=== req_encoder_16x4_flat ===
Fig. 1: req_encoder_16x4_flat, M3 wires
The bar under the picture is 20 um long. Cells faint in the background.
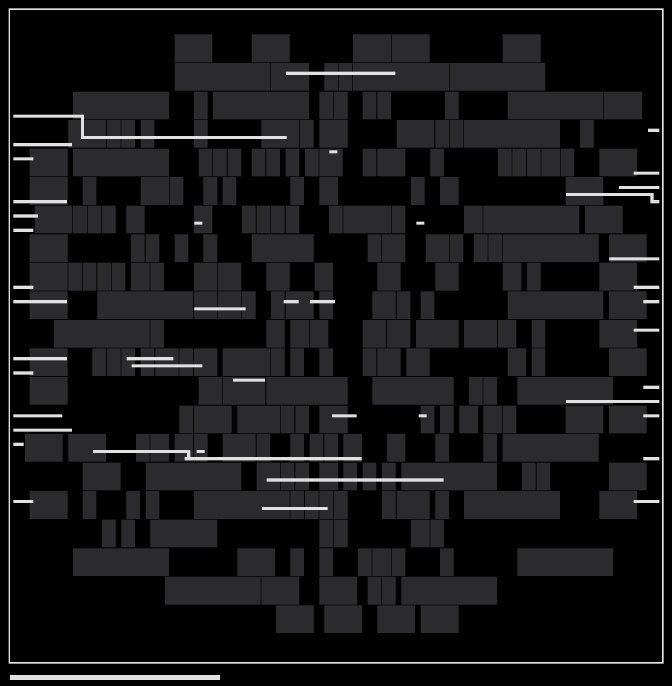

==> src/rtl/req_encoder_16x4_if.sv <==
// Request/output bundle for req_encoder_16x4: capture inputs plus the valid/ready code stream.
// The master modport is the encoder's view; slave is the event-source/consumer side.
interface req_encoder_16x4_if;
  logic        en;
  logic [15:0] req;
  logic        out_ready;
  logic        out_valid;
  logic [3:0]  code;
  logic [15:0] pending;
  logic        ovf;

  modport master (
    input  en,
    input  req,
    input  out_ready,
    output out_valid,
    output code,
    output pending,
    output ovf
  );

  modport slave (
    output en,
    output req,
    output out_ready,
    input  out_valid,
    input  code,
    input  pending,
    input  ovf
  );
endinterface

==> src/rtl/req_encoder_16x4.sv <==
// Sequential 16-to-4 request encoder: latches requests into a pending set and issues one index
// per valid/ready handshake. Define REQ_ENCODER_ROUND_ROBIN_EN for round-robin selection.
module req_encoder_16x4 (
  input  logic                      clk,
  input  logic                      rst,
  req_encoder_16x4_if.master        bus
);

  typedef enum logic [0:0] {StIdle, StHold} state_e;

  state_e      state_q, state_d;
  logic [15:0] pending_q, pending_d;
  logic        out_valid_q, out_valid_d;
  logic [3:0]  code_q, code_d;
  logic        ovf_q, ovf_d;
  logic [3:0]  last_q, last_d;

  logic [15:0] cap;
  logic [15:0] clr;
  logic [3:0]  sel_idx;
  logic        sel_found;

  assign cap = bus.req & {16{bus.en}};

`ifdef REQ_ENCODER_ROUND_ROBIN_EN
  // Walk downward from the farthest offset so the nearest set bit after last_q wins.
  always_comb begin
    sel_idx   = 4'd0;
    sel_found = 1'b0;
    for (int i = 15; i >= 0; i--) begin
      if (pending_q[last_q + 4'(i) + 4'd1]) begin
        sel_idx   = last_q + 4'(i) + 4'd1;
        sel_found = 1'b1;
      end
    end
  end
`else
  // Ascending scan; later hits overwrite, so the highest set index wins.
  always_comb begin
    sel_idx   = 4'd0;
    sel_found = 1'b0;
    for (int i = 0; i < 16; i++) begin
      if (pending_q[i]) begin
        sel_idx   = 4'(i);
        sel_found = 1'b1;
      end
    end
  end
`endif

  always_comb begin
    state_d     = state_q;
    out_valid_d = out_valid_q;
    code_d      = code_q;
    last_d      = last_q;
    clr         = 16'h0000;
    unique case (state_q)
      StIdle: begin
        if (sel_found) begin
          clr         = 16'h0001 << sel_idx;
          code_d      = sel_idx;
          out_valid_d = 1'b1;
          last_d      = sel_idx;
          state_d     = StHold;
        end
      end
      StHold: begin
        if (out_valid_q && bus.out_ready) begin
          out_valid_d = 1'b0;
          state_d     = StIdle;
        end
      end
      default: begin
        state_d     = StIdle;
        out_valid_d = 1'b0;
      end
    endcase
    // A same-cycle set beats the issue clear.
    pending_d = (pending_q & ~clr) | cap;
    ovf_d     = |(cap & pending_q & ~clr);
  end

  always_ff @(posedge clk or posedge rst) begin
    if (rst) begin
      state_q     <= StIdle;
      pending_q   <= 16'h0000;
      out_valid_q <= 1'b0;
      code_q      <= 4'd0;
      ovf_q       <= 1'b0;
      last_q      <= 4'd15;
    end else begin
      state_q     <= state_d;
      pending_q   <= pending_d;
      out_valid_q <= out_valid_d;
      code_q      <= code_d;
      ovf_q       <= ovf_d;
      last_q      <= last_d;
    end
  end

  assign bus.out_valid = out_valid_q;
  assign bus.code      = code_q;
  assign bus.pending   = pending_q;
  assign bus.ovf       = ovf_q;

endmodule
==> src/flat_wrapper.sv <==
// flat-port wrapper written by rule: the top's interface ports become plain ports
module req_encoder_16x4_flat 
  (clk, rst, bus_en, bus_req, bus_out_ready, bus_out_valid, bus_code, bus_pending, bus_ovf);
  req_encoder_16x4_if bus_i ();
  input  logic clk;
  input  logic rst;
  input wire logic [$bits(bus_i.en)-1:0] bus_en;
  input wire logic [$bits(bus_i.req)-1:0] bus_req;
  input wire logic [$bits(bus_i.out_ready)-1:0] bus_out_ready;
  output wire logic [$bits(bus_i.out_valid)-1:0] bus_out_valid;
  output wire logic [$bits(bus_i.code)-1:0] bus_code;
  output wire logic [$bits(bus_i.pending)-1:0] bus_pending;
  output wire logic [$bits(bus_i.ovf)-1:0] bus_ovf;
  assign bus_i.en = bus_en;
  assign bus_i.req = bus_req;
  assign bus_i.out_ready = bus_out_ready;
  assign bus_out_valid = bus_i.out_valid;
  assign bus_code = bus_i.code;
  assign bus_pending = bus_i.pending;
  assign bus_ovf = bus_i.ovf;
  req_encoder_16x4 u_core (.clk(clk), .rst(rst), .bus(bus_i));
endmodule
==> config.mk <==
export PLATFORM = sky130hd
export DESIGN_NAME = req_encoder_16x4_flat
export DESIGN_NICKNAME = d
export VERILOG_FILES = /design/src/rtl/req_encoder_16x4_if.sv /design/src/rtl/req_encoder_16x4.sv /design/src/flat_wrapper.sv
export SDC_FILE = /design/constraint.sdc
export NUM_CORES = 1
export LEC_CHECK = 0
export ABC_AREA = 1
export CAP_MARGIN = 10
export CORE_UTILIZATION = 40
export DETAILED_ROUTE_END_ITERATION = 16
export MAX_ROUTING_LAYER = met4
export PLACE_DENSITY = 0.68
export REMOVE_ABC_BUFFERS = 1
export SYNTH_ARGS = -nofsm -noshare
export SYNTH_HDL_FRONTEND = slang
export SYNTH_SLANG_ARGS = --single-unit
==> constraint.sdc <==
create_clock -name clk -period 3.52 [get_ports clk]
set_input_delay 0.528 -clock clk [delete_from_list [all_inputs] [get_ports clk]]
set_output_delay 0.528 -clock clk [all_outputs]
set_load 0.01 [all_outputs]
=== instruction_fetch ===
==> src/rtl/riscv_pkg.sv <==
// Shared RISC-V core constants and small helpers used across the fetch slice.
package riscv_pkg;

  localparam int unsigned XLEN = 64;
  localparam int unsigned ILEN = 32;

  function automatic logic is_misaligned(input logic [1:0] addr_lsb);
    return addr_lsb != 2'b00;
  endfunction

endpackage

==> src/rtl/sync_fifo.sv <==
// Single-clock FIFO with synchronous reset and clear; head is read combinationally.
module sync_fifo #(
  parameter int unsigned WIDTH = 8,
  parameter int unsigned DEPTH = 2
) (
  input  logic                           clk,
  input  logic                           reset,
  input  logic                           clear_i,
  input  logic                           push_i,
  input  logic                           pop_i,
  input  logic [WIDTH-1:0]               din_i,
  output logic [WIDTH-1:0]               dout_o,
  output logic                           full_o,
  output logic                           empty_o,
  output logic [$clog2(DEPTH+1)-1:0]     count_o
);

  localparam int unsigned AW = (DEPTH > 1) ? $clog2(DEPTH) : 1;
  localparam int unsigned CW = $clog2(DEPTH+1);

  logic [WIDTH-1:0] mem_q [DEPTH];
  logic [AW-1:0]    wr_ptr_q, wr_ptr_d;
  logic [AW-1:0]    rd_ptr_q, rd_ptr_d;
  logic [CW-1:0]    count_q, count_d;
  logic             do_push, do_pop;

  function automatic logic [AW-1:0] next_ptr(input logic [AW-1:0] p);
    return (p == AW'(DEPTH-1)) ? '0 : p + 1'b1;
  endfunction

  assign empty_o = (count_q == '0);
  assign full_o  = (count_q == CW'(DEPTH));
  assign count_o = count_q;
  assign dout_o  = mem_q[rd_ptr_q];

  assign do_pop  = pop_i && !empty_o;
  // A full FIFO still accepts a push when the head leaves in the same cycle.
  assign do_push = push_i && (!full_o || do_pop);

  always_comb begin
    wr_ptr_d = wr_ptr_q;
    rd_ptr_d = rd_ptr_q;
    count_d  = count_q + CW'(do_push) - CW'(do_pop);
    if (do_push) wr_ptr_d = next_ptr(wr_ptr_q);
    if (do_pop)  rd_ptr_d = next_ptr(rd_ptr_q);
    if (clear_i) begin
      wr_ptr_d = '0;
      rd_ptr_d = '0;
      count_d  = '0;
    end
  end

  always_ff @(posedge clk) begin
    if (reset) begin
      wr_ptr_q <= '0;
      rd_ptr_q <= '0;
      count_q  <= '0;
    end else begin
      wr_ptr_q <= wr_ptr_d;
      rd_ptr_q <= rd_ptr_d;
      count_q  <= count_d;
    end
  end

  always_ff @(posedge clk) begin
    if (do_push && !clear_i) mem_q[wr_ptr_q] <= din_i;
  end

endmodule

==> src/rtl/instruction_fetch.sv <==
// Credit-limited instruction fetch: issues PC reads, tags them in order, and
// buffers returned instructions for decode, with flush-time response dropping.
module instruction_fetch
  import riscv_pkg::*;
#(
  parameter int unsigned WORDSIZE   = XLEN,
  parameter int unsigned INST_WIDTH = ILEN,
  parameter int unsigned DEPTH      = 2
) (
  input  logic                  clk,
  input  logic                  reset,
  input  logic [WORDSIZE-1:0]   pc_addr,
  input  logic                  pc_valid,
  output logic                  pc_ready,
  output logic                  mem_req_valid,
  output logic [WORDSIZE-1:0]   mem_req_addr,
  input  logic                  mem_req_ready,
  input  logic                  mem_rsp_valid,
  input  logic [INST_WIDTH-1:0] mem_rsp_data,
  input  logic                  flush,
  output logic                  inst_valid,
  output logic [INST_WIDTH-1:0] inst_data,
  output logic [WORDSIZE-1:0]   inst_pc,
  output logic                  inst_misaligned,
  input  logic                  inst_ready
);

  localparam int unsigned CW = $clog2(DEPTH+1);
  localparam int unsigned SW = CW + 2;
  localparam int unsigned QW = WORDSIZE + INST_WIDTH;

  logic [CW-1:0]       drop_q, drop_d;
  logic [CW-1:0]       outstanding, queued;
  logic [SW-1:0]       inflight;
  logic                credit;
  logic                pc_hs, rsp_take, rsp_any, inst_pop;
  logic                tag_full, tag_empty, q_full, q_empty;
  logic [WORDSIZE-1:0] tag_head;
  logic [QW-1:0]       q_head;

  // Outstanding requests are exactly the tags waiting in the tag FIFO.
  assign inflight = SW'(outstanding) + SW'(queued) + SW'(drop_q);
  assign credit   = inflight < SW'(DEPTH);

  assign mem_req_valid = !reset && pc_valid && credit && !flush && !tag_full;
  assign mem_req_addr  = pc_addr;
  assign pc_hs         = mem_req_valid && mem_req_ready;
  assign pc_ready      = pc_hs;

  assign rsp_any  = mem_rsp_valid && ((drop_q != '0) || !tag_empty);
  assign rsp_take = mem_rsp_valid && !flush && (drop_q == '0) && !tag_empty && !q_full;

  always_comb begin
    drop_d = drop_q;
    if (flush) begin
      // A response in the flush cycle retires one pending item (dropped or live).
      drop_d = drop_q + outstanding - CW'(rsp_any);
    end else if (mem_rsp_valid && (drop_q != '0)) begin
      drop_d = drop_q - 1'b1;
    end
  end

  always_ff @(posedge clk) begin
    if (reset) drop_q <= '0;
    else       drop_q <= drop_d;
  end

  sync_fifo #(
    .WIDTH (WORDSIZE),
    .DEPTH (DEPTH)
  ) u_tag_fifo (
    .clk     (clk),
    .reset   (reset),
    .clear_i (flush),
    .push_i  (pc_hs),
    .pop_i   (rsp_take),
    .din_i   (pc_addr),
    .dout_o  (tag_head),
    .full_o  (tag_full),
    .empty_o (tag_empty),
    .count_o (outstanding)
  );

  sync_fifo #(
    .WIDTH (QW),
    .DEPTH (DEPTH)
  ) u_inst_queue (
    .clk     (clk),
    .reset   (reset),
    .clear_i (flush),
    .push_i  (rsp_take),
    .pop_i   (inst_pop),
    .din_i   ({tag_head, mem_rsp_data}),
    .dout_o  (q_head),
    .full_o  (q_full),
    .empty_o (q_empty),
    .count_o (queued)
  );

  assign inst_valid      = !reset && !q_empty;
  assign inst_pop        = inst_valid && inst_ready;
  assign inst_data       = inst_valid ? q_head[INST_WIDTH-1:0] : '0;
  assign inst_pc         = inst_valid ? q_head[QW-1:INST_WIDTH] : '0;
  assign inst_misaligned = inst_valid && is_misaligned(q_head[INST_WIDTH+1:INST_WIDTH]);

endmodule

==> config.mk <==
export PLATFORM = sky130hd
export DESIGN_NAME = instruction_fetch
export DESIGN_NICKNAME = d
export VERILOG_FILES = /design/src/rtl/riscv_pkg.sv /design/src/rtl/sync_fifo.sv /design/src/rtl/instruction_fetch.sv
export SDC_FILE = /design/constraint.sdc
export NUM_CORES = 1
export LEC_CHECK = 0
export CAP_MARGIN = 30
export CELL_PAD_IN_SITES_DETAIL_PLACEMENT = 0
export CELL_PAD_IN_SITES_GLOBAL_PLACEMENT = 1
export CORE_MARGIN = 4
export CORE_UTILIZATION = 43
export CTS_CLUSTER_SIZE = 12
export DETAILED_ROUTE_END_ITERATION = 12
export PLACE_DENSITY = 0.87
export SLEW_MARGIN = 40
export SYNTH_ARGS = -nofsm -noshare
export SYNTH_HDL_FRONTEND = slang
export SYNTH_SLANG_ARGS = --single-unit
export TNS_END_PERCENT = 1
==> constraint.sdc <==
create_clock -name clk -period 16.3 [get_ports clk]
set_input_delay 3.26 -clock clk [delete_from_list [all_inputs] [get_ports clk]]
set_output_delay 3.26 -clock clk [all_outputs]
set_load 0.03 [all_outputs]
Fig. 2: req_encoder_16x4_flat, where the registers sit
The bar under the picture is 20 um long.
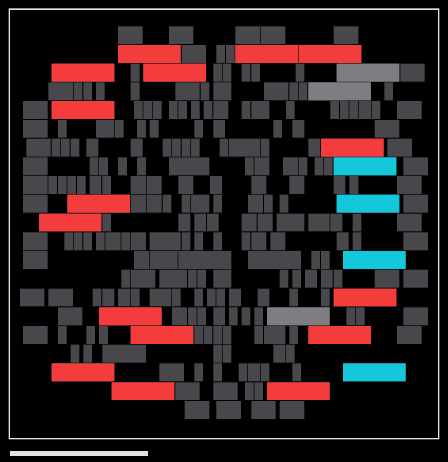
name in the netlist	colour	placed flops	where
u_core.bus.pending	red	16	widely spread
u_core.bus.code	cyan	4	middle right
not coloured	3
Final Core Density: 0.5703
sequential power: 362 uW
FF/Latch Area: 575.6 um^2

Fig. 3: req_encoder_16x4_flat, metal 1
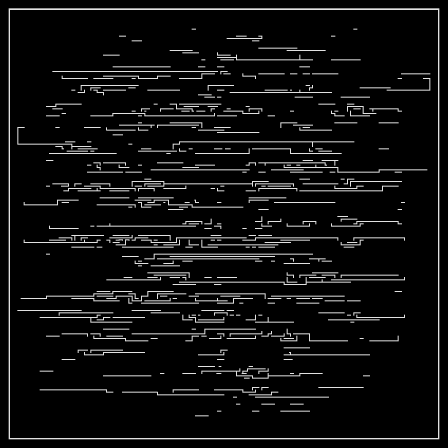
wire length on this layer	1550 um
longest straight run	25.3 um
drt total wl: 3.406 mm
GR Util met1: 0.2500
Vias: 1427

About Fig. 1:
share of all routed wire	5.6%
nets with wire on the layer	37
met3 track demand over resource: 0.03125

==> job_summary.md, req_encoder_16x4_flat <==
### Metrics collected by this job

| Metric | Value |
|---|---|
| Status | `completed` |
| Crit path DRT | `3.74 ns` |
| Worst R2R Setup Slack | `1.41 ns` |
| Worst Path Class, Setup | `reg2reg` |
| Complex Gates by Area | `0.09775` |
| YS warnings | `0` |
| Final Hold Fails | `0` |
| Non-clk buf share | `0.2123` |
| Setup_tns | `0 ns` |
| Xor/xnor share of the synthesized area | `0` |
| FF-to-FF Start | `u_core.bus.pending[2]` |
| Leading cell kind | `logic gates` |
| Final Slew Violations | `0` |
| R2r endpoint | `u_core.bus.ovf` |
| Finished Layout Cells | `289` |
| Ys cells | `200` |
| Area grow syn2layout | `33.65%` |
| PD cells | `480.9 mW/mm^2` |
| Vias per Instance | `4.938` |
| CTS Root Cell | `clkbuf_4` |
| Clock Latency Late Sink | `0.32 ns` |
| #MultiIn Comb | `144` |
## req_encoder_16x4_flat: state kept, by name, summed over array words and instances, names as in the netlist
signal and count:
u_core.bus.code 4, u_core.bus.out_valid 1, u_core.bus.pending 16, u_core.state_q 1, u_core.bus.ovf 1
## req_encoder_16x4_flat: cell usage in the layout, fill, tap and decap left out, types with 2 or more instances in the layout
master and n:
a21oi_2 2, clkbuf_4 3, clkdlybuf4s50_1 41, dfrtp_1 23
inv_1 20, inv_2 10, nand2_1 71, nand2_2 5
nand2_4 3, nand3_1 10, nand3b_1 2, nand4_1 13
nor2_1 17, o21ai_0 9, o21ai_1 3
## req_encoder_16x4_flat: power groups by stage
| stage | clock (uW) | sequential, uW | combinational (uW) |
|---|---|---|---|
| 3_3_place_gp | 0 | 368 | 439 |
| 5_1_grt | 146 | 373 | 488 |
| 4_1_cts | 130 | 364 | 442 |
| 3_5_place_dp | 0 | 369 | 440 |
| 2_1_floorplan | 0 | 384 | 257 |
| 6_report | 127 | 362 | 441 |
## req_encoder_16x4_flat: logic make-up (layout without fill, tap and decap cells)
kind of cell	Yosys count	after routing
AND-OR/OR-AND	19	19
buffers and inverters	33	76
flip-flops	23	23
AND/OR/NAND/NOR	125	125
Fig. 4: instruction_fetch, the metal 2 layer
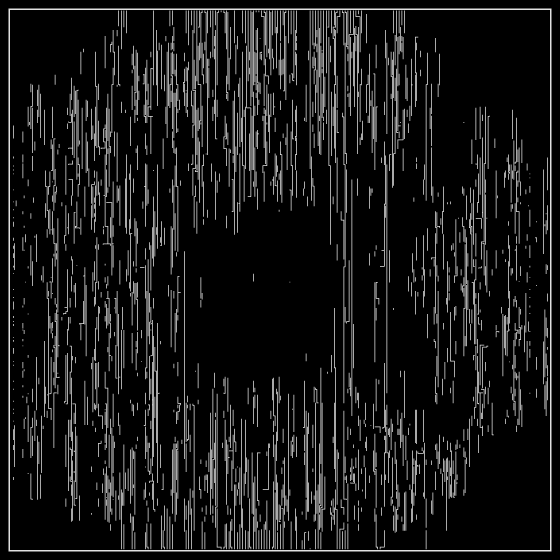
longest straight run	80.6 um
nets with wire on the layer	976
global routing usage on met2: 0.2566
drt total wl: 26.00 mm
Vias: 6922

==> job_summary.md, instruction_fetch <==
### Metrics collected by this job

| Metric | Value |
|---|---|
| Clock slew at reported path FFs | `0.06 ns` |
| Clock tree from TritonCTS | `built` |
| Clock Latency Late Sink | `0.51 ns` |
| Total power | `1767 uW` |
| Register share after synthesis | `0.7380` |
| Area leader, netlist | `edfxtp_1` |
| CP endpoint kind | `output pin` |
| Chip Height | `184.2 um` |
| Post-CTS setup buffer count | `0` |
| Worst Hold Launch | `u_inst_queue.rd_ptr_q` |
| Clock Skews | `0.02323 ns` |
| Vias in the first global route | `7153` |
| Top cell type's share of synthesized area | `0.7200` |
| Final setup violation count | `0` |
| Biggest regs | `u_inst_queue.mem_q x192, u_tag_fifo.mem_q x128` |
| Max IR drop VDD | `0.00007042 V` |
| Status | `completed` |
| Clk. pwr | `718 uW` |
| IO Port Bufs | `266` |
| Max reg flops | `192` |
| Share of cells above drive strength 1 | `0.1246` |
| Logic inverters | `11` |
| FP Rows | `64` |
| Crit-path leading delay family | `buffers and inverters` |
| Switching portion of total power | `0.2012` |
| Worst path depth | `5` |
| Total CTS buffers | `36` |
| DRC | `0` |
| YS warnings | `0` |
| Comb pwr share | `0.058` |
| Clock share of power | `0.406` |
| P_sw | `355.4 uW` |
| Final instance area | `0.01695 mm^2` |
instruction_fetch: logic make-up (layout without fill, tap and decap cells):
kind of cell,Yosys count,count (layout),share of synthesized area
AND-OR/OR-AND,17,17,0.008625
adder cells (fa/ha/maj),10,10,0.009938
AND/OR/NAND/NOR,136,136,0.05279
buffers and inverters,106,342,0.05944
multiplexers,161,161,0.1268
flip-flops,332,332,0.7380
XOR/XNOR,5,5,0.004406
instruction_fetch: Yosys cell counts, drive strengths merged, types with 2 or more instances:
| cell | instances |
|---|---|
| nor4 | 3 |
| a21oi | 3 |
| nor3 | 7 |
| and3b | 2 |
| o31ai | 2 |
| buf | 94 |
| dfxtp | 12 |
| nand2b | 5 |
| nand2 | 6 |
| ha | 9 |
| o21ai | 6 |
| nor2 | 98 |
| o21a | 2 |
| edfxtp | 320 |
| xnor2 | 4 |
| and2 | 3 |
| mux2i | 97 |
| nand4 | 2 |
| nor2b | 3 |
| mux2 | 64 |
| inv | 11 |
instruction_fetch: routing by layer:
metal  up-vias  share of wire  track usage
met1      3416           0.42       0.1912
met2       241           0.50       0.2566
li1       3228              -            -
met5         -              0            0
met3        37          0.064      0.03217
met4         0          0.019      0.03520

==> notes/layouts.md <==
Pictures saved along the way, in no particular order.

Congestion heat map.
(a)
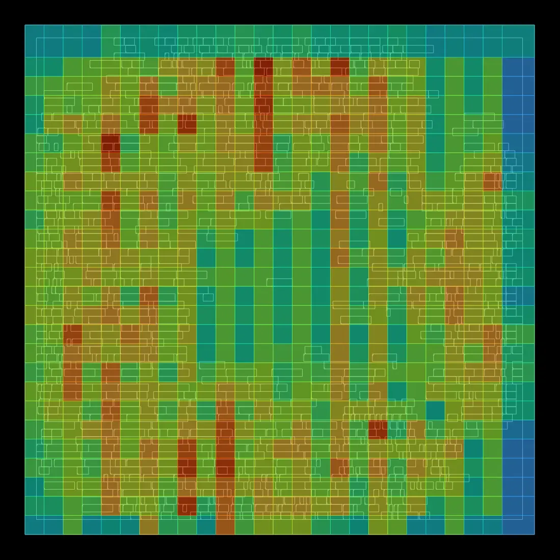
(b)
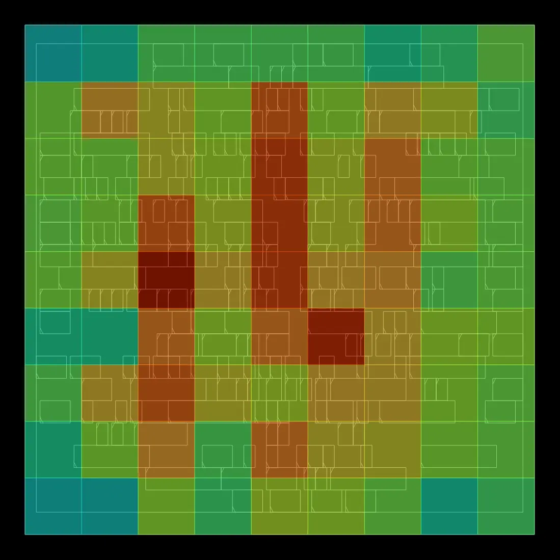
- instruction_fetch = (a)
- req_encoder_16x4_flat = (b)
The one with the most wire per cell is (a).
The one with the highest track usage is (b).


=== execute_stage ===
Fig. 5: execute_stage, M3 wires
The bar under the picture is 50 um long. Cells faint in the background.
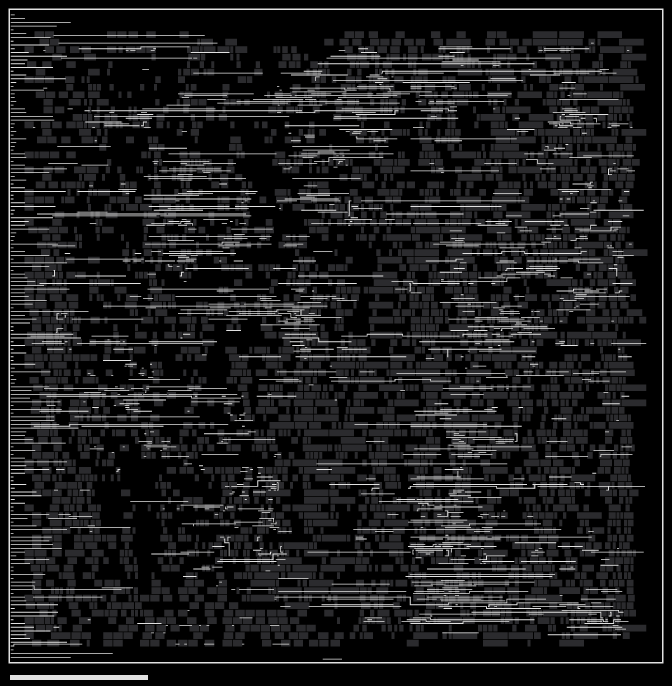

**src/rtl/riscv_pkg.sv**
```systemverilog
// Shared encodings for the RV32 execute stage: ALU ops, RV32M funct3,
// forwarding selects and the mul/div sequencer states.
package riscv_pkg;

    localparam logic [2:0] ALU_ADD = 3'b000;
    localparam logic [2:0] ALU_SUB = 3'b001;
    localparam logic [2:0] ALU_AND = 3'b010;
    localparam logic [2:0] ALU_OR  = 3'b011;
    localparam logic [2:0] ALU_SLT = 3'b101;

    localparam logic [1:0] FWD_REG = 2'b00;
    localparam logic [1:0] FWD_W   = 2'b01;
    localparam logic [1:0] FWD_M   = 2'b10;

    typedef enum logic [2:0] {
        MD_MUL, MD_MULH, MD_MULHSU, MD_MULHU,
        MD_DIV, MD_DIVU, MD_REM, MD_REMU
    } muldiv_op_e;

    typedef enum logic [1:0] {
        MD_IDLE,
        MD_BUSY,
        MD_DONE
    } md_state_e;

    // Unused encoding 11 falls back to the register file value.
    function automatic logic [31:0] fwd_mux(input logic [1:0]  sel,
                                            input logic [31:0] reg_v,
                                            input logic [31:0] w_v,
                                            input logic [31:0] m_v);
        case (sel)
            FWD_W:   return w_v;
            FWD_M:   return m_v;
            default: return reg_v;
        endcase
    endfunction

endpackage

```
**src/rtl/muldiv_unit.sv**
```systemverilog
// Iterative RV32M unit: one shift-add or restoring-subtract step per cycle on
// operand magnitudes, with the sign fix applied when entering DONE.
module muldiv_unit
    import riscv_pkg::*;
#(
    parameter int XLEN = 32,
    parameter int ITER = 32
) (
    input  logic            clk,
    input  logic            reset_n,
    input  logic            start,
    input  logic [2:0]      op,
    input  logic [XLEN-1:0] a,
    input  logic [XLEN-1:0] b,
    output logic            busy,
    output logic            done,
    output logic [XLEN-1:0] result
);

    localparam int CW = $clog2(ITER);

    md_state_e         state, state_nxt;
    muldiv_op_e        op_q;
    logic [CW-1:0]     count;
    logic              neg_a, neg_b, b_zero;
    logic [XLEN-1:0]   op_b;
    logic [2*XLEN-1:0] acc;
    logic [XLEN-1:0]   result_q;

    logic              a_signed, b_signed, last_step;
    logic [XLEN:0]     mul_sum;
    logic [XLEN:0]     div_top;
    logic [XLEN-1:0]   div_diff, quo, rem;
    logic [2*XLEN-1:0] mul_step, div_step, step, prod;
    logic [XLEN-1:0]   final_result;

    assign a_signed  = (op == MD_MULH) || (op == MD_MULHSU) || (op == MD_DIV) || (op == MD_REM);
    assign b_signed  = (op == MD_MULH) || (op == MD_DIV) || (op == MD_REM);
    assign last_step = (count == CW'(ITER - 1));

    // acc holds {partial product, multiplier} for mul and {remainder, quotient} for div.
    always_comb begin
        mul_sum  = {1'b0, acc[2*XLEN-1:XLEN]} + (acc[0] ? {1'b0, op_b} : '0);
        mul_step = {mul_sum, acc[XLEN-1:1]};
        div_top  = acc[2*XLEN-1:XLEN-1];
        div_diff = acc[2*XLEN-2:XLEN-1] - op_b;
        div_step = (div_top >= {1'b0, op_b}) ? {div_diff, acc[XLEN-2:0], 1'b1}
                                             : {acc[2*XLEN-2:XLEN-1], acc[XLEN-2:0], 1'b0};
        step     = op_q[2] ? div_step : mul_step;
        prod     = (neg_a ^ neg_b) ? -step : step;
        quo      = step[XLEN-1:0];
        rem      = step[2*XLEN-1:XLEN];
        case (op_q)
            MD_MUL:                       final_result = prod[XLEN-1:0];
            MD_MULH, MD_MULHSU, MD_MULHU: final_result = prod[2*XLEN-1:XLEN];
            MD_DIV, MD_DIVU:              final_result = b_zero ? '1 : ((neg_a ^ neg_b) ? -quo : quo);
            default:                      final_result = neg_a ? -rem : rem;
        endcase
    end

    // NOTE: every output of a combinational block gets a default first so no path infers a latch.
    always_comb begin
        state_nxt = state;
        case (state)
            MD_IDLE: if (start)     state_nxt = MD_BUSY;
            MD_BUSY: if (last_step) state_nxt = MD_DONE;
            default:                state_nxt = MD_IDLE;
        endcase
    end

    // NOTE: sequential state uses non-blocking assignments; datapath registers are reset too so an aborted op leaves nothing behind.
    always_ff @(posedge clk or negedge reset_n) begin
        if (!reset_n) begin
            state    <= MD_IDLE;
            op_q     <= MD_MUL;
            count    <= '0;
            neg_a    <= 1'b0;
            neg_b    <= 1'b0;
            b_zero   <= 1'b0;
            op_b     <= '0;
            acc      <= '0;
            result_q <= '0;
        end else begin
            state <= state_nxt;
            if (state == MD_IDLE && start) begin
                op_q   <= muldiv_op_e'(op);
                count  <= '0;
                neg_a  <= a_signed & a[XLEN-1];
                neg_b  <= b_signed & b[XLEN-1];
                b_zero <= (b == '0);
                op_b   <= (b_signed & b[XLEN-1]) ? -b : b;
                acc    <= {{XLEN{1'b0}}, (a_signed & a[XLEN-1]) ? -a : a};
            end else if (state == MD_BUSY) begin
                acc   <= step;
                count <= count + 1'b1;
                if (last_step) result_q <= final_result;
            end
        end
    end

    // Gating with reset_n keeps the stall low while reset is held over an issuing instruction.
    assign busy   = (state == MD_BUSY) || (state == MD_IDLE && start && reset_n);
    assign done   = (state == MD_DONE);
    assign result = result_q;

endmodule

```
**src/rtl/execute_stage.sv**
```systemverilog
// RV32 execute stage: operand forwarding, single-cycle ALU, branch/jump
// resolution and the iterative mul/div unit that stalls the front end.
module execute_stage
    import riscv_pkg::*;
#(
    parameter int XLEN = 32,
    parameter int ITER = 32
) (
    input  logic            clk,
    input  logic            reset_n,
    input  logic [XLEN-1:0] RD1E,
    input  logic [XLEN-1:0] RD2E,
    input  logic [XLEN-1:0] ImmExtE,
    input  logic [XLEN-1:0] PCE,
    input  logic [2:0]      ALUControlE,
    input  logic            ALUSrcE,
    input  logic            BranchE,
    input  logic            JumpE,
    input  logic            MulDivE,
    input  logic [2:0]      MulDivOpE,
    input  logic [1:0]      ForwardAE,
    input  logic [1:0]      ForwardBE,
    input  logic [XLEN-1:0] ResultW,
    input  logic [XLEN-1:0] ALUResultM,
    output logic [XLEN-1:0] ALUResultE,
    output logic [XLEN-1:0] WriteDataE,
    output logic [XLEN-1:0] PCTargetE,
    output logic            PCSrcE,
    output logic            ZeroE,
    output logic            StallMD
);

    logic [XLEN-1:0] src_a, fwd_b, src_b, alu_result, md_result;
    logic            md_done;

    assign src_a      = fwd_mux(ForwardAE, RD1E, ResultW, ALUResultM);
    assign fwd_b      = fwd_mux(ForwardBE, RD2E, ResultW, ALUResultM);
    assign src_b      = ALUSrcE ? ImmExtE : fwd_b;
    assign WriteDataE = fwd_b;
    assign PCTargetE  = PCE + ImmExtE;

    always_comb begin
        alu_result = '0;
        case (ALUControlE)
            ALU_ADD: alu_result = src_a + src_b;
            ALU_SUB: alu_result = src_a - src_b;
            ALU_AND: alu_result = src_a & src_b;
            ALU_OR:  alu_result = src_a | src_b;
            ALU_SLT: alu_result = {{(XLEN-1){1'b0}}, $signed(src_a) < $signed(src_b)};
            default: alu_result = '0;
        endcase
    end

    // A mul/div instruction never branches, so its ALU-path flags are masked.
    assign ZeroE      = ~MulDivE & (alu_result == '0);
    assign PCSrcE     = ~MulDivE & ((BranchE & ZeroE) | JumpE);
    assign ALUResultE = md_done ? md_result : alu_result;

    muldiv_unit #(
        .XLEN (XLEN),
        .ITER (ITER)
    ) u_muldiv (
        .clk     (clk),
        .reset_n (reset_n),
        .start   (MulDivE),
        .op      (MulDivOpE),
        .a       (src_a),
        .b       (fwd_b),
        .busy    (StallMD),
        .done    (md_done),
        .result  (md_result)
    );

endmodule

```
**config.mk**
```make
export PLATFORM = sky130hd
export DESIGN_NAME = execute_stage
export DESIGN_NICKNAME = d
export VERILOG_FILES = /design/src/rtl/riscv_pkg.sv /design/src/rtl/muldiv_unit.sv /design/src/rtl/execute_stage.sv
export SDC_FILE = /design/constraint.sdc
export NUM_CORES = 1
export LEC_CHECK = 0
export CAP_MARGIN = 30
export CORE_MARGIN = 5
export CORE_UTILIZATION = 45
export CTS_BUF_LIST = sky130_fd_sc_hd__clkbuf_16
export DETAILED_ROUTE_END_ITERATION = 7
export PLACE_DENSITY = 0.67
export SYNTH_ARGS = -nofsm -noshare
export SYNTH_HDL_FRONTEND = slang
export SYNTH_SLANG_ARGS = --single-unit
```
**constraint.sdc**
```tcl
create_clock -name clk -period 12.7 [get_ports clk]
set_input_delay 2.54 -clock clk [delete_from_list [all_inputs] [get_ports clk]]
set_output_delay 2.54 -clock clk [all_outputs]
set_load 0.01 [all_outputs]
```
=== dsp_op_sequencer ===
**config.mk**
```make
export PLATFORM = sky130hd
export DESIGN_NAME = dsp_op_sequencer
export DESIGN_NICKNAME = d
export VERILOG_FILES = /design/src/rtl/dsp_seq_pkg.sv /design/src/rtl/dsp_seq_fifo.sv /design/src/rtl/dsp_op_sequencer.sv
export SDC_FILE = /design/constraint.sdc
export NUM_CORES = 1
export LEC_CHECK = 0
export CORE_AREA = 4 4 212 152
export DETAILED_ROUTE_END_ITERATION = 12
export DIE_AREA = 0 0 216 156
export PLACE_DENSITY = 0.76
export SLEW_MARGIN = 40
export SYNTH_ARGS = -nofsm -noshare
export SYNTH_HDL_FRONTEND = slang
export SYNTH_SLANG_ARGS = --single-unit
```
**constraint.sdc**
```tcl
create_clock -name clk -period 2.98 [get_ports clk]
set_input_delay 0.447 -clock clk [delete_from_list [all_inputs] [get_ports clk]]
set_output_delay 0.447 -clock clk [all_outputs]
set_load 0.05 [all_outputs]
```
**src/rtl/dsp_seq_pkg.sv**
```systemverilog
// Shared types and widths for the DSP operation sequencer.
package dsp_seq_pkg;

  localparam int A_W   = 18;
  localparam int C_W   = 48;
  localparam int OPM_W = 8;

  typedef enum logic [1:0] {
    ST_IDLE  = 2'd0,
    ST_RUN   = 2'd1,
    ST_DRAIN = 2'd2
  } seq_state_e;

  typedef struct packed {
    logic [C_W-1:0] p;
    logic           carryout;
  } dsp_res_t;

endpackage

```
**src/rtl/dsp_seq_fifo.sv**
```systemverilog
// Result FIFO for the DSP sequencer; overflow is prevented upstream by issue credits.
module dsp_seq_fifo
  import dsp_seq_pkg::*;
#(
  parameter int DEPTH = 4
) (
  input  logic                   clk,
  input  logic                   rst_n,
  input  logic                   push,
  input  dsp_res_t               push_data,
  input  logic                   pop,
  output dsp_res_t               head,
  output logic [$clog2(DEPTH):0] count,
  output logic                   empty
);

  localparam int PW = $clog2(DEPTH);
  localparam int CW = PW + 1;

  logic [PW-1:0] wr_ptr_q, wr_ptr_d;
  logic [PW-1:0] rd_ptr_q, rd_ptr_d;
  logic [CW-1:0] count_q, count_d;
  dsp_res_t      mem_q [DEPTH];
  dsp_res_t      mem_d [DEPTH];
  logic          pop_ok;

  assign pop_ok = pop && (count_q != '0);

  always_comb begin
    mem_d    = mem_q;
    wr_ptr_d = wr_ptr_q;
    rd_ptr_d = rd_ptr_q;
    count_d  = count_q;
    if (push) begin
      mem_d[wr_ptr_q] = push_data;
      wr_ptr_d        = wr_ptr_q + PW'(1);
    end
    if (pop_ok) begin
      rd_ptr_d = rd_ptr_q + PW'(1);
    end
    // Pointers are power-of-two wide, so they wrap modulo DEPTH for free.
    case ({push, pop_ok})
      2'b10:   count_d = count_q + CW'(1);
      2'b01:   count_d = count_q - CW'(1);
      default: count_d = count_q;
    endcase
  end

  always_ff @(posedge clk or negedge rst_n) begin
    if (!rst_n) begin
      wr_ptr_q <= '0;
      rd_ptr_q <= '0;
      count_q  <= '0;
      for (int i = 0; i < DEPTH; i++) begin
        mem_q[i] <= '0;
      end
    end else begin
      wr_ptr_q <= wr_ptr_d;
      rd_ptr_q <= rd_ptr_d;
      count_q  <= count_d;
      mem_q    <= mem_d;
    end
  end

  assign head  = mem_q[rd_ptr_q];
  assign count = count_q;
  assign empty = (count_q == '0);

endmodule

```
**src/rtl/dsp_op_sequencer.sv**
```systemverilog
// Command-side DSP driver: issues ops, tracks them through the DSP pipe, returns results in order.
// Optional performance counters are enabled with `define DSP_SEQ_PERF_EN.
//
// Handshakes: a beat transfers on a rising edge where valid && ready; valid must not depend on
// ready, and ready here depends only on registered state (no combinational path from cmd_valid).
module dsp_op_sequencer
  import dsp_seq_pkg::*;
#(
  parameter int LATENCY    = 3,
  parameter int FIFO_DEPTH = 4
) (
  input  logic             clk,
  input  logic             rst_n,
  input  logic             cmd_valid,
  output logic             cmd_ready,
  input  logic [OPM_W-1:0] cmd_opmode,
  input  logic [A_W-1:0]   cmd_a,
  input  logic [A_W-1:0]   cmd_b,
  input  logic [A_W-1:0]   cmd_d,
  input  logic [C_W-1:0]   cmd_c,
  input  logic             cmd_carryin,
  input  logic             flush,
  output logic [A_W-1:0]   dsp_a,
  output logic [A_W-1:0]   dsp_b,
  output logic [A_W-1:0]   dsp_d,
  output logic [C_W-1:0]   dsp_c,
  output logic [OPM_W-1:0] dsp_opmode,
  output logic             dsp_carryin,
  input  logic [C_W-1:0]   dsp_p,
  input  logic             dsp_carryout,
  output logic             res_valid,
  input  logic             res_ready,
  output logic [C_W-1:0]   res_p,
  output logic             res_carryout,
  output logic             busy
`ifdef DSP_SEQ_PERF_EN
  ,
  output logic [31:0]      perf_issued,
  output logic [31:0]      perf_stall
`endif
);

  localparam int CW = $clog2(FIFO_DEPTH) + 1;
  localparam int OW = CW + 4;

  seq_state_e       state_q, state_d;
  logic [LATENCY-1:0] pipe_q, pipe_d;
  logic             live_q, live_d;
  logic [A_W-1:0]   a_q, a_d, b_q, b_d, d_q, d_d;
  logic [C_W-1:0]   c_q, c_d;
  logic [OPM_W-1:0] opm_q, opm_d;
  logic             ci_q, ci_d;

  logic             accept;
  logic             pop;
  logic             fifo_empty;
  logic [CW-1:0]    fifo_count;
  dsp_res_t         fifo_head;
  dsp_res_t         push_data;
  logic [OW-1:0]    pipe_cnt;
  logic [OW-1:0]    outstanding;

  always_comb begin
    pipe_cnt = '0;
    for (int i = 0; i < LATENCY; i++) begin
      pipe_cnt = pipe_cnt + OW'(pipe_q[i]);
    end
  end

  assign outstanding = pipe_cnt + OW'(fifo_count);
  // live_q keeps cmd_ready low while reset is asserted and for the first edge after it.
  assign cmd_ready   = live_q && (state_q != ST_DRAIN) && (outstanding < OW'(FIFO_DEPTH));
  assign accept      = cmd_valid && cmd_ready;
  assign res_valid   = !fifo_empty;
  assign pop         = res_valid && res_ready;
  assign busy        = (state_q != ST_IDLE);

  always_comb begin
    pipe_d[0] = accept;
    for (int i = 1; i < LATENCY; i++) begin
      pipe_d[i] = pipe_q[i-1];
    end
  end

  always_comb begin
    a_d    = a_q;
    b_d    = b_q;
    d_d    = d_q;
    c_d    = c_q;
    opm_d  = opm_q;
    ci_d   = ci_q;
    live_d = 1'b1;
    if (accept) begin
      a_d   = cmd_a;
      b_d   = cmd_b;
      d_d   = cmd_d;
      c_d   = cmd_c;
      opm_d = cmd_opmode;
      ci_d  = cmd_carryin;
    end
  end

  always_comb begin
    state_d = state_q;
    case (state_q)
      ST_IDLE: begin
        if (flush)       state_d = ST_DRAIN;
        else if (accept) state_d = ST_RUN;
      end
      ST_RUN: begin
        if (flush)                                 state_d = ST_DRAIN;
        else if ((outstanding == '0) && !accept)   state_d = ST_IDLE;
      end
      ST_DRAIN: begin
        if ((pipe_q == '0) && fifo_empty) state_d = ST_IDLE;
      end
      default: state_d = ST_IDLE;
    endcase
  end

  always_ff @(posedge clk or negedge rst_n) begin
    if (!rst_n) begin
      state_q <= ST_IDLE;
      pipe_q  <= '0;
      live_q  <= 1'b0;
      a_q     <= '0;
      b_q     <= '0;
      d_q     <= '0;
      c_q     <= '0;
      opm_q   <= '0;
      ci_q    <= 1'b0;
    end else begin
      state_q <= state_d;
      pipe_q  <= pipe_d;
      live_q  <= live_d;
      a_q     <= a_d;
      b_q     <= b_d;
      d_q     <= d_d;
      c_q     <= c_d;
      opm_q   <= opm_d;
      ci_q    <= ci_d;
    end
  end

  // The oldest tracked op's result is on dsp_p at the edge its pipe bit leaves the top.
  assign push_data = '{p: dsp_p, carryout: dsp_carryout};

  dsp_seq_fifo #(.DEPTH(FIFO_DEPTH)) u_fifo (
    .clk       (clk),
    .rst_n     (rst_n),
    .push      (pipe_q[LATENCY-1]),
    .push_data (push_data),
    .pop       (pop),
    .head      (fifo_head),
    .count     (fifo_count),
    .empty     (fifo_empty)
  );

  assign dsp_a        = a_q;
  assign dsp_b        = b_q;
  assign dsp_d        = d_q;
  assign dsp_c        = c_q;
  assign dsp_opmode   = opm_q;
  assign dsp_carryin  = ci_q;
  assign res_p        = fifo_head.p;
  assign res_carryout = fifo_head.carryout;

`ifdef DSP_SEQ_PERF_EN
  logic [31:0] issued_q, issued_d;
  logic [31:0] stall_q, stall_d;

  always_comb begin
    issued_d = issued_q + 32'(accept);
    stall_d  = stall_q + 32'(cmd_valid && !cmd_ready);
  end

  always_ff @(posedge clk or negedge rst_n) begin
    if (!rst_n) begin
      issued_q <= '0;
      stall_q  <= '0;
    end else begin
      issued_q <= issued_d;
      stall_q  <= stall_d;
    end
  end

  assign perf_issued = issued_q;
  assign perf_stall  = stall_q;
`endif

endmodule

```
Fig. 6: dsp_op_sequencer, congestion heat map
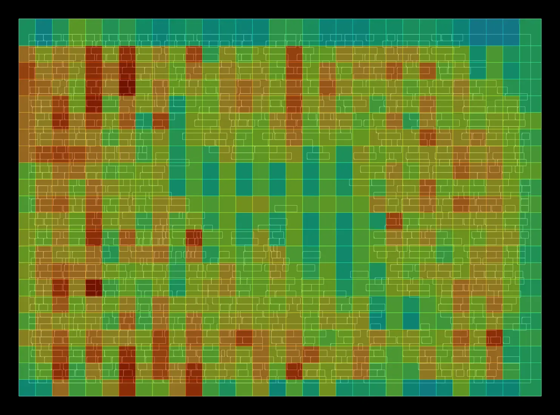
total track usage: 0.1989
drt wl/cell: 21.66 um
global routing usage on met2: 0.3404
Final Core Density: 0.6259

==> job_summary.md, dsp_op_sequencer <==
### Metrics collected by this job

| Metric | Value |
|---|---|
| Hpwl dp | `24.12 mm` |
| CTS Root Cell | `clkbuf_16` |
| Final setup violation count | `112` |
| CP endpoint kind | `output pin` |
| Failing checks | `setup timing` |
| FP Rows | `53` |
| DRT iter0 DRCs | `359` |
| Clk sink count | `320` |
| Cell Type Count | `30` |
| Grt ovf | `0` |
| Critical path arrival | `2.98 ns` |
| Synth top cell by count | `dfrtp_1` |
| Total power | `22220 uW` |
| Worst Path Class, Setup | `reg2out` |
| Setup slack after layout | `-0.4518 ns` |
| Nets | `1307` |
| Crit path cell chain | `fa_1 -> ha_2 -> inv_2 -> fa_2 -> a211o_1 -> a2111oi_4 -> buf_4 -> buf_12` |
| Largest Register | `u_fifo.mem_q` |
| Vias | `7972` |
| Unrepaired setup endpoints after global routing | `yes` |
| CP max stage cell | `fa_1` |
| Xor/xnor share of the synthesized area | `0.003894` |
| Crit path launch | `pipe_q[0]` |
| Final Slew Violations | `0` |
| Register share after synthesis | `0.5933` |
| Post-CTS setup buffer count | `2` |
| Chip area in the Yosys report | `0.01350 mm^2` |
| Post-route ant nets | `0` |
| Status | `complete, but fails checks` |
| First-pass GRT wire length | `52.66 mm` |
| CP max FO | `2` |
dsp_op_sequencer: layer usage:
layer  global-route usage  vias to the layer above  wire [um]
met5                    0                        -         55
li1                     -                     3530          -
met1               0.2544                     4156      14150
met3              0.06210                       60       2310
met4              0.03899                        8        692
met2               0.3404                      218      16780
dsp_op_sequencer: per-stage QoR:
step | hold WS [ns] | instances | utilization
global route | 0.4562 | 1568 | 0.6259
detailed placement | 0.4199 | 1501 | 0.5865
floorplan | 0.1514 | 775 | -
finish | 0.4266 | 1569 | 0.6259
CTS | 0.4248 | 1568 | 0.6251
global placement | 0.4103 | 1501 | 0.5865
dsp_op_sequencer: final cells by class:
cell class              instances  area, um^2  share of cell area
clock inverters                16       125.1            0.006684
well taps                     412       515.5             0.02754
diodes                          1       2.502           0.0001337
flip-flops and latches        320        8015              0.4282
inverters                      13       48.80            0.002607
repair buffers                367        3923              0.2095
multi-input cells             398        5244              0.2801
clock buffers                  42       847.1             0.04525
dsp_op_sequencer: power by group:
part	total [uW]	internal [uW]	switching, uW
Sequential	7120	6100	1020
Clock	3760	2090	1670
Combinational	11300	4700	6640
Fig. 7: execute_stage, congestion heat map
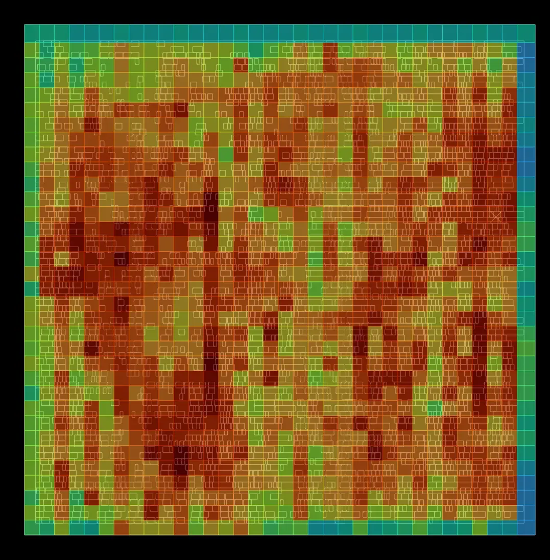
drt wl/cell: 27.85 um
Final Core Density: 0.5411
global routing usage on met2: 0.6266

Notes on Fig. 5 above:
nets with wire on the layer	793
main direction	horizontal
Vias: 27.54k
drt total wl: 115.3 mm
met3 track demand over resource: 0.07277

==> job_summary.md, execute_stage <==
### Metrics collected by this job

| Metric | Value |
|---|---|
| Status | `complete, but fails checks` |
| Failing checks | `DRC` |
| Worst R2R Setup Slack | `5.50 ns` |
| Final setup violation count | `0` |
| Worst Path Class, Setup | `in2out` |
| Tapcell Cnt | `672` |
| Num sequential | `141` |
| Logic inverters | `208` |
| DRC | `1` |
| Synth logic family | `AND-OR/OR-AND gates` |
| Fill cells | `4962` |
| Post-synth EDFFs | `0` |
| IO Port Bufs | `306` |
| Worst Tran Pin Value | `1.094 ns` |
| R2R cell count | `19` |
| Flops after synth | `141` |
execute_stage: where the power goes:
part | total (uW) | switching (uW) | internal, uW
Sequential | 1010 | 343 | 670
Combinational | 6020 | 3790 | 2230
Clock | 496 | 239 | 257
execute_stage: Yosys cell counts, drive strengths merged, types with 24 or more instances:
cell    count
a211oi     45
a21o       49
a21oi     239
a221o      24
a22oi      45
a31oi      30
and2       48
buf        44
clkbuf    141
dfrtp     141
ha        214
inv       208
mux2i      45
nand2     362
nand2b     29
nand3      93
nor2      277
nor2b      26
nor3       93
nor4       28
o211ai     61
o21a       28
o21ai     323
o221ai     25
o31ai      42
or3        29
xnor2     165
xor2       67
execute_stage: through the flow:
step	total power [uW]	area [um^2]
detailed placement	6797	26670
finish	7533	27260
global route	7977	27250
CTS	7316	27220
global placement	6653	26610
floorplan	4971	22990
execute_stage: worst max-delay path by stage:
stage               endpoint  depth (start not counted)    startpoint
finish                PCSrcE                         22  ForwardBE[0]
global route          PCSrcE                         22  ForwardBE[0]
global placement      PCSrcE                         22  ForwardBE[0]
detailed placement    PCSrcE                         22  ForwardBE[0]
floorplan             PCSrcE                         22  ForwardAE[0]
CTS                   PCSrcE                         22  ForwardBE[0]

==> layout pictures side by side <==
The metal 2 layer.
panel A
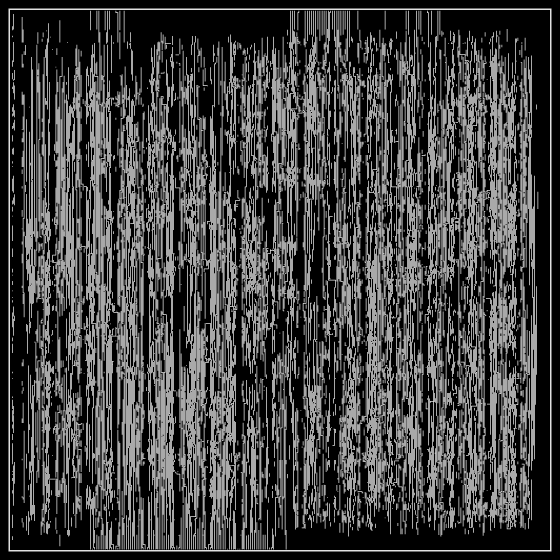
panel B
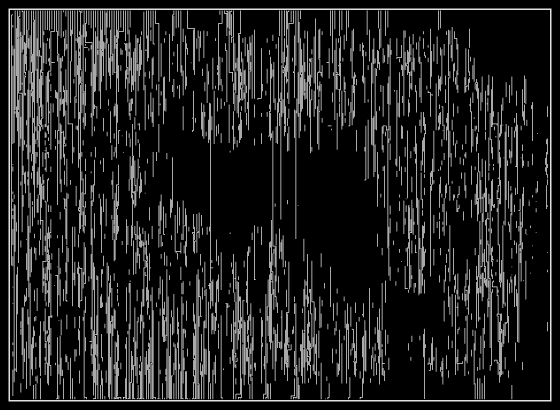
Panel A is execute_stage.
Panel B is dsp_op_sequencer.

Key to panel B:
nets with wire on the layer	1235
longest straight run	100 um


=== detector_pulsacion ===
Fig. 8: detector_pulsacion, M3 wires
The bar under the picture is 20 um long. Cells faint in the background.
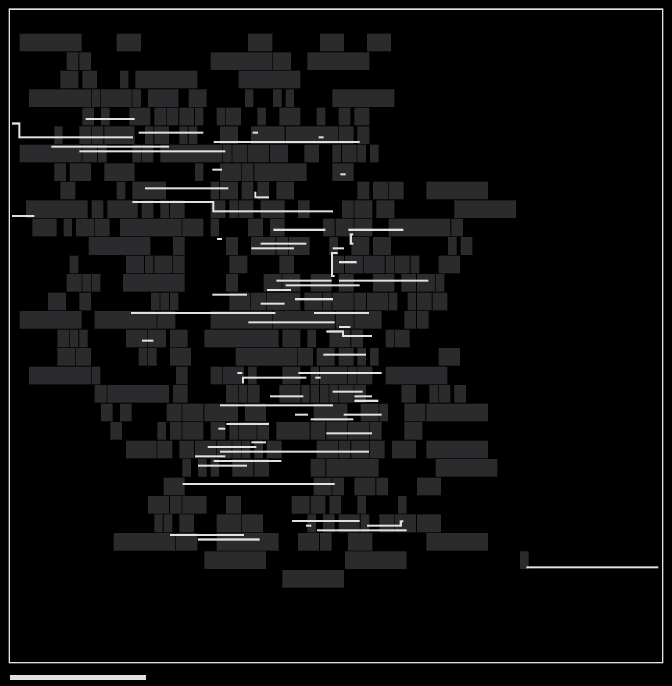

--- src/rtl/detector_pulsacion.sv ---
// rtl/detector_pulsacion.sv - classifies a debounced button level into short, long and repeat pulses
// Four-state FSM with a shared high-sample counter; every output is registered.
module detector_pulsacion #(
    parameter int MIN_COUNT  = 1,
    parameter int LONG_COUNT = 100_000_000,
    parameter int REP_COUNT  = 25_000_000
) (
    input  logic clk,
    input  logic reset,
    input  logic boton_in,
    output logic pulso_corto,
    output logic pulso_largo,
    output logic pulso_repetir,
    output logic presionado
);

    localparam int MAX_COUNT = (LONG_COUNT > REP_COUNT) ? LONG_COUNT : REP_COUNT;
    localparam int W         = $clog2(MAX_COUNT + 1);

    localparam logic [W-1:0] C_CERO = '0;
    localparam logic [W-1:0] C_UNO  = W'(1);
    localparam logic [W-1:0] C_MIN  = W'(MIN_COUNT);
    localparam logic [W-1:0] C_LONG = W'(LONG_COUNT);
    localparam logic [W-1:0] C_REP  = W'(REP_COUNT);

    typedef enum logic [1:0] {
        INICIO     = 2'd0,
        LIBRE      = 2'd1,
        PRESIONADO = 2'd2,
        LARGO      = 2'd3
    } estado_t;

    estado_t      r_estado;
    estado_t      w_estado_sig;
    logic [W-1:0] r_cuenta;
    logic [W-1:0] w_cuenta_sig;
    logic [W-1:0] w_cuenta_inc;
    logic         r_pulso_corto;
    logic         r_pulso_largo;
    logic         r_pulso_repetir;
    logic         r_presionado;
    logic         w_pulso_corto;
    logic         w_pulso_largo;
    logic         w_pulso_repetir;
    logic         w_presionado;

    assign w_cuenta_inc = r_cuenta + C_UNO;

    always_ff @(posedge clk or negedge reset) begin
        if (!reset) begin
            r_estado        <= INICIO;
            r_cuenta        <= C_CERO;
            r_pulso_corto   <= 1'b0;
            r_pulso_largo   <= 1'b0;
            r_pulso_repetir <= 1'b0;
            r_presionado    <= 1'b0;
        end else begin
            r_estado        <= w_estado_sig;
            r_cuenta        <= w_cuenta_sig;
            r_pulso_corto   <= w_pulso_corto;
            r_pulso_largo   <= w_pulso_largo;
            r_pulso_repetir <= w_pulso_repetir;
            r_presionado    <= w_presionado;
        end
    end

    // Pulses default low so each one lasts exactly one cycle.
    always_comb begin
        w_estado_sig    = r_estado;
        w_cuenta_sig    = r_cuenta;
        w_pulso_corto   = 1'b0;
        w_pulso_largo   = 1'b0;
        w_pulso_repetir = 1'b0;
        w_presionado    = r_presionado;
        case (r_estado)
            INICIO: begin
                // A level already high after reset is not a fresh press.
                if (!boton_in) begin
                    w_estado_sig = LIBRE;
                end
            end
            LIBRE: begin
                if (boton_in) begin
                    w_estado_sig = PRESIONADO;
                    w_cuenta_sig = C_UNO;
                    w_presionado = 1'b1;
                end
            end
            PRESIONADO: begin
                if (boton_in) begin
                    if (w_cuenta_inc == C_LONG) begin
                        w_pulso_largo = 1'b1;
                        w_cuenta_sig  = C_CERO;
                        w_estado_sig  = LARGO;
                    end else begin
                        w_cuenta_sig = w_cuenta_inc;
                    end
                end else begin
                    w_pulso_corto = (r_cuenta >= C_MIN);
                    w_estado_sig  = LIBRE;
                    w_presionado  = 1'b0;
                    w_cuenta_sig  = C_CERO;
                end
            end
            LARGO: begin
                if (boton_in) begin
                    if (REP_COUNT != 0) begin
                        if (w_cuenta_inc == C_REP) begin
                            w_pulso_repetir = 1'b1;
                            w_cuenta_sig    = C_CERO;
                        end else begin
                            w_cuenta_sig = w_cuenta_inc;
                        end
                    end
                end else begin
                    w_estado_sig = LIBRE;
                    w_presionado = 1'b0;
                    w_cuenta_sig = C_CERO;
                end
            end
            default: begin
                w_estado_sig = INICIO;
                w_cuenta_sig = C_CERO;
                w_presionado = 1'b0;
            end
        endcase
    end

    assign pulso_corto   = r_pulso_corto;
    assign pulso_largo   = r_pulso_largo;
    assign pulso_repetir = r_pulso_repetir;
    assign presionado    = r_presionado;

endmodule

--- config.mk ---
export PLATFORM = sky130hd
export DESIGN_NAME = detector_pulsacion
export DESIGN_NICKNAME = d
export VERILOG_FILES = /design/src/rtl/detector_pulsacion.sv
export SDC_FILE = /design/constraint.sdc
export NUM_CORES = 1
export LEC_CHECK = 0
export CORE_UTILIZATION = 30
export CTS_CLUSTER_DIAMETER = 30
export CTS_CLUSTER_SIZE = 14
export DETAILED_ROUTE_END_ITERATION = 16
export HOLD_SLACK_MARGIN = 0.12
export RECOVER_POWER = 100
export SYNTH_ARGS = -nofsm -noshare
export SYNTH_HDL_FRONTEND = slang
export SYNTH_SLANG_ARGS = --single-unit
--- constraint.sdc ---
create_clock -name clk -period 4.21 [get_ports clk]
set_clock_uncertainty 0.05 [all_clocks]
set_input_delay 0.842 -clock clk [delete_from_list [all_inputs] [get_ports clk]]
set_output_delay 0.842 -clock clk [all_outputs]
set_load 0.005 [all_outputs]
=== alu_seq_ctrl_flat ===
**config.mk**
```make
export PLATFORM = sky130hd
export DESIGN_NAME = alu_seq_ctrl_flat
export DESIGN_NICKNAME = d
export VERILOG_FILES = /design/src/rtl/alu_seq_pkg.sv /design/src/rtl/alu_seq_ctrl_if.sv /design/src/rtl/alu_seq_ctrl.sv /design/src/flat_wrapper.sv
export SDC_FILE = /design/constraint.sdc
export NUM_CORES = 1
export LEC_CHECK = 0
export CORE_ASPECT_RATIO = 1.25
export CORE_MARGIN = 3
export CORE_UTILIZATION = 40
export DETAILED_ROUTE_END_ITERATION = 8
export PLACE_DENSITY = 0.76
export SYNTH_ARGS = -nofsm -noshare
export SYNTH_HDL_FRONTEND = slang
export SYNTH_SLANG_ARGS = --single-unit
```
**constraint.sdc**
```tcl
create_clock -name clock -period 1.95 [get_ports clock]
set_clock_uncertainty 0.15 [all_clocks]
set_input_delay 0.39 -clock clock [delete_from_list [all_inputs] [get_ports clock]]
set_output_delay 0.39 -clock clock [all_outputs]
set_load 0.02 [all_outputs]
```
**src/rtl/alu_seq_pkg.sv**
```systemverilog
// Purpose : shared constants and state type for the multi-cycle ALU sequencer.
// Latency : n/a (declarations only).
// Backpr. : n/a.
//
// Contents:
//   W_DEF                      default operand width (must equal the ALU width)
//   ALUC_ADD/ALUC_SUB/ALUC_OR  opcodes understood by the shared ALU
//   state_t                    sequencer state encoding
package alu_seq_pkg;

    localparam int W_DEF = 32;

    localparam logic [3:0] ALUC_ADD = 4'b0000;
    localparam logic [3:0] ALUC_SUB = 4'b0100;
    localparam logic [3:0] ALUC_OR  = 4'b0101;

    typedef enum logic [2:0] {
        ST_IDLE = 3'd0,
        ST_MUL  = 3'd1,
        ST_CHK  = 3'd2,
        ST_DIV  = 3'd3,
        ST_DONE = 3'd4
    } state_t;

endpackage

```
**src/rtl/alu_seq_ctrl_if.sv**
```systemverilog
// Purpose : bus between the sequencer and the shared single-cycle ALU.
// Latency : combinational; the ALU answers within the same cycle.
// Backpr. : none; the sequencer simply owns the ALU while alu_own is high.
//
// Signals:
//   alu_own   sequencer -> datapath  mux select, 1 = sequencer drives the ALU
//   alu_a     sequencer -> ALU       operand a
//   alu_b     sequencer -> ALU       operand b
//   alu_aluc  sequencer -> ALU       opcode (ALUC_* in alu_seq_pkg)
//   alu_s     ALU -> sequencer       result
//   alu_z     ALU -> sequencer       zero flag (alu_s == 0)
// Modports: master = sequencer side, slave = ALU / datapath side.
interface alu_seq_ctrl_if
    import alu_seq_pkg::*;
#(
    parameter int W = W_DEF
);

    logic         alu_own;
    logic [W-1:0] alu_a;
    logic [W-1:0] alu_b;
    logic [3:0]   alu_aluc;
    logic [W-1:0] alu_s;
    logic         alu_z;

    modport master (
        output alu_own,
        output alu_a,
        output alu_b,
        output alu_aluc,
        input  alu_s,
        input  alu_z
    );

    modport slave (
        input  alu_own,
        input  alu_a,
        input  alu_b,
        input  alu_aluc,
        output alu_s,
        output alu_z
    );

endinterface

```
**src/rtl/alu_seq_ctrl.sv**
```systemverilog
// Purpose : multi-cycle unsigned multiply (shift-add) / divide (restoring) on a borrowed ALU.
// Latency : MUL done k+33, DIV done k+34, divide-by-zero done k+2 (start accepted at edge k).
// Backpr. : none; start is only sampled in IDLE, requests while busy or in DONE are dropped.
//
// Ports:
//   clock, reset        rising-edge clock, synchronous active-high reset
//   start, op           request and operation (0 = MUL, 1 = DIV)
//   opa, opb            multiplicand/dividend, multiplier/divisor
//   alu                 alu_seq_ctrl_if.master: operands/opcode out, result/zero flag in
//   busy, done          busy in MUL/CHK/DIV, one-cycle done pulse
//   hi, lo, dz          MUL: product high/low; DIV: remainder/quotient; divide-by-zero flag
// Configuration: macro ALU_SEQ_DIV_EN enables CHK/DIV states and dz. Without it every
// request is a multiply and dz is tied 0.
module alu_seq_ctrl
    import alu_seq_pkg::*;
#(
    parameter int W     = W_DEF,
    parameter int CNT_W = $clog2(W)
) (
    input  logic                 clock,
    input  logic                 reset,
    input  logic                 start,
    input  logic                 op,
    input  logic [W-1:0]         opa,
    input  logic [W-1:0]         opb,
    alu_seq_ctrl_if.master       alu,
    output logic                 busy,
    output logic                 done,
    output logic [W-1:0]         hi,
    output logic [W-1:0]         lo,
    output logic                 dz
);

    localparam logic [CNT_W-1:0] CNT_LAST = CNT_W'(W - 1);

    state_t         state, state_n;
    logic [CNT_W-1:0] cnt, cnt_n;
    // mcand holds the multiplicand during MUL and the divisor during DIV.
    logic [W-1:0]   mcand, mcand_n;
    logic [W-1:0]   hi_q, hi_n;
    logic [W-1:0]   lo_q, lo_n;
    logic           carry;

`ifdef ALU_SEQ_DIV_EN
    logic           dz_q, dz_n;
    logic [W-1:0]   rem_t;
    logic           quo_bit;
`endif

    // ------------------------------------------------------------------
    // State and datapath registers
    // ------------------------------------------------------------------
    always_ff @(posedge clock) begin
        if (reset) begin
            state <= ST_IDLE;
            cnt   <= '0;
            mcand <= '0;
            hi_q  <= '0;
            lo_q  <= '0;
`ifdef ALU_SEQ_DIV_EN
            dz_q  <= 1'b0;
`endif
        end else begin
            state <= state_n;
            cnt   <= cnt_n;
            mcand <= mcand_n;
            hi_q  <= hi_n;
            lo_q  <= lo_n;
`ifdef ALU_SEQ_DIV_EN
            dz_q  <= dz_n;
`endif
        end
    end

    // ------------------------------------------------------------------
    // Next-state, datapath update and ALU drive
    // ------------------------------------------------------------------
    always_comb begin
        state_n      = state;
        cnt_n        = cnt;
        mcand_n      = mcand;
        hi_n         = hi_q;
        lo_n         = lo_q;
        carry        = 1'b0;
        alu.alu_a    = '0;
        alu.alu_b    = '0;
        alu.alu_aluc = ALUC_ADD;
`ifdef ALU_SEQ_DIV_EN
        dz_n         = dz_q;
        rem_t        = '0;
        quo_bit      = 1'b0;
`endif

        case (state)
            ST_IDLE: begin
                if (start) begin
                    mcand_n = opa;
                    hi_n    = '0;
                    lo_n    = opb;
                    cnt_n   = '0;
`ifdef ALU_SEQ_DIV_EN
                    dz_n    = 1'b0;
                    state_n = op ? ST_CHK : ST_MUL;
`else
                    state_n = ST_MUL;
`endif
                end
            end

            ST_MUL: begin
                alu.alu_a    = hi_q;
                alu.alu_b    = mcand;
                alu.alu_aluc = ALUC_ADD;
                // The ALU has no carry-out; an unsigned add wrapped iff the sum is below an operand.
                carry = (alu.alu_s < hi_q);
                if (lo_q[0]) begin
                    {hi_n, lo_n} = {carry, alu.alu_s, lo_q[W-1:1]};
                end else begin
                    {hi_n, lo_n} = {1'b0, hi_q, lo_q[W-1:1]};
                end
                if (cnt == CNT_LAST) begin
                    state_n = ST_DONE;
                end else begin
                    cnt_n = cnt + 1'b1;
                end
            end

`ifdef ALU_SEQ_DIV_EN
            ST_CHK: begin
                // OR with zero passes the divisor through so the ALU zero flag tests it.
                alu.alu_a    = '0;
                alu.alu_b    = lo_q;
                alu.alu_aluc = ALUC_OR;
                if (alu.alu_z) begin
                    dz_n    = 1'b1;
                    lo_n    = '1;
                    hi_n    = mcand;
                    state_n = ST_DONE;
                end else begin
                    // Swap so lo carries the dividend bits and mcand the divisor.
                    hi_n    = '0;
                    lo_n    = mcand;
                    mcand_n = lo_q;
                    state_n = ST_DIV;
                end
            end

            ST_DIV: begin
                rem_t        = {hi_q[W-2:0], lo_q[W-1]};
                alu.alu_a    = rem_t;
                alu.alu_b    = mcand;
                alu.alu_aluc = ALUC_SUB;
                // hi[31] set means the shifted remainder is really 33 bits wide and
                // therefore exceeds any 32-bit divisor; the truncated SUB is still exact.
                quo_bit = hi_q[W-1] | (rem_t >= mcand);
                hi_n    = quo_bit ? alu.alu_s : rem_t;
                lo_n    = {lo_q[W-2:0], quo_bit};
                if (cnt == CNT_LAST) begin
                    state_n = ST_DONE;
                end else begin
                    cnt_n = cnt + 1'b1;
                end
            end
`endif

            ST_DONE: begin
                state_n = ST_IDLE;
            end

            default: begin
                state_n = ST_IDLE;
            end
        endcase
    end

    // ------------------------------------------------------------------
    // Decoded status and result outputs
    // ------------------------------------------------------------------
    assign busy        = (state == ST_MUL) || (state == ST_CHK) || (state == ST_DIV);
    assign done        = (state == ST_DONE);
    assign alu.alu_own = busy;
    assign hi          = hi_q;
    assign lo          = lo_q;

`ifdef ALU_SEQ_DIV_EN
    assign dz = dz_q;
`else
    assign dz = 1'b0;
    // op and the zero flag only matter for division.
    logic unused_div_inputs;
    assign unused_div_inputs = &{1'b0, op, alu.alu_z};
`endif

endmodule

```
**src/flat_wrapper.sv**
```systemverilog
// flat-port wrapper written by rule: the top's interface ports become plain ports
module alu_seq_ctrl_flat import alu_seq_pkg::*;
#(
    parameter int W     = W_DEF,
    parameter int CNT_W = $clog2(W)
)
  (clock, reset, start, op, opa, opb, busy, done, hi, lo, dz, alu_alu_own, alu_alu_a, alu_alu_b, alu_alu_aluc, alu_alu_s, alu_alu_z);
  alu_seq_ctrl_if #(.W(W)) alu_i ();
  input  logic clock;
  input  logic reset;
  input  logic start;
  input  logic op;
  input  logic [W-1:0] opa;
  input  logic [W-1:0] opb;
  output logic busy;
  output logic done;
  output logic [W-1:0] hi;
  output logic [W-1:0] lo;
  output logic dz;
  output wire logic [$bits(alu_i.alu_own)-1:0] alu_alu_own;
  output wire logic [$bits(alu_i.alu_a)-1:0] alu_alu_a;
  output wire logic [$bits(alu_i.alu_b)-1:0] alu_alu_b;
  output wire logic [$bits(alu_i.alu_aluc)-1:0] alu_alu_aluc;
  input wire logic [$bits(alu_i.alu_s)-1:0] alu_alu_s;
  input wire logic [$bits(alu_i.alu_z)-1:0] alu_alu_z;
  assign alu_alu_own = alu_i.alu_own;
  assign alu_alu_a = alu_i.alu_a;
  assign alu_alu_b = alu_i.alu_b;
  assign alu_alu_aluc = alu_i.alu_aluc;
  assign alu_i.alu_s = alu_alu_s;
  assign alu_i.alu_z = alu_alu_z;
  alu_seq_ctrl #(.W(W), .CNT_W(CNT_W)) u_core (.clock(clock), .reset(reset), .start(start), .op(op), .opa(opa), .opb(opb), .alu(alu_i), .busy(busy), .done(done), .hi(hi), .lo(lo), .dz(dz));
endmodule
```
=== pipeline_interlock_flat ===
**config.mk**
```make
export PLATFORM = sky130hd
export DESIGN_NAME = pipeline_interlock_flat
export DESIGN_NICKNAME = d
export VERILOG_FILES = /design/src/rtl/pipeline_interlock_pkg.sv /design/src/rtl/pipeline_interlock_if.sv /design/src/rtl/pipeline_interlock_hazard_compare.sv /design/src/rtl/pipeline_interlock.sv /design/src/flat_wrapper.sv
export SDC_FILE = /design/constraint.sdc
export NUM_CORES = 1
export LEC_CHECK = 0
export CORE_ASPECT_RATIO = 0.9
export CORE_MARGIN = 2
export CORE_UTILIZATION = 49
export DETAILED_ROUTE_END_ITERATION = 8
export PLACE_DENSITY = 0.76
export RECOVER_POWER = 100
export SKIP_CTS_REPAIR_TIMING = 1
export SLEW_MARGIN = 30
export SYNTH_ARGS = -nofsm -noshare
export SYNTH_HDL_FRONTEND = slang
export SYNTH_SLANG_ARGS = --single-unit
```
**constraint.sdc**
```tcl
create_clock -name clk -period 2.55 [get_ports clk]
set_clock_uncertainty 0.05 [all_clocks]
set_input_delay 0.51 -clock clk [delete_from_list [all_inputs] [get_ports clk]]
set_output_delay 0.51 -clock clk [all_outputs]
set_load 0.01 [all_outputs]
```
**src/rtl/pipeline_interlock_pkg.sv**
```systemverilog
// Shared types for the LC-3b pipeline interlock: scoreboard entries, controller
// states and the decode-source bundle compared against the scoreboard.
package lc3b_types;

  localparam int SB_DEPTH = 3;
  localparam int SB_EX    = 0;
  localparam int SB_MEM   = 1;
  localparam int SB_WB    = 2;

  // One in-flight instruction's register/CC write intent.
  typedef struct packed {
    logic       valid;
    logic [2:0] dreg;
    logic       wr;
    logic       cc;
  } lc3b_sb_entry;

  typedef enum logic [1:0] {
    RUN      = 2'd0,
    RAW_WAIT = 2'd1,
    MEM_WAIT = 2'd2
  } lc3b_interlock_state;

  // Everything the decode stage reads, as seen by the hazard comparators.
  typedef struct packed {
    logic [2:0] sr1;
    logic [2:0] sr2;
    logic [2:0] dest;
    logic       uses_sr1;
    logic       uses_sr2;
    logic       uses_dest;
    logic       reads_cc;
  } lc3b_decode_src;

  localparam lc3b_sb_entry SB_EMPTY = '0;

  // Write flags are qualified by valid so a bubble never poisons the scoreboard.
  function automatic lc3b_sb_entry make_entry(
    input logic       valid,
    input logic [2:0] wr_reg,
    input logic       writes_reg,
    input logic       sets_cc
  );
    lc3b_sb_entry e;
    e.valid = valid;
    e.dreg  = wr_reg;
    e.wr    = valid && writes_reg;
    e.cc    = valid && sets_cc;
    return e;
  endfunction

endpackage

```
**src/rtl/pipeline_interlock_if.sv**
```systemverilog
// Decode-side hazard inputs and pipeline-control outputs of the interlock.
interface pipeline_interlock_if #(
  parameter int CNT_WIDTH = 16
);
  logic                 id_valid;
  logic [2:0]           id_sr1;
  logic [2:0]           id_sr2;
  logic [2:0]           id_dest;
  logic                 id_uses_sr1;
  logic                 id_uses_sr2;
  logic                 id_uses_dest;
  logic                 id_reads_cc;
  logic                 id_writes_reg;
  logic [2:0]           id_wr_reg;
  logic                 id_sets_cc;
  logic                 mem_stall;
  logic                 br_taken;

  logic                 load_pc;
  logic                 load_if_id;
  logic                 load_id_ex;
  logic                 load_ex_mem;
  logic                 load_mem_wb;
  logic                 if_id_flush;
  logic                 id_ex_bubble;
  logic [1:0]           state;
  logic [CNT_WIDTH-1:0] stall_cycles;

  modport master (
    output id_valid, id_sr1, id_sr2, id_dest, id_uses_sr1, id_uses_sr2,
           id_uses_dest, id_reads_cc, id_writes_reg, id_wr_reg, id_sets_cc,
           mem_stall, br_taken,
    input  load_pc, load_if_id, load_id_ex, load_ex_mem, load_mem_wb,
           if_id_flush, id_ex_bubble, state, stall_cycles
  );

  modport slave (
    input  id_valid, id_sr1, id_sr2, id_dest, id_uses_sr1, id_uses_sr2,
           id_uses_dest, id_reads_cc, id_writes_reg, id_wr_reg, id_sets_cc,
           mem_stall, br_taken,
    output load_pc, load_if_id, load_id_ex, load_ex_mem, load_mem_wb,
           if_id_flush, id_ex_bubble, state, stall_cycles
  );
endinterface

```
**src/rtl/pipeline_interlock_hazard_compare.sv**
```systemverilog
// Matches one scoreboard entry against the registers and CC read in decode.
module hazard_compare
  import lc3b_types::*;
(
  input  lc3b_sb_entry   entry,
  input  lc3b_decode_src src,
  output logic           match
);

  logic reg_match;
  logic cc_match;

  always_comb begin
    reg_match = entry.wr && ((src.uses_sr1  && (entry.dreg == src.sr1))  ||
                             (src.uses_sr2  && (entry.dreg == src.sr2))  ||
                             (src.uses_dest && (entry.dreg == src.dest)));
    cc_match  = entry.cc && src.reads_cc;
    match     = entry.valid && (reg_match || cc_match);
  end

endmodule

```
**src/rtl/pipeline_interlock.sv**
```systemverilog
// Stall/flush controller for the 5-stage LC-3b pipeline without forwarding:
// scoreboard of EX/MEM/WB writes, priority sequencing and a stall counter.
module pipeline_interlock
  import lc3b_types::*;
#(
  parameter int CNT_WIDTH = 16
) (
  input  logic                 clk,
  input  logic                 reset,
  pipeline_interlock_if.slave  bus
);

  lc3b_sb_entry        sb_reg  [SB_DEPTH];
  lc3b_sb_entry        sb_next [SB_DEPTH];
  lc3b_interlock_state state_reg;
  lc3b_interlock_state state_next;
  logic [CNT_WIDTH-1:0] cnt_reg;
  logic [CNT_WIDTH-1:0] cnt_next;

  lc3b_decode_src      dec_src;
  lc3b_sb_entry        id_entry;
  logic [SB_DEPTH-1:0] hit;
  logic                raw_hit;

  logic load_pc, load_if_id, load_id_ex, load_ex_mem, load_mem_wb;
  logic if_id_flush, id_ex_bubble;

  assign dec_src = '{
    sr1:       bus.id_sr1,
    sr2:       bus.id_sr2,
    dest:      bus.id_dest,
    uses_sr1:  bus.id_uses_sr1,
    uses_sr2:  bus.id_uses_sr2,
    uses_dest: bus.id_uses_dest,
    reads_cc:  bus.id_reads_cc
  };

  assign id_entry = make_entry(bus.id_valid, bus.id_wr_reg,
                               bus.id_writes_reg, bus.id_sets_cc);

  // WB is included: the regfile writes on the edge that decode would need it.
  generate
    for (genvar gi = 0; gi < SB_DEPTH; gi++) begin : g_cmp
      hazard_compare u_cmp (
        .entry (sb_reg[gi]),
        .src   (dec_src),
        .match (hit[gi])
      );
    end
  endgenerate

  assign raw_hit = bus.id_valid && (|hit);

  always_comb begin
    load_pc      = 1'b1;
    load_if_id   = 1'b1;
    load_id_ex   = 1'b1;
    load_ex_mem  = 1'b1;
    load_mem_wb  = 1'b1;
    if_id_flush  = 1'b0;
    id_ex_bubble = 1'b0;
    state_next   = RUN;
    sb_next[SB_EX]  = id_entry;
    sb_next[SB_MEM] = sb_reg[SB_EX];
    sb_next[SB_WB]  = sb_reg[SB_MEM];

    if (reset) begin
      load_pc      = 1'b0;
      load_if_id   = 1'b0;
      load_id_ex   = 1'b0;
      load_ex_mem  = 1'b0;
      load_mem_wb  = 1'b0;
      if_id_flush  = 1'b1;
      id_ex_bubble = 1'b1;
    end else if (bus.mem_stall) begin
      // Whole pipe freezes; branch and RAW decisions are re-made on release.
      load_pc      = 1'b0;
      load_if_id   = 1'b0;
      load_id_ex   = 1'b0;
      load_ex_mem  = 1'b0;
      load_mem_wb  = 1'b0;
      sb_next[SB_EX]  = sb_reg[SB_EX];
      sb_next[SB_MEM] = sb_reg[SB_MEM];
      sb_next[SB_WB]  = sb_reg[SB_WB];
      state_next   = MEM_WAIT;
    end else if (bus.br_taken) begin
      // The wrong-path instruction leaving EX never reaches MEM.
      if_id_flush  = 1'b1;
      id_ex_bubble = 1'b1;
      sb_next[SB_EX]  = SB_EMPTY;
      sb_next[SB_MEM] = SB_EMPTY;
    end else if (raw_hit) begin
      load_pc      = 1'b0;
      load_if_id   = 1'b0;
      id_ex_bubble = 1'b1;
      sb_next[SB_EX] = SB_EMPTY;
      state_next   = RAW_WAIT;
    end
  end

  always_comb begin
    cnt_next = cnt_reg;
    if (!reset && !load_if_id && (cnt_reg != {CNT_WIDTH{1'b1}})) begin
      cnt_next = cnt_reg + 1'b1;
    end
  end

  generate
    for (genvar gi = 0; gi < SB_DEPTH; gi++) begin : g_sb
      always_ff @(posedge clk) begin
        if (reset) begin
          sb_reg[gi] <= SB_EMPTY;
        end else begin
          sb_reg[gi] <= sb_next[gi];
        end
      end
    end
  endgenerate

  always_ff @(posedge clk) begin
    if (reset) begin
      state_reg <= RUN;
      cnt_reg   <= '0;
    end else begin
      state_reg <= state_next;
      cnt_reg   <= cnt_next;
    end
  end

  assign bus.load_pc      = load_pc;
  assign bus.load_if_id   = load_if_id;
  assign bus.load_id_ex   = load_id_ex;
  assign bus.load_ex_mem  = load_ex_mem;
  assign bus.load_mem_wb  = load_mem_wb;
  assign bus.if_id_flush  = if_id_flush;
  assign bus.id_ex_bubble = id_ex_bubble;
  assign bus.state        = state_reg;
  assign bus.stall_cycles = cnt_reg;

endmodule

```
**src/flat_wrapper.sv**
```systemverilog
// flat-port wrapper written by rule: the top's interface ports become plain ports
module pipeline_interlock_flat import lc3b_types::*;
#(
  parameter int CNT_WIDTH = 16
)
  (clk, reset, bus_id_valid, bus_id_sr1, bus_id_sr2, bus_id_dest, bus_id_uses_sr1, bus_id_uses_sr2, bus_id_uses_dest, bus_id_reads_cc, bus_id_writes_reg, bus_id_wr_reg, bus_id_sets_cc, bus_mem_stall, bus_br_taken, bus_load_pc, bus_load_if_id, bus_load_id_ex, bus_load_ex_mem, bus_load_mem_wb, bus_if_id_flush, bus_id_ex_bubble, bus_state, bus_stall_cycles);
  pipeline_interlock_if #(.CNT_WIDTH(CNT_WIDTH)) bus_i ();
  input  logic clk;
  input  logic reset;
  input wire logic [$bits(bus_i.id_valid)-1:0] bus_id_valid;
  input wire logic [$bits(bus_i.id_sr1)-1:0] bus_id_sr1;
  input wire logic [$bits(bus_i.id_sr2)-1:0] bus_id_sr2;
  input wire logic [$bits(bus_i.id_dest)-1:0] bus_id_dest;
  input wire logic [$bits(bus_i.id_uses_sr1)-1:0] bus_id_uses_sr1;
  input wire logic [$bits(bus_i.id_uses_sr2)-1:0] bus_id_uses_sr2;
  input wire logic [$bits(bus_i.id_uses_dest)-1:0] bus_id_uses_dest;
  input wire logic [$bits(bus_i.id_reads_cc)-1:0] bus_id_reads_cc;
  input wire logic [$bits(bus_i.id_writes_reg)-1:0] bus_id_writes_reg;
  input wire logic [$bits(bus_i.id_wr_reg)-1:0] bus_id_wr_reg;
  input wire logic [$bits(bus_i.id_sets_cc)-1:0] bus_id_sets_cc;
  input wire logic [$bits(bus_i.mem_stall)-1:0] bus_mem_stall;
  input wire logic [$bits(bus_i.br_taken)-1:0] bus_br_taken;
  output wire logic [$bits(bus_i.load_pc)-1:0] bus_load_pc;
  output wire logic [$bits(bus_i.load_if_id)-1:0] bus_load_if_id;
  output wire logic [$bits(bus_i.load_id_ex)-1:0] bus_load_id_ex;
  output wire logic [$bits(bus_i.load_ex_mem)-1:0] bus_load_ex_mem;
  output wire logic [$bits(bus_i.load_mem_wb)-1:0] bus_load_mem_wb;
  output wire logic [$bits(bus_i.if_id_flush)-1:0] bus_if_id_flush;
  output wire logic [$bits(bus_i.id_ex_bubble)-1:0] bus_id_ex_bubble;
  output wire logic [$bits(bus_i.state)-1:0] bus_state;
  output wire logic [$bits(bus_i.stall_cycles)-1:0] bus_stall_cycles;
  assign bus_i.id_valid = bus_id_valid;
  assign bus_i.id_sr1 = bus_id_sr1;
  assign bus_i.id_sr2 = bus_id_sr2;
  assign bus_i.id_dest = bus_id_dest;
  assign bus_i.id_uses_sr1 = bus_id_uses_sr1;
  assign bus_i.id_uses_sr2 = bus_id_uses_sr2;
  assign bus_i.id_uses_dest = bus_id_uses_dest;
  assign bus_i.id_reads_cc = bus_id_reads_cc;
  assign bus_i.id_writes_reg = bus_id_writes_reg;
  assign bus_i.id_wr_reg = bus_id_wr_reg;
  assign bus_i.id_sets_cc = bus_id_sets_cc;
  assign bus_i.mem_stall = bus_mem_stall;
  assign bus_i.br_taken = bus_br_taken;
  assign bus_load_pc = bus_i.load_pc;
  assign bus_load_if_id = bus_i.load_if_id;
  assign bus_load_id_ex = bus_i.load_id_ex;
  assign bus_load_ex_mem = bus_i.load_ex_mem;
  assign bus_load_mem_wb = bus_i.load_mem_wb;
  assign bus_if_id_flush = bus_i.if_id_flush;
  assign bus_id_ex_bubble = bus_i.id_ex_bubble;
  assign bus_state = bus_i.state;
  assign bus_stall_cycles = bus_i.stall_cycles;
  pipeline_interlock #(.CNT_WIDTH(CNT_WIDTH)) u_core (.clk(clk), .reset(reset), .bus(bus_i));
endmodule
```
=== dmem_access_ctrl ===
<file path="src/rtl/dmem_access_ctrl.sv">
// MEM-stage data-memory access sequencer: issues req/ack transfers, stalls the pipeline, flags errors.
// Optional request timeout abort is compiled in with `define DMEM_TIMEOUT_EN.
module dmem_access_ctrl #(
  parameter int TO_W     = 8,
  parameter int TO_LIMIT = 255
) (
  input  logic        clk,
  input  logic        rst,
  input  logic        mem_read_i,
  input  logic        mem_write_i,
  input  logic [31:0] addr_i,
  input  logic [31:0] wdata_i,
  output logic        dmem_req_o,
  output logic        dmem_we_o,
  output logic [31:0] dmem_addr_o,
  output logic [31:0] dmem_wdata_o,
  input  logic        dmem_ack_i,
  input  logic [31:0] dmem_rdata_i,
  output logic [31:0] rdata_o,
  output logic        stall_o,
  output logic        err_o,
  output logic [31:0] stall_cnt_o
);

  localparam logic [1:0] ST_IDLE = 2'd0;
  localparam logic [1:0] ST_REQ  = 2'd1;
  localparam logic [1:0] ST_DONE = 2'd2;

  logic [1:0] state_r;
  logic       access_s;
  logic       misaligned_s;
  logic       conflict_r;
  logic       timeout_s;

  assign access_s     = mem_read_i | mem_write_i;
  assign misaligned_s = (addr_i[1:0] != 2'b00);

  // Pipeline freeze: pending access in IDLE, or waiting on memory
  always_comb begin
    stall_o = 1'b0;
    if (state_r == ST_REQ) begin
      stall_o = 1'b1;
    end else if (state_r == ST_IDLE) begin
      stall_o = access_s;
    end else begin
      stall_o = 1'b0;
    end
  end

`ifdef DMEM_TIMEOUT_EN
  localparam logic [TO_W-1:0] TO_LAST = TO_W'(TO_LIMIT - 1);
  logic [TO_W-1:0] to_cnt_r;

  // Count REQ cycles without ack; the abort fires on the TO_LIMIT-th such cycle
  always_ff @(posedge clk or negedge rst) begin
    if (!rst) begin
      to_cnt_r <= '0;
    end else if (state_r == ST_REQ) begin
      if (!dmem_ack_i) begin
        to_cnt_r <= to_cnt_r + {{(TO_W-1){1'b0}}, 1'b1};
      end else begin
        to_cnt_r <= to_cnt_r;
      end
    end else begin
      to_cnt_r <= '0;
    end
  end

  assign timeout_s = (state_r == ST_REQ) && !dmem_ack_i && (to_cnt_r == TO_LAST);
`else
  assign timeout_s = 1'b0;
`endif

  // Access FSM and registered memory/MEM-WB outputs
  always_ff @(posedge clk or negedge rst) begin
    if (!rst) begin
      state_r      <= ST_IDLE;
      dmem_req_o   <= 1'b0;
      dmem_we_o    <= 1'b0;
      dmem_addr_o  <= 32'h0000_0000;
      dmem_wdata_o <= 32'h0000_0000;
      rdata_o      <= 32'h0000_0000;
      err_o        <= 1'b0;
      conflict_r   <= 1'b0;
    end else begin
      case (state_r)
        ST_IDLE: begin
          if (access_s && misaligned_s) begin
            rdata_o <= 32'h0000_0000;
            err_o   <= 1'b1;
            state_r <= ST_DONE;
          end else if (access_s) begin
            dmem_req_o   <= 1'b1;
            dmem_we_o    <= mem_write_i;
            dmem_addr_o  <= {addr_i[31:2], 2'b00};
            dmem_wdata_o <= wdata_i;
            // Read+write together still performs the write but reports an error
            conflict_r   <= mem_read_i & mem_write_i;
            state_r      <= ST_REQ;
          end else begin
            state_r <= ST_IDLE;
          end
        end
        ST_REQ: begin
          if (dmem_ack_i) begin
            dmem_req_o <= 1'b0;
            if (!dmem_we_o) begin
              rdata_o <= dmem_rdata_i;
            end
            err_o   <= conflict_r;
            state_r <= ST_DONE;
          end else if (timeout_s) begin
            dmem_req_o <= 1'b0;
            rdata_o    <= 32'hDEAD_BEEF;
            err_o      <= 1'b1;
            state_r    <= ST_DONE;
          end else begin
            state_r <= ST_REQ;
          end
        end
        ST_DONE: begin
          err_o   <= 1'b0;
          state_r <= ST_IDLE;
        end
        default: begin
          dmem_req_o <= 1'b0;
          err_o      <= 1'b0;
          state_r    <= ST_IDLE;
        end
      endcase
    end
  end

  // Saturating stall-cycle counter
  always_ff @(posedge clk or negedge rst) begin
    if (!rst) begin
      stall_cnt_o <= 32'h0000_0000;
    end else if (stall_o && (stall_cnt_o != 32'hFFFF_FFFF)) begin
      stall_cnt_o <= stall_cnt_o + 32'd1;
    end else begin
      stall_cnt_o <= stall_cnt_o;
    end
  end

endmodule

</file>
<file path="config.mk">
export PLATFORM = sky130hd
export DESIGN_NAME = dmem_access_ctrl
export DESIGN_NICKNAME = d
export VERILOG_FILES = /design/src/rtl/dmem_access_ctrl.sv
export SDC_FILE = /design/constraint.sdc
export NUM_CORES = 1
export LEC_CHECK = 0
export ABC_AREA = 1
export CORE_AREA = 2 2 113 115
export CTS_CLUSTER_DIAMETER = 50
export DETAILED_ROUTE_END_ITERATION = 7
export DIE_AREA = 0 0 115 117
export DONT_BUFFER_PORTS = 1
export HOLD_SLACK_MARGIN = 0.15
export PLACE_DENSITY_LB_ADDON = 0.3
export SYNTH_ARGS = -nofsm -noshare
export SYNTH_HDL_FRONTEND = slang
export SYNTH_SLANG_ARGS = --single-unit
</file>
<file path="constraint.sdc">
create_clock -name clk -period 1.92 [get_ports clk]
set_input_delay 0.384 -clock clk [delete_from_list [all_inputs] [get_ports clk]]
set_output_delay 0.384 -clock clk [all_outputs]
set_load 0.02 [all_outputs]
</file>

==> layout pictures side by side <==
Congestion heat map.
Plate I
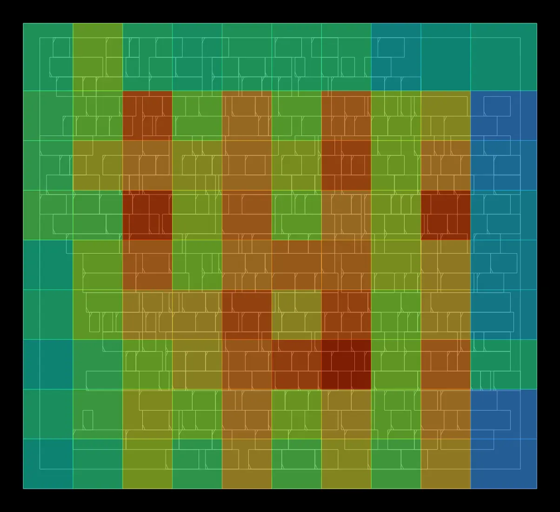
Plate II
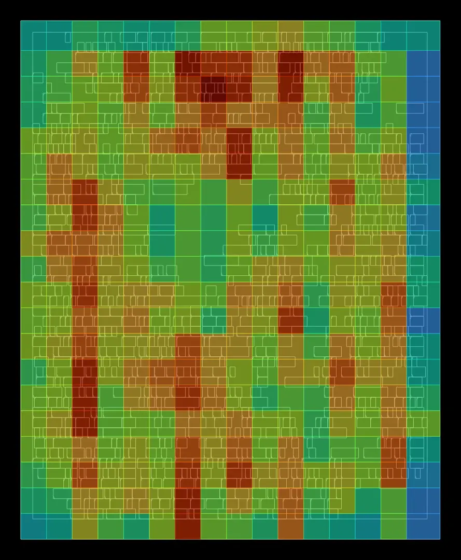
Plate III
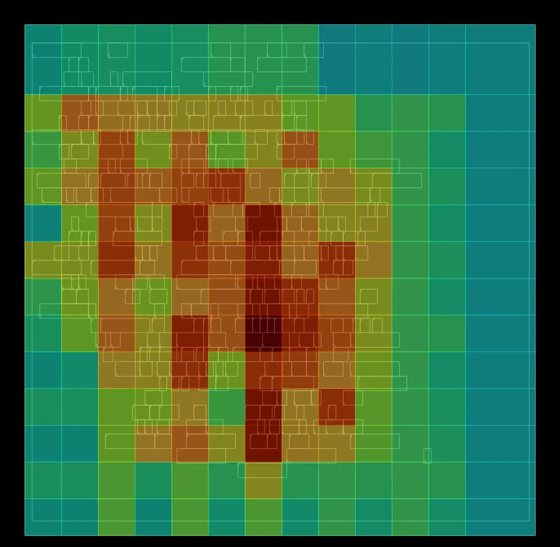
Plate IV
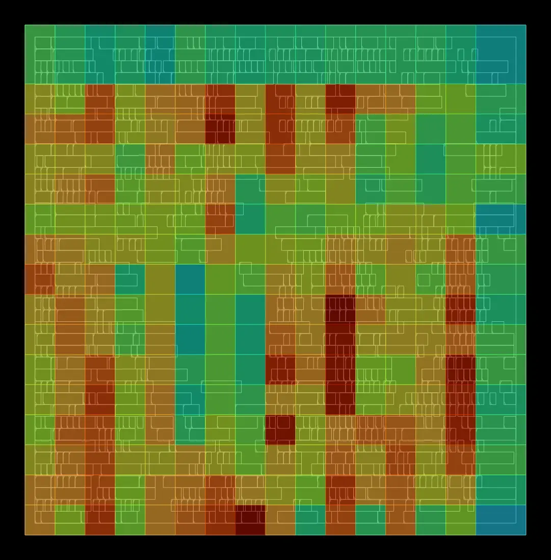
For pipeline_interlock_flat, see Plate I.
For alu_seq_ctrl_flat, see Plate II.
For dmem_access_ctrl, see Plate IV.
For detector_pulsacion, see Plate III.
Of these, highest track usage: Plate IV
Of these, lowest utilization: Plate III

Fig. 9: detector_pulsacion, metal 1
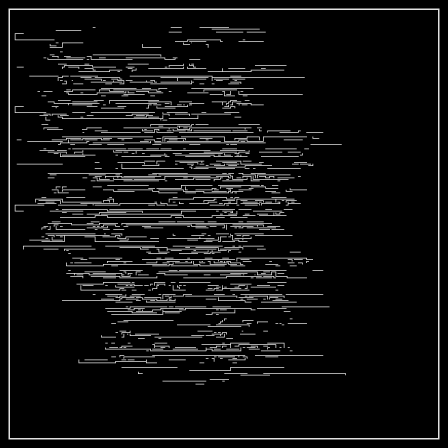
longest straight run	33.6 um
nets with wire on the layer	305
GR Util met1: 0.2443
drt total wl: 7.967 mm
Vias: 2667

## Picture notes: Fig. 8
main direction	horizontal
longest straight run	22.1 um
wire length on this layer	506 um
met3 track demand over resource: 0.03476

==> job_summary.md, detector_pulsacion <==
### Metrics collected by this job

| Metric | Value |
|---|---|
| Status | `complete, but fails checks` |
| Met1 Wirelength | `3.527 mm` |
| Critical path arrival | `4.00 ns` |
| Unrepaired setup endpoints after global routing | `no` |
| Post-Syn Instances | `330` |
| Most frequent cells in the layout | `40 x nand2_1, 33 x dfrtp_1, 22 x nor2_1` |
| Post-synthesis average cell area | `8.019 um^2` |
| IO Port Bufs | `6` |
| OpenROAD warnings | `30` |
| Area grow syn2layout | `7.423%` |
| Vias per Instance | `6.275` |
| Total power | `1109 uW` |
| Post-synth top cells | `40 x nand2_1, 33 x dfrtp_1, 22 x nor2_1` |
| Post-synth net total | `339` |
| Chip Height | `95.92 um` |
| Max reg flops | `27` |
| # IOs | `7` |
| Overall die width | `95.92 um` |
| Post-CTS setup buffer count | `0` |
| Cell Type Count | `58` |
| Fill cells | `877` |
| Register share after synthesis | `0.3121` |
| Final Slew Violations | `34` |
| CP max FO | `13` |
| Chip area in the Yosys report | `0.002646 mm^2` |
| Failing checks | `capacitance limit, slew limit` |
| P_leak | `0.001039 uW` |
| Post-route ant nets | `0` |
| DRC | `0` |
| CTS Root Cell | `clkbuf_8` |
| Final Hold Fails | `0` |
| Max_cap viols | `1` |
| Init Core Util | `0.3157` |
| Ys cells | `330` |
| Worst path depth | `8` |
| Worst Tran Pin Value | `1.939 ns` |
| Hold Path End | `presionado` |
| Clock tree from TritonCTS | `built` |
| Worst hold slack | `0.5448 ns` |
==> detector_pulsacion: area by class of cell <==
| type | count | share of cell area |
|---|---|---|
| clock inverter | 1 | 0.01056 |
| inverter | 12 | 0.01585 |
| clock buffer | 7 | 0.03037 |
| timing repair buffer | 10 | 0.02817 |
| tap | 105 | 0.04621 |
| multi-input combinational | 257 | 0.5783 |
| sequential | 33 | 0.2905 |
==> detector_pulsacion: worst register-to-register path: stages, from the launching register on <==
cell	delay, ns
dfrtp_1	0.58
nand4_4	0.22
or4_4	0.67
or4_1	0.55
a22oi_1	0.27
nand4b_1	0.20
o21a_1	0.30
o21ai_1	0.66
o221ai_1	0.25
==> detector_pulsacion: kinds of logic (layout without fill, tap and decap cells) <==
logic type / Yosys count / after routing / synth area share
AND-OR/OR-AND: 92 / 92 / 0.2487
XOR/XNOR: 11 / 11 / 0.03641
adder cells (fa/ha/maj): 6 / 6 / 0.02837
buffers and inverters: 40 / 30 / 0.06525
flip-flops: 33 / 33 / 0.3121
AND/OR/NAND/NOR: 148 / 148 / 0.3092
==> detector_pulsacion: where the power goes <==
part / switching, uW / internal [uW] / total [uW]
clock: 136 / 193 / 329
combinational: 259 / 118 / 377
sequential: 56.0 / 347 / 403
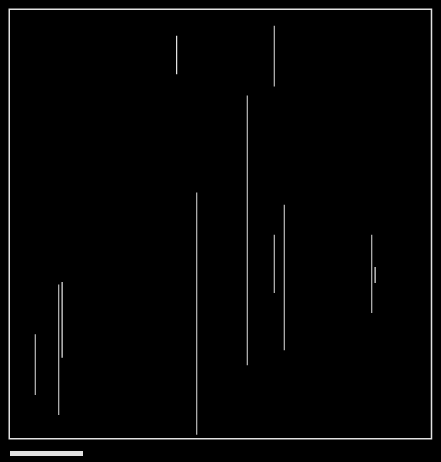
Fig. 10. M4 wires (dmem_access_ctrl).
The bar under the picture is 20 um long.
longest straight run	73.4 um
main direction	vertical
nets with wire on the layer	11
wire length on this layer	318 um
drt total wl: 17.20 mm
Vias: 5524

Fig. 11: dmem_access_ctrl, the metal 2 layer
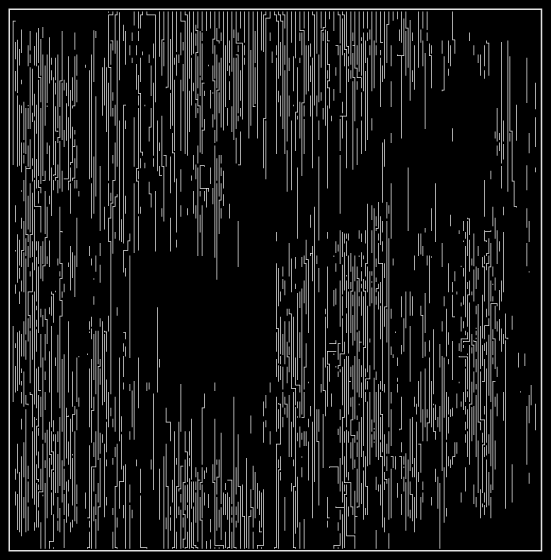
longest straight run	59.5 um
main direction	vertical
wire length on this layer	8930 um
global routing usage on met2: 0.4435

==> job_summary.md, dmem_access_ctrl <==
### Metrics collected by this job

| Metric | Value |
|---|---|
| Status | `complete, but fails checks` |
| Failing checks | `hold timing` |
| Clock tree from TritonCTS | `built` |
| Init Core Util | `0.4838` |
| Hold Crit Class | `in2async` |
| Most used DFF post-synth | `dfrtp_1` |
| CP max FO | `6` |
| R2R cell count | `10` |
| CP max stage cell | `dfrtp_1` |
| Worst path depth | `4` |
| Met3 track demand over resource | `0.08754` |
| Worst slack, placed | `0.1359 ns` |
| RePlAce Congestion | `0.9489` |
| Setup_tns | `0 ns` |
| Final instance area | `0.007955 mm^2` |
| Fmax | `0.5539 GHz` |
| Final Hold Fails | `132` |
| Register share after synthesis | `0.5545` |
| Largest net degree at the start of global routing | `133` |
| Post-CTS setup buffer count | `0` |
| IO Port Bufs | `0` |
| P_leak | `0.004085 uW` |
| Drt wl/cell | `16.00 um` |
| Crit path cell chain | `nor2_1 -> nand2_1 -> nand2_4 -> buf_4` |
| Worst hold slack | `-0.3421 ns` |
| Max IR drop VDD | `0.0007820 V` |
| Tapcell Cnt | `150` |
dmem_access_ctrl: worst paths after layout:
kind,end,slack [ns]
max in group asynchronous,dmem_wdata_o[1],2.03
worst min register to register,conflict_r,0.49
worst min-delay path,stall_cnt_o[17],-0.34
min in group clk,state_r[0],0.18
worst max register to register,stall_cnt_o[5],0.12
worst max-delay path,stall_o,0.11
dmem_access_ctrl: cell families (layout without fill, tap and decap cells):
logic type | count (synthesis) | count (layout) | synth area share
buffers and inverters | 59 | 206 | 0.04201
DFF | 132 | 132 | 0.5545
xor gates and xnor gates | 10 | 10 | 0.01470
AOI/OAI and AO/OA | 11 | 11 | 0.009241
other | 1 | 2 | 0.0006295
adders and majority gates | 1 | 1 | 0.002100
and+or+nand+nor | 563 | 563 | 0.3768
dmem_access_ctrl: report_power, final:
part	switching [uW]	internal (uW)	total (uW)	leakage, uW
clock network	1380	1750	3120	0.000273
registers	1610	3580	5190	0.00173
logic	1240	788	2030	0.00208
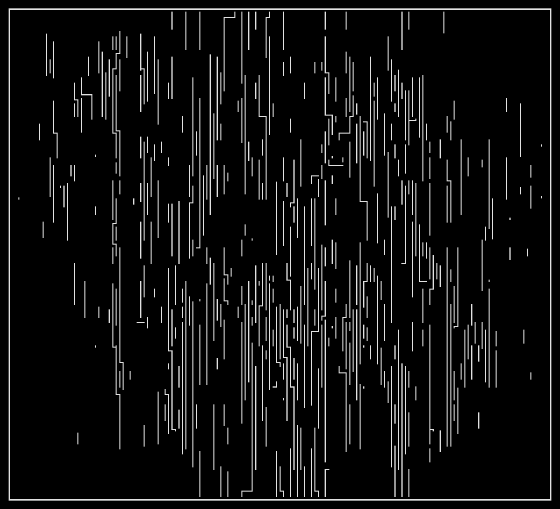
Fig. 12. The metal 2 layer (pipeline_interlock_flat).
wire length on this layer	2100 um
nets with wire on the layer	281
longest straight run	26.2 um
Vias: 1837
global routing usage on met2: 0.3252
drt total wl: 4.762 mm

==> job_summary.md, pipeline_interlock_flat <==
### Metrics collected by this job

| Metric | Value |
|---|---|
| Status | `complete, but fails checks` |
| Failing checks | `setup timing` |
| OpenROAD warnings | `27` |
| Basic Gates by Area | `0.2093` |
| Worst Path Class, Setup | `in2out` |
| Clk sink count | `36` |
| #MultiIn Comb | `165` |
| Top cell type's share of synthesized area | `0.3609` |
| Final setup violation count | `1` |
| Clock slew at reported path FFs | `0.07 ns` |
| CP endpoint kind | `output pin` |
| Leading cell kind | `logic gates` |
| Clock Tree Buf Depth | `2` |
| Num sequential | `36` |
| Clock Latency Late Sink | `0.29 ns` |
| FF-to-FF Start | `u_core.sb_reg[0][2]` |
| Worst R2R Setup Slack | `0.11 ns` |
| Most used DFF post-synth | `dfxtp_1` |
| Setup slack after layout | `-0.00004352 ns` |
| Kind of start point of the critical path | `primary input` |
| Final Hold Fails | `0` |
| Seq/total area | `0.2465` |
| Crit path top cell by count | `inv_1` |
| Int Power | `954.9 uW` |
| Most frequent cells in the layout | `35 x buf_4, 35 x dfxtp_1, 28 x xnor2_1` |
| Die Size | `0.004602 mm^2` |
| Post-synth net total | `247` |
-- pipeline_interlock_flat: per-stage QoR --
step	area, um^2	instances
6_report	2929	348
4_1_cts	2828	347
2_1_floorplan	1997	223
3_5_place_dp	2716	339
3_3_place_gp	2716	339
5_1_grt	2929	348
-- pipeline_interlock_flat: worst max-delay path by stage --
stage | startpoint | to | cells past startpoint
2_1_floorplan | bus_id_sr1[1] | bus_load_pc | 6
3_3_place_gp | bus_id_sr1[0] | bus_id_ex_bubble | 9
3_5_place_dp | bus_id_sr2[0] | bus_id_ex_bubble | 9
4_1_cts | bus_id_reads_cc | bus_id_ex_bubble | 9
5_1_grt | bus_id_sr1[0] | bus_load_if_id | 9
6_report | bus_mem_stall | bus_if_id_flush | 6
-- pipeline_interlock_flat: metal layers --
layer | GRT usage | part of all wire | up-vias
li1 | - | - | 933
met4 | 0.07075 | 0.016 | 0
met5 | 0 | 0 | -
met1 | 0.2924 | 0.49 | 854
met2 | 0.3252 | 0.44 | 41
met3 | 0.05288 | 0.048 | 9
-- pipeline_interlock_flat: worst max-delay path: cells and delay by family --
kind | cells | cell delay, ns
compound gates | 1 | 0.19
buf+inv | 5 | 1.28
Fig. 13: alu_seq_ctrl_flat, M3 wires
The bar under the picture is 20 um long. Cells faint in the background.
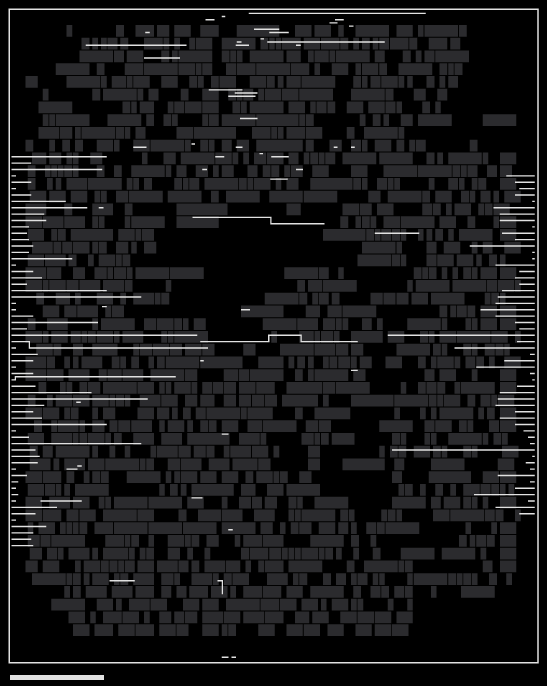
longest straight run	39.3 um
share of all routed wire	6.0%
Vias: 6072
met3 track demand over resource: 0.04932
drt total wl: 18.03 mm

Fig. 14: alu_seq_ctrl_flat, metal 1
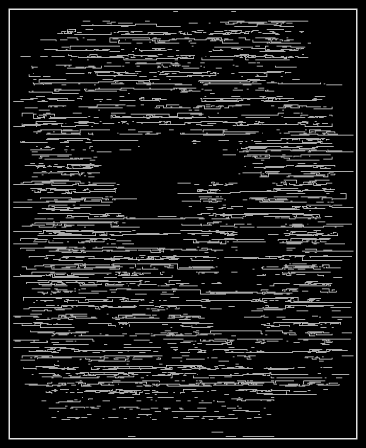
share of all routed wire	42%
main direction	horizontal
nets with wire on the layer	1040
wire length on this layer	7560 um
longest straight run	25.1 um
GR Util met1: 0.2648

==> job_summary.md, alu_seq_ctrl_flat <==
### Metrics collected by this job

| Metric | Value |
|---|---|
| Status | `complete, but fails checks` |
| Failing checks | `setup timing` |
| Post-Synth Adder-Cell Area | `0.07285` |
| Post-synth EDFFs | `0` |
| Worst Hold Launch | `reset` |
| Die Size | `0.01564 mm^2` |
| Synth logic family | `simple AND/OR/NAND/NOR gates` |
| Final Hold Fails | `0` |
| Hold Path End | `u_core.hi[31]` |
| Final instance area | `0.008896 mm^2` |
| Final setup violation count | `1` |
| Final Slew Violations | `0` |
| Hold Crit Class | `in2reg` |
| First-pass GRT wire length | `28.41 mm` |
| Overall die width | `112.5 um` |
| Post-Syn Instances | `788` |
| RePlAce Congestion | `0.8263` |
| Sequential power share | `0.419` |
| Post-DP Area | `0.008402 mm^2` |
| FF-to-FF Start | `u_core.state[2]` |
| Crit-path leading delay family | `buffers and inverters` |
| Kind of start point of the critical path | `flip-flop` |
| P_leak | `0.004029 uW` |
| Min-Delay Path Depth | `4` |
| Worst path depth | `5` |
| Sequential power | `2300 uW` |
| Vias per Instance | `4.993` |
| Non-clk buf share | `0.3205` |
| H-tree depth | `3` |
| Flops after synth | `103` |
| Setup slack after layout | `-0.003584 ns` |
-- alu_seq_ctrl_flat: stage by stage --
stage	setup TNS (ns)	std cells
after floorplan	0	792
after global placement	-6.132	1192
after detailed placement	-7.359	1192
after CTS	-0.006155	1208
after global routing	-1.310	1216
final	-0.003584	1216
-- alu_seq_ctrl_flat: cell usage in the layout, fill, tap and decap left out, types with 2 or more instances in the layout --
master and n:
inv_1 35, and2_4 7, nand2_1 78, clkbuf_16 13, xor2_1 2, buf_8 3, a21o_1 6, nor3_1 35
a32oi_1 2, dlymetal6s2s_1 16, buf_12 6, ha_1 32, dfxtp_1 100, clkdlybuf4s50_1 139, nor2_4 6, buf_6 19
nor2_2 9, buf_4 71, a31oi_1 2, dlygate4sd2_1 6, nor2b_1 31, o21ai_0 5, nor2_1 179, nand2b_1 2
a21oi_1 107, buf_2 29, conb_1 5, and2_1 27, nand4_1 5, clkdlybuf4s15_2 2, dfxtp_2 3, o21ai_1 2
mux2i_1 32
-- alu_seq_ctrl_flat: registers in the layout, indices dropped and copies added (netlist names) --
name and flops:
u_core.hi 32, u_core.lo 32, u_core.mcand 32, u_core.cnt 5, u_core.state 2

=== alu_arbiter ===
Fig. 15: alu_arbiter, the metal 2 layer
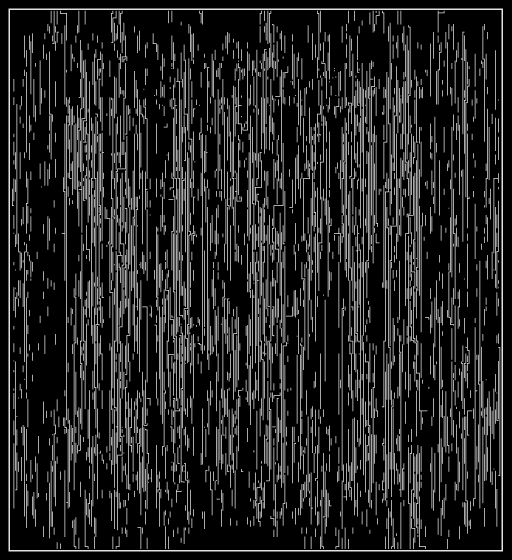

==> src/rtl/alu_pkg.sv <==
// Shared ALU definitions: default widths, opcode encodings and arbiter state type.
package alu_pkg;

    localparam int ALU_DATA_W = 32;
    localparam int ALU_OP_W   = 4;

    localparam logic [ALU_OP_W-1:0] ALU_ADD = 4'b0000;
    localparam logic [ALU_OP_W-1:0] ALU_SUB = 4'b0010;
    localparam logic [ALU_OP_W-1:0] ALU_AND = 4'b0100;
    localparam logic [ALU_OP_W-1:0] ALU_OR  = 4'b0101;
    localparam logic [ALU_OP_W-1:0] ALU_XOR = 4'b0110;
    localparam logic [ALU_OP_W-1:0] ALU_NOR = 4'b0111;
    localparam logic [ALU_OP_W-1:0] ALU_SGT = 4'b1010;

    typedef enum logic {
        ARB_EMPTY,
        ARB_FULL
    } arb_state_e;

endpackage

==> src/rtl/alu.sv <==
// Purely combinational ALU; unknown opcodes yield a zero result rather than an error.
module alu
    import alu_pkg::*;
#(
    parameter int DATA_W = ALU_DATA_W,
    parameter int OP_W   = ALU_OP_W
) (
    input  logic [DATA_W-1:0] a,
    input  logic [DATA_W-1:0] b,
    input  logic [OP_W-1:0]   op,
    output logic [DATA_W-1:0] result,
    output logic              zero
);

    always_comb begin
        result = '0;
        case (op)
            ALU_ADD: result = a + b;
            ALU_SUB: result = a - b;
            ALU_AND: result = a & b;
            ALU_OR:  result = a | b;
            ALU_XOR: result = a ^ b;
            ALU_NOR: result = ~(a | b);
            ALU_SGT: result = {{(DATA_W-1){1'b0}}, ($signed(a) > $signed(b))};
            default: result = '0;
        endcase
    end

    assign zero = (result == '0);

endmodule

==> src/rtl/alu_arbiter.sv <==
// Round-robin sharing of one ALU between two requesters, with a single-entry
// result slot returned on the issuing requester's own response channel.
module alu_arbiter
    import alu_pkg::*;
#(
    parameter int DATA_W = ALU_DATA_W,
    parameter int OP_W   = ALU_OP_W
) (
    input  logic              clk,
    input  logic              rstn,
    input  logic              req0_valid,
    output logic              req0_ready,
    input  logic [DATA_W-1:0] req0_a,
    input  logic [DATA_W-1:0] req0_b,
    input  logic [OP_W-1:0]   req0_op,
    input  logic              req1_valid,
    output logic              req1_ready,
    input  logic [DATA_W-1:0] req1_a,
    input  logic [DATA_W-1:0] req1_b,
    input  logic [OP_W-1:0]   req1_op,
    output logic              rsp0_valid,
    input  logic              rsp0_ready,
    output logic [DATA_W-1:0] rsp0_result,
    output logic              rsp0_zero,
    output logic              rsp1_valid,
    input  logic              rsp1_ready,
    output logic [DATA_W-1:0] rsp1_result,
    output logic              rsp1_zero,
    output logic              busy
);

    arb_state_e        state;
    arb_state_e        state_next;
    logic              own;
    logic              last;
    logic              drain;
    logic              can_accept;
    logic              grant;
    logic              accept;
    logic [DATA_W-1:0] alu_a;
    logic [DATA_W-1:0] alu_b;
    logic [OP_W-1:0]   alu_op;
    logic [DATA_W-1:0] alu_result;
    logic              alu_zero;
    logic [DATA_W-1:0] result_q;
    logic              zero_q;

    // Acceptance is masked during reset so a held request is only granted once rstn is high.
    always_comb begin
        drain      = (state == ARB_FULL) && (own ? rsp1_ready : rsp0_ready);
        can_accept = rstn && ((state == ARB_EMPTY) || drain);
        grant      = (req0_valid && req1_valid) ? ~last : req1_valid;
        accept     = can_accept && (req0_valid || req1_valid);
        state_next = state;
        if (accept) begin
            state_next = ARB_FULL;
        end else if (drain) begin
            state_next = ARB_EMPTY;
        end
    end

    assign req0_ready = accept && !grant;
    assign req1_ready = accept && grant;

    assign alu_a  = grant ? req1_a  : req0_a;
    assign alu_b  = grant ? req1_b  : req0_b;
    assign alu_op = grant ? req1_op : req0_op;

    alu #(
        .DATA_W (DATA_W),
        .OP_W   (OP_W)
    ) u_alu (
        .a      (alu_a),
        .b      (alu_b),
        .op     (alu_op),
        .result (alu_result),
        .zero   (alu_zero)
    );

    always_ff @(posedge clk) begin
        if (!rstn) begin
            state <= ARB_EMPTY;
        end else begin
            state <= state_next;
        end
    end

    // last resets to 1 so the first contention is won by requester 0.
    always_ff @(posedge clk) begin
        if (!rstn) begin
            own      <= 1'b0;
            last     <= 1'b1;
            result_q <= '0;
            zero_q   <= 1'b0;
        end else if (accept) begin
            own      <= grant;
            last     <= grant;
            result_q <= alu_result;
            zero_q   <= alu_zero;
        end
    end

    assign busy        = (state == ARB_FULL);
    assign rsp0_valid  = busy && !own;
    assign rsp1_valid  = busy && own;
    assign rsp0_result = result_q;
    assign rsp1_result = result_q;
    assign rsp0_zero   = zero_q;
    assign rsp1_zero   = zero_q;

endmodule
==> config.mk <==
export PLATFORM = sky130hd
export DESIGN_NAME = alu_arbiter
export DESIGN_NICKNAME = d
export VERILOG_FILES = /design/src/rtl/alu_pkg.sv /design/src/rtl/alu.sv /design/src/rtl/alu_arbiter.sv
export SDC_FILE = /design/constraint.sdc
export NUM_CORES = 1
export LEC_CHECK = 0
export ABC_AREA = 1
export CAP_MARGIN = 25
export CELL_PAD_IN_SITES_DETAIL_PLACEMENT = 1
export CELL_PAD_IN_SITES_GLOBAL_PLACEMENT = 1
export CORE_ASPECT_RATIO = 1.1
export CORE_UTILIZATION = 40
export DETAILED_ROUTE_END_ITERATION = 8
export DONT_BUFFER_PORTS = 1
export PLACE_DENSITY_LB_ADDON = 0.1
export SYNTH_ARGS = -nofsm -noshare
export SYNTH_HDL_FRONTEND = slang
export SYNTH_SLANG_ARGS = --single-unit
==> constraint.sdc <==
create_clock -name clk -period 5.44 [get_ports clk]
set_input_delay 1.088 -clock clk [delete_from_list [all_inputs] [get_ports clk]]
set_output_delay 1.088 -clock clk [all_outputs]
set_load 0.005 [all_outputs]
=== ysyx_22040729_regfile_wb_ctrl ===
### config.mk
export PLATFORM = sky130hd
export DESIGN_NAME = ysyx_22040729_regfile_wb_ctrl
export DESIGN_NICKNAME = d
export VERILOG_FILES = /design/src/rtl/ysyx_22040729_pkg.sv /design/src/rtl/ysyx_22040729_rr_arb2.sv /design/src/rtl/ysyx_22040729_regfile_wb_ctrl.sv
export SDC_FILE = /design/constraint.sdc
export NUM_CORES = 1
export LEC_CHECK = 0
export ABC_AREA = 1
export CAP_MARGIN = 10
export CORE_ASPECT_RATIO = 1.75
export CORE_MARGIN = 5
export CORE_UTILIZATION = 50
export CTS_CLUSTER_DIAMETER = 150
export DETAILED_ROUTE_END_ITERATION = 8
export PLACE_DENSITY = 0.84
export SLEW_MARGIN = 10
export SYNTH_ARGS = -nofsm -noshare
export SYNTH_HDL_FRONTEND = slang
export SYNTH_HIERARCHICAL = 1
export SYNTH_SLANG_ARGS = --single-unit
export TNS_END_PERCENT = 5
### constraint.sdc
create_clock -name clk -period 2.1 [get_ports clk]
set_input_delay 0.21 -clock clk [delete_from_list [all_inputs] [get_ports clk]]
set_output_delay 0.21 -clock clk [all_outputs]
set_load 0.02 [all_outputs]
### src/rtl/ysyx_22040729_pkg.sv
// Shared sizes and the writeback request payload for the regfile writeback controller.
package ysyx_22040729_pkg;

    localparam int unsigned REGI_DEPTH = 32;
    localparam int unsigned DATA_WIDTH = 64;
    localparam int unsigned CNT_WIDTH  = 2;
    localparam int unsigned AW         = $clog2(REGI_DEPTH);

    typedef struct packed {
        logic                  valid;
        logic [AW-1:0]         addr;
        logic [DATA_WIDTH-1:0] data;
    } wb_req_t;

endpackage

### src/rtl/ysyx_22040729_rr_arb2.sv
// Two-way round-robin arbiter; the preference flips to the loser after every conflict.
module ysyx_22040729_rr_arb2 (
    input  logic       clk,
    input  logic       rst,
    input  logic [1:0] req,
    output logic [1:0] gnt
);

    // ptr = 0 prefers req[0], ptr = 1 prefers req[1]
    logic ptr;

    always_comb begin
        gnt = req;
        if (req == 2'b11) begin
            gnt = ptr ? 2'b10 : 2'b01;
        end
    end

    always_ff @(posedge clk) begin
        if (rst) begin
            ptr <= 1'b0;
        end else if (req == 2'b11) begin
            ptr <= ~ptr;
        end
    end

endmodule

### src/rtl/ysyx_22040729_regfile_wb_ctrl.sv
// Arbitrates EXU/LSU writeback onto the single RF write port and tracks
// per-register pending writes so decode can stall on RAW hazards.
module ysyx_22040729_regfile_wb_ctrl
    import ysyx_22040729_pkg::*;
(
    input  logic                  clk,
    input  logic                  rst,
    input  logic                  issue_valid,
    input  logic [AW-1:0]         issue_rd,
    output logic                  issue_ready,
    input  logic                  req0_valid,
    input  logic [AW-1:0]         req0_addr,
    input  logic [DATA_WIDTH-1:0] req0_data,
    output logic                  req0_ready,
    input  logic                  req1_valid,
    input  logic [AW-1:0]         req1_addr,
    input  logic [DATA_WIDTH-1:0] req1_data,
    output logic                  req1_ready,
    output logic                  rf_wen,
    output logic [AW-1:0]         rf_waddr,
    output logic [DATA_WIDTH-1:0] rf_wdata,
    input  logic [AW-1:0]         raddr1,
    input  logic [AW-1:0]         raddr2,
    output logic                  busy1,
    output logic                  busy2
);

    localparam logic [CNT_WIDTH-1:0] CNT_MAX = '1;

    wb_req_t req0;
    wb_req_t req1;
    wb_req_t win;
    logic [1:0] gnt;
    logic       grant_any;

    logic [CNT_WIDTH-1:0]  cnt [REGI_DEPTH];
    logic [REGI_DEPTH-1:0] inc_vec;
    logic [REGI_DEPTH-1:0] dec_vec;

    always_comb begin
        req0.valid = req0_valid;
        req0.addr  = req0_addr;
        req0.data  = req0_data;
        req1.valid = req1_valid;
        req1.addr  = req1_addr;
        req1.data  = req1_data;
    end

    ysyx_22040729_rr_arb2 u_arb (
        .clk (clk),
        .rst (rst),
        .req ({req1.valid, req0.valid}),
        .gnt (gnt)
    );

    assign req0_ready = gnt[0];
    assign req1_ready = gnt[1];
    assign grant_any  = |gnt;
    assign win        = gnt[1] ? req1 : req0;

    // Write stage: x0 grants complete the handshake but never assert rf_wen
    always_ff @(posedge clk) begin
        if (rst) begin
            rf_wen   <= 1'b0;
            rf_waddr <= '0;
            rf_wdata <= '0;
        end else begin
            rf_wen <= grant_any && (win.addr != '0);
            if (grant_any) begin
                rf_waddr <= win.addr;
                rf_wdata <= win.data;
            end
        end
    end

    assign issue_ready = (issue_rd == '0) || (cnt[issue_rd] != CNT_MAX);
    assign busy1       = (raddr1 != '0) && (cnt[raddr1] != '0);
    assign busy2       = (raddr2 != '0) && (cnt[raddr2] != '0);

    always_comb begin
        inc_vec = '0;
        dec_vec = '0;
        if (issue_valid && issue_ready && (issue_rd != '0)) begin
            inc_vec[issue_rd] = 1'b1;
        end
        if (rf_wen) begin
            dec_vec[rf_waddr] = 1'b1;
        end
    end

    // Pending-write counters; a simultaneous issue and commit cancel out
    always_ff @(posedge clk) begin
        if (rst) begin
            for (int r = 0; r < REGI_DEPTH; r++) begin
                cnt[r] <= '0;
            end
        end else begin
            for (int r = 0; r < REGI_DEPTH; r++) begin
                if (inc_vec[r] && !dec_vec[r]) begin
                    cnt[r] <= cnt[r] + CNT_WIDTH'(1);
                end else if (dec_vec[r] && !inc_vec[r] && (cnt[r] != '0)) begin
                    cnt[r] <= cnt[r] - CNT_WIDTH'(1);
                end
            end
        end
    end

    // A commit with no outstanding issue indicates a protocol error upstream
    always_ff @(posedge clk) begin
        if (!rst && rf_wen && !inc_vec[rf_waddr]) begin
            assert (cnt[rf_waddr] != '0)
            else $error("scoreboard underflow on x%0d", rf_waddr);
        end
    end

endmodule

=== ssr_reply_decoder ===
$ cat src/rtl/ssr_reply_decoder_pkg.sv
// Shared SSR definitions: reply timing, slot map and decoder state encoding.
// Slot n of a reply lands in shift-register bit (13 - n) once slots 1..13 are captured.
package ssr_reply_decoder_pkg;

  localparam int SSR_L     = 9;
  localparam int SSR_BL    = 20;
  localparam int SSR_PITCH = SSR_L + SSR_BL;

  localparam int SLOT_C1 = 1;
  localparam int SLOT_A1 = 2;
  localparam int SLOT_C2 = 3;
  localparam int SLOT_A2 = 4;
  localparam int SLOT_C4 = 5;
  localparam int SLOT_A4 = 6;
  localparam int SLOT_X  = 7;
  localparam int SLOT_B1 = 8;
  localparam int SLOT_D1 = 9;
  localparam int SLOT_B2 = 10;
  localparam int SLOT_D2 = 11;
  localparam int SLOT_B4 = 12;
  localparam int SLOT_D4 = 13;
  localparam int SLOT_F2 = 14;

  typedef enum logic [1:0] {
    IDLE   = 2'd0,
    F1_CHK = 2'd1,
    SLOT   = 2'd2,
    DRAIN  = 2'd3
  } state_t;

  function automatic logic [11:0] slots_to_code(input logic [12:0] sh);
    return {sh[13-SLOT_A4], sh[13-SLOT_A2], sh[13-SLOT_A1],
            sh[13-SLOT_B4], sh[13-SLOT_B2], sh[13-SLOT_B1],
            sh[13-SLOT_C4], sh[13-SLOT_C2], sh[13-SLOT_C1],
            sh[13-SLOT_D4], sh[13-SLOT_D2], sh[13-SLOT_D1]};
  endfunction

endpackage

$ cat src/rtl/sync_2ff.sv
// Two-flop synchronizer for a single asynchronous level into the clk domain.
module sync_2ff (
  input  logic clk,
  input  logic rst,
  input  logic d,
  output logic q
);

  logic meta;

  // NOTE: non-blocking assignments make meta and q a true two-stage pipeline;
  // blocking ones would collapse both stages into a single flop.
  always_ff @(posedge clk or negedge rst) begin
    if (!rst) begin
      meta <= 1'b0;
      q    <= 1'b0;
    end else begin
      meta <= d;
      q    <= meta;
    end
  end

endmodule

$ cat src/rtl/ssr_reply_decoder.sv
// SSR Mode A reply decoder: F1 qualification, 14 free-running slot samples,
// F2 check, then drain until the reply video drops.
module ssr_reply_decoder
  import ssr_reply_decoder_pkg::*;
#(
  parameter int L    = SSR_L,
  parameter int BL   = SSR_BL,
  parameter int SAMP = 4
) (
  input  logic        clk,
  input  logic        rst,
  input  logic        rx,
  output logic [11:0] code,
  output logic        x_bit,
  output logic        valid,
  output logic        err,
  output logic        busy
);

  localparam int         PITCH    = L + BL;
  localparam logic [4:0] CNT_LAST = 5'(PITCH - 1);
  localparam logic [4:0] CNT_SAMP = 5'(SAMP);
  localparam logic [3:0] IDX_F2   = 4'(SLOT_F2 - 1);

  state_t      state;
  logic        rx_s;
  logic        rx_d;
  logic [4:0]  cnt;
  logic [3:0]  idx;
  logic [12:0] shreg;

  sync_2ff u_sync (
    .clk (clk),
    .rst (rst),
    .d   (rx),
    .q   (rx_s)
  );

  always_ff @(posedge clk or negedge rst) begin
    if (!rst) begin
      state <= IDLE;
      rx_d  <= 1'b0;
      cnt   <= '0;
      idx   <= '0;
      shreg <= '0;
      code  <= '0;
      x_bit <= 1'b0;
      valid <= 1'b0;
      err   <= 1'b0;
      busy  <= 1'b0;
    end else begin
      rx_d  <= rx_s;
      valid <= 1'b0;
      err   <= 1'b0;
      case (state)
        IDLE: begin
          if (rx_s && !rx_d) begin
            state <= F1_CHK;
            cnt   <= 5'd1;
            idx   <= '0;
            shreg <= '0;
            busy  <= 1'b1;
          end
        end

        // cnt tracks the offset from the F1 leading edge while F1 must stay high
        F1_CHK: begin
          if (!rx_s) begin
            state <= IDLE;
            cnt   <= '0;
            busy  <= 1'b0;
          end else if (cnt == CNT_SAMP) begin
            state <= SLOT;
            cnt   <= 5'd1;
          end else begin
            cnt <= cnt + 5'd1;
          end
        end

        // Slots are sampled whenever the free-running pitch counter wraps to 0
        SLOT: begin
          cnt <= (cnt == CNT_LAST) ? 5'd0 : cnt + 5'd1;
          if (cnt == 5'd0) begin
            if (idx == IDX_F2) begin
              state <= DRAIN;
              if (rx_s) begin
                valid <= 1'b1;
                code  <= slots_to_code(shreg);
                x_bit <= shreg[13-SLOT_X];
              end else begin
                err <= 1'b1;
              end
            end else begin
              shreg <= {shreg[11:0], rx_s};
              idx   <= idx + 4'd1;
            end
          end
        end

        DRAIN: begin
          cnt <= '0;
          if (!rx_s) begin
            state <= IDLE;
            busy  <= 1'b0;
          end
        end

        default: begin
          state <= IDLE;
          busy  <= 1'b0;
        end
      endcase
    end
  end

endmodule

$ cat config.mk
export PLATFORM = sky130hd
export DESIGN_NAME = ssr_reply_decoder
export DESIGN_NICKNAME = d
export VERILOG_FILES = /design/src/rtl/ssr_reply_decoder_pkg.sv /design/src/rtl/sync_2ff.sv /design/src/rtl/ssr_reply_decoder.sv
export SDC_FILE = /design/constraint.sdc
export NUM_CORES = 1
export LEC_CHECK = 0
export ABC_CLOCK_PERIOD_IN_PS = 2700
export CAP_MARGIN = 10
export CORE_ASPECT_RATIO = 0.8
export CORE_MARGIN = 2
export CORE_UTILIZATION = 55
export DETAILED_ROUTE_END_ITERATION = 8
export PLACE_DENSITY = 0.89
export SYNTH_ARGS = -nofsm -noshare
export SYNTH_HDL_FRONTEND = slang
export SYNTH_SLANG_ARGS = --single-unit
$ cat constraint.sdc
create_clock -name clk -period 2.7 [get_ports clk]
set_input_delay 0.27 -clock clk [delete_from_list [all_inputs] [get_ports clk]]
set_output_delay 0.27 -clock clk [all_outputs]
set_load 0.02 [all_outputs]
=== bullet_scheduler ===
**src/rtl/bullet_scheduler_pkg.sv**
```systemverilog
// Shared encodings and screen limits for the bullet scheduler and its slots.
package bullet_scheduler_pkg;

  localparam logic [1:0] ICON_UP    = 2'b00;
  localparam logic [1:0] ICON_DOWN  = 2'b01;
  localparam logic [1:0] ICON_LEFT  = 2'b10;
  localparam logic [1:0] ICON_RIGHT = 2'b11;

  localparam int X_MAX  = 639;
  localparam int Y_MAX  = 479;
  localparam int MUZZLE = 15;
  localparam int OWN_W  = 2;

  typedef enum logic [1:0] {
    S_IDLE = 2'd0,
    S_FLY  = 2'd1,
    S_EXPL = 2'd2
  } slot_state_t;

endpackage

```
**src/rtl/bullet_scheduler_slot.sv**
```systemverilog
// One bullet slot: launch on load, fly one pixel per step, explode, then free.
// state  | meaning
// S_IDLE | free, all fields cleared
// S_FLY  | bullet moving, counts as the owner's live bullet
// S_EXPL | explosion shown at frozen position until the counter expires
module bullet_slot
  import bullet_scheduler_pkg::*;
#(
  parameter int EXPL_STEPS = 32
) (
  input  logic             clk25,
  input  logic             reset_n,
  input  logic             step,
  input  logic             load,
  input  logic [9:0]       load_x,
  input  logic [8:0]       load_y,
  input  logic [1:0]       load_dir,
  input  logic [OWN_W-1:0] load_owner,
  input  logic             hit,
  output logic             act,
  output logic             expl,
  output logic [9:0]       x,
  output logic [8:0]       y,
  output logic [1:0]       dir,
  output logic [OWN_W-1:0] owner
);

  localparam int EC_W = $clog2(EXPL_STEPS + 1);

  slot_state_t     state;
  logic [EC_W-1:0] ecnt;
  logic            at_edge;

  // The next move would take the bullet off screen: explode instead of wrapping.
  always_comb begin
    case (dir)
      ICON_UP:   at_edge = (y == 9'd0);
      ICON_DOWN: at_edge = (y == 9'(Y_MAX));
      ICON_LEFT: at_edge = (x == 10'd0);
      default:   at_edge = (x == 10'(X_MAX));
    endcase
  end

  always_ff @(posedge clk25) begin
    if (!reset_n) begin
      state <= S_IDLE;
      act   <= 1'b0;
      expl  <= 1'b0;
      x     <= '0;
      y     <= '0;
      dir   <= '0;
      owner <= '0;
      ecnt  <= '0;
    end else begin
      case (state)
        S_IDLE: begin
          if (load) begin
            state <= S_FLY;
            act   <= 1'b1;
            x     <= load_x;
            y     <= load_y;
            dir   <= load_dir;
            owner <= load_owner;
          end
        end
        S_FLY: begin
          if (hit || (step && at_edge)) begin
            state <= S_EXPL;
            act   <= 1'b0;
            expl  <= 1'b1;
            ecnt  <= EC_W'(EXPL_STEPS);
          end else if (step) begin
            case (dir)
              ICON_UP:   y <= y - 9'd1;
              ICON_DOWN: y <= y + 9'd1;
              ICON_LEFT: x <= x - 10'd1;
              default:   x <= x + 10'd1;
            endcase
          end
        end
        S_EXPL: begin
          if (step) begin
            if (ecnt <= EC_W'(1)) begin
              state <= S_IDLE;
              expl  <= 1'b0;
              x     <= '0;
              y     <= '0;
              dir   <= '0;
              owner <= '0;
              ecnt  <= '0;
            end else begin
              ecnt <= ecnt - EC_W'(1);
            end
          end
        end
        default: state <= S_IDLE;
      endcase
    end
  end

endmodule

```
**src/rtl/bullet_scheduler.sv**
```systemverilog
// Shared bullet pool: round-robin fire arbitration, per-tank cooldown, step timer.
module bullet_scheduler
  import bullet_scheduler_pkg::*;
#(
  parameter int N_TANK         = 4,
  parameter int N_SLOT         = 4,
  parameter int STEP_CNT       = 100000,
  parameter int COOLDOWN_STEPS = 64,
  parameter int EXPL_STEPS     = 32
) (
  input  logic                      clk25,
  input  logic                      reset_n,
  input  logic [N_TANK-1:0]         fire_req,
  input  logic [10*N_TANK-1:0]      tank_x,
  input  logic [9*N_TANK-1:0]       tank_y,
  input  logic [2*N_TANK-1:0]       tank_dir,
  input  logic [N_SLOT-1:0]         hit_slot,
  output logic [N_TANK-1:0]         fire_gnt,
  output logic [N_SLOT-1:0]         slot_act,
  output logic [N_SLOT-1:0]         slot_expl,
  output logic [10*N_SLOT-1:0]      slot_x,
  output logic [9*N_SLOT-1:0]       slot_y,
  output logic [2*N_SLOT-1:0]       slot_dir,
  output logic [OWN_W*N_SLOT-1:0]   slot_owner
);

  localparam int SC_W = $clog2(STEP_CNT);
  localparam int CD_W = $clog2(COOLDOWN_STEPS + 1);

  logic [SC_W-1:0]  step_cnt;
  logic             step;
  logic [CD_W-1:0]  cooldown [N_TANK];
  logic [OWN_W-1:0] rr_ptr;
  logic [N_TANK-1:0] live, elig;
  logic [N_SLOT-1:0] first_idle, slot_load;
  logic              found, grant;
  logic [OWN_W-1:0]  winner;
  logic [9:0]        sel_x;
  logic [8:0]        sel_y;
  logic [1:0]        sel_dir;

  assign step = (step_cnt == SC_W'(STEP_CNT - 1));

  always_comb begin
    live = '0;
    elig = '0;
    for (int t = 0; t < N_TANK; t++) begin
      for (int s = 0; s < N_SLOT; s++)
        if (slot_act[s] && slot_owner[OWN_W*s +: OWN_W] == OWN_W'(t)) live[t] = 1'b1;
      elig[t] = fire_req[t] && !live[t] && (cooldown[t] == '0);
    end
  end

  // Scan from rr_ptr upward; the first eligible tank wins.
  always_comb begin
    found  = 1'b0;
    winner = '0;
    for (int k = 0; k < N_TANK; k++)
      for (int t = 0; t < N_TANK; t++)
        if (!found && elig[t] && t == (int'(rr_ptr) + k) % N_TANK) begin
          found  = 1'b1;
          winner = OWN_W'(t);
        end
  end

  always_comb begin
    first_idle = '0;
    for (int s = N_SLOT - 1; s >= 0; s--)
      if (!slot_act[s] && !slot_expl[s]) first_idle = N_SLOT'(1) << s;
    grant     = found && (first_idle != '0);
    slot_load = grant ? first_idle : '0;
  end

  always_comb begin
    sel_x   = '0;
    sel_y   = '0;
    sel_dir = '0;
    for (int t = 0; t < N_TANK; t++)
      if (winner == OWN_W'(t)) begin
        sel_x   = tank_x[10*t +: 10] + 10'(MUZZLE);
        sel_y   = tank_y[9*t +: 9] + 9'(MUZZLE);
        sel_dir = tank_dir[2*t +: 2];
      end
  end

  always_ff @(posedge clk25) begin
    if (!reset_n) begin
      step_cnt <= '0;
      rr_ptr   <= '0;
      fire_gnt <= '0;
      for (int t = 0; t < N_TANK; t++) cooldown[t] <= '0;
    end else begin
      step_cnt <= step ? '0 : step_cnt + SC_W'(1);
      for (int t = 0; t < N_TANK; t++) begin
        if (grant && winner == OWN_W'(t)) begin
          fire_gnt[t] <= 1'b1;
          cooldown[t] <= CD_W'(COOLDOWN_STEPS);
        end else begin
          fire_gnt[t] <= 1'b0;
          if (step && cooldown[t] != '0) cooldown[t] <= cooldown[t] - CD_W'(1);
        end
      end
      if (grant) rr_ptr <= OWN_W'((int'(winner) + 1) % N_TANK);
    end
  end

  for (genvar i = 0; i < N_SLOT; i++) begin : g_slot
    bullet_slot #(.EXPL_STEPS(EXPL_STEPS)) u_slot (
      .clk25      (clk25),
      .reset_n    (reset_n),
      .step       (step),
      .load       (slot_load[i]),
      .load_x     (sel_x),
      .load_y     (sel_y),
      .load_dir   (sel_dir),
      .load_owner (winner),
      .hit        (hit_slot[i]),
      .act        (slot_act[i]),
      .expl       (slot_expl[i]),
      .x          (slot_x[10*i +: 10]),
      .y          (slot_y[9*i +: 9]),
      .dir        (slot_dir[2*i +: 2]),
      .owner      (slot_owner[OWN_W*i +: OWN_W])
    );
  end

endmodule

```
**config.mk**
```make
export PLATFORM = sky130hd
export DESIGN_NAME = bullet_scheduler
export DESIGN_NICKNAME = d
export VERILOG_FILES = /design/src/rtl/bullet_scheduler_pkg.sv /design/src/rtl/bullet_scheduler_slot.sv /design/src/rtl/bullet_scheduler.sv
export SDC_FILE = /design/constraint.sdc
export NUM_CORES = 1
export LEC_CHECK = 0
export ABC_AREA = 0
export CAP_MARGIN = 5
export CORE_UTILIZATION = 45
export CTS_CLUSTER_SIZE = 12
export DETAILED_ROUTE_END_ITERATION = 8
export PLACE_DENSITY = 0.67
export SKIP_CTS_REPAIR_TIMING = 1
export SLEW_MARGIN = 20
export SYNTH_ARGS = -nofsm -noshare
export SYNTH_HDL_FRONTEND = slang
export SYNTH_SLANG_ARGS = --single-unit
```
**constraint.sdc**
```tcl
create_clock -name clk25 -period 4.5 [get_ports clk25]
set_clock_uncertainty 0.05 [all_clocks]
set_input_delay 1.125 -clock clk25 [delete_from_list [all_inputs] [get_ports clk25]]
set_output_delay 1.125 -clock clk25 [all_outputs]
set_load 0.01 [all_outputs]
```

## Gallery

M4 wires.
image #1
The bar under the picture is 50 um long.
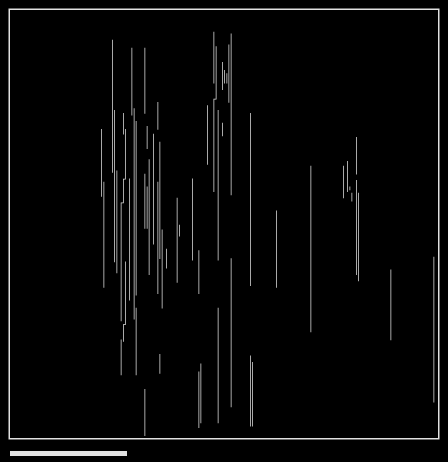
image #2
The bar under the picture is 20 um long.
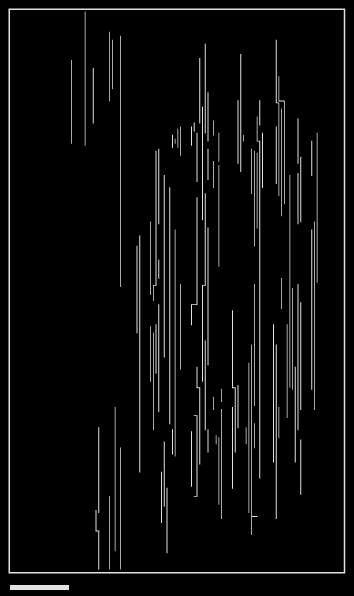
image #3
The bar under the picture is 50 um long.
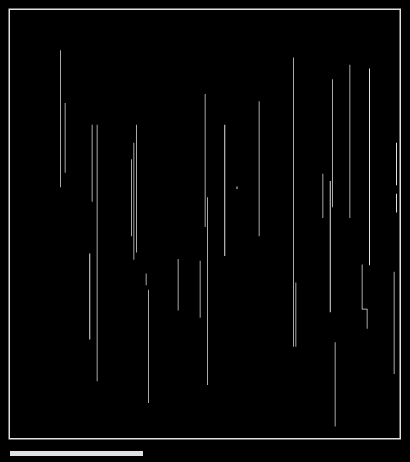
image #2: ysyx_22040729_regfile_wb_ctrl
image #1: bullet_scheduler
image #3: alu_arbiter
The one with the largest die is image #1.

Fig. 16: ssr_reply_decoder, where the registers sit
The bar under the picture is 20 um long.
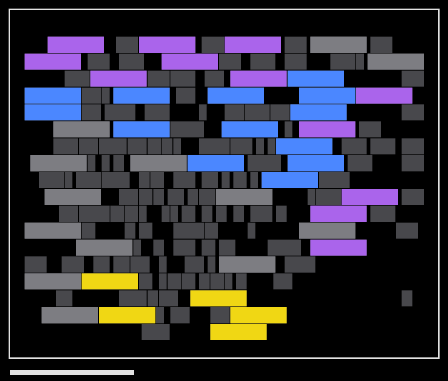
name in the netlist	colour	placed flops
code	purple	12
shreg	blue	13
cnt	yellow	5
Final Core Density: 0.6758
Seq/total area: 0.5050
FF/Latch Area: 0.001076 mm^2
sequential power: 760 uW

==> job_summary.md, ssr_reply_decoder <==
### Metrics collected by this job

| Metric | Value |
|---|---|
| Status | `completed` |
| Chip Height | `55.94 um` |
| Final Hold Fails | `0` |
| Clk. pwr | `398 uW` |
| Clk sink count | `43` |
| Finished Layout Cells | `208` |
| # IOs | `19` |
| Worst R2R Setup Slack | `0.15 ns` |
| Met1 Wirelength | `1.566 mm` |
| Setup slack after layout | `0.1522 ns` |
| Most frequent cells in the layout | `43 x dfrtp_1, 17 x clkdlybuf4s50_1, 15 x mux2_2` |
| Max_cap viols | `0` |
| Post-synth top cells | `43 x dfrtp_1, 15 x mux2_2, 10 x a22o_1` |
| Clock Skews | `0.006356 ns` |
| OpenROAD warnings | `28` |
| Final Slew Violations | `0` |
| R2r endpoint | `shreg[0]` |
| R2R cell count | `6` |
| FP Rows | `18` |
| Post-synth EDFFs | `0` |
| Post-Syn Area | `0.001854 mm^2` |
| N_diodes | `0` |
| Fill cells | `231` |
| Post-Syn Instances | `147` |
| Metal2 WL | `1.640 mm` |
| Highest routed metal layer | `met4` |
| Crit path launch | `cnt[0]` |
| # hold bufs at CTS | `0` |
| Antenna violations before repair | `0` |
| Total CTS buffers | `5` |
| Post_cts resized | `0` |
| Async SR Flop Fraction | `1.000` |
| Hpwl dp | `2.332 mm` |
ssr_reply_decoder: cells by family (layout without fill, tap and decap cells):
family,Yosys count,count (layout),share of synthesized area
AOI/OAI and AO/OA,27,27,0.1066
muxes,20,20,0.1262
DFF,43,43,0.5803
adders and majority gates,4,4,0.02699
and+or+nand+nor,39,39,0.1208
buffers and inverters,13,34,0.03441
xor gates and xnor gates,1,1,0.004724
ssr_reply_decoder: state kept, by name, indices dropped and copies added (netlist names), named ones only:
| register | count |
|---|---|
| u_sync.meta | 1 |
| code | 12 |
| cnt | 5 |
| idx | 4 |
| shreg | 13 |
| state | 1 |
| busy | 1 |
| valid | 1 |
| u_sync.q | 1 |
| x_bit | 1 |
| rx_d | 1 |
| err | 1 |
ssr_reply_decoder: layout make-up:
| class | instances | share of cell area |
|---|---|---|
| clock inverter | 2 | 0.005872 |
| tap | 40 | 0.02349 |
| inverter | 8 | 0.01409 |
| timing repair buffer | 18 | 0.08221 |
| sequential | 43 | 0.5050 |
| clock buffer | 6 | 0.03406 |
| multi-input combinational | 91 | 0.3353 |
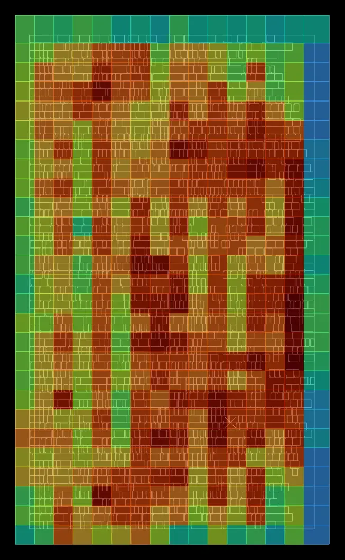
Fig. 17. Congestion heat map (ysyx_22040729_regfile_wb_ctrl).
total track usage: 0.3386
drt wl/cell: 18.33 um

==> job_summary.md, ysyx_22040729_regfile_wb_ctrl <==
### Metrics collected by this job

| Metric | Value |
|---|---|
| Status | `complete, but fails checks` |
| Failing checks | `DRC, setup timing` |
| Total CTS buffers | `17` |
| Leading cell kind | `logic gates` |
| Largest net degree at the start of global routing | `55` |
| Synth logic family | `simple AND/OR/NAND/NOR gates` |
| Clock Tree Buf Depth | `2` |
| Critical path arrival | `2.42 ns` |
| Max_cap viols | `0` |
| Final Slew Violations | `0` |
| Bufs w/o clock | `426` |
| Seq/total area | `0.2373` |
| Highest routed metal layer | `met4` |
| Post-Syn Instances | `1437` |
| Worst path buffer plus inverter count | `2` |
| Most used routing layer | `met2` |
| Top cell type's share of synthesized area | `0.2090` |
| DRC | `1` |
| Ys cells | `1437` |
| Post-synthesis average cell area | `6.398 um^2` |
| Core area | `0.01805 mm^2` |
| ClkCell Share | `0.04040` |
| GR Util met1 | `0.3361` |
| Setup slack after layout | `-0.1908 ns` |
| Final setup violation count | `74` |
| Area leader, netlist | `edfxtp_1` |
| YS warnings | `6` |
| DRT iter0 DRCs | `933` |
[ysyx_22040729_regfile_wb_ctrl: cell families after synthesis]
| family | after synthesis |
|---|---|
| AND-OR/OR-AND | 141 |
| XOR/XNOR | 18 |
| adder cells (fa/ha/maj) | 1 |
| buffers and inverters | 229 |
| flip-flops | 135 |
| multiplexers | 5 |
| AND/OR/NAND/NOR | 908 |
[ysyx_22040729_regfile_wb_ctrl: power groups by stage]
| stage | clock (uW) | sequential [uW] | combinational (uW) |
|---|---|---|---|
| floorplan | 0 | 3250 | 883 |
| global placement | 0 | 3140 | 2130 |
| detailed placement | 0 | 3150 | 2160 |
| CTS | 2920 | 3090 | 2220 |
| global route | 3050 | 3120 | 2460 |
| finish | 2910 | 3100 | 2300 |
[ysyx_22040729_regfile_wb_ctrl: registers in the layout (all words and copies together) (netlist names)]
register / cells
cnt: 64
rf_waddr: 5
rf_wdata: 64
rf_wen: 1
u_arb/ptr: 1
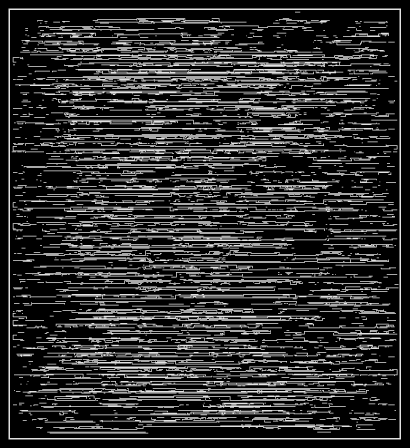
Fig. 18. Metal 1 (alu_arbiter).
nets with wire on the layer	1701
wire length on this layer	17800 um
main direction	horizontal
longest straight run	66.7 um
share of all routed wire	47%
drt total wl: 37.46 mm
Vias: 10.52k
GR Util met1: 0.4396

Notes on Fig. 15 above:
wire length on this layer	16400 um
share of all routed wire	44%
longest straight run	90.4 um
main direction	vertical
nets with wire on the layer	1532
global routing usage on met2: 0.5189

==> job_summary.md, alu_arbiter <==
### Metrics collected by this job

| Metric | Value |
|---|---|
| Status | `completed` |
| Fin crit period | `4.952 ns` |
| # placed instances | `1920` |
| Clock Latency Late Sink | `0.29 ns` |
| FF-to-FF Start | `last` |
| Worst Hold Launch | `rsp0_result[2]` |
| Most used routing layer | `met2` |
| Met1 Wirelength | `17.77 mm` |
| DRC | `0` |
| Clock Skews | `0.004349 ns` |
| Top cell type's share of synthesized area | `0.1801` |
| Clk sink count | `36` |
| Register share after synthesis | `0.07894` |
| Hold Path End | `rsp0_result[2]` |
| CTS Root Cell | `clkbuf_16` |
| Slew margin rel. | `0.4564` |
| Crit-path leading delay family | `simple AND/OR/NAND/NOR gates` |
| R2r endpoint | `rsp0_zero` |
| Metal2 WL | `16.43 mm` |
| Post-synth net total | `1953` |
| Kind of start point of the critical path | `primary input` |
| Met3 track demand over resource | `0.02642` |
| Area grow syn2layout | `0.5071%` |
| Most frequent cells in the layout | `438 x nand2_1, 291 x inv_1, 199 x nor2_1` |
| CP max FO | `28` |
| Grt ovf | `0` |
| Post-CTS setup buffer count | `0` |
| Chip area in the Yosys report | `0.009130 mm^2` |
| Vias in the first global route | `10.39k` |
| Leading post-synthesis cells by cell area | `nand2_1 18%, ha_1 14%, inv_1 12%` |
==> alu_arbiter: kinds of logic (layout without fill, tap and decap cells) <==
kind of cell / after synthesis / in the layout / share of synthesized area
simple gates: 892 / 892 / 0.4189
xor+xnor: 4 / 4 / 0.003838
compound gates: 282 / 282 / 0.1716
fa+ha+maj: 101 / 101 / 0.1401
buf+inv: 395 / 318 / 0.1867
flops: 36 / 36 / 0.07894
==> alu_arbiter: worst min-delay path: cells and delay by family (launching register included) <==
family | cells | cell delay, ns
DFF | 1 | 0.34
AOI/OAI and AO/OA | 1 | 0.05
and+or+nand+nor | 1 | 0.07
==> alu_arbiter: power by group <==
part / switching (uW) / internal [uW] / total, uW
Clock: 111 / 183 / 294
Combinational: 981 / 395 / 1380
Sequential: 33.4 / 293 / 326
Total: 1130 / 870 / 2000
==> alu_arbiter: registers in the layout, indices dropped and copies added (netlist names) <==
register,cells
own,1
busy,1
rsp0_result,32
rsp0_zero,1
last,1
==> alu_arbiter: cell type report <==
type / count / area share
sequential: 36 / 0.07854
timing repair buffer: 12 / 0.01118
inverter: 298 / 0.1222
multi-input combinational: 1279 / 0.7313
clock buffer: 6 / 0.01513
clock inverter: 2 / 0.001500
tap: 295 / 0.04022
Fig. 19: bullet_scheduler, the metal 2 layer
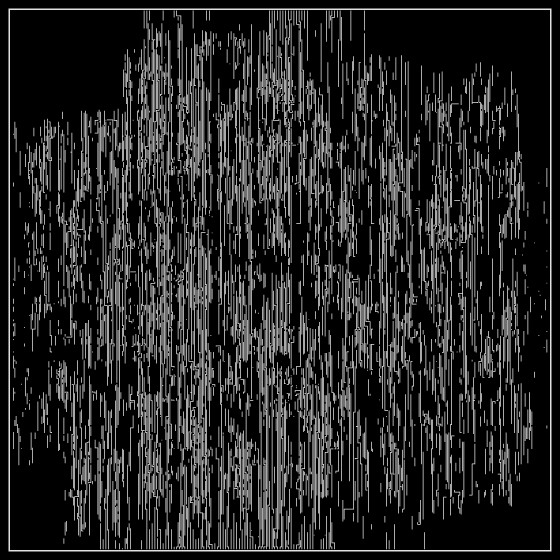
nets with wire on the layer	1885
share of all routed wire	45%
longest straight run	51.7 um
main direction	vertical
drt total wl: 49.40 mm
Vias: 15.18k
global routing usage on met2: 0.4731

==> job_summary.md, bullet_scheduler <==
### Metrics collected by this job

| Metric | Value |
|---|---|
| Post-Syn Area | `0.01466 mm^2` |
| Grt ovf | `0` |
| 1st-pass router iterations | `6` |
| Clock share of power | `0.226` |
| Worst hold slack | `0.4432 ns` |
| P_leak | `0.006635 uW` |
| Complex Gates by Area | `0.2452` |
| Final Core Density | `0.5617` |
| Post-synth top cells | `185 x nor2_1, 155 x dfxtp_1, 152 x a21oi_1` |
| H-tree depth | `4` |
| Largest Pwr Group | `combinational logic` |
| Total CTS buffers | `17` |
| Xor/xnor share of the synthesized area | `0.08781` |
| Clock Latency Late Sink | `0.45 ns` |
| PD cells | `371.7 mW/mm^2` |
| Most used routing layer | `met2` |
| Final setup violation count | `0` |
| CP max stage cell | `a211oi_1` |
| FP Rows | `65` |
| Core area | `0.03180 mm^2` |
| N_diodes | `0` |
| Finished Layout Cells | `2461` |
| Kind of start point of the critical path | `flip-flop` |
| Crit path cell chain | `inv_1 -> ha_1 -> or3b_1 -> nor4_4 -> and4_1 -> o221ai_1 -> a21oi_2 -> ha_1 -> buf_4 -> a211oi_1 -> a211oi_1 -> nor4_1 -> a221oi_1 -> a211oi_1` |
| Clock Tree Buf Depth | `2` |
| DRC | `0` |
| R2R cell count | `14` |
| Post-synth EDFFs | `28` |
| Status | `completed` |
| Clk. pwr | `1500 uW` |
| Crit path top cell by count | `a211oi_1` |
| GR Util met1 | `0.3858` |
| YS warnings | `0` |
| Clock tree from TritonCTS | `built` |
| Post-synthesis average cell area | `8.056 um^2` |
| Synth logic family | `AND-OR/OR-AND gates` |
| Nets | `2219` |
==> bullet_scheduler: cells in the final DEF, fill, tap and decap left out, drive strengths merged, types with 53 or more instances in the layout <==
master         Yosys  final
nor2             187    187
ha               104    104
a21oi            154    154
xor2              71     71
o21ai             53     53
dfxtp            155    155
clkdlybuf4s50      0    196
xnor2             76     76
buf               32     62
inv               87     94
nand3             66     66
nor3             145    145
nand2             95     95
==> bullet_scheduler: layer usage <==
layer  wire length [um]  vias up
met3               3829      141
li1                   -     7223
met1              21240     7187
met4               2003        0
met5                  0        -
met2              22330      632
==> bullet_scheduler: state kept, by name, indices dropped and copies added, names as in the netlist, 8 cells and up <==
name / count
g_slot.u_slot.state: 8
step_cnt: 17
g_slot.u_slot.x: 40
g_slot.u_slot.dir: 8
g_slot.u_slot.owner: 8
g_slot.u_slot.ecnt: 24
g_slot.u_slot.y: 36
cooldown: 28
==> bullet_scheduler: area by class of cell <==
type                       instances  area (um^2)
clock inverter                    13        135.1
multi-input combinational       1464         9972
timing repair buffer             258         2487
clock buffer                      19        442.9
fill                            2981        13940
tap                              435        544.3
sequential                       183         3944
inverter                          89        335.3

=== stream_downsize ===
Fig. 20: stream_downsize, where the registers sit
The bar under the picture is 10 um long.
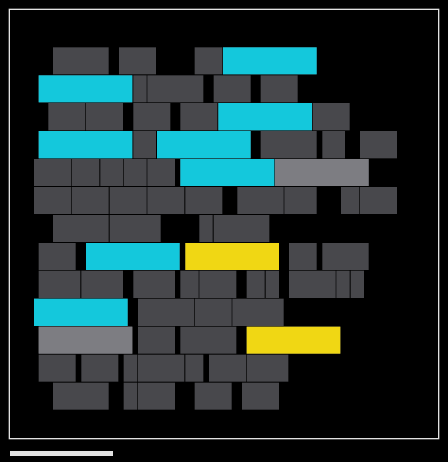

## src/rtl/stream_pkg.sv

```systemverilog
// Shared definitions for the stream width converters (packer and downsizer).
package stream_pkg;

  typedef enum logic {IDLE, SEND} dsz_state_t;

  // Widest lane mask the helper function accepts.
  localparam int unsigned MaxRatio = 32;

  // True when the mask has at most one bit set.
  function automatic logic onehot0_le1(input logic [MaxRatio-1:0] mask);
    return (mask & (mask - MaxRatio'(1))) == '0;
  endfunction

endpackage

```

## src/rtl/stream_lane_pick.sv

```systemverilog
// Lowest-set-bit priority encoder over a lane mask; flags masks holding exactly one lane.
module stream_lane_pick
  import stream_pkg::*;
#(
  parameter int unsigned T_DATA_RATIO = 2,
  localparam int unsigned IdxW = $clog2(T_DATA_RATIO)
) (
  input  logic [T_DATA_RATIO-1:0] mask,
  output logic [IdxW-1:0]         idx,
  output logic                    last_one
);

  always_comb begin
    idx = '0;
    // Walk downwards so the lowest set bit is the one that sticks.
    for (int i = int'(T_DATA_RATIO) - 1; i >= 0; i--) begin
      if (mask[i]) idx = IdxW'(i);
    end
    last_one = (mask != '0) && onehot0_le1(MaxRatio'(mask));
  end

endmodule

```

## src/rtl/stream_downsize.sv

```systemverilog
// Wide-to-narrow stream converter: serializes the kept lanes of each wide beat, lane 0 first.
module stream_downsize
  import stream_pkg::*;
#(
  parameter int unsigned T_DATA_WIDTH = 4,
  parameter int unsigned T_DATA_RATIO = 2
) (
  input  logic                    clk,
  input  logic                    rst,
  input  logic [T_DATA_WIDTH-1:0] s_data_i [T_DATA_RATIO-1:0],
  input  logic [T_DATA_RATIO-1:0] s_keep_i,
  input  logic                    s_last_i,
  input  logic                    s_valid_i,
  output logic                    s_ready_o,
  output logic [T_DATA_WIDTH-1:0] m_data_o,
  output logic                    m_last_o,
  output logic                    m_valid_o,
  input  logic                    m_ready_i
);

  localparam int unsigned IdxW = $clog2(T_DATA_RATIO);

  dsz_state_t              state_q, state_d;
  logic [T_DATA_WIDTH-1:0] lane_buf_q [T_DATA_RATIO-1:0];
  logic [T_DATA_RATIO-1:0] rem_q, rem_d;
  logic                    pkt_last_q, pkt_last_d;
  logic                    load;
  logic                    accept;
  logic [T_DATA_RATIO-1:0] cur_bit;
  logic [IdxW-1:0]         cur;
  logic                    last_one;

  stream_lane_pick #(
    .T_DATA_RATIO(T_DATA_RATIO)
  ) u_pick (
    .mask    (rem_q),
    .idx     (cur),
    .last_one(last_one)
  );

  always_comb begin
    state_d    = state_q;
    rem_d      = rem_q;
    pkt_last_d = pkt_last_q;
    load       = 1'b0;
    s_ready_o  = 1'b0;
    cur_bit    = '0;
    cur_bit[cur] = 1'b1;

    unique case (state_q)
      IDLE:    s_ready_o = !rst;
      // A new beat may enter only while the final lane of the current one leaves.
      SEND:    s_ready_o = !rst && m_ready_i && last_one;
      default: s_ready_o = 1'b0;
    endcase

    accept = s_valid_i && s_ready_o;

    if (state_q == SEND && m_ready_i) begin
      rem_d = rem_q & ~cur_bit;
      if (rem_d == '0) state_d = IDLE;
    end

    // Empty-keep beats are consumed without touching the lane state.
    if (accept && (s_keep_i != '0)) begin
      load       = 1'b1;
      rem_d      = s_keep_i;
      pkt_last_d = s_last_i;
      state_d    = SEND;
    end
  end

  always_comb begin
    m_valid_o = (state_q == SEND);
    m_data_o  = m_valid_o ? lane_buf_q[cur] : '0;
    m_last_o  = m_valid_o && pkt_last_q && last_one;
  end

  always_ff @(posedge clk or posedge rst) begin
    if (rst) begin
      state_q    <= IDLE;
      rem_q      <= '0;
      pkt_last_q <= 1'b0;
    end else begin
      state_q    <= state_d;
      rem_q      <= rem_d;
      pkt_last_q <= pkt_last_d;
    end
  end

  always_ff @(posedge clk or posedge rst) begin
    if (rst) begin
      for (int i = 0; i < int'(T_DATA_RATIO); i++) lane_buf_q[i] <= '0;
    end else if (load) begin
      lane_buf_q <= s_data_i;
    end
  end

endmodule
```

## config.mk

```make
export PLATFORM = sky130hd
export DESIGN_NAME = stream_downsize
export DESIGN_NICKNAME = d
export VERILOG_FILES = /design/src/rtl/stream_pkg.sv /design/src/rtl/stream_lane_pick.sv /design/src/rtl/stream_downsize.sv
export SDC_FILE = /design/constraint.sdc
export NUM_CORES = 1
export LEC_CHECK = 0
export CAP_MARGIN = 40
export CORE_MARGIN = 2
export CORE_UTILIZATION = 47
export CTS_CLUSTER_SIZE = 28
export DETAILED_ROUTE_END_ITERATION = 10
export GPL_TIMING_DRIVEN = 0
export PLACE_DENSITY = 0.92
export SKIP_LAST_GASP = 1
export SLEW_MARGIN = 20
export SYNTH_ARGS = -nofsm -noshare
export SYNTH_HDL_FRONTEND = slang
export SYNTH_SLANG_ARGS = --single-unit
```

## constraint.sdc

```tcl
create_clock -name clk -period 4.3 [get_ports clk]
set_input_delay 0.86 -clock clk [delete_from_list [all_inputs] [get_ports clk]]
set_output_delay 0.86 -clock clk [all_outputs]
set_load 0.02 [all_outputs]
```

=== gcd_hs ===
[config.mk]
export PLATFORM = sky130hd
export DESIGN_NAME = gcd_hs
export DESIGN_NICKNAME = d
export VERILOG_FILES = /design/src/rtl/gcd_pkg.sv /design/src/rtl/gcd_step.sv /design/src/rtl/gcd_hs.sv
export SDC_FILE = /design/constraint.sdc
export NUM_CORES = 1
export LEC_CHECK = 0
export ABC_AREA = 1
export CELL_PAD_IN_SITES_DETAIL_PLACEMENT = 1
export CELL_PAD_IN_SITES_GLOBAL_PLACEMENT = 2
export CORE_MARGIN = 10
export CORE_UTILIZATION = 30
export DETAILED_ROUTE_END_ITERATION = 8
export GPL_TIMING_DRIVEN = 0
export HOLD_SLACK_MARGIN = 0.02
export PLACE_DENSITY_LB_ADDON = 0.3
export SLEW_MARGIN = 10
export SYNTH_ARGS = -nofsm -noshare
export SYNTH_HDL_FRONTEND = slang
export SYNTH_HIERARCHICAL = 1
export SYNTH_SLANG_ARGS = --single-unit
[constraint.sdc]
create_clock -name clk -period 2.6 [get_ports clk]
set_input_delay 0.52 -clock clk [delete_from_list [all_inputs] [get_ports clk]]
set_output_delay 0.52 -clock clk [all_outputs]
set_load 0.1 [all_outputs]
[src/rtl/gcd_pkg.sv]
// Shared types and constants for the handshaked GCD engine.
// Build option: GCD_STEIN_EN selects the binary (Stein) iteration instead of subtraction.
package gcd_pkg;

    typedef enum logic [1:0] {
        IDLE,
        CALC,
        DONE
    } gcd_state_t;

    localparam int GCD_WIDTH_DEF = 11;

endpackage

[src/rtl/gcd_step.sv]
// One combinational GCD iteration. The FSM in gcd_hs only sequences this block.
// Build option: GCD_STEIN_EN selects binary (Stein) steps with a shared power-of-two
// counter k; otherwise one subtraction per step and no k.
module gcd_step
    import gcd_pkg::*;
#(
    parameter int WIDTH = GCD_WIDTH_DEF
`ifdef GCD_STEIN_EN
    ,
    parameter int KW    = $clog2(WIDTH)
`endif
) (
    input  logic [WIDTH-1:0] a_i,
    input  logic [WIDTH-1:0] b_i,
`ifdef GCD_STEIN_EN
    input  logic [KW-1:0]    k_i,
    output logic [KW-1:0]    k_o,
`endif
    output logic [WIDTH-1:0] a_o,
    output logic [WIDTH-1:0] b_o,
    output logic             eq_o
);

`ifdef GCD_STEIN_EN
    // Binary step: strip common twos into k, strip lone twos, halve the odd difference.
    always_comb begin
        a_o  = a_i;
        b_o  = b_i;
        k_o  = k_i;
        eq_o = (a_i == b_i);
        if (!eq_o) begin
            unique case ({a_i[0], b_i[0]})
                2'b00: begin
                    a_o = a_i >> 1;
                    b_o = b_i >> 1;
                    k_o = k_i + KW'(1);
                end
                2'b01:   a_o = a_i >> 1;
                2'b10:   b_o = b_i >> 1;
                default: begin
                    // both odd: difference is even, so halving it is exact
                    if (a_i > b_i) a_o = (a_i - b_i) >> 1;
                    else           b_o = (b_i - a_i) >> 1;
                end
            endcase
        end
    end
`else
    // Subtractive step: the compare guards the subtraction against underflow.
    always_comb begin
        a_o  = a_i;
        b_o  = b_i;
        eq_o = (a_i == b_i);
        if (a_i > b_i)      a_o = a_i - b_i;
        else if (a_i < b_i) b_o = b_i - a_i;
    end
`endif

endmodule

[src/rtl/gcd_hs.sv]
// GCD engine with valid/ready handshakes: accepts one operand pair in IDLE,
// iterates in CALC, holds the result in DONE until the consumer takes it.
// Build option: GCD_STEIN_EN (binary iteration; adds the k register).
module gcd_hs
    import gcd_pkg::*;
#(
    parameter int WIDTH = GCD_WIDTH_DEF
) (
    input  logic             clk,
    input  logic             rst,
    input  logic             in_valid,
    output logic             in_ready,
    input  logic [WIDTH-1:0] x_i,
    input  logic [WIDTH-1:0] y_i,
    output logic             out_valid,
    input  logic             out_ready,
    output logic [WIDTH-1:0] data_o,
    output logic             err_o
);

    gcd_state_t       state_q, state_d;
    logic [WIDTH-1:0] a_q, a_d, b_q, b_d;
    logic [WIDTH-1:0] data_q, data_d;
    logic             err_q, err_d;
    logic [WIDTH-1:0] step_a, step_b;
    logic             step_eq;
    logic [WIDTH-1:0] result;

`ifdef GCD_STEIN_EN
    localparam int KW = $clog2(WIDTH);
    logic [KW-1:0] k_q, k_d, step_k;

    gcd_step #(.WIDTH(WIDTH), .KW(KW)) u_step (
        .a_i (a_q),
        .b_i (b_q),
        .k_i (k_q),
        .k_o (step_k),
        .a_o (step_a),
        .b_o (step_b),
        .eq_o(step_eq)
    );

    // Common factor of two stripped during iteration is restored at the end.
    assign result = a_q << k_q;
`else
    gcd_step #(.WIDTH(WIDTH)) u_step (
        .a_i (a_q),
        .b_i (b_q),
        .a_o (step_a),
        .b_o (step_b),
        .eq_o(step_eq)
    );

    assign result = a_q;
`endif

    assign in_ready  = (state_q == IDLE);
    assign out_valid = (state_q == DONE);
    assign data_o    = data_q;
    assign err_o     = err_q;

    // Next state and datapath: zero operands short-circuit straight to DONE.
    always_comb begin
        state_d = state_q;
        a_d     = a_q;
        b_d     = b_q;
        data_d  = data_q;
        err_d   = err_q;
`ifdef GCD_STEIN_EN
        k_d     = k_q;
`endif
        unique case (state_q)
            IDLE: begin
                if (in_valid) begin
`ifdef GCD_STEIN_EN
                    k_d = '0;
`endif
                    if (x_i == '0 && y_i == '0) begin
                        data_d  = '0;
                        err_d   = 1'b1;
                        state_d = DONE;
                    end else if (x_i == '0) begin
                        data_d  = y_i;
                        err_d   = 1'b0;
                        state_d = DONE;
                    end else if (y_i == '0) begin
                        data_d  = x_i;
                        err_d   = 1'b0;
                        state_d = DONE;
                    end else begin
                        a_d     = x_i;
                        b_d     = y_i;
                        state_d = CALC;
                    end
                end
            end
            CALC: begin
                if (step_eq) begin
                    data_d  = result;
                    err_d   = 1'b0;
                    state_d = DONE;
                end else begin
                    a_d = step_a;
                    b_d = step_b;
`ifdef GCD_STEIN_EN
                    k_d = step_k;
`endif
                end
            end
            DONE: begin
                if (out_ready) state_d = IDLE;
            end
            default: state_d = IDLE;
        endcase
    end

    // State register; reset abandons any operation in flight.
    always_ff @(posedge clk or negedge rst) begin
        if (!rst) state_q <= IDLE;
        else      state_q <= state_d;
    end

    // Operand, result and error registers.
    always_ff @(posedge clk or negedge rst) begin
        if (!rst) begin
            a_q    <= '0;
            b_q    <= '0;
            data_q <= '0;
            err_q  <= 1'b0;
`ifdef GCD_STEIN_EN
            k_q    <= '0;
`endif
        end else begin
            a_q    <= a_d;
            b_q    <= b_d;
            data_q <= data_d;
            err_q  <= err_d;
`ifdef GCD_STEIN_EN
            k_q    <= k_d;
`endif
        end
    end

endmodule

=== spi_peripheral ===
===== config.mk =====
export PLATFORM = sky130hd
export DESIGN_NAME = spi_peripheral
export DESIGN_NICKNAME = d
export VERILOG_FILES = /design/src/rtl/spi_peripheral.sv
export SDC_FILE = /design/constraint.sdc
export NUM_CORES = 1
export LEC_CHECK = 0
export CAP_MARGIN = 30
export CORE_ASPECT_RATIO = 0.9
export CORE_MARGIN = 2
export CORE_UTILIZATION = 25
export CTS_BUF_LIST = sky130_fd_sc_hd__clkbuf_4 sky130_fd_sc_hd__clkbuf_8 sky130_fd_sc_hd__clkbuf_16
export CTS_CLUSTER_DIAMETER = 150
export DETAILED_ROUTE_END_ITERATION = 6
export MAX_ROUTING_LAYER = met4
export PLACE_DENSITY = 0.42
export SLEW_MARGIN = 10
export SYNTH_ARGS = -nofsm -noshare
export SYNTH_HDL_FRONTEND = slang
export SYNTH_SLANG_ARGS = --single-unit

===== constraint.sdc =====
create_clock -name clk -period 1.89 [get_ports clk]
set_input_delay 0.378 -clock clk [delete_from_list [all_inputs] [get_ports clk]]
set_output_delay 0.378 -clock clk [all_outputs]
set_load 0.005 [all_outputs]

===== src/rtl/spi_peripheral.sv =====
// SPI target, mode 0, write-only. Receives 16-bit register write frames
// (R/W, 7-bit address, 8-bit data, MSB first) and holds the five control
// registers that configure the PWM block. SPI pins are asynchronous to clk.
module spi_peripheral #(
  parameter int unsigned SYNC_STAGES = 2,
  parameter int unsigned MAX_ADDR    = 4
) (
  input  logic       clk,
  input  logic       rst_n,
  input  logic       sclk,
  input  logic       copi,
  input  logic       ncs,
  output logic [7:0] en_reg_out_7_0,
  output logic [7:0] en_reg_out_15_8,
  output logic [7:0] en_reg_pwm_7_0,
  output logic [7:0] en_reg_pwm_15_8,
  output logic [7:0] pwm_duty_cycle,
  output logic       wr_strobe
);

  localparam logic [6:0] MaxAddr = 7'(MAX_ADDR);

  typedef enum logic [1:0] {StIdle, StShift, StCommit} state_e;

  logic [SYNC_STAGES-1:0] sclk_sync_q, copi_sync_q, ncs_sync_q;
  logic                   sclk_prev_q, ncs_prev_q;
  logic                   sclk_s, copi_s, ncs_s;
  logic                   sclk_rise, ncs_rise;

  state_e      state_q;
  logic [4:0]  bit_cnt_q;
  logic        overflow_q;
  logic [15:0] shift_q;
  logic [7:0]  out_lo_q, out_hi_q, pwm_lo_q, pwm_hi_q, duty_q;
  logic        wr_strobe_q;

  logic [6:0]  frame_addr;
  logic [7:0]  frame_data;
  logic        frame_ok;

  // Synchronise the SPI pins; the extra prev flops give edge detection.
  always_ff @(posedge clk or negedge rst_n) begin
    if (!rst_n) begin
      sclk_sync_q <= '0;
      copi_sync_q <= '0;
      ncs_sync_q  <= '1;
      sclk_prev_q <= 1'b0;
      ncs_prev_q  <= 1'b1;
    end else begin
      sclk_sync_q <= {sclk_sync_q[SYNC_STAGES-2:0], sclk};
      copi_sync_q <= {copi_sync_q[SYNC_STAGES-2:0], copi};
      ncs_sync_q  <= {ncs_sync_q[SYNC_STAGES-2:0], ncs};
      sclk_prev_q <= sclk_s;
      ncs_prev_q  <= ncs_s;
    end
  end

  // Synced pin values, edge strobes and decoded frame fields.
  always_comb begin
    sclk_s     = sclk_sync_q[SYNC_STAGES-1];
    copi_s     = copi_sync_q[SYNC_STAGES-1];
    ncs_s      = ncs_sync_q[SYNC_STAGES-1];
    sclk_rise  = sclk_s & ~sclk_prev_q;
    ncs_rise   = ncs_s & ~ncs_prev_q;
    frame_addr = shift_q[14:8];
    frame_data = shift_q[7:0];
    frame_ok   = (bit_cnt_q == 5'd16) && !overflow_q && shift_q[15] && (frame_addr <= MaxAddr);
  end

  // Frame reception FSM with registered register file and write strobe.
  always_ff @(posedge clk or negedge rst_n) begin
    if (!rst_n) begin
      state_q     <= StIdle;
      bit_cnt_q   <= '0;
      overflow_q  <= 1'b0;
      shift_q     <= '0;
      out_lo_q    <= '0;
      out_hi_q    <= '0;
      pwm_lo_q    <= '0;
      pwm_hi_q    <= '0;
      duty_q      <= '0;
      wr_strobe_q <= 1'b0;
    end else begin
      wr_strobe_q <= 1'b0;
      case (state_q)
        StIdle: begin
          if (!ncs_s) begin
            state_q    <= StShift;
            bit_cnt_q  <= '0;
            overflow_q <= 1'b0;
          end
        end
        StShift: begin
          // End of frame wins over a coincident SCLK rise.
          if (ncs_rise) begin
            state_q <= StCommit;
          end else if (sclk_rise) begin
            shift_q <= {shift_q[14:0], copi_s};
            if (bit_cnt_q < 5'd16) begin
              bit_cnt_q <= bit_cnt_q + 5'd1;
            end else begin
              overflow_q <= 1'b1;
            end
          end
        end
        StCommit: begin
          state_q <= StIdle;
          if (frame_ok) begin
            wr_strobe_q <= 1'b1;
            case (frame_addr)
              7'd0:    out_lo_q <= frame_data;
              7'd1:    out_hi_q <= frame_data;
              7'd2:    pwm_lo_q <= frame_data;
              7'd3:    pwm_hi_q <= frame_data;
              7'd4:    duty_q   <= frame_data;
              default: ;
            endcase
          end
        end
        default: state_q <= StIdle;
      endcase
    end
  end

  assign en_reg_out_7_0  = out_lo_q;
  assign en_reg_out_15_8 = out_hi_q;
  assign en_reg_pwm_7_0  = pwm_lo_q;
  assign en_reg_pwm_15_8 = pwm_hi_q;
  assign pwm_duty_cycle  = duty_q;
  assign wr_strobe       = wr_strobe_q;

endmodule


=== sl_n1_cell ===
## src/rtl/sl_pkg.sv

```systemverilog
// Shared request/response bus types for the sl_* tree cells.
package sl_pkg;

  localparam int unsigned SL_ADDR_W = 32;
  localparam int unsigned SL_DATA_W = 32;

  typedef struct packed {
    logic                 valid;
    logic                 wr;
    logic [SL_ADDR_W-1:0] addr;
    logic [SL_DATA_W-1:0] wdata;
  } SL_REQ;

  typedef struct packed {
    logic                 valid;
    logic                 err;
    logic [SL_DATA_W-1:0] rdata;
  } SL_RES;

  // Response returned on behalf of a child index that does not exist.
  function automatic SL_RES sl_err_res();
    SL_RES res;
    res       = '0;
    res.valid = 1'b1;
    res.err   = 1'b1;
    return res;
  endfunction

endpackage

```

## src/rtl/sl_pipe.sv

```systemverilog
// Type-generic register chain; Depth 0 degenerates to a wire.
module sl_pipe #(
  parameter type         T     = logic,
  parameter int unsigned Depth = 1
) (
  input  logic clk,
  input  logic rst_n,
  input  T     d_i,
  output T     q_o
);

  if (Depth == 0) begin : g_wire
    logic unused_clk_rst;
    assign unused_clk_rst = clk ^ rst_n;
    assign q_o            = d_i;
  end else begin : g_regs
    T stage_d [Depth];
    T stage_q [Depth];

    always_comb begin
      stage_d[0] = d_i;
      for (int unsigned i = 1; i < Depth; i++) begin
        stage_d[i] = stage_q[i-1];
      end
    end

    // rst_n is active high in this codebase.
    always_ff @(posedge clk) begin
      for (int unsigned i = 0; i < Depth; i++) begin
        if (rst_n) begin
          stage_q[i] <= '0;
        end else begin
          stage_q[i] <= stage_d[i];
        end
      end
    end

    assign q_o = stage_q[Depth-1];
  end

endmodule

```

## src/rtl/sl_n1_cell.sv

```systemverilog
// 1-to-N address-decoding tree cell: routes parent requests to one child and
// returns the child's fixed-latency response in order.
module sl_n1_cell
  import sl_pkg::*;
#(
  parameter int unsigned NUM_DOWN  = 4,
  parameter int unsigned INDI      = 12,
  parameter int unsigned DOWN_PIPE = 2,
  parameter int unsigned UP_PIPE   = 1,
  parameter int unsigned CHILD_LAT = 3
) (
  input  logic  clk,
  input  logic  rst_n,
  input  SL_REQ req_up,
  output SL_RES res_up,
  output SL_REQ req_down [NUM_DOWN],
  input  SL_RES res_down [NUM_DOWN],
  output logic  spurious
);

  localparam int unsigned SEL_W = $clog2(NUM_DOWN);
  localparam int unsigned CNT_W = $clog2(CHILD_LAT + 1);

  typedef struct packed {
    logic             valid;
    logic             err;
    logic [SEL_W-1:0] sel;
  } tag_t;

  SL_REQ            req_pipe;
  SL_RES            res_sel;
  SL_RES            res_pipe;
  tag_t             tag_in;
  tag_t             tag_out;
  logic [SEL_W-1:0] sel;
  logic             sel_err;
  logic             spur_hit;
  logic             spurious_d, spurious_q;
  logic [CNT_W-1:0] mask_d, mask_q;

  sl_pipe #(
    .T     (SL_REQ),
    .Depth (DOWN_PIPE)
  ) u_req_pipe (
    .clk   (clk),
    .rst_n (rst_n),
    .d_i   (req_up),
    .q_o   (req_pipe)
  );

  assign sel     = req_pipe.addr[INDI +: SEL_W];
  assign sel_err = 32'(sel) >= NUM_DOWN;

  // Payload is broadcast; only the addressed child sees valid.
  always_comb begin
    for (int unsigned i = 0; i < NUM_DOWN; i++) begin
      req_down[i]       = req_pipe;
      req_down[i].valid = req_pipe.valid && (32'(sel) == i);
      if (rst_n) begin
        req_down[i] = '0;
      end
    end
  end

  always_comb begin
    tag_in = '0;
    if (req_pipe.valid && !rst_n) begin
      tag_in.valid = 1'b1;
      tag_in.err   = sel_err;
      tag_in.sel   = sel;
    end
  end

  sl_pipe #(
    .T     (tag_t),
    .Depth (CHILD_LAT)
  ) u_tag_pipe (
    .clk   (clk),
    .rst_n (rst_n),
    .d_i   (tag_in),
    .q_o   (tag_out)
  );

  // Any child response not claimed by the exiting tag is dropped and flagged.
  always_comb begin
    res_sel  = '0;
    spur_hit = 1'b0;
    if (tag_out.valid && tag_out.err) begin
      res_sel = sl_err_res();
    end
    for (int unsigned i = 0; i < NUM_DOWN; i++) begin
      if (tag_out.valid && !tag_out.err && (32'(tag_out.sel) == i)) begin
        res_sel = res_down[i];
      end else if (res_down[i].valid) begin
        spur_hit = 1'b1;
      end
    end
  end

  sl_pipe #(
    .T     (SL_RES),
    .Depth (UP_PIPE)
  ) u_res_pipe (
    .clk   (clk),
    .rst_n (rst_n),
    .d_i   (res_sel),
    .q_o   (res_pipe)
  );

  assign res_up = rst_n ? '0 : res_pipe;

  // Children may still answer requests issued before reset; ignore them for
  // CHILD_LAT cycles after reset releases.
  always_comb begin
    mask_d     = (mask_q != '0) ? mask_q - CNT_W'(1) : mask_q;
    spurious_d = spurious_q || (spur_hit && (mask_q == '0));
  end

  always_ff @(posedge clk) begin
    if (rst_n) begin
      spurious_q <= 1'b0;
      mask_q     <= CNT_W'(CHILD_LAT);
    end else begin
      spurious_q <= spurious_d;
      mask_q     <= mask_d;
    end
  end

  assign spurious = spurious_q;

endmodule
```

## config.mk

```make
export PLATFORM = sky130hd
export DESIGN_NAME = sl_n1_cell
export DESIGN_NICKNAME = d
export VERILOG_FILES = /design/src/rtl/sl_pkg.sv /design/src/rtl/sl_pipe.sv /design/src/rtl/sl_n1_cell.sv
export SDC_FILE = /design/constraint.sdc
export NUM_CORES = 1
export LEC_CHECK = 0
export CORE_AREA = 3 3 194 196
export DETAILED_ROUTE_END_ITERATION = 16
export DIE_AREA = 0 0 197 199
export MAX_ROUTING_LAYER = met4
export PLACE_DENSITY_LB_ADDON = 0.05
export SLEW_MARGIN = 25
export SYNTH_ARGS = -nofsm -noshare
export SYNTH_HDL_FRONTEND = slang
export SYNTH_SLANG_ARGS = --single-unit
```

## constraint.sdc

```tcl
create_clock -name clk -period 1.9 [get_ports clk]
set_input_delay 0.475 -clock clk [delete_from_list [all_inputs] [get_ports clk]]
set_output_delay 0.475 -clock clk [all_outputs]
set_load 0.05 [all_outputs]
```

=== df_tap_pair_sum ===
<file path="config.mk">
export PLATFORM = sky130hd
export DESIGN_NAME = df_tap_pair_sum
export DESIGN_NICKNAME = d
export VERILOG_FILES = /design/src/rtl/df_pkg.sv /design/src/rtl/df_tap_shreg.sv /design/src/rtl/df_tap_pair_sum.sv
export SDC_FILE = /design/constraint.sdc
export NUM_CORES = 1
export LEC_CHECK = 0
export CELL_PAD_IN_SITES_DETAIL_PLACEMENT = 1
export CELL_PAD_IN_SITES_GLOBAL_PLACEMENT = 2
export CORE_MARGIN = 4
export CORE_UTILIZATION = 30
export CTS_CLUSTER_SIZE = 8
export DETAILED_ROUTE_END_ITERATION = 7
export PLACE_DENSITY = 0.69
export SYNTH_ARGS = -nofsm -noshare
export SYNTH_HDL_FRONTEND = slang
export SYNTH_SLANG_ARGS = --single-unit
</file>
<file path="constraint.sdc">
create_clock -name clk -period 3.8 [get_ports clk]
set_input_delay 0.57 -clock clk [delete_from_list [all_inputs] [get_ports clk]]
set_output_delay 0.57 -clock clk [all_outputs]
set_load 0.01 [all_outputs]
</file>
<file path="src/rtl/df_pkg.sv">
// Shared definitions for the moving-average datapath: sample/operand widths,
// delay-line depth and the fill-phase encoding.
package df_pkg;

  localparam int SAMPLE_W  = 8;
  localparam int OPERAND_W = SAMPLE_W + 1;
  localparam int TAPS      = 4;

  typedef enum logic {
    PH_FILL = 1'b0,
    PH_RUN  = 1'b1
  } fill_phase_e;

  // Zero-extended pair sum; the carry lands in the extra bit, so it never wraps.
  function automatic logic [OPERAND_W-1:0] pair_add(input logic [SAMPLE_W-1:0] a,
                                                     input logic [SAMPLE_W-1:0] b);
    return {1'b0, a} + {1'b0, b};
  endfunction

endpackage

</file>
<file path="src/rtl/df_tap_shreg.sv">
// Parameterised delay line: taps[0] is the newest sample, taps[DEPTH-1] the oldest.
module df_tap_shreg #(
  parameter int W     = 8,
  parameter int DEPTH = 4
) (
  input  logic                      clk,
  input  logic                      rst_n,
  input  logic                      clr,
  input  logic                      shift_en,
  input  logic [W-1:0]              d,
  output logic [DEPTH-1:0][W-1:0]   taps
);

  logic [DEPTH-1:0][W-1:0] taps_r;

  // Shift on enable, synchronous clear has priority over shifting.
  always_ff @(posedge clk or negedge rst_n) begin
    if (!rst_n) begin
      taps_r <= '0;
    end else if (clr) begin
      taps_r <= '0;
    end else if (shift_en) begin
      taps_r <= {taps_r[DEPTH-2:0], d};
    end else begin
      taps_r <= taps_r;
    end
  end

  assign taps = taps_r;

endmodule

</file>
<file path="src/rtl/df_tap_pair_sum.sv">
// Moving-average front end: 4-tap delay line feeding two registered pair sums
// behind a single-entry valid/ready output stage.
module df_tap_pair_sum
  import df_pkg::*;
(
  input  logic                  clk,
  input  logic                  rst_n,
  input  logic                  flush,
  input  logic [SAMPLE_W-1:0]   in_data,
  input  logic                  in_valid,
  output logic                  in_ready,
  output logic [OPERAND_W-1:0]  out_a,
  output logic [OPERAND_W-1:0]  out_b,
  output logic                  out_valid,
  input  logic                  out_ready
);

  localparam logic [2:0] FILL_FULL = 3'(TAPS);

  logic [TAPS-1:0][SAMPLE_W-1:0] taps_s;
  logic                          in_ready_s;
  logic                          acc_s;
  logic [2:0]                    fill_cnt_r;
  logic [2:0]                    fill_nxt_s;
  fill_phase_e                   phase_nxt_s;
  logic [OPERAND_W-1:0]          sum_a_s;
  logic [OPERAND_W-1:0]          sum_b_s;
  logic [OPERAND_W-1:0]          out_a_r;
  logic [OPERAND_W-1:0]          out_b_r;
  logic                          out_valid_r;
  logic                          x3_unused_s;

  df_tap_shreg #(
    .W     (SAMPLE_W),
    .DEPTH (TAPS)
  ) u_shreg (
    .clk      (clk),
    .rst_n    (rst_n),
    .clr      (flush),
    .shift_en (acc_s),
    .d        (in_data),
    .taps     (taps_s)
  );

  // The oldest tap completes the delay line but is not an operand of either sum.
  assign x3_unused_s = ^taps_s[TAPS-1];

  assign in_ready_s = !flush && (!out_valid_r || out_ready);
  assign acc_s      = in_valid && in_ready_s;

  // Sums use the post-shift view: x[n]=in_data, x[n-1..n-3]=taps[0..2] before the edge.
  always_comb begin
    sum_a_s = pair_add(in_data, taps_s[0]);
    sum_b_s = pair_add(taps_s[1], taps_s[2]);
    if (fill_cnt_r == FILL_FULL) begin
      fill_nxt_s = fill_cnt_r;
    end else begin
      fill_nxt_s = fill_cnt_r + 3'd1;
    end
    if (fill_nxt_s == FILL_FULL) begin
      phase_nxt_s = PH_RUN;
    end else begin
      phase_nxt_s = PH_FILL;
    end
  end

  // Fill counter saturates once the delay line holds a full set of real samples.
  always_ff @(posedge clk or negedge rst_n) begin
    if (!rst_n) begin
      fill_cnt_r <= 3'd0;
    end else if (flush) begin
      fill_cnt_r <= 3'd0;
    end else if (acc_s) begin
      fill_cnt_r <= fill_nxt_s;
    end else begin
      fill_cnt_r <= fill_cnt_r;
    end
  end

  // Output stage: a new result replaces the old one even while it drains.
  always_ff @(posedge clk or negedge rst_n) begin
    if (!rst_n) begin
      out_a_r     <= '0;
      out_b_r     <= '0;
      out_valid_r <= 1'b0;
    end else if (flush) begin
      out_a_r     <= '0;
      out_b_r     <= '0;
      out_valid_r <= 1'b0;
    end else if (acc_s) begin
      out_a_r     <= sum_a_s;
      out_b_r     <= sum_b_s;
      out_valid_r <= (phase_nxt_s == PH_RUN);
    end else if (out_valid_r && out_ready) begin
      out_a_r     <= out_a_r;
      out_b_r     <= out_b_r;
      out_valid_r <= 1'b0;
    end else begin
      out_a_r     <= out_a_r;
      out_b_r     <= out_b_r;
      out_valid_r <= out_valid_r;
    end
  end

  assign in_ready  = in_ready_s;
  assign out_a     = out_a_r;
  assign out_b     = out_b_r;
  assign out_valid = out_valid_r;

endmodule

</file>
Fig. 21: spi_peripheral, the metal 2 layer
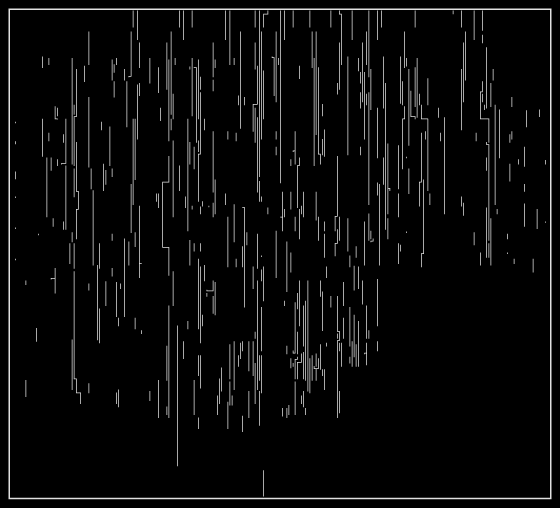
wire length on this layer	2660 um
longest straight run	37.6 um
nets with wire on the layer	240
drt total wl: 6.062 mm
global routing usage on met2: 0.1416
Vias: 1753

==> job_summary.md, spi_peripheral <==
### Metrics collected by this job

| Metric | Value |
|---|---|
| Final Hold Fails | `0` |
| Setup slack after layout | `-0.09097 ns` |
| Share of cells above drive strength 1 | `0.4173` |
| Clk sink count | `73` |
| Total track usage | `0.1069` |
| Crit path launch | `bit_cnt_q[1]` |
| Failing checks | `setup timing` |
| CP max FO | `6` |
| Clock slew at reported path FFs | `0.06 ns` |
| Final setup violation count | `37` |
| Status | `complete, but fails checks` |
| Setup_tns | `-2.044 ns` |
| Post-Syn Area | `0.002925 mm^2` |
| Complex Gates by Area | `0.02395` |
| Xor/xnor share of the synthesized area | `0` |
| Worst Path Class, Setup | `reg2reg` |
| Largest net degree at the start of global routing | `61` |
| RePlAce Congestion | `0.7699` |
| Basic Gates by Area | `0.09795` |
| Worst R2R Setup Slack | `-0.09 ns` |
| R2R cell count | `7` |
spi_peripheral: worst max-delay path: cells and delay by family (launching register included):
| kind | cells | cell delay [ns] |
|---|---|---|
| flip-flops | 1 | 0.39 |
| buffers and inverters | 2 | 0.31 |
| multiplexers | 1 | 0.35 |
| AND/OR/NAND/NOR | 3 | 0.70 |
| adder cells (fa/ha/maj) | 1 | 0.12 |
spi_peripheral: state kept, by name, summed over array words and instances (netlist names):
signal           flops
state_q              2
wr_strobe            1
en_reg_pwm_7_0       8
en_reg_out_7_0       8
ncs_sync_q           2
pwm_duty_cycle       8
overflow_q           1
ncs_prev_q           1
en_reg_pwm_15_8      8
bit_cnt_q            5
sclk_sync_q          2
copi_sync_q          2
sclk_prev_q          1
shift_q             16
en_reg_out_15_8      8
spi_peripheral: layout make-up:
type	count	area, um^2
sequential	73	1831
tap	156	195.2
clock inverter	2	13.76
fill	1120	7300
multi-input combinational	103	1129
timing repair buffer	70	676.9
clock buffer	14	275.3
inverter	4	15.01
spi_peripheral: repair_timing:
action	4_1_cts	5_1_grt
hold buffers	1	0
gates resized	22	1
pin swaps	1	2
gates cloned	0	0
hold endpoints to repair	13	0
buffers inserted	2	2
setup endpoints to repair	39	40
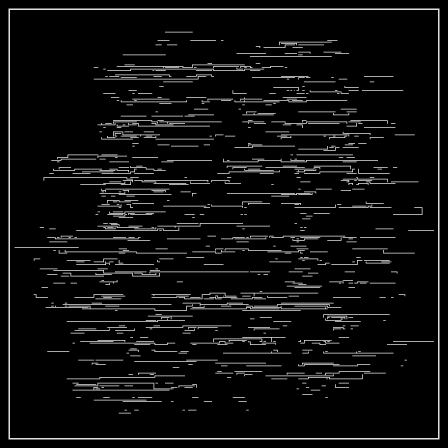
Fig. 22. Metal 1 (df_tap_pair_sum).
longest straight run	25.8 um
share of all routed wire	47%
main direction	horizontal
wire length on this layer	3140 um
GR Util met1: 0.1878
drt total wl: 6.681 mm
Vias: 2196

==> job_summary.md, df_tap_pair_sum <==
### Metrics collected by this job

| Metric | Value |
|---|---|
| Top cell type's share of synthesized area | `0.4344` |
| Complex Gates by Area | `0.2096` |
| Status | `completed` |
| Crit-path leading delay family | `AND-OR/OR-AND gates` |
| Comb area | `0.001408 mm^2` |
| YS warnings | `0` |
| Clk_buf instances | `7` |
| Synth top cell by count | `nand2_1` |
| Async SR Flop Fraction | `1.000` |
| Nets | `351` |
| Post-Syn Instances | `291` |
| Met1 Wirelength | `3.140 mm` |
| Clk sink count | `46` |
| Met3 track demand over resource | `0.02253` |
| FF/Latch Area | `0.001151 mm^2` |
| Total track usage | `0.1412` |
| DRT iter0 DRCs | `65` |
| IO Port Bufs | `32` |
| Cell Type Count | `39` |
| Finished Layout Cells | `427` |
| Clock tree from TritonCTS | `built` |
| # placed instances | `419` |
| Tapcell Cnt | `108` |
| Most instantiated logic cell after routing | `nand2_1` |
| Area leader, netlist | `dfrtp_1` |
| Logic gate fraction of the total cell area | `0.4452` |
| FP Rows | `34` |
| OpenROAD warnings | `27` |
| Bufs w/o clock | `36` |
| CP max stage cell | `fa_1` |
| ClkCell Share | `0.02889` |
| Ys cells | `291` |
| Post-synth net total | `324` |
| Xor/xnor share of the synthesized area | `0.009915` |
| Synth logic family | `AND-OR/OR-AND gates` |
| Clock Latency Late Sink | `0.29 ns` |
| Metal2 WL | `3.288 mm` |
| # hold bufs at CTS | `0` |
==> df_tap_pair_sum: sequential cells by signal, indices dropped and copies added (netlist names) <==
name	flops
out_a	9
u_shreg.taps	24
out_valid	1
out_b	9
fill_cnt_r	3
==> df_tap_pair_sum: through the flow <==
step	worst slack, ns	hold WS, ns
after floorplan	1.758	0.2744
after global placement	1.153	0.5112
after detailed placement	1.113	0.5198
after CTS	1.383	0.3280
after global routing	1.268	0.3551
final	1.391	0.3057
==> df_tap_pair_sum: worst paths after layout <==
path                                  from               to  depth (start not counted)
setup reg to reg           u_shreg.taps[0]         out_a[6]                          6
hold reg to reg                   out_a[1]         out_a[1]                          2
min in group clk                  out_a[1]         out_a[1]                          2
setup / recovery                in_data[0]         out_a[6]                          7
hold / removal                       rst_n        out_valid                          1
max in group asynchronous            rst_n  u_shreg.taps[5]                          2
==> df_tap_pair_sum: cell families after synthesis <==
kind of cell / Yosys count
muxes: 2
and+or+nand+nor: 116
adders and majority gates: 20
DFF: 46
buffers and inverters: 19
AOI/OAI and AO/OA: 85
xor gates and xnor gates: 3
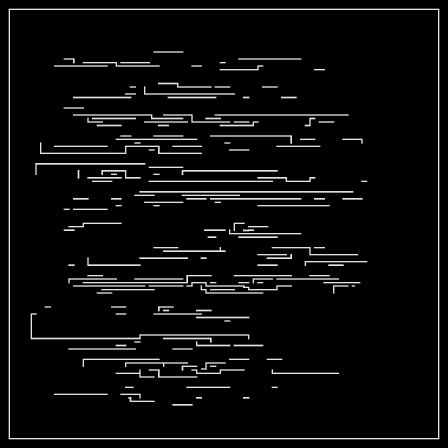
Fig. 23. Metal 1 (stream_downsize).
nets with wire on the layer	81
longest straight run	20.7 um
share of all routed wire	41%
wire length on this layer	568 um
main direction	horizontal
Vias: 460
drt total wl: 1.388 mm
GR Util met1: 0.2163

Fig. 24: stream_downsize, the metal 2 layer
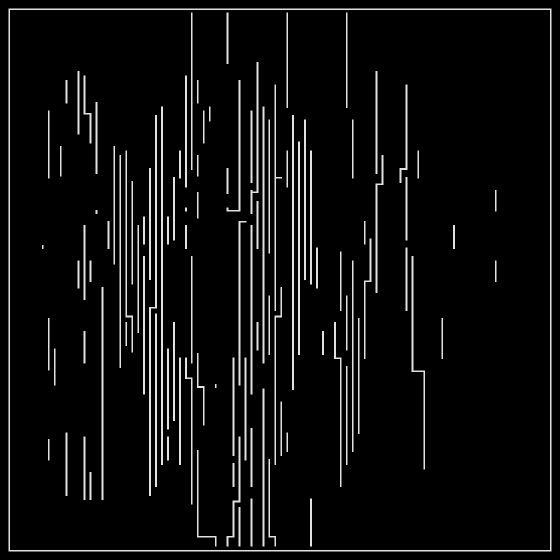
longest straight run	27.5 um
share of all routed wire	53%
main direction	vertical
global routing usage on met2: 0.3094

Notes on Fig. 20 above:
name in the netlist	colour	placed flops
lane_buf_q	cyan	8
rem_q	yellow	2
not coloured	2
FF/Latch Area: 300.3 um^2

==> job_summary.md, stream_downsize <==
### Metrics collected by this job

| Metric | Value |
|---|---|
| Status | `completed` |
| DRT iter0 DRCs | `13` |
| Post-CTS setup buffer count | `0` |
| Fmax | `0.3206 GHz` |
| Total CTS buffers | `3` |
| Nets | `95` |
| Unrepaired setup endpoints after global routing | `no` |
| Routed wl met3 | `70 um` |
| Area leader, netlist | `dfrtp_1` |
| Highest routed metal layer | `met4` |
| Post_cts resized | `0` |
| Worst Path Class, Setup | `in2out` |
| Area grow syn2layout | `39.77%` |
| Hold Path End | `lane_buf_q[6]` |
| Init Core Util | `0.5062` |
| Share of cells above drive strength 1 | `0.2500` |
| CP endpoint kind | `output pin` |
| Clk sink count | `12` |
| Final Hold Fails | `0` |
| Final instance area | `932.1 um^2` |
| Tcrit/Tclk final | `0.7254` |
| IO Port Bufs | `21` |
| First-pass GRT wire length | `2.339 mm` |
| Chip Height | `41.67 um` |
| Largest net degree at the start of global routing | `13` |
| Post-Synth Adder-Cell Area | `0.05629` |
| Synth top cell by count | `dfrtp_1` |
| Core area | `0.001318 mm^2` |
| Fill cells | `87` |
-- stream_downsize: cell type report --
cell class / instances / area [um^2] / area share
Sequential cell: 12 / 300.3 / 0.3221
Timing Repair Buffer: 21 / 210.2 / 0.2255
Inverter: 3 / 11.26 / 0.01208
Buffer: 3 / 20.02 / 0.02148
Multi-Input combinational cell: 33 / 335.3 / 0.3597
Clock buffer: 4 / 36.28 / 0.03893
Tap cell: 15 / 18.77 / 0.02013
-- stream_downsize: sequential cells by signal, indices dropped and copies added (netlist names) --
signal	cells
pkt_last_q	1
lane_buf_q	8
m_valid_o	1
rem_q	2
-- stream_downsize: critical path: stages --
cell             delay, ns
clkdlybuf4s50_1       0.54
nand2b_4              0.07
a21oi_1               0.16
clkdlybuf4s50_1       0.63
-- stream_downsize: cell families after synthesis --
kind of cell | count (synthesis)
AOI/OAI and AO/OA | 5
buffers and inverters | 6
and+or+nand+nor | 9
muxes | 16
adders and majority gates | 3
DFF | 12
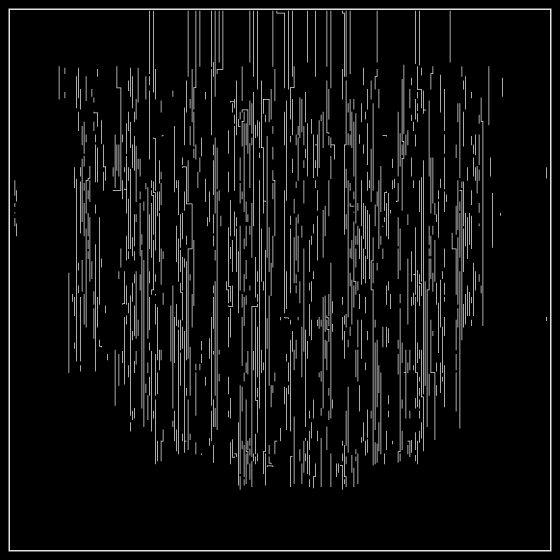
Fig. 25. The metal 2 layer (gcd_hs).
wire length on this layer	6000 um
main direction	vertical
nets with wire on the layer	585
share of all routed wire	48%
drt total wl: 12.44 mm
Vias: 3760
global routing usage on met2: 0.2655

==> job_summary.md, gcd_hs <==
### Metrics collected by this job

| Metric | Value |
|---|---|
| Status | `completed` |
| N_diodes | `0` |
| Grt ovf | `0` |
| Drt wl/cell | `15.65 um` |
| FP Rows | `39` |
| Top cell type's share of synthesized area | `0.2879` |
| # hold bufs at CTS | `0` |
| Init Core Util | `0.3091` |
| Synth top cell by count | `nand2_1` |
| Vias per Instance | `4.730` |
| Async SR Flop Fraction | `1.000` |
| Clk_buf instances | `6` |
| CP max stage cell | `dlygate4sd2_1` |
| Post-Synth Adder-Cell Area | `0.08506` |
| Post-synthesis average cell area | `5.933 um^2` |
| DRC | `0` |
| Fin crit period | `2.391 ns` |
| R2R cell count | `13` |
| Hpwl dp | `10.37 mm` |
| Max_cap viols | `0` |
| Crit path DRT | `2.08 ns` |
| Total CTS buffers | `5` |
| Post-DP Area | `0.004146 mm^2` |
| Hold Crit Class | `in2async` |
| Total track usage | `0.1529` |
| Crit-path leading delay family | `buffers and inverters` |
| Worst slack, placed | `-0.006255 ns` |
| Flops after synth | `36` |
| Seq/total area | `0.2081` |
==> gcd_hs: worst max-delay path by stage <==
stage	from	end	depth (start not counted)
after global placement	rst	b_q[2]	1
after detailed placement	a_q[7]	a_q[8]	12
after CTS	a_q[7]	a_q[8]	13
after floorplan	state_q[1]	out_valid	2
final	state_q[1]	in_ready	2
after global routing	a_q[9]	data_o[8]	14
==> gcd_hs: routing by layer <==
| layer | share of wire | track usage | vias up |
|---|---|---|---|
| li1 | - | - | 1921 |
| met1 | 0.49 | 0.1989 | 1796 |
| met2 | 0.48 | 0.2655 | 33 |
| met3 | 0.022 | 0.02136 | 10 |
| met4 | 0.0075 | 0.02676 | 0 |
| met5 | 0 | 0 | - |
==> gcd_hs: registers in the layout, indices dropped and copies added, names as in the netlist <==
signal	cells
a_q	11
b_q	11
state_q	2
err_o	1
data_o	11
==> gcd_hs: timing repair <==
action                                  4_1_cts  5_1_grt
gates resized                                 4       15
buffers inserted                              0        4
endpoints found under the setup margin        9       35
Fig. 26: sl_n1_cell, the metal 2 layer
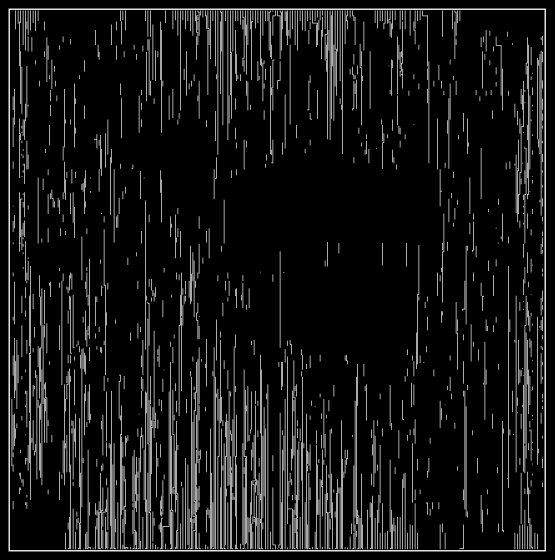
wire length on this layer	13100 um
nets with wire on the layer	1110
drt total wl: 25.11 mm
Vias: 5990

==> job_summary.md, sl_n1_cell <==
### Metrics collected by this job

| Metric | Value |
|---|---|
| Top cell type's share of synthesized area | `0.4552` |
| Max_cap viols | `0` |
| Setup slack after layout | `0.05936 ns` |
| 1st-pass router iterations | `4` |
| Status | `completed` |
| Worst hold slack | `0.2742 ns` |
| R2r endpoint | `u_res_pipe.g_regs.stage_q[0][0]` |
| Die Size | `0.03920 mm^2` |
| Flops after synth | `178` |
| Vias in the first global route | `5949` |
| RePlAce Congestion | `0.7466` |
| Worst path buffer plus inverter count | `1` |
| Complex Gates by Area | `0.05322` |
| Fmax | `0.5433 GHz` |
| YS warnings | `0` |
| Async SR Flop Fraction | `0` |
| H-tree depth | `4` |
| OpenROAD warnings | `29` |
## sl_n1_cell: state kept, by name (all words and copies together), names as in the netlist
register and cells:
mask_q 2, spurious 1, u_tag_pipe.g_regs.stage_q 9, u_req_pipe.g_regs.stage_q 132
u_res_pipe.g_regs.stage_q 34
## sl_n1_cell: per-layer routing
layer	track usage	part of all wire
met2	0.2263	0.52
met1	0.1272	0.37
met4	0.04857	0.024
met3	0.04455	0.082
met5	-	0
## sl_n1_cell: cell type report
type	count	area, um^2	share of cell area
repair buffers	539	4833	0.3817
clock buffers	19	452.9	0.03577
flip-flops and latches	178	3571	0.2820
clock inverters	12	85.08	0.006719
inverters	3	11.26	0.0008893
well taps	468	585.6	0.04625
multi-input cells	395	3120	0.2464
diodes	1	2.502	0.0001976
## sl_n1_cell: layout by cell type, fill, tap and decap left out, drive strengths merged
cell type	count
a221o	1
nor2b	220
diode	1
nor2	34
and2b	21
a311oi	1
o211a	1
mux2i	2
clkbuf	19
buf	337
and2	2
clkinvlp	3
ha	1
nand2b	1
clkinv	7
nand3b	1
clkdlybuf4s50	202
mux2	35
dfxtp	178
inv	5
o21ai	35
xor2	1
o22ai	34
nor3b	1
nand3	1
nand2	2
and3	1

==> screenshots <==
Congestion heat map.
picture 1
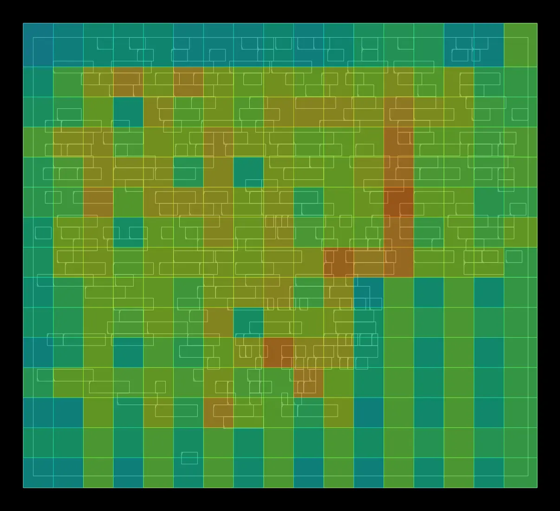
picture 2
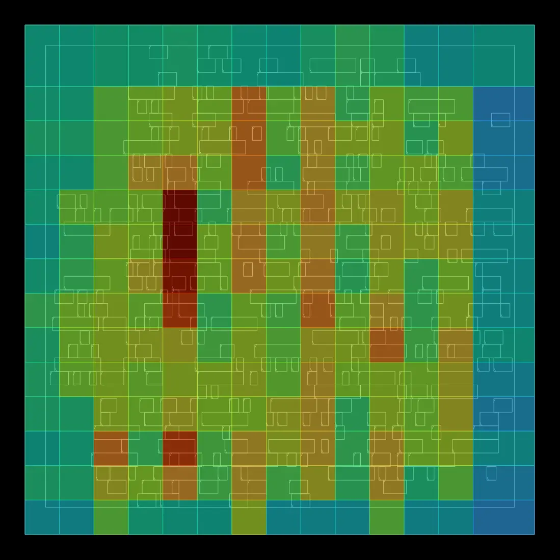
picture 3
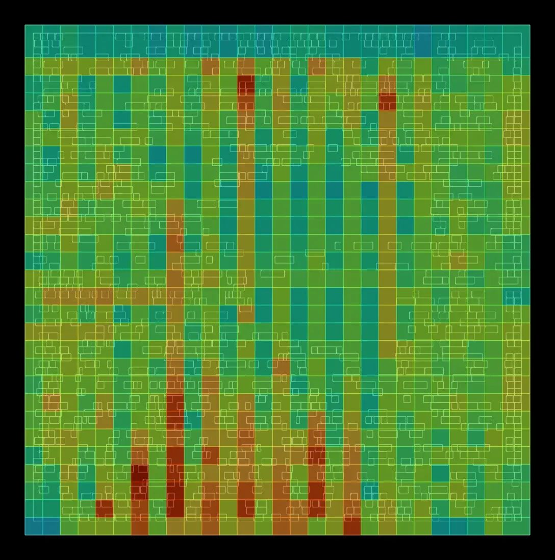
picture 4
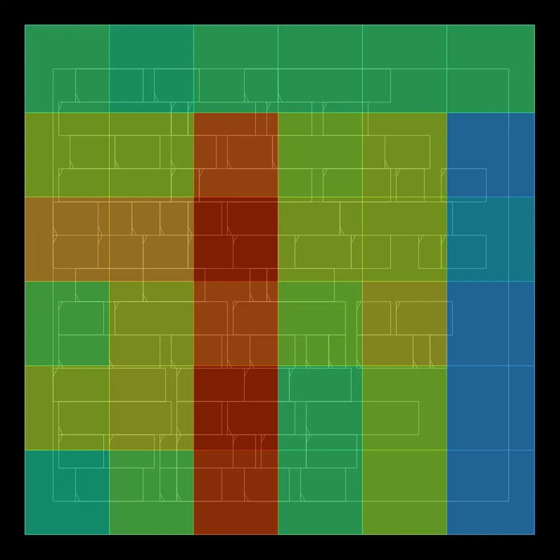
Picture 2 comes from df_tap_pair_sum.
Picture 1 comes from spi_peripheral.
Picture 4 comes from stream_downsize.
Picture 3 comes from sl_n1_cell.
- highest utilization: picture 4
- lowest track usage: picture 1


=== lsu_dbus_master ===
`config.mk`:
```
export PLATFORM = sky130hd
export DESIGN_NAME = lsu_dbus_master
export DESIGN_NICKNAME = d
export VERILOG_FILES = /design/src/rtl/lsu_dbus_master.sv
export SDC_FILE = /design/constraint.sdc
export NUM_CORES = 1
export LEC_CHECK = 0
export CAP_MARGIN = 20
export CELL_PAD_IN_SITES_DETAIL_PLACEMENT = 0
export CELL_PAD_IN_SITES_GLOBAL_PLACEMENT = 1
export CORE_UTILIZATION = 34
export CTS_CLUSTER_SIZE = 14
export DETAILED_ROUTE_END_ITERATION = 7
export PLACE_DENSITY = 0.92
export SLEW_MARGIN = 10
export SYNTH_ARGS = -nofsm -noshare
export SYNTH_HDL_FRONTEND = slang
export SYNTH_SLANG_ARGS = --single-unit
```
`constraint.sdc`:
```
create_clock -name clk -period 2.2 [get_ports clk]
set_input_delay 0.22 -clock clk [delete_from_list [all_inputs] [get_ports clk]]
set_output_delay 0.22 -clock clk [all_outputs]
set_load 0.02 [all_outputs]
```
`src/rtl/lsu_dbus_master.sv`:
```
// Data-bus initiator for the LSU: issues one load/store at a time, builds byte lanes,
// waits for the peripheral acknowledge and returns extended load data or an error flag.

package lsu_dbus_pkg;
    typedef struct packed {
        logic        req;
        logic        w_en;
        logic [31:0] addr;
        logic [31:0] w_data;
        logic [3:0]  sel_byte;
    } type_dbus2peri_s;

    typedef struct packed {
        logic [31:0] r_data;
        logic        ack;
    } type_peri2dbus_s;
endpackage

module lsu_dbus_master #(
    parameter int unsigned XLEN           = 32,
    parameter int unsigned TIMEOUT_CYCLES = 255
) (
    input  logic                          clk,
    input  logic                          rst_n,
    input  logic                          op_valid,
    output logic                          op_ready,
    input  logic                          op_store,
    input  logic [1:0]                    op_size,
    input  logic                          op_unsigned,
    input  logic [XLEN-1:0]               op_addr,
    input  logic [XLEN-1:0]               op_wdata,
    output lsu_dbus_pkg::type_dbus2peri_s lsu2dbus_o,
    input  lsu_dbus_pkg::type_peri2dbus_s dbus2lsu_i,
    output logic                          rsp_valid,
    output logic [XLEN-1:0]               rsp_rdata,
    output logic                          rsp_misaligned,
    output logic                          rsp_timeout
);

    localparam int unsigned CntW = (TIMEOUT_CYCLES > 1) ? $clog2(TIMEOUT_CYCLES) : 1;
    localparam logic [CntW-1:0] CntLast =
        CntW'((TIMEOUT_CYCLES == 0) ? 0 : TIMEOUT_CYCLES - 1);

    typedef enum logic [1:0] {StIdle, StReq, StResp} state_e;

    state_e                        state_q;
    logic                          store_q;
    logic                          unsigned_q;
    logic [1:0]                    size_q;
    logic [1:0]                    off_q;
    logic [CntW-1:0]               cnt_q;
    lsu_dbus_pkg::type_dbus2peri_s bus_q;
    logic                          rsp_valid_q;
    logic                          rsp_mis_q;
    logic                          rsp_to_q;
    logic [XLEN-1:0]               rsp_rdata_q;

    logic            misaligned;
    logic [3:0]      sel_d;
    logic [XLEN-1:0] wdata_d;
    logic [7:0]      ld_b;
    logic [15:0]     ld_h;
    logic [XLEN-1:0] ld_ext;

    always_comb begin
        misaligned = 1'b1;
        sel_d      = 4'b1111;
        wdata_d    = op_wdata;
        unique case (op_size)
            2'b00: begin
                misaligned = 1'b0;
                sel_d      = 4'b0001 << op_addr[1:0];
                wdata_d    = {4{op_wdata[7:0]}};
            end
            2'b01: begin
                misaligned = op_addr[0];
                sel_d      = op_addr[1] ? 4'b1100 : 4'b0011;
                wdata_d    = {2{op_wdata[15:0]}};
            end
            2'b10:   misaligned = |op_addr[1:0];
            default: misaligned = 1'b1;
        endcase
    end

    always_comb begin
        ld_b   = dbus2lsu_i.r_data[{off_q, 3'b000} +: 8];
        ld_h   = dbus2lsu_i.r_data[{off_q[1], 4'b0000} +: 16];
        ld_ext = dbus2lsu_i.r_data;
        unique case (size_q)
            2'b00:   ld_ext = unsigned_q ? {{(XLEN-8){1'b0}}, ld_b}
                                         : {{(XLEN-8){ld_b[7]}}, ld_b};
            2'b01:   ld_ext = unsigned_q ? {{(XLEN-16){1'b0}}, ld_h}
                                         : {{(XLEN-16){ld_h[15]}}, ld_h};
            default: ld_ext = dbus2lsu_i.r_data;
        endcase
    end

    always_ff @(posedge clk or negedge rst_n) begin
        if (!rst_n) begin
            state_q     <= StIdle;
            store_q     <= 1'b0;
            unsigned_q  <= 1'b0;
            size_q      <= 2'b00;
            off_q       <= 2'b00;
            cnt_q       <= '0;
            bus_q       <= '0;
            rsp_valid_q <= 1'b0;
            rsp_mis_q   <= 1'b0;
            rsp_to_q    <= 1'b0;
            rsp_rdata_q <= '0;
        end else begin
            case (state_q)
                StIdle: begin
                    if (op_valid) begin
                        store_q    <= op_store;
                        unsigned_q <= op_unsigned;
                        size_q     <= op_size;
                        off_q      <= op_addr[1:0];
                        if (misaligned) begin
                            state_q     <= StResp;
                            rsp_valid_q <= 1'b1;
                            rsp_mis_q   <= 1'b1;
                        end else begin
                            state_q        <= StReq;
                            cnt_q          <= '0;
                            bus_q.req      <= 1'b1;
                            bus_q.w_en     <= op_store;
                            bus_q.addr     <= {op_addr[XLEN-1:2], 2'b00};
                            bus_q.w_data   <= wdata_d;
                            bus_q.sel_byte <= sel_d;
                        end
                    end
                end
                StReq: begin
                    // Ack takes priority over a timeout expiring in the same cycle.
                    if (dbus2lsu_i.ack) begin
                        state_q     <= StResp;
                        bus_q       <= '0;
                        rsp_valid_q <= 1'b1;
                        rsp_rdata_q <= store_q ? '0 : ld_ext;
                    end else if (TIMEOUT_CYCLES != 0 && cnt_q == CntLast) begin
                        state_q     <= StResp;
                        bus_q       <= '0;
                        rsp_valid_q <= 1'b1;
                        rsp_to_q    <= 1'b1;
                    end else begin
                        cnt_q <= cnt_q + CntW'(1);
                    end
                end
                StResp: begin
                    state_q     <= StIdle;
                    rsp_valid_q <= 1'b0;
                    rsp_mis_q   <= 1'b0;
                    rsp_to_q    <= 1'b0;
                    rsp_rdata_q <= '0;
                end
                default: state_q <= StIdle;
            endcase
        end
    end

    assign op_ready       = (state_q == StIdle) && rst_n;
    assign lsu2dbus_o     = bus_q;
    assign rsp_valid      = rsp_valid_q;
    assign rsp_rdata      = rsp_rdata_q;
    assign rsp_misaligned = rsp_mis_q;
    assign rsp_timeout    = rsp_to_q;

endmodule

```
=== solver_dispatch ===
<file path="config.mk">
export PLATFORM = sky130hd
export DESIGN_NAME = solver_dispatch
export DESIGN_NICKNAME = d
export VERILOG_FILES = /design/src/rtl/solver_dispatch.sv
export SDC_FILE = /design/constraint.sdc
export NUM_CORES = 1
export LEC_CHECK = 0
export CAP_MARGIN = 20
export CORE_ASPECT_RATIO = 1.5
export CORE_MARGIN = 3
export CORE_UTILIZATION = 29
export CTS_BUF_LIST = sky130_fd_sc_hd__clkbuf_16
export CTS_CLUSTER_DIAMETER = 100
export DETAILED_ROUTE_END_ITERATION = 12
export SLEW_MARGIN = 20
export SYNTH_ARGS = -nofsm -noshare
export SYNTH_HDL_FRONTEND = slang
export SYNTH_SLANG_ARGS = --single-unit
export TNS_END_PERCENT = 20
</file>
<file path="constraint.sdc">
create_clock -name clock -period 6.4 [get_ports clock]
set_input_delay 0.64 -clock clock [delete_from_list [all_inputs] [get_ports clock]]
set_output_delay 0.64 -clock clock [all_outputs]
set_load 0.01 [all_outputs]
</file>
<file path="src/rtl/solver_dispatch.sv">
// solver_dispatch: host-side driver for one fractal solver core.
// Takes a job as a stream of coordinate limbs (cre then cim, MS limb first),
// programs the solver's limb count, iteration limit and coordinates, pulses
// start, waits for the sticky done flag and returns count + tag as a result.
//
// state     | meaning
// ----------+-----------------------------------------------------------
// IDLE      | waiting for the first job beat; latches cfg on job_valid
// CONFIG    | writes limb count and iteration limit into the solver
// LOAD      | accepts 2N job beats and writes them as coordinate limbs
// START     | one-cycle solver start pulse
// WAIT_DONE | waiting for the solver done flag
// RESULT    | result presented until the consumer accepts it
module solver_dispatch #(
  parameter int LIMB_INDEX_BITS = 6,
  parameter int LIMB_BITS       = 32,
  parameter int TAG_BITS        = 8
) (
  input  logic                       clock,
  input  logic                       reset,
  input  logic [LIMB_INDEX_BITS-1:0] cfg_num_limbs,
  input  logic [15:0]                cfg_iter_lim,
  input  logic                       job_valid,
  output logic                       job_ready,
  input  logic [LIMB_BITS-1:0]       job_data,
  input  logic [TAG_BITS-1:0]        job_tag,
  output logic                       slv_wr_en,
  output logic                       slv_wr_ind,
  output logic [LIMB_INDEX_BITS-1:0] slv_wr_addr,
  output logic [LIMB_BITS-1:0]       slv_wr_data,
  output logic                       slv_wr_num_limbs_en,
  output logic [LIMB_INDEX_BITS-1:0] slv_num_limbs_data,
  output logic                       slv_wr_iter_lim_en,
  output logic [15:0]                slv_iter_lim_data,
  output logic                       slv_start,
  input  logic                       slv_out_ready,
  input  logic [15:0]                slv_iteration_count,
  output logic                       res_valid,
  input  logic                       res_ready,
  output logic [15:0]                res_count,
  output logic                       res_escaped,
  output logic [TAG_BITS-1:0]        res_tag,
  output logic                       busy
);

  typedef enum logic [2:0] {IDLE, CONFIG, LOAD, START, WAIT_DONE, RESULT} state_t;

  localparam logic [LIMB_INDEX_BITS-1:0] ONE_N = LIMB_INDEX_BITS'(1);
  localparam logic [LIMB_INDEX_BITS:0]   ONE_K = (LIMB_INDEX_BITS + 1)'(1);

  state_t                     state;
  logic [LIMB_INDEX_BITS-1:0] n_lat;
  logic [15:0]                iter_lat;
  logic [LIMB_INDEX_BITS:0]   k;
  logic [LIMB_INDEX_BITS:0]   n_ext;
  logic [LIMB_INDEX_BITS:0]   last_beat;
  logic [LIMB_INDEX_BITS-1:0] k_low;
  logic                       in_cim;

  // Beat index decode: k counts 0..2N-1, so it needs one bit more than N.
  // The cim address 2N-1-k is rewritten as (N-1)-(k-N) so it stays in the
  // narrow limb-address width without losing the modulo behaviour.
  assign n_ext     = {1'b0, n_lat};
  assign last_beat = (n_ext << 1) - ONE_K;
  assign in_cim    = (k >= n_ext);
  assign k_low     = k[LIMB_INDEX_BITS-1:0];

  assign slv_wr_en          = job_ready & job_valid;
  assign slv_wr_ind         = in_cim;
  assign slv_wr_addr        = n_lat - ONE_N - (in_cim ? (k_low - n_lat) : k_low);
  assign slv_wr_data        = job_data;
  assign slv_num_limbs_data = n_lat;
  assign slv_iter_lim_data  = iter_lat;

  // Sequencer: state, latched job parameters and all registered outputs.
  always_ff @(posedge clock) begin
    if (reset) begin
      state               <= IDLE;
      n_lat               <= '0;
      iter_lat            <= '0;
      k                   <= '0;
      job_ready           <= 1'b0;
      slv_wr_num_limbs_en <= 1'b0;
      slv_wr_iter_lim_en  <= 1'b0;
      slv_start           <= 1'b0;
      res_valid           <= 1'b0;
      res_count           <= '0;
      res_escaped         <= 1'b0;
      res_tag             <= '0;
      busy                <= 1'b0;
    end else begin
      case (state)
        IDLE: begin
          if (job_valid) begin
            n_lat               <= (cfg_num_limbs == '0) ? ONE_N : cfg_num_limbs;
            iter_lat            <= cfg_iter_lim;
            slv_wr_num_limbs_en <= 1'b1;
            slv_wr_iter_lim_en  <= 1'b1;
            busy                <= 1'b1;
            state               <= CONFIG;
          end
        end
        CONFIG: begin
          slv_wr_num_limbs_en <= 1'b0;
          slv_wr_iter_lim_en  <= 1'b0;
          job_ready           <= 1'b1;
          k                   <= '0;
          state               <= LOAD;
        end
        LOAD: begin
          if (job_valid) begin
            if (k == '0) res_tag <= job_tag;
            if (k == last_beat) begin
              k         <= '0;
              job_ready <= 1'b0;
              slv_start <= 1'b1;
              state     <= START;
            end else begin
              k <= k + ONE_K;
            end
          end
        end
        START: begin
          slv_start <= 1'b0;
          state     <= WAIT_DONE;
        end
        WAIT_DONE: begin
          if (slv_out_ready) begin
            res_count   <= slv_iteration_count;
            res_escaped <= (slv_iteration_count != 16'hFFFF);
            res_valid   <= 1'b1;
            state       <= RESULT;
          end
        end
        RESULT: begin
          if (res_ready) begin
            res_valid <= 1'b0;
            busy      <= 1'b0;
            state     <= IDLE;
          end
        end
        default: state <= IDLE;
      endcase
    end
  end

endmodule

</file>
=== reg_write_arbiter_flat ===
--- config.mk ---
export PLATFORM = sky130hd
export DESIGN_NAME = reg_write_arbiter_flat
export DESIGN_NICKNAME = d
export VERILOG_FILES = /design/src/rtl/reg_write_arbiter_pkg.sv /design/src/rtl/reg_write_arbiter_if.sv /design/src/rtl/reg_write_arbiter_rr_pick.sv /design/src/rtl/reg_write_arbiter.sv /design/src/flat_wrapper.sv
export SDC_FILE = /design/constraint.sdc
export NUM_CORES = 1
export LEC_CHECK = 0
export CAP_MARGIN = 20
export CORE_AREA = 8 8 70 72
export DETAILED_ROUTE_END_ITERATION = 7
export DIE_AREA = 0 0 78 80
export PLACE_DENSITY = 0.74
export SLEW_MARGIN = 20
export SYNTH_ARGS = -nofsm -noshare
export SYNTH_HDL_FRONTEND = slang
export SYNTH_SLANG_ARGS = --single-unit
--- constraint.sdc ---
create_clock -name clk -period 2.3 [get_ports clk]
set_input_delay 0.46 -clock clk [delete_from_list [all_inputs] [get_ports clk]]
set_output_delay 0.46 -clock clk [all_outputs]
set_load 0.005 [all_outputs]
--- src/rtl/reg_write_arbiter_pkg.sv ---
// Shared definitions for the register write arbiter: FSM state encoding,
// write-counter width and the saturating increment used by the counter.
package reg_write_arbiter_pkg;

    typedef enum logic [1:0] {
        IDLE  = 2'd0,
        GRANT = 2'd1,
        WRITE = 2'd2
    } state_e;

    localparam int CNT_W = 16;

    function automatic logic [CNT_W-1:0] sat_inc(input logic [CNT_W-1:0] v);
        return (v == {CNT_W{1'b1}}) ? v : v + CNT_W'(1);
    endfunction

endpackage

--- src/rtl/reg_write_arbiter_if.sv ---
// Requester-side bus of the register write arbiter: level requests with
// per-requester data in, one-hot grant/ack and the shared register out.
interface reg_write_arbiter_if #(
    parameter int N_REQ = 4,
    parameter int DW    = 8
);
    logic [N_REQ-1:0]    req;
    logic [N_REQ*DW-1:0] wdata;
    logic [N_REQ-1:0]    gnt;
    logic [N_REQ-1:0]    ack;
    logic [DW-1:0]       q;
    logic                busy;

    modport master (output req, wdata, input gnt, ack, q, busy);
    modport slave  (input req, wdata, output gnt, ack, q, busy);
endinterface

--- src/rtl/reg_write_arbiter_rr_pick.sv ---
// Combinational round-robin picker: returns the one-hot index of the first
// active request found scanning upward (with wrap) from ptr.
module rr_pick #(
    parameter int N_REQ = 4,
    parameter int PW    = $clog2(N_REQ)
) (
    input  logic [N_REQ-1:0] req,
    input  logic [PW-1:0]    ptr,
    output logic [N_REQ-1:0] win
);
    logic [PW-1:0] idx;
    logic          found;

    always_comb begin
        win   = '0;
        idx   = '0;
        found = 1'b0;
        for (int k = 0; k < N_REQ; k++) begin
            idx = PW'((int'(ptr) + k) % N_REQ);
            if (!found && req[idx]) begin
                win[idx] = 1'b1;
                found    = 1'b1;
            end
        end
    end
endmodule

--- src/rtl/reg_write_arbiter.sv ---
// Round-robin arbiter granting N_REQ requesters write access to one shared
// register. Define REG_WRITE_ARBITER_COUNT_EN to add the wr_count output.
module reg_write_arbiter
    import reg_write_arbiter_pkg::*;
#(
    parameter int N_REQ = 4,
    parameter int DW    = 8
) (
    input  logic                   clk,
    input  logic                   rst,
    reg_write_arbiter_if.slave     bus
`ifdef REG_WRITE_ARBITER_COUNT_EN
    ,
    output logic [CNT_W-1:0]       wr_count
`endif
);
    localparam int PW = $clog2(N_REQ);

    state_e           state_q, state_d;
    logic [N_REQ-1:0] gnt_q, gnt_d;
    logic [N_REQ-1:0] ack_q, ack_d;
    logic [DW-1:0]    q_q, q_d;
    logic [PW-1:0]    ptr_q, ptr_d;
    logic [N_REQ-1:0] pick;
    logic [PW-1:0]    win_idx;
    logic [DW-1:0]    sel_data;
    logic             win_held;

    rr_pick #(.N_REQ(N_REQ), .PW(PW)) u_rr_pick (
        .req (bus.req),
        .ptr (ptr_q),
        .win (pick)
    );

    // The registered grant remembers the winner through the GRANT cycle.
    always_comb begin
        win_idx  = '0;
        sel_data = '0;
        for (int i = 0; i < N_REQ; i++) begin
            if (gnt_q[i]) begin
                win_idx  = PW'(i);
                sel_data = bus.wdata[i*DW +: DW];
            end
        end
    end

    assign win_held = |(bus.req & gnt_q);

    always_ff @(posedge clk or posedge rst) begin
        if (rst) state_q <= IDLE;
        else     state_q <= state_d;
    end

    always_comb begin
        state_d = state_q;
        case (state_q)
            IDLE:    if (|bus.req) state_d = GRANT;
            GRANT:   state_d = win_held ? WRITE : IDLE;
            WRITE:   state_d = IDLE;
            default: state_d = IDLE;
        endcase
    end

    always_comb begin
        gnt_d = '0;
        ack_d = '0;
        q_d   = q_q;
        ptr_d = ptr_q;
        case (state_q)
            IDLE: gnt_d = pick;
            GRANT: begin
                if (win_held) begin
                    q_d   = sel_data;
                    ack_d = gnt_q;
                    ptr_d = (int'(win_idx) == N_REQ - 1) ? '0 : win_idx + PW'(1);
                end
            end
            default: ;
        endcase
    end

    // Reset clears the register contents too, so a write caught in GRANT is lost.
    always_ff @(posedge clk or posedge rst) begin
        if (rst) begin
            gnt_q <= '0;
            ack_q <= '0;
            q_q   <= '0;
            ptr_q <= '0;
        end else begin
            gnt_q <= gnt_d;
            ack_q <= ack_d;
            q_q   <= q_d;
            ptr_q <= ptr_d;
        end
    end

    assign bus.gnt  = gnt_q;
    assign bus.ack  = ack_q;
    assign bus.q    = q_q;
    assign bus.busy = (state_q != IDLE);

`ifdef REG_WRITE_ARBITER_COUNT_EN
    logic [CNT_W-1:0] wr_cnt_q, wr_cnt_d;

    always_comb begin
        wr_cnt_d = wr_cnt_q;
        if (|ack_d) wr_cnt_d = sat_inc(wr_cnt_q);
    end

    always_ff @(posedge clk or posedge rst) begin
        if (rst) wr_cnt_q <= '0;
        else     wr_cnt_q <= wr_cnt_d;
    end

    assign wr_count = wr_cnt_q;
`endif

endmodule
--- src/flat_wrapper.sv ---
// flat-port wrapper written by rule: the top's interface ports become plain ports
module reg_write_arbiter_flat import reg_write_arbiter_pkg::*;
#(
    parameter int N_REQ = 4,
    parameter int DW    = 8
)
  (clk, rst, bus_req, bus_wdata, bus_gnt, bus_ack, bus_q, bus_busy);
  reg_write_arbiter_if #(.N_REQ(N_REQ), .DW(DW)) bus_i ();
  input  logic clk;
  input  logic rst;
  input wire logic [$bits(bus_i.req)-1:0] bus_req;
  input wire logic [$bits(bus_i.wdata)-1:0] bus_wdata;
  output wire logic [$bits(bus_i.gnt)-1:0] bus_gnt;
  output wire logic [$bits(bus_i.ack)-1:0] bus_ack;
  output wire logic [$bits(bus_i.q)-1:0] bus_q;
  output wire logic [$bits(bus_i.busy)-1:0] bus_busy;
  assign bus_i.req = bus_req;
  assign bus_i.wdata = bus_wdata;
  assign bus_gnt = bus_i.gnt;
  assign bus_ack = bus_i.ack;
  assign bus_q = bus_i.q;
  assign bus_busy = bus_i.busy;
  reg_write_arbiter #(.N_REQ(N_REQ), .DW(DW)) u_core (.clk(clk), .rst(rst), .bus(bus_i));
endmodule
Fig. 27: lsu_dbus_master, M4 wires
The bar under the picture is 50 um long.
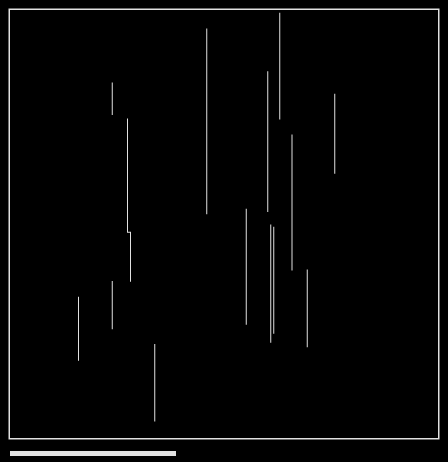
longest straight run	55.8 um
wire length on this layer	435 um
Vias: 4696
drt total wl: 16.11 mm

==> job_summary.md, lsu_dbus_master <==
### Metrics collected by this job

| Metric | Value |
|---|---|
| Metal2 WL | `7.569 mm` |
| Global routing usage on met2 | `0.3175` |
| Status | `completed` |
| DRT iter0 DRCs | `330` |
| Tapcell Cnt | `216` |
| # placed instances | `873` |
| Fin crit period | `2.061 ns` |
| Crit path cell chain | `buf_4 -> nor2_1 -> and2_1 -> clkdlybuf4s50_1` |
| DRC | `0` |
| Highest routed metal layer | `met4` |
| Leading post-synthesis cells by cell area | `dfrtp_1 54%, a22o_1 7.8%, mux2i_1 6.0%` |
| Clock slew at reported path FFs | `0.05 ns` |
| Combinational power | `3590 uW` |
| Chip area in the Yosys report | `0.005497 mm^2` |
| Clock Latency Late Sink | `0.41 ns` |
| Area leader, netlist | `dfrtp_1` |
| Ys cells | `468` |
| Slowest stage delay, CP | `0.61 ns` |
| Crit-path leading delay family | `buffers and inverters` |
| Logic inverters | `5` |
| Most used routing layer | `met2` |
| Crit path DRT | `1.98 ns` |
| Largest Pwr Group | `combinational logic` |
==> lsu_dbus_master: logic make-up after synthesis <==
kind of cell,synth area share
flip-flops,0.5418
AND-OR/OR-AND,0.2320
AND/OR/NAND/NOR,0.08900
other,0.0006822
buffers and inverters,0.04211
multiplexers,0.08673
XOR/XNOR,0.003187
adder cells (fa/ha/maj),0.004552
==> lsu_dbus_master: per-stage QoR <==
stage,util,hold slack (ns),worst slack [ns]
after floorplan,-,-0.07559,0.3756
after global placement,0.4953,0.3809,0.2461
after detailed placement,0.4953,0.3851,0.1719
after CTS,0.5307,0.3921,0.09212
after global routing,0.5308,0.4014,0.02289
final,0.5308,0.4125,0.1395
==> lsu_dbus_master: final timing paths <==
check,from,to,slack [ns],depth (start not counted)
worst max-delay path,state_q[0],op_ready,0.14,4
worst min-delay path,op_addr[24],lsu2dbus_o[60],0.41,2
min in group asynchronous,rst_n,lsu2dbus_o[69],0.48,3
worst min register to register,rsp_rdata[5],rsp_rdata[5],0.48,2
max in group asynchronous,rst_n,lsu2dbus_o[58],1.27,3
worst max register to register,off_q[1],rsp_rdata[11],0.26,5
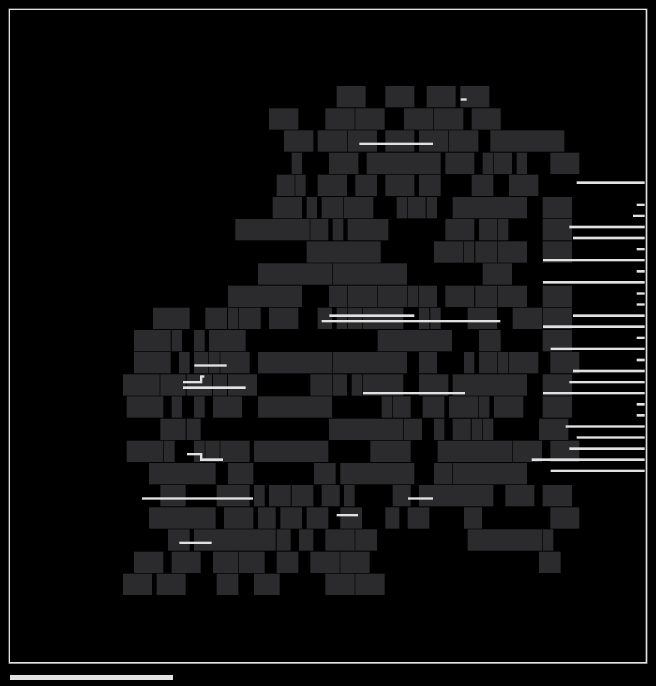
Fig. 28. M3 wires (reg_write_arbiter_flat).
The bar under the picture is 20 um long. Cells faint in the background.
longest straight run	21.6 um
nets with wire on the layer	37
met3 track demand over resource: 0.01914
Vias: 1239
drt total wl: 3.767 mm

==> job_summary.md, reg_write_arbiter_flat <==
### Metrics collected by this job

| Metric | Value |
|---|---|
| Metal2 WL | `1.822 mm` |
| Worst Tran Pin Value | `0.5410 ns` |
| # hold bufs at CTS | `0` |
| Register share after synthesis | `0.3850` |
| Largest Pwr Group | `combinational logic` |
| Setup_tns | `0 ns` |
| Fill cells | `379` |
| Flops after synth | `20` |
| Final setup violation count | `0` |
| CP max FO | `7` |
| Worst path depth | `5` |
| Status | `completed` |
| Top cell type's share of synthesized area | `0.3850` |
| Num sequential | `20` |
| Max_cap viols | `0` |
| Kind of start point of the critical path | `flip-flop` |
| Chip area in the Yosys report | `0.001300 mm^2` |
| Highest routed metal layer | `met4` |
| Unrepaired setup endpoints after global routing | `no` |
| Met1 Wirelength | `1.645 mm` |
| Combinational power | `1190 uW` |
| Final Hold Fails | `0` |
| Total track usage | `0.1197` |
| Cell Type Count | `33` |
==> reg_write_arbiter_flat: cell usage in the layout (no fill, tap or decap), drive strengths merged, types with 2 or more instances in the layout <==
cell and instances:
clkdlybuf4s50 54, dfrtp 20, nand2 14, a221o 11, nor2 10, buf 10, a31oi 9, inv 9
o211ai 7, ha 7, a21oi 7, or3b 6, and2 4, clkbuf 4, o21ai 3, a22oi 2
nand3b 2, nor3b 2, mux4 2
==> reg_write_arbiter_flat: logic make-up (layout without fill, tap and decap cells) <==
kind of cell | after synthesis | after routing | synth area share
and+or+nand+nor | 44 | 44 | 0.1819
adders and majority gates | 7 | 7 | 0.06737
AOI/OAI and AO/OA | 43 | 43 | 0.2666
buffers and inverters | 18 | 78 | 0.05389
DFF | 20 | 20 | 0.3850
muxes | 3 | 3 | 0.04524
==> reg_write_arbiter_flat: worst min-delay path by stage <==
stage	endpoint	slack, ns	depth (start not counted)
after floorplan	u_core.bus.ack[0]	0.42	1
after global routing	u_core.bus.ack[2]	0.58	3
final	u_core.bus.ack[2]	0.54	3
after global placement	u_core.bus.q[7]	0.53	2
after CTS	u_core.bus.ack[2]	0.55	3
after detailed placement	u_core.bus.q[7]	0.54	2
Fig. 29: solver_dispatch, M4 wires
The bar under the picture is 20 um long.
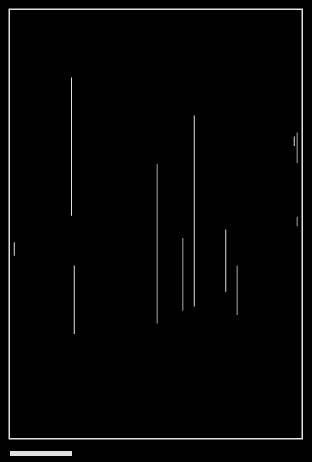
longest straight run	61.2 um
nets with wire on the layer	10
wire length on this layer	256 um
main direction	vertical
share of all routed wire	2.8%
Vias: 3054
drt total wl: 9.025 mm

==> job_summary.md, solver_dispatch <==
### Metrics collected by this job

| Metric | Value |
|---|---|
| Status | `completed` |
| # hold bufs at CTS | `0` |
| Nets | `589` |
| 1st-pass router iterations | `4` |
| Die Size | `0.01294 mm^2` |
| Worst slack, placed | `1.289 ns` |
| Setup slack after layout | `1.004 ns` |
| Largest Pwr Group | `clock` |
| Final Slew Violations | `0` |
| H-tree depth | `3` |
| Critical path endpoint | `slv_wr_addr[5]` |
| Routed wl met3 | `551 um` |
| Post-Syn Area | `0.003359 mm^2` |
| Worst Hold Launch | `slv_iter_lim_data[5]` |
| Crit path launch | `slv_num_limbs_data[1]` |
| N_diodes | `0` |
| Vias in the first global route | `2911` |
| Kind of start point of the critical path | `flip-flop` |
| Grt ovf | `0` |
| Clock slew at reported path FFs | `0.05 ns` |
| Final Hold Fails | `0` |
| Drt wl/cell | `14.06 um` |
| Most frequent cells in the layout | `110 x clkdlybuf4s50_1, 90 x nand2_1, 62 x dfxtp_1` |
| Unrepaired setup endpoints after global routing | `no` |
| Core area | `0.01117 mm^2` |
| R2R cell count | `8` |
| Fmax | `0.1853 GHz` |
| Total track usage | `0.1369` |
| CTS Root Cell | `clkbuf_16` |
| Finished Layout Cells | `642` |
| Clk. pwr | `586 uW` |
| RePlAce Congestion | `0.8135` |
solver_dispatch: cell usage after synthesis (5+ instances only):
master,n
xnor2_1,11
a21oi_1,53
nand2_1,90
xor2_1,5
nand4_1,8
nand2b_1,5
ha_1,14
nand3_1,6
buf_4,33
inv_1,13
clkbuf_1,15
dfxtp_1,62
nor2_1,24
o21ai_0,11
mux2i_1,11
solver_dispatch: layout make-up:
cell class,instances,area (um^2)
Fill cell,1121,6466
Multi-Input combinational cell,291,1750
Sequential cell,62,1241
Timing Repair Buffer,113,1121
Clock buffer,9,225.2
Tap cell,147,183.9
Clock inverter,7,136.4
Inverter,13,48.80
solver_dispatch: sequential cells by signal, summed over array words and instances (netlist names):
name / flops
res_count: 16
slv_iter_lim_data: 16
res_tag: 8
k: 7
slv_num_limbs_data: 6
state: 3
busy: 1
job_ready: 1
res_escaped: 1
res_valid: 1
slv_start: 1
slv_wr_iter_lim_en: 1
solver_dispatch: worst max-delay path: cells and delay by family, from the launching register on:
kind	cells	cell delay, ns
muxes	1	0.43
AOI/OAI and AO/OA	7	1.29
adders and majority gates	2	0.61
buffers and inverters	2	0.68
DFF	1	0.49
xor gates and xnor gates	2	0.29
and+or+nand+nor	2	0.65

=== srambank_ctrl_4x256x34 ===
Fig. 30: srambank_ctrl_4x256x34, M3 wires
The bar under the picture is 50 um long. Cells faint in the background.
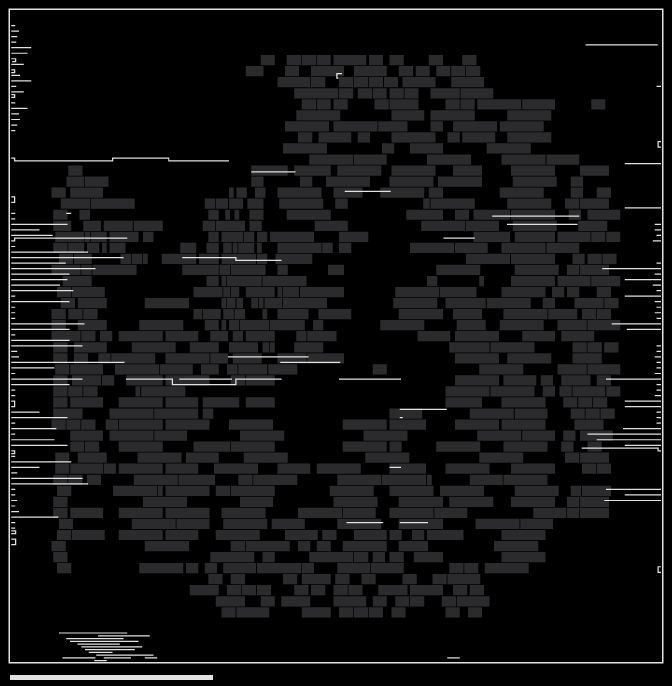

===== src/rtl/srambank_ctrl_4x256x34.sv =====
// Request front-end for four 256 x 34 SRAM banks forming a 1024-word memory.
// Requests are decoded onto a shared bank bus in their accept cycle. Read data
// is captured from the selected bank one cycle later and returned in order
// through a small credit-protected response FIFO.
module srambank_ctrl_4x256x34 #(
    parameter int NBANKS    = 4,
    parameter int BAW       = 8,
    parameter int DW        = 34,
    parameter int RSP_DEPTH = 4
) (
    input  logic                              clk,
    input  logic                              reset_n,
    input  logic                              req_valid,
    output logic                              req_ready,
    input  logic                              req_write,
    input  logic [BAW+$clog2(NBANKS)-1:0]     req_addr,
    input  logic [DW-1:0]                     req_wd,
    output logic                              rsp_valid,
    input  logic                              rsp_ready,
    output logic [DW-1:0]                     rsp_data,
    output logic [BAW-1:0]                    bank_ADDRESS,
    output logic [DW-1:0]                     bank_wd,
    output logic [NBANKS-1:0]                 bank_sel,
    output logic                              bank_read,
    output logic                              bank_write,
    input  logic [NBANKS*DW-1:0]              bank_rdata
);

    localparam int SELW = $clog2(NBANKS);
    localparam int AW   = BAW + SELW;
    localparam int CW   = $clog2(RSP_DEPTH + 1);
    localparam int PW   = (RSP_DEPTH > 1) ? $clog2(RSP_DEPTH) : 1;

    logic [CW-1:0]   count;
    logic [PW-1:0]   wr_ptr;
    logic [PW-1:0]   rd_ptr;
    logic            pend;
    logic [SELW-1:0] pend_bank;
    logic [DW-1:0]   fifo_mem [RSP_DEPTH];

    logic [SELW-1:0] req_bank;
    logic [CW:0]     occupancy;
    logic            acc;
    logic            push;
    logic            pop;
    logic [DW-1:0]   sel_rdata;

    // Pointers wrap at the FIFO depth, which need not be a power of two.
    function automatic logic [PW-1:0] next_ptr(input logic [PW-1:0] p);
        return (p == PW'(RSP_DEPTH - 1)) ? '0 : p + PW'(1);
    endfunction

    assign req_bank = req_addr[AW-1:BAW];

    // A read in flight already owns a FIFO slot, so it counts against the credit.
    assign occupancy = {1'b0, count} + (CW+1)'(pend);
    assign req_ready = reset_n & (occupancy < (CW+1)'(RSP_DEPTH));
    assign acc       = req_valid & req_ready;

    assign bank_ADDRESS = req_addr[BAW-1:0];
    assign bank_wd      = req_wd;
    assign bank_write   = acc & req_write;
    assign bank_read    = acc & ~req_write;

    // One-hot bank select, only while a request is actually being accepted.
    always_comb begin
        bank_sel = '0;
        for (int i = 0; i < NBANKS; i++) begin
            if (acc && (req_bank == SELW'(i))) begin
                bank_sel[i] = 1'b1;
            end
        end
    end

    // Pick the latched dataout of the bank the pending read went to.
    always_comb begin
        sel_rdata = '0;
        for (int i = 0; i < NBANKS; i++) begin
            if (pend_bank == SELW'(i)) begin
                sel_rdata = bank_rdata[i*DW +: DW];
            end
        end
    end

    assign push      = pend;
    assign rsp_valid = reset_n & (count != '0);
    assign pop       = rsp_valid & rsp_ready;
    assign rsp_data  = rsp_valid ? fifo_mem[rd_ptr] : '0;

    // Pending-read tracking, FIFO pointers and occupancy.
    always_ff @(posedge clk) begin
        if (!reset_n) begin
            count  <= '0;
            wr_ptr <= '0;
            rd_ptr <= '0;
            pend   <= 1'b0;
        end else begin
            pend <= acc & ~req_write;
            if (acc && !req_write) begin
                pend_bank <= req_bank;
            end
            if (push) begin
                wr_ptr <= next_ptr(wr_ptr);
            end
            if (pop) begin
                rd_ptr <= next_ptr(rd_ptr);
            end
            case ({push, pop})
                2'b10:   count <= count + CW'(1);
                2'b01:   count <= count - CW'(1);
                default: count <= count;
            endcase
        end
    end

    // Response storage is deliberately not reset; only the pointers matter.
    always_ff @(posedge clk) begin
        if (reset_n && push) begin
            fifo_mem[wr_ptr] <= sel_rdata;
        end
    end

endmodule


===== config.mk =====
export PLATFORM = sky130hd
export DESIGN_NAME = srambank_ctrl_4x256x34
export DESIGN_NICKNAME = d
export VERILOG_FILES = /design/src/rtl/srambank_ctrl_4x256x34.sv
export SDC_FILE = /design/constraint.sdc
export NUM_CORES = 1
export LEC_CHECK = 0
export CAP_MARGIN = 20
export CORE_MARGIN = 10
export CORE_UTILIZATION = 35
export CTS_CLUSTER_SIZE = 12
export DETAILED_ROUTE_END_ITERATION = 10
export HOLD_SLACK_MARGIN = 0.03
export PLACE_DENSITY = 0.75
export SETUP_SLACK_MARGIN = 0.4
export SLEW_MARGIN = 30
export SYNTH_ARGS = -nofsm -noshare
export SYNTH_HDL_FRONTEND = slang
export SYNTH_SLANG_ARGS = --single-unit

===== constraint.sdc =====
create_clock -name clk -period 2.35 [get_ports clk]
set_input_delay 0.47 -clock clk [delete_from_list [all_inputs] [get_ports clk]]
set_output_delay 0.47 -clock clk [all_outputs]
set_load 0.05 [all_outputs]

=== seg7_scan_scheduler ===
===== src/rtl/seg7_pkg.sv =====
// Shared constants and helpers for the 8-digit 7-segment scan scheduler.
package seg7_pkg;

   localparam int N_DIGITS = 8;
   localparam int N_PHASES = 8;
   localparam logic [7:0] AN_ALL_OFF = 8'hFF;

   typedef logic [3:0] nibble_t;

   // Visible-digit mask for leading-zero blanking: every slot up to the most
   // significant nonzero nibble is visible, and slot 0 always is.
   function automatic logic [7:0] lz_mask(input logic [31:0] value);
      logic [7:0] mask;
      logic seen;
      mask = '0;
      seen = 1'b0;
      for (int i = N_DIGITS - 1; i >= 0; i--) begin
         if (value[4*i +: 4] != 4'h0) seen = 1'b1;
         mask[i] = seen | (i == 0);
      end
      return mask;
   endfunction

endpackage


===== src/rtl/scan_tick_gen.sv =====
// Prescaler for the scan scheduler: counts 0..SUB_DIV-1 and flags the terminal count
// as a one-cycle tick that advances the PWM phase.
module scan_tick_gen #(
   parameter int SUB_DIV = 10
) (
   input  logic clk,
   input  logic rst,
   output logic tick
);

   localparam int CW = (SUB_DIV > 1) ? $clog2(SUB_DIV) : 1;
   localparam logic [CW-1:0] TC = CW'(SUB_DIV - 1);

   logic [CW-1:0] cnt_q;
   logic [CW-1:0] cnt_d;

   always_comb begin
      cnt_d = cnt_q + CW'(1);
      if (cnt_q == TC) cnt_d = '0;
   end

   always_ff @(posedge clk) begin
      if (rst) cnt_q <= '0;
      else     cnt_q <= cnt_d;
   end

   assign tick = (cnt_q == TC);

endmodule


===== src/rtl/seg7_scan_scheduler.sv =====
// Scan scheduler for an 8-digit common-anode display: slot/phase sequencing, PWM
// brightness and frame-aligned double buffering. Optional LEADING_ZERO_BLANK_EN.
module seg7_scan_scheduler
   import seg7_pkg::*;
#(
   parameter int CLK_HZ  = 100_000_000,
   parameter int SCAN_HZ = 1000
) (
   input  logic        CLK100MHZ,
   input  logic        RST,
   input  logic        load_valid,
   input  logic [31:0] load_data,
   output logic        load_ready,
   input  logic [7:0]  digit_en,
   input  logic [7:0]  dp_mask,
   input  logic [2:0]  bright,
   output logic [7:0]  AN,
   output logic [3:0]  digit,
   output logic        DP,
   output logic        frame_done
);

   localparam int SUB_DIV = CLK_HZ / (SCAN_HZ * N_DIGITS);
   localparam logic [2:0] LAST_PHASE = 3'(N_PHASES - 1);
   localparam logic [2:0] LAST_SLOT  = 3'(N_DIGITS - 1);

   logic        tick;
   logic        boundary;
   logic        accept;
   logic        lit;
   logic [7:0]  vis;

   logic [2:0]  slot_q, slot_d;
   logic [2:0]  phase_q, phase_d;
   logic [31:0] active_q, active_d;
   logic [31:0] shadow_q, shadow_d;
   logic        shadow_full_q, shadow_full_d;
   logic [7:0]  an_q, an_d;
   nibble_t     digit_q, digit_d;
   logic        dp_q, dp_d;
   logic        frame_done_q, frame_done_d;

   scan_tick_gen #(.SUB_DIV(SUB_DIV)) u_tick (
      .clk  (CLK100MHZ),
      .rst  (RST),
      .tick (tick)
   );

   assign boundary = tick & (phase_q == LAST_PHASE) & (slot_q == LAST_SLOT);
   assign accept   = load_valid & ~shadow_full_q;

`ifdef LEADING_ZERO_BLANK_EN
   logic [7:0] vis_q, vis_d;

   always_comb begin
      vis_d = vis_q;
      if (!accept && boundary && shadow_full_q) vis_d = lz_mask(shadow_q);
   end

   // Reset active value is zero, which shows only slot 0.
   always_ff @(posedge CLK100MHZ) begin
      if (RST) vis_q <= 8'h01;
      else     vis_q <= vis_d;
   end

   assign vis = vis_q;
`else
   assign vis = 8'hFF;
`endif

   always_comb begin
      phase_d = phase_q;
      slot_d  = slot_q;
      if (tick) begin
         phase_d = phase_q + 3'd1;
         if (phase_q == LAST_PHASE) slot_d = slot_q + 3'd1;
      end

      // Accept and swap are exclusive: accept needs an empty shadow, swap a full one.
      shadow_d      = shadow_q;
      shadow_full_d = shadow_full_q;
      active_d      = active_q;
      if (accept) begin
         shadow_d      = load_data;
         shadow_full_d = 1'b1;
      end else if (boundary && shadow_full_q) begin
         active_d      = shadow_q;
         shadow_full_d = 1'b0;
      end

      lit = digit_en[slot_q] & vis[slot_q] & (phase_q <= bright);
      an_d = AN_ALL_OFF;
      if (lit) an_d[slot_q] = 1'b0;
      digit_d      = active_q[{slot_q, 2'b00} +: 4];
      dp_d         = ~(dp_mask[slot_q] & lit);
      frame_done_d = boundary;
   end

   always_ff @(posedge CLK100MHZ) begin
      if (RST) begin
         slot_q        <= '0;
         phase_q       <= '0;
         active_q      <= '0;
         shadow_q      <= '0;
         shadow_full_q <= 1'b0;
         an_q          <= AN_ALL_OFF;
         digit_q       <= '0;
         dp_q          <= 1'b1;
         frame_done_q  <= 1'b0;
      end else begin
         slot_q        <= slot_d;
         phase_q       <= phase_d;
         active_q      <= active_d;
         shadow_q      <= shadow_d;
         shadow_full_q <= shadow_full_d;
         an_q          <= an_d;
         digit_q       <= digit_d;
         dp_q          <= dp_d;
         frame_done_q  <= frame_done_d;
      end
   end

   assign load_ready = ~shadow_full_q;
   assign AN         = an_q;
   assign digit      = digit_q;
   assign DP         = dp_q;
   assign frame_done = frame_done_q;

endmodule

===== config.mk =====
export PLATFORM = sky130hd
export DESIGN_NAME = seg7_scan_scheduler
export DESIGN_NICKNAME = d
export VERILOG_FILES = /design/src/rtl/seg7_pkg.sv /design/src/rtl/scan_tick_gen.sv /design/src/rtl/seg7_scan_scheduler.sv
export SDC_FILE = /design/constraint.sdc
export NUM_CORES = 1
export LEC_CHECK = 0
export CORE_MARGIN = 10
export CORE_UTILIZATION = 52
export CTS_CLUSTER_SIZE = 40
export DETAILED_ROUTE_END_ITERATION = 12
export GPL_ROUTABILITY_DRIVEN = 0
export PLACE_DENSITY = 0.79
export SKIP_LAST_GASP = 1
export SLEW_MARGIN = 20
export SYNTH_ARGS = -nofsm -noshare
export SYNTH_HDL_FRONTEND = slang
export SYNTH_SLANG_ARGS = --single-unit

===== constraint.sdc =====
create_clock -name CLK100MHZ -period 2.63 [get_ports CLK100MHZ]
set_clock_uncertainty 0.1 [all_clocks]
set_input_delay 0.6575 -clock CLK100MHZ [delete_from_list [all_inputs] [get_ports CLK100MHZ]]
set_output_delay 0.6575 -clock CLK100MHZ [all_outputs]
set_load 0.02 [all_outputs]

=== mant_div_iter ===
--- src/rtl/mant_div_iter.sv ---
// rtl/mant_div_iter.sv - iterative non-restoring radix-2 mantissa divider
// Produces a raw WIDTH_Q-bit quotient (1 integer bit) plus final remainder sign flags.
module mant_div_iter #(
  parameter int WIDTH_M = 24,
  parameter int WIDTH_Q = 28
) (
  input  logic               clk,
  input  logic               reset,
  input  logic               start,
  input  logic [WIDTH_M-1:0] n,
  input  logic [WIDTH_M-1:0] d,
  output logic               busy,
  output logic               done,
  output logic [WIDTH_Q-1:0] q,
  output logic               rem_is_positive,
  output logic               rem_is_negative,
  output logic               div_by_zero
);

  localparam int WR = WIDTH_M + 2;
  localparam int WC = $clog2(WIDTH_Q);

  typedef enum logic [1:0] {IDLE, LOAD, ITER, DONE} state_t;

  state_t             state_q, state_d;
  logic [WIDTH_M-1:0] n_q, n_d, d_q, d_d;
  logic [WR-1:0]      rem_q, rem_d;
  logic [WIDTH_Q-1:0] qa_q, qa_d, qm_q, qm_d;
  logic [WC-1:0]      cnt_q, cnt_d;
  logic [WIDTH_Q-1:0] q_q, q_d;
  logic               pos_q, pos_d, neg_q, neg_d, dz_q, dz_d;

  logic [WR-1:0]      rem_shift, rem_step, d_ext;
  logic [WIDTH_Q-1:0] qa_step, qm_step;

  always_ff @(posedge clk) begin
    if (reset) begin
      state_q <= IDLE;
      n_q     <= '0;
      d_q     <= '0;
      rem_q   <= '0;
      qa_q    <= '0;
      qm_q    <= '0;
      cnt_q   <= '0;
      q_q     <= '0;
      pos_q   <= 1'b0;
      neg_q   <= 1'b0;
      dz_q    <= 1'b0;
    end else begin
      state_q <= state_d;
      n_q     <= n_d;
      d_q     <= d_d;
      rem_q   <= rem_d;
      qa_q    <= qa_d;
      qm_q    <= qm_d;
      cnt_q   <= cnt_d;
      q_q     <= q_d;
      pos_q   <= pos_d;
      neg_q   <= neg_d;
      dz_q    <= dz_d;
    end
  end

  always_comb begin
    state_d = state_q;
    case (state_q)
      IDLE:    if (start) state_d = LOAD;
      LOAD:    state_d = ITER;
      ITER:    if (cnt_q == '0) state_d = DONE;
      DONE:    state_d = IDLE;
      default: state_d = IDLE;
    endcase
  end

  // The first digit carries integer weight, so the remainder is not doubled on
  // that step. A zero remainder means the quotient is exact: it stays zero and
  // the converter appends 0 digits. qa/qm are the on-the-fly pair Q and Q-1ulp.
  always_comb begin
    rem_shift = (cnt_q == WC'(WIDTH_Q - 1)) ? rem_q : {rem_q[WR-2:0], 1'b0};
    d_ext     = {2'b00, d_q};
    if (rem_q == '0) begin
      rem_step = '0;
      qa_step  = {qa_q[WIDTH_Q-2:0], 1'b0};
      qm_step  = {qm_q[WIDTH_Q-2:0], 1'b1};
    end else if (!rem_q[WR-1]) begin
      rem_step = rem_shift - d_ext;
      qa_step  = {qa_q[WIDTH_Q-2:0], 1'b1};
      qm_step  = {qa_q[WIDTH_Q-2:0], 1'b0};
    end else begin
      rem_step = rem_shift + d_ext;
      qa_step  = {qm_q[WIDTH_Q-2:0], 1'b1};
      qm_step  = {qm_q[WIDTH_Q-2:0], 1'b0};
    end
  end

  always_comb begin
    n_d   = n_q;
    d_d   = d_q;
    rem_d = rem_q;
    qa_d  = qa_q;
    qm_d  = qm_q;
    cnt_d = cnt_q;
    q_d   = q_q;
    pos_d = pos_q;
    neg_d = neg_q;
    dz_d  = dz_q;
    case (state_q)
      IDLE: begin
        if (start) begin
          n_d = n;
          d_d = d;
        end
      end
      LOAD: begin
        rem_d = {2'b00, n_q};
        qa_d  = '0;
        qm_d  = '1;
        cnt_d = WC'(WIDTH_Q - 1);
      end
      ITER: begin
        rem_d = rem_step;
        qa_d  = qa_step;
        qm_d  = qm_step;
        if (cnt_q != '0) begin
          cnt_d = cnt_q - WC'(1);
        end else if (d_q == '0) begin
          q_d   = '1;
          pos_d = 1'b0;
          neg_d = 1'b0;
          dz_d  = 1'b1;
        end else begin
          q_d   = qa_step;
          pos_d = (rem_step != '0) && !rem_step[WR-1];
          neg_d = rem_step[WR-1];
          dz_d  = 1'b0;
        end
      end
      default: ;
    endcase
  end

  always_comb begin
    busy = (state_q != IDLE);
    done = (state_q == DONE);
  end

  assign q               = q_q;
  assign rem_is_positive = pos_q;
  assign rem_is_negative = neg_q;
  assign div_by_zero     = dz_q;

endmodule
--- config.mk ---
export PLATFORM = sky130hd
export DESIGN_NAME = mant_div_iter
export DESIGN_NICKNAME = d
export VERILOG_FILES = /design/src/rtl/mant_div_iter.sv
export SDC_FILE = /design/constraint.sdc
export NUM_CORES = 1
export LEC_CHECK = 0
export ABC_AREA = 1
export CAP_MARGIN = 15
export CORE_ASPECT_RATIO = 1.4
export CORE_MARGIN = 5
export CORE_UTILIZATION = 40
export CTS_CLUSTER_DIAMETER = 200
export CTS_CLUSTER_SIZE = 28
export DETAILED_ROUTE_END_ITERATION = 6
export GPL_TIMING_DRIVEN = 0
export MAX_ROUTING_LAYER = met4
export PLACE_DENSITY = 0.67
export SLEW_MARGIN = 20
export SYNTH_ARGS = -nofsm -noshare
export SYNTH_HDL_FRONTEND = slang
export SYNTH_SLANG_ARGS = --single-unit
--- constraint.sdc ---
create_clock -name clk -period 4.7 [get_ports clk]
set_input_delay 0.705 -clock clk [delete_from_list [all_inputs] [get_ports clk]]
set_output_delay 0.705 -clock clk [all_outputs]
set_load 0.01 [all_outputs]
Fig. 31: srambank_ctrl_4x256x34, congestion heat map
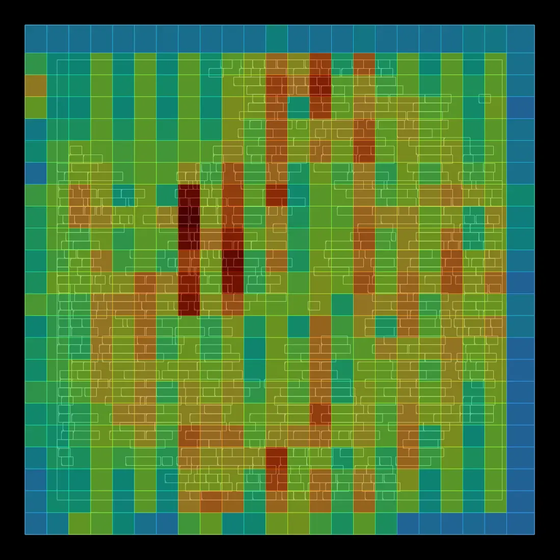
global routing usage on met2: 0.2310
met3 track demand over resource: 0.05010
Final Core Density: 0.5293
most used routing layer: met2

Fig. 32: srambank_ctrl_4x256x34, metal 1
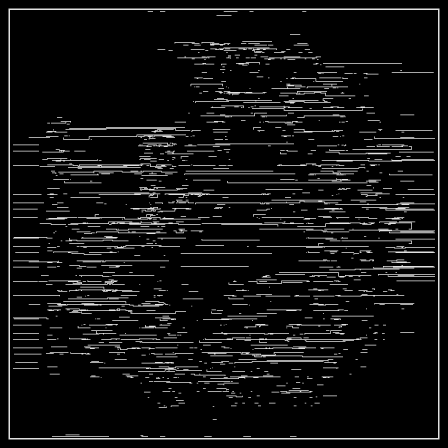
nets with wire on the layer	619
wire length on this layer	6380 um
share of all routed wire	38%
main direction	horizontal
Vias: 3982
GR Util met1: 0.1345
drt total wl: 16.83 mm

## Picture notes: Fig. 30
longest straight run	27.6 um
share of all routed wire	7.2%
nets with wire on the layer	135

==> job_summary.md, srambank_ctrl_4x256x34 <==
### Metrics collected by this job

| Metric | Value |
|---|---|
| FP Rows | `51` |
| Failing checks | `setup timing` |
| Setup slack after layout | `-0.02804 ns` |
| Sequential power | `2940 uW` |
| Grt ovf | `0` |
| Clk. pwr | `2650 uW` |
| # placed instances | `777` |
| Vias in the first global route | `4551` |
| CP max FO | `6` |
| Setup_tns | `-0.1263 ns` |
| Register share after synthesis | `0.6280` |
| Final Hold Fails | `0` |
| Final instance area | `0.01030 mm^2` |
| Async SR Flop Fraction | `0` |
| CP endpoint kind | `output pin` |
| Switching portion of total power | `0.2118` |
| Post-CTS setup buffer count | `6` |
| Antenna violations before repair | `1` |
| Hold Crit Class | `in2reg` |
| Most used DFF post-synth | `edfxtp_1` |
| Crit path DRT | `1.88 ns` |
| Int Power | `5198 uW` |
| P_leak | `0.003474 uW` |
| Highest routed metal layer | `met5` |
| Max IR drop VDD | `0.0004934 V` |
| Crit path cell chain | `buf_12 -> buf_16 -> mux4_2 -> and2_4 -> buf_12` |
| Final Slew Violations | `0` |
| Share of cells above drive strength 1 | `0.4123` |
| Fmax | `0.4205 GHz` |
| Comb area | `0.002221 mm^2` |
| Init Core Util | `0.3554` |
| Drt wl/cell | `20.58 um` |
| Vias per Instance | `4.868` |
| Final setup violation count | `14` |
| Kind of start point of the critical path | `flip-flop` |
| Hpwl dp | `12.05 mm` |
| # IOs | `269` |
| Crit-path leading delay family | `multiplexers` |
| Worst path buffer plus inverter count | `3` |
| Worst hold slack | `0.4440 ns` |
| Clock share of power | `0.402` |
| Status | `complete, but fails checks` |
| Chip area in the Yosys report | `0.006918 mm^2` |
[srambank_ctrl_4x256x34: registers in the layout, summed over array words and instances, names as in the netlist, named ones only]
name,flops
count,3
fifo_mem,136
pend,1
pend_bank,2
rd_ptr,2
wr_ptr,2
[srambank_ctrl_4x256x34: logic make-up (layout without fill, tap and decap cells)]
family,after synthesis,after routing,share of synthesized area
AOI/OAI and AO/OA,8,8,0.007777
xor gates and xnor gates,2,2,0.002533
adders and majority gates,7,7,0.01375
buffers and inverters,68,257,0.07036
DFF,148,148,0.6280
muxes,69,69,0.2250
and+or+nand+nor,62,62,0.05263
[srambank_ctrl_4x256x34: final timing paths]
check | startpoint | end | slack, ns | cells past startpoint
worst min-delay path | req_addr[8] | pend_bank[0] | 0.44 | 1
worst max register to register | count[1] | count[1] | 0.53 | 7
worst min register to register | rd_ptr[0] | flip-flop | 0.54 | 2
worst max-delay path | flip-flop | rsp_data[19] | -0.03 | 5
[srambank_ctrl_4x256x34: worst reg2reg max path: stages (launching register included)]
cell	delay, ns
dfxtp_4	0.36
buf_4	0.13
o311a_1	0.34
ha_2	0.20
inv_1	0.06
fa_1	0.41
o21ai_0	0.13
and2_1	0.13
Fig. 33: mant_div_iter, M4 wires
The bar under the picture is 50 um long.
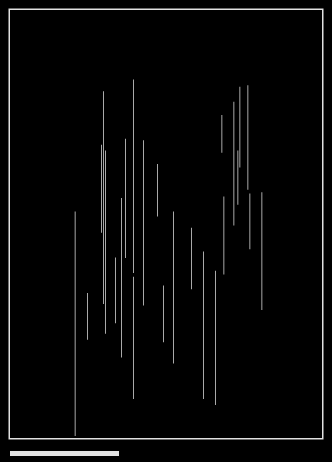
longest straight run	103 um
wire length on this layer	1290 um
Vias: 9893
drt total wl: 31.75 mm

==> job_summary.md, mant_div_iter <==
### Metrics collected by this job

| Metric | Value |
|---|---|
| Status | `completed` |
| Sequential power share | `0.210` |
| Tcrit/Tclk final | `0.8947` |
| Synth logic family | `simple AND/OR/NAND/NOR gates` |
| DRT iter0 DRCs | `670` |
| Most used routing layer | `met2` |
| CTS Root Cell | `clkbuf_16` |
| Overall die width | `143.0 um` |
| Post-DP Area | `0.01112 mm^2` |
| PD cells | `862.7 mW/mm^2` |
| P_sw | `5379 uW` |
| Clk. pwr | `1410 uW` |
| Non-clk buf share | `0.1000` |
| Crit path DRT | `5.00 ns` |
| Worst Path Class, Setup | `reg2reg` |
| Clk_buf instances | `19` |
| First-pass GRT wire length | `49.88 mm` |
| Crit path top cell by count | `nand2_1` |
| FP Rows | `68` |
| Chip area in the Yosys report | `0.009903 mm^2` |
| Total CTS buffers | `17` |
| Fill cells | `2590` |
| Vias in the first global route | `9619` |
| Met1 Wirelength | `12.68 mm` |
| Post-Synth Adder-Cell Area | `0.04498` |
| Final Core Density | `0.4779` |
| Complex Gates by Area | `0.2230` |
| Clock Tree Buf Depth | `2` |
| Most frequent cells in the layout | `422 x nand2_1, 172 x inv_1, 166 x dfxtp_1` |
| Largest Pwr Group | `combinational logic` |
| FF/Latch Area | `0.003323 mm^2` |
| ClkCell Share | `0.05053` |
| Async SR Flop Fraction | `0` |
| Post-Syn Area | `0.009903 mm^2` |
mant_div_iter: worst paths after layout:
kind | startpoint | endpoint | slack (ns) | cells after the start
setup / recovery | cnt_q[0] | rem_is_positive | 0.50 | 22
hold / removal | qa_q[5] | qa_q[5] | 0.47 | 2
setup reg to reg | cnt_q[0] | rem_is_positive | 0.50 | 22
hold reg to reg | qa_q[5] | qa_q[5] | 0.47 | 2
mant_div_iter: cells in the mapped netlist, types with 10 or more instances:
master,instances,area share
nand2_1,422,0.16
dfxtp_1,166,0.34
ha_1,34,0.043
nand3_1,60,0.030
a21oi_1,122,0.062
clkbuf_1,57,0.022
a21oi_2,12,0.011
inv_1,172,0.065
nor3_1,10,0.0051
o21ai_0,137,0.069
o211ai_1,37,0.028
nor2_1,110,0.042
xor2_1,20,0.018
mant_div_iter: flip-flops by register name, summed over array words and instances (netlist names):
name             flops
qa_q                27
rem_q               26
qm_q                27
state_q              2
cnt_q                5
rem_is_negative      1
d_q                 24
n_q                 24
div_by_zero          1
q                   28
rem_is_positive      1
Fig. 34: seg7_scan_scheduler, M3 wires
The bar under the picture is 20 um long. Cells faint in the background.
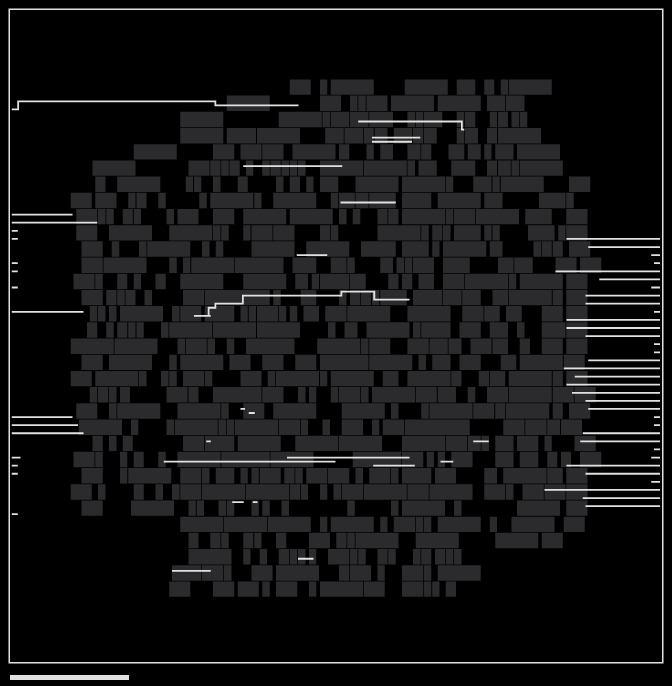
main direction	horizontal
longest straight run	33.1 um
share of all routed wire	6.9%
wire length on this layer	624 um
drt total wl: 9.089 mm
met3 track demand over resource: 0.05091

Fig. 35: seg7_scan_scheduler, the metal 2 layer
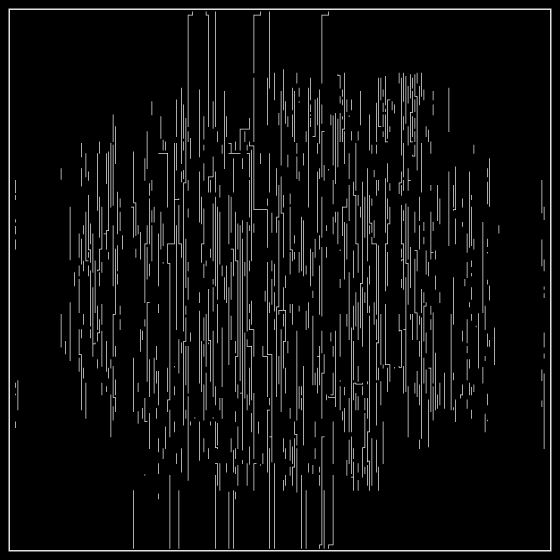
longest straight run	42.8 um
main direction	vertical
wire length on this layer	4190 um
nets with wire on the layer	482
global routing usage on met2: 0.2504
Vias: 3304

==> job_summary.md, seg7_scan_scheduler <==
### Metrics collected by this job

| Metric | Value |
|---|---|
| FP Rows | `32` |
| Switching portion of total power | `0.2252` |
| Clk sink count | `99` |
| Logic gate fraction of the total cell area | `0.3874` |
| Vias per Instance | `5.171` |
| Final setup violation count | `0` |
| Vias in the first global route | `3227` |
| CP endpoint kind | `flip-flop` |
| Min-Delay Path Depth | `2` |
| Final Hold Fails | `0` |
| Non-clk buf share | `0.1541` |
| P_sw | `634.2 uW` |
| DRT iter0 DRCs | `136` |
| YS warnings | `0` |
| Post-synthesis average cell area | `8.809 um^2` |
| Status | `completed` |
| Crit path launch | `u_tick.cnt_q[0]` |
| Crit path DRT | `2.82 ns` |
| Post-Syn Area | `0.004166 mm^2` |
| Post-CTS setup buffer count | `0` |
| Bufs w/o clock | `80` |
| Clock tree from TritonCTS | `built` |
| Clock Tree Buf Depth | `2` |
| Chip area in the Yosys report | `0.004166 mm^2` |
seg7_scan_scheduler: metal layers:
metal	track usage	wire length, um	part of all wire	up-vias
li1	-	-	-	1702
met3	0.05091	624	0.069	14
met2	0.2504	4193	0.46	80
met5	0	0	0	-
met1	0.1838	4122	0.45	1508
met4	0.05762	148	0.016	0
seg7_scan_scheduler: stage by stage:
| stage | hold WS [ns] | total power (uW) | area (um^2) | setup slack (ns) |
|---|---|---|---|---|
| floorplan | 0.3315 | 1685 | 4167 | 0.3892 |
| global placement | 0.3422 | 1801 | 4947 | 0.2435 |
| detailed placement | 0.3486 | 1806 | 4947 | 0.1529 |
| CTS | 0.3618 | 2841 | 5164 | 0.1783 |
| global route | 0.3806 | 2943 | 5164 | 0.05704 |
| finish | 0.3585 | 2816 | 5164 | 0.1946 |
seg7_scan_scheduler: power by group through the flow:
stage               combinational, uW  clock (uW)  sequential (uW)
floorplan                        99.9           0             1590
global placement                  213           0             1590
detailed placement                217           0             1590
CTS                               218        1070             1550
global route                      240        1140             1560
finish                            215        1050             1550


==> notes/layouts.md <==
Pictures saved along the way, in no particular order.

M4 wires.
shot_01.png
The bar under the picture is 50 um long.
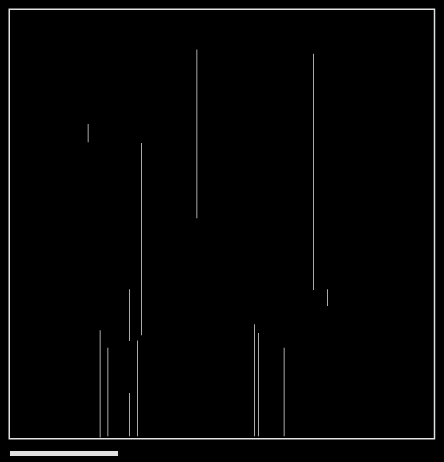
shot_02.png
The bar under the picture is 20 um long.
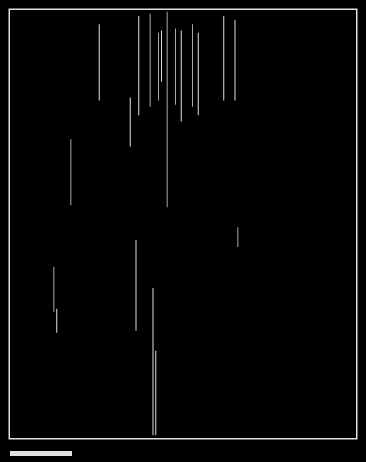
shot_03.png
The bar under the picture is 20 um long.
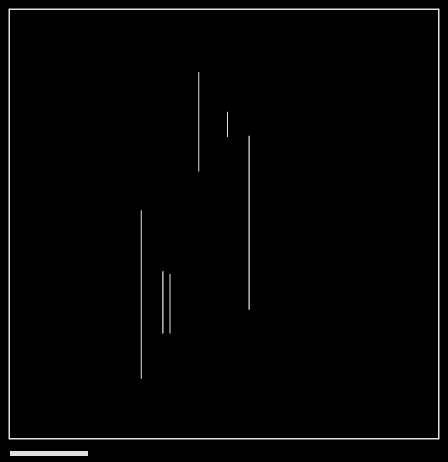
shot_04.png
The bar under the picture is 50 um long.
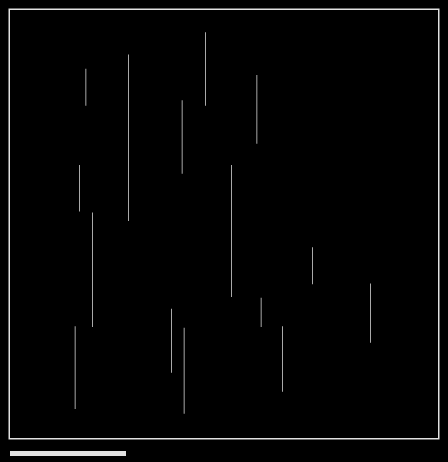
shot_05.png
The bar under the picture is 50 um long.
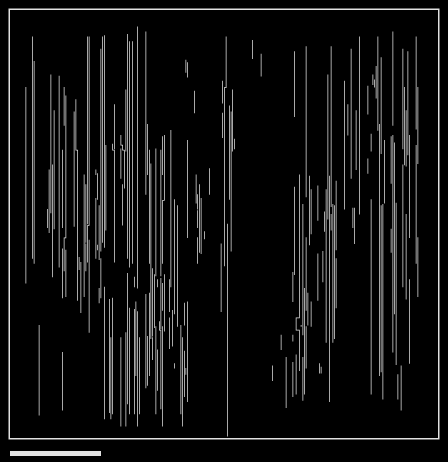
- execute_stage = shot_05.png
- seg7_scan_scheduler = shot_03.png
- instruction_fetch = shot_04.png
- alu_seq_ctrl_flat = shot_02.png
- sl_n1_cell = shot_01.png


==> notes/layouts.md <==
Pictures saved along the way, in no particular order.

Congestion heat map.
panel A
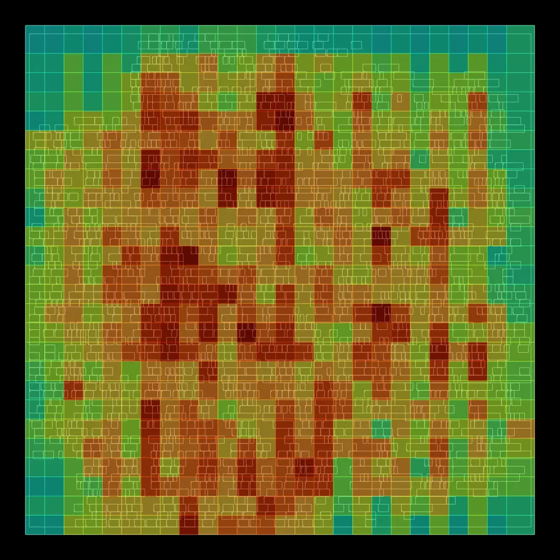
panel B
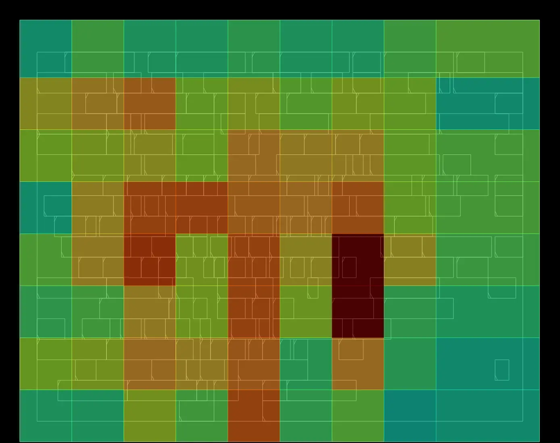
panel C
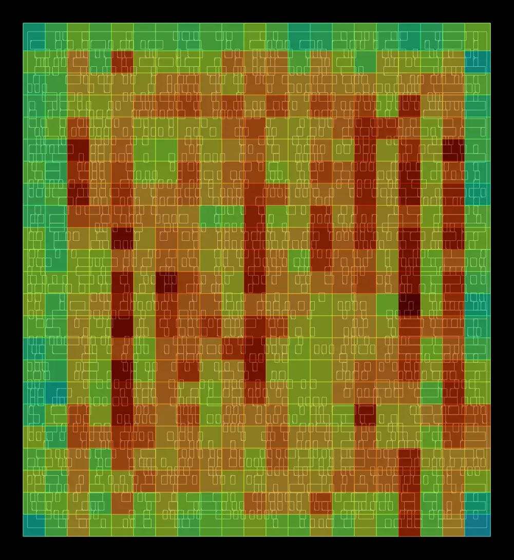
panel D
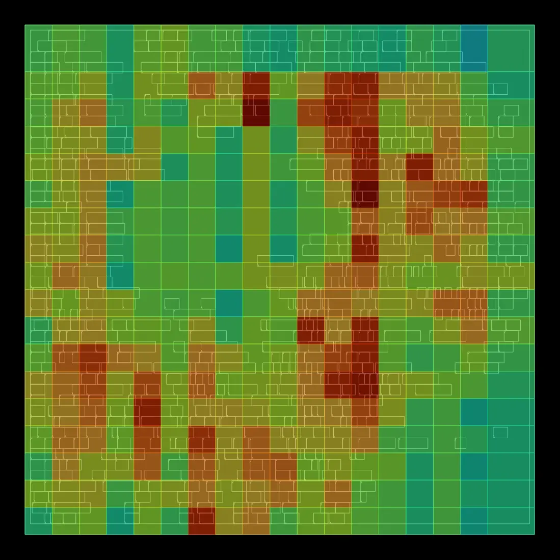
panel E
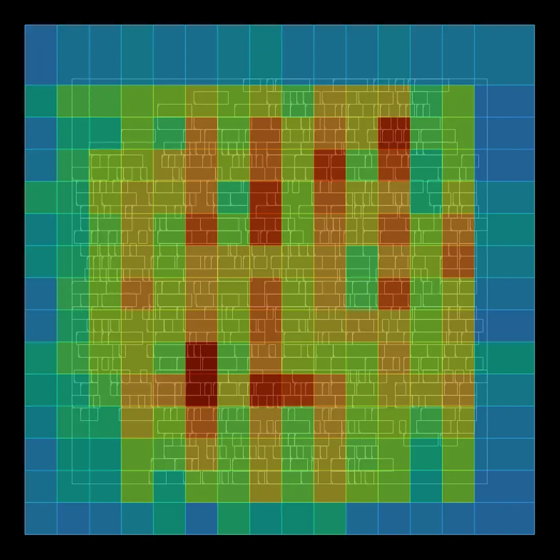
panel F
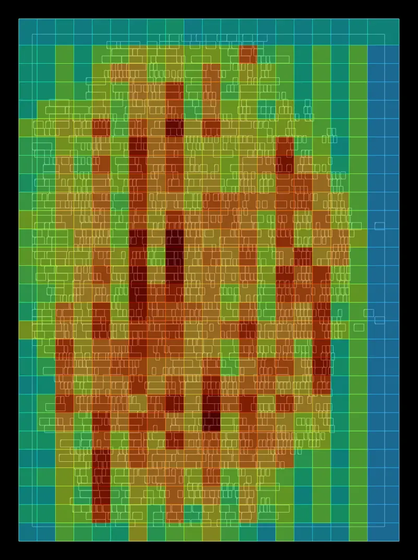
seg7_scan_scheduler: panel E
alu_arbiter: panel C
mant_div_iter: panel F
bullet_scheduler: panel A
lsu_dbus_master: panel D
ssr_reply_decoder: panel B
Of these, lowest utilization: panel C

Power figures rest on the tool's default switching activity, not on a simulated workload.
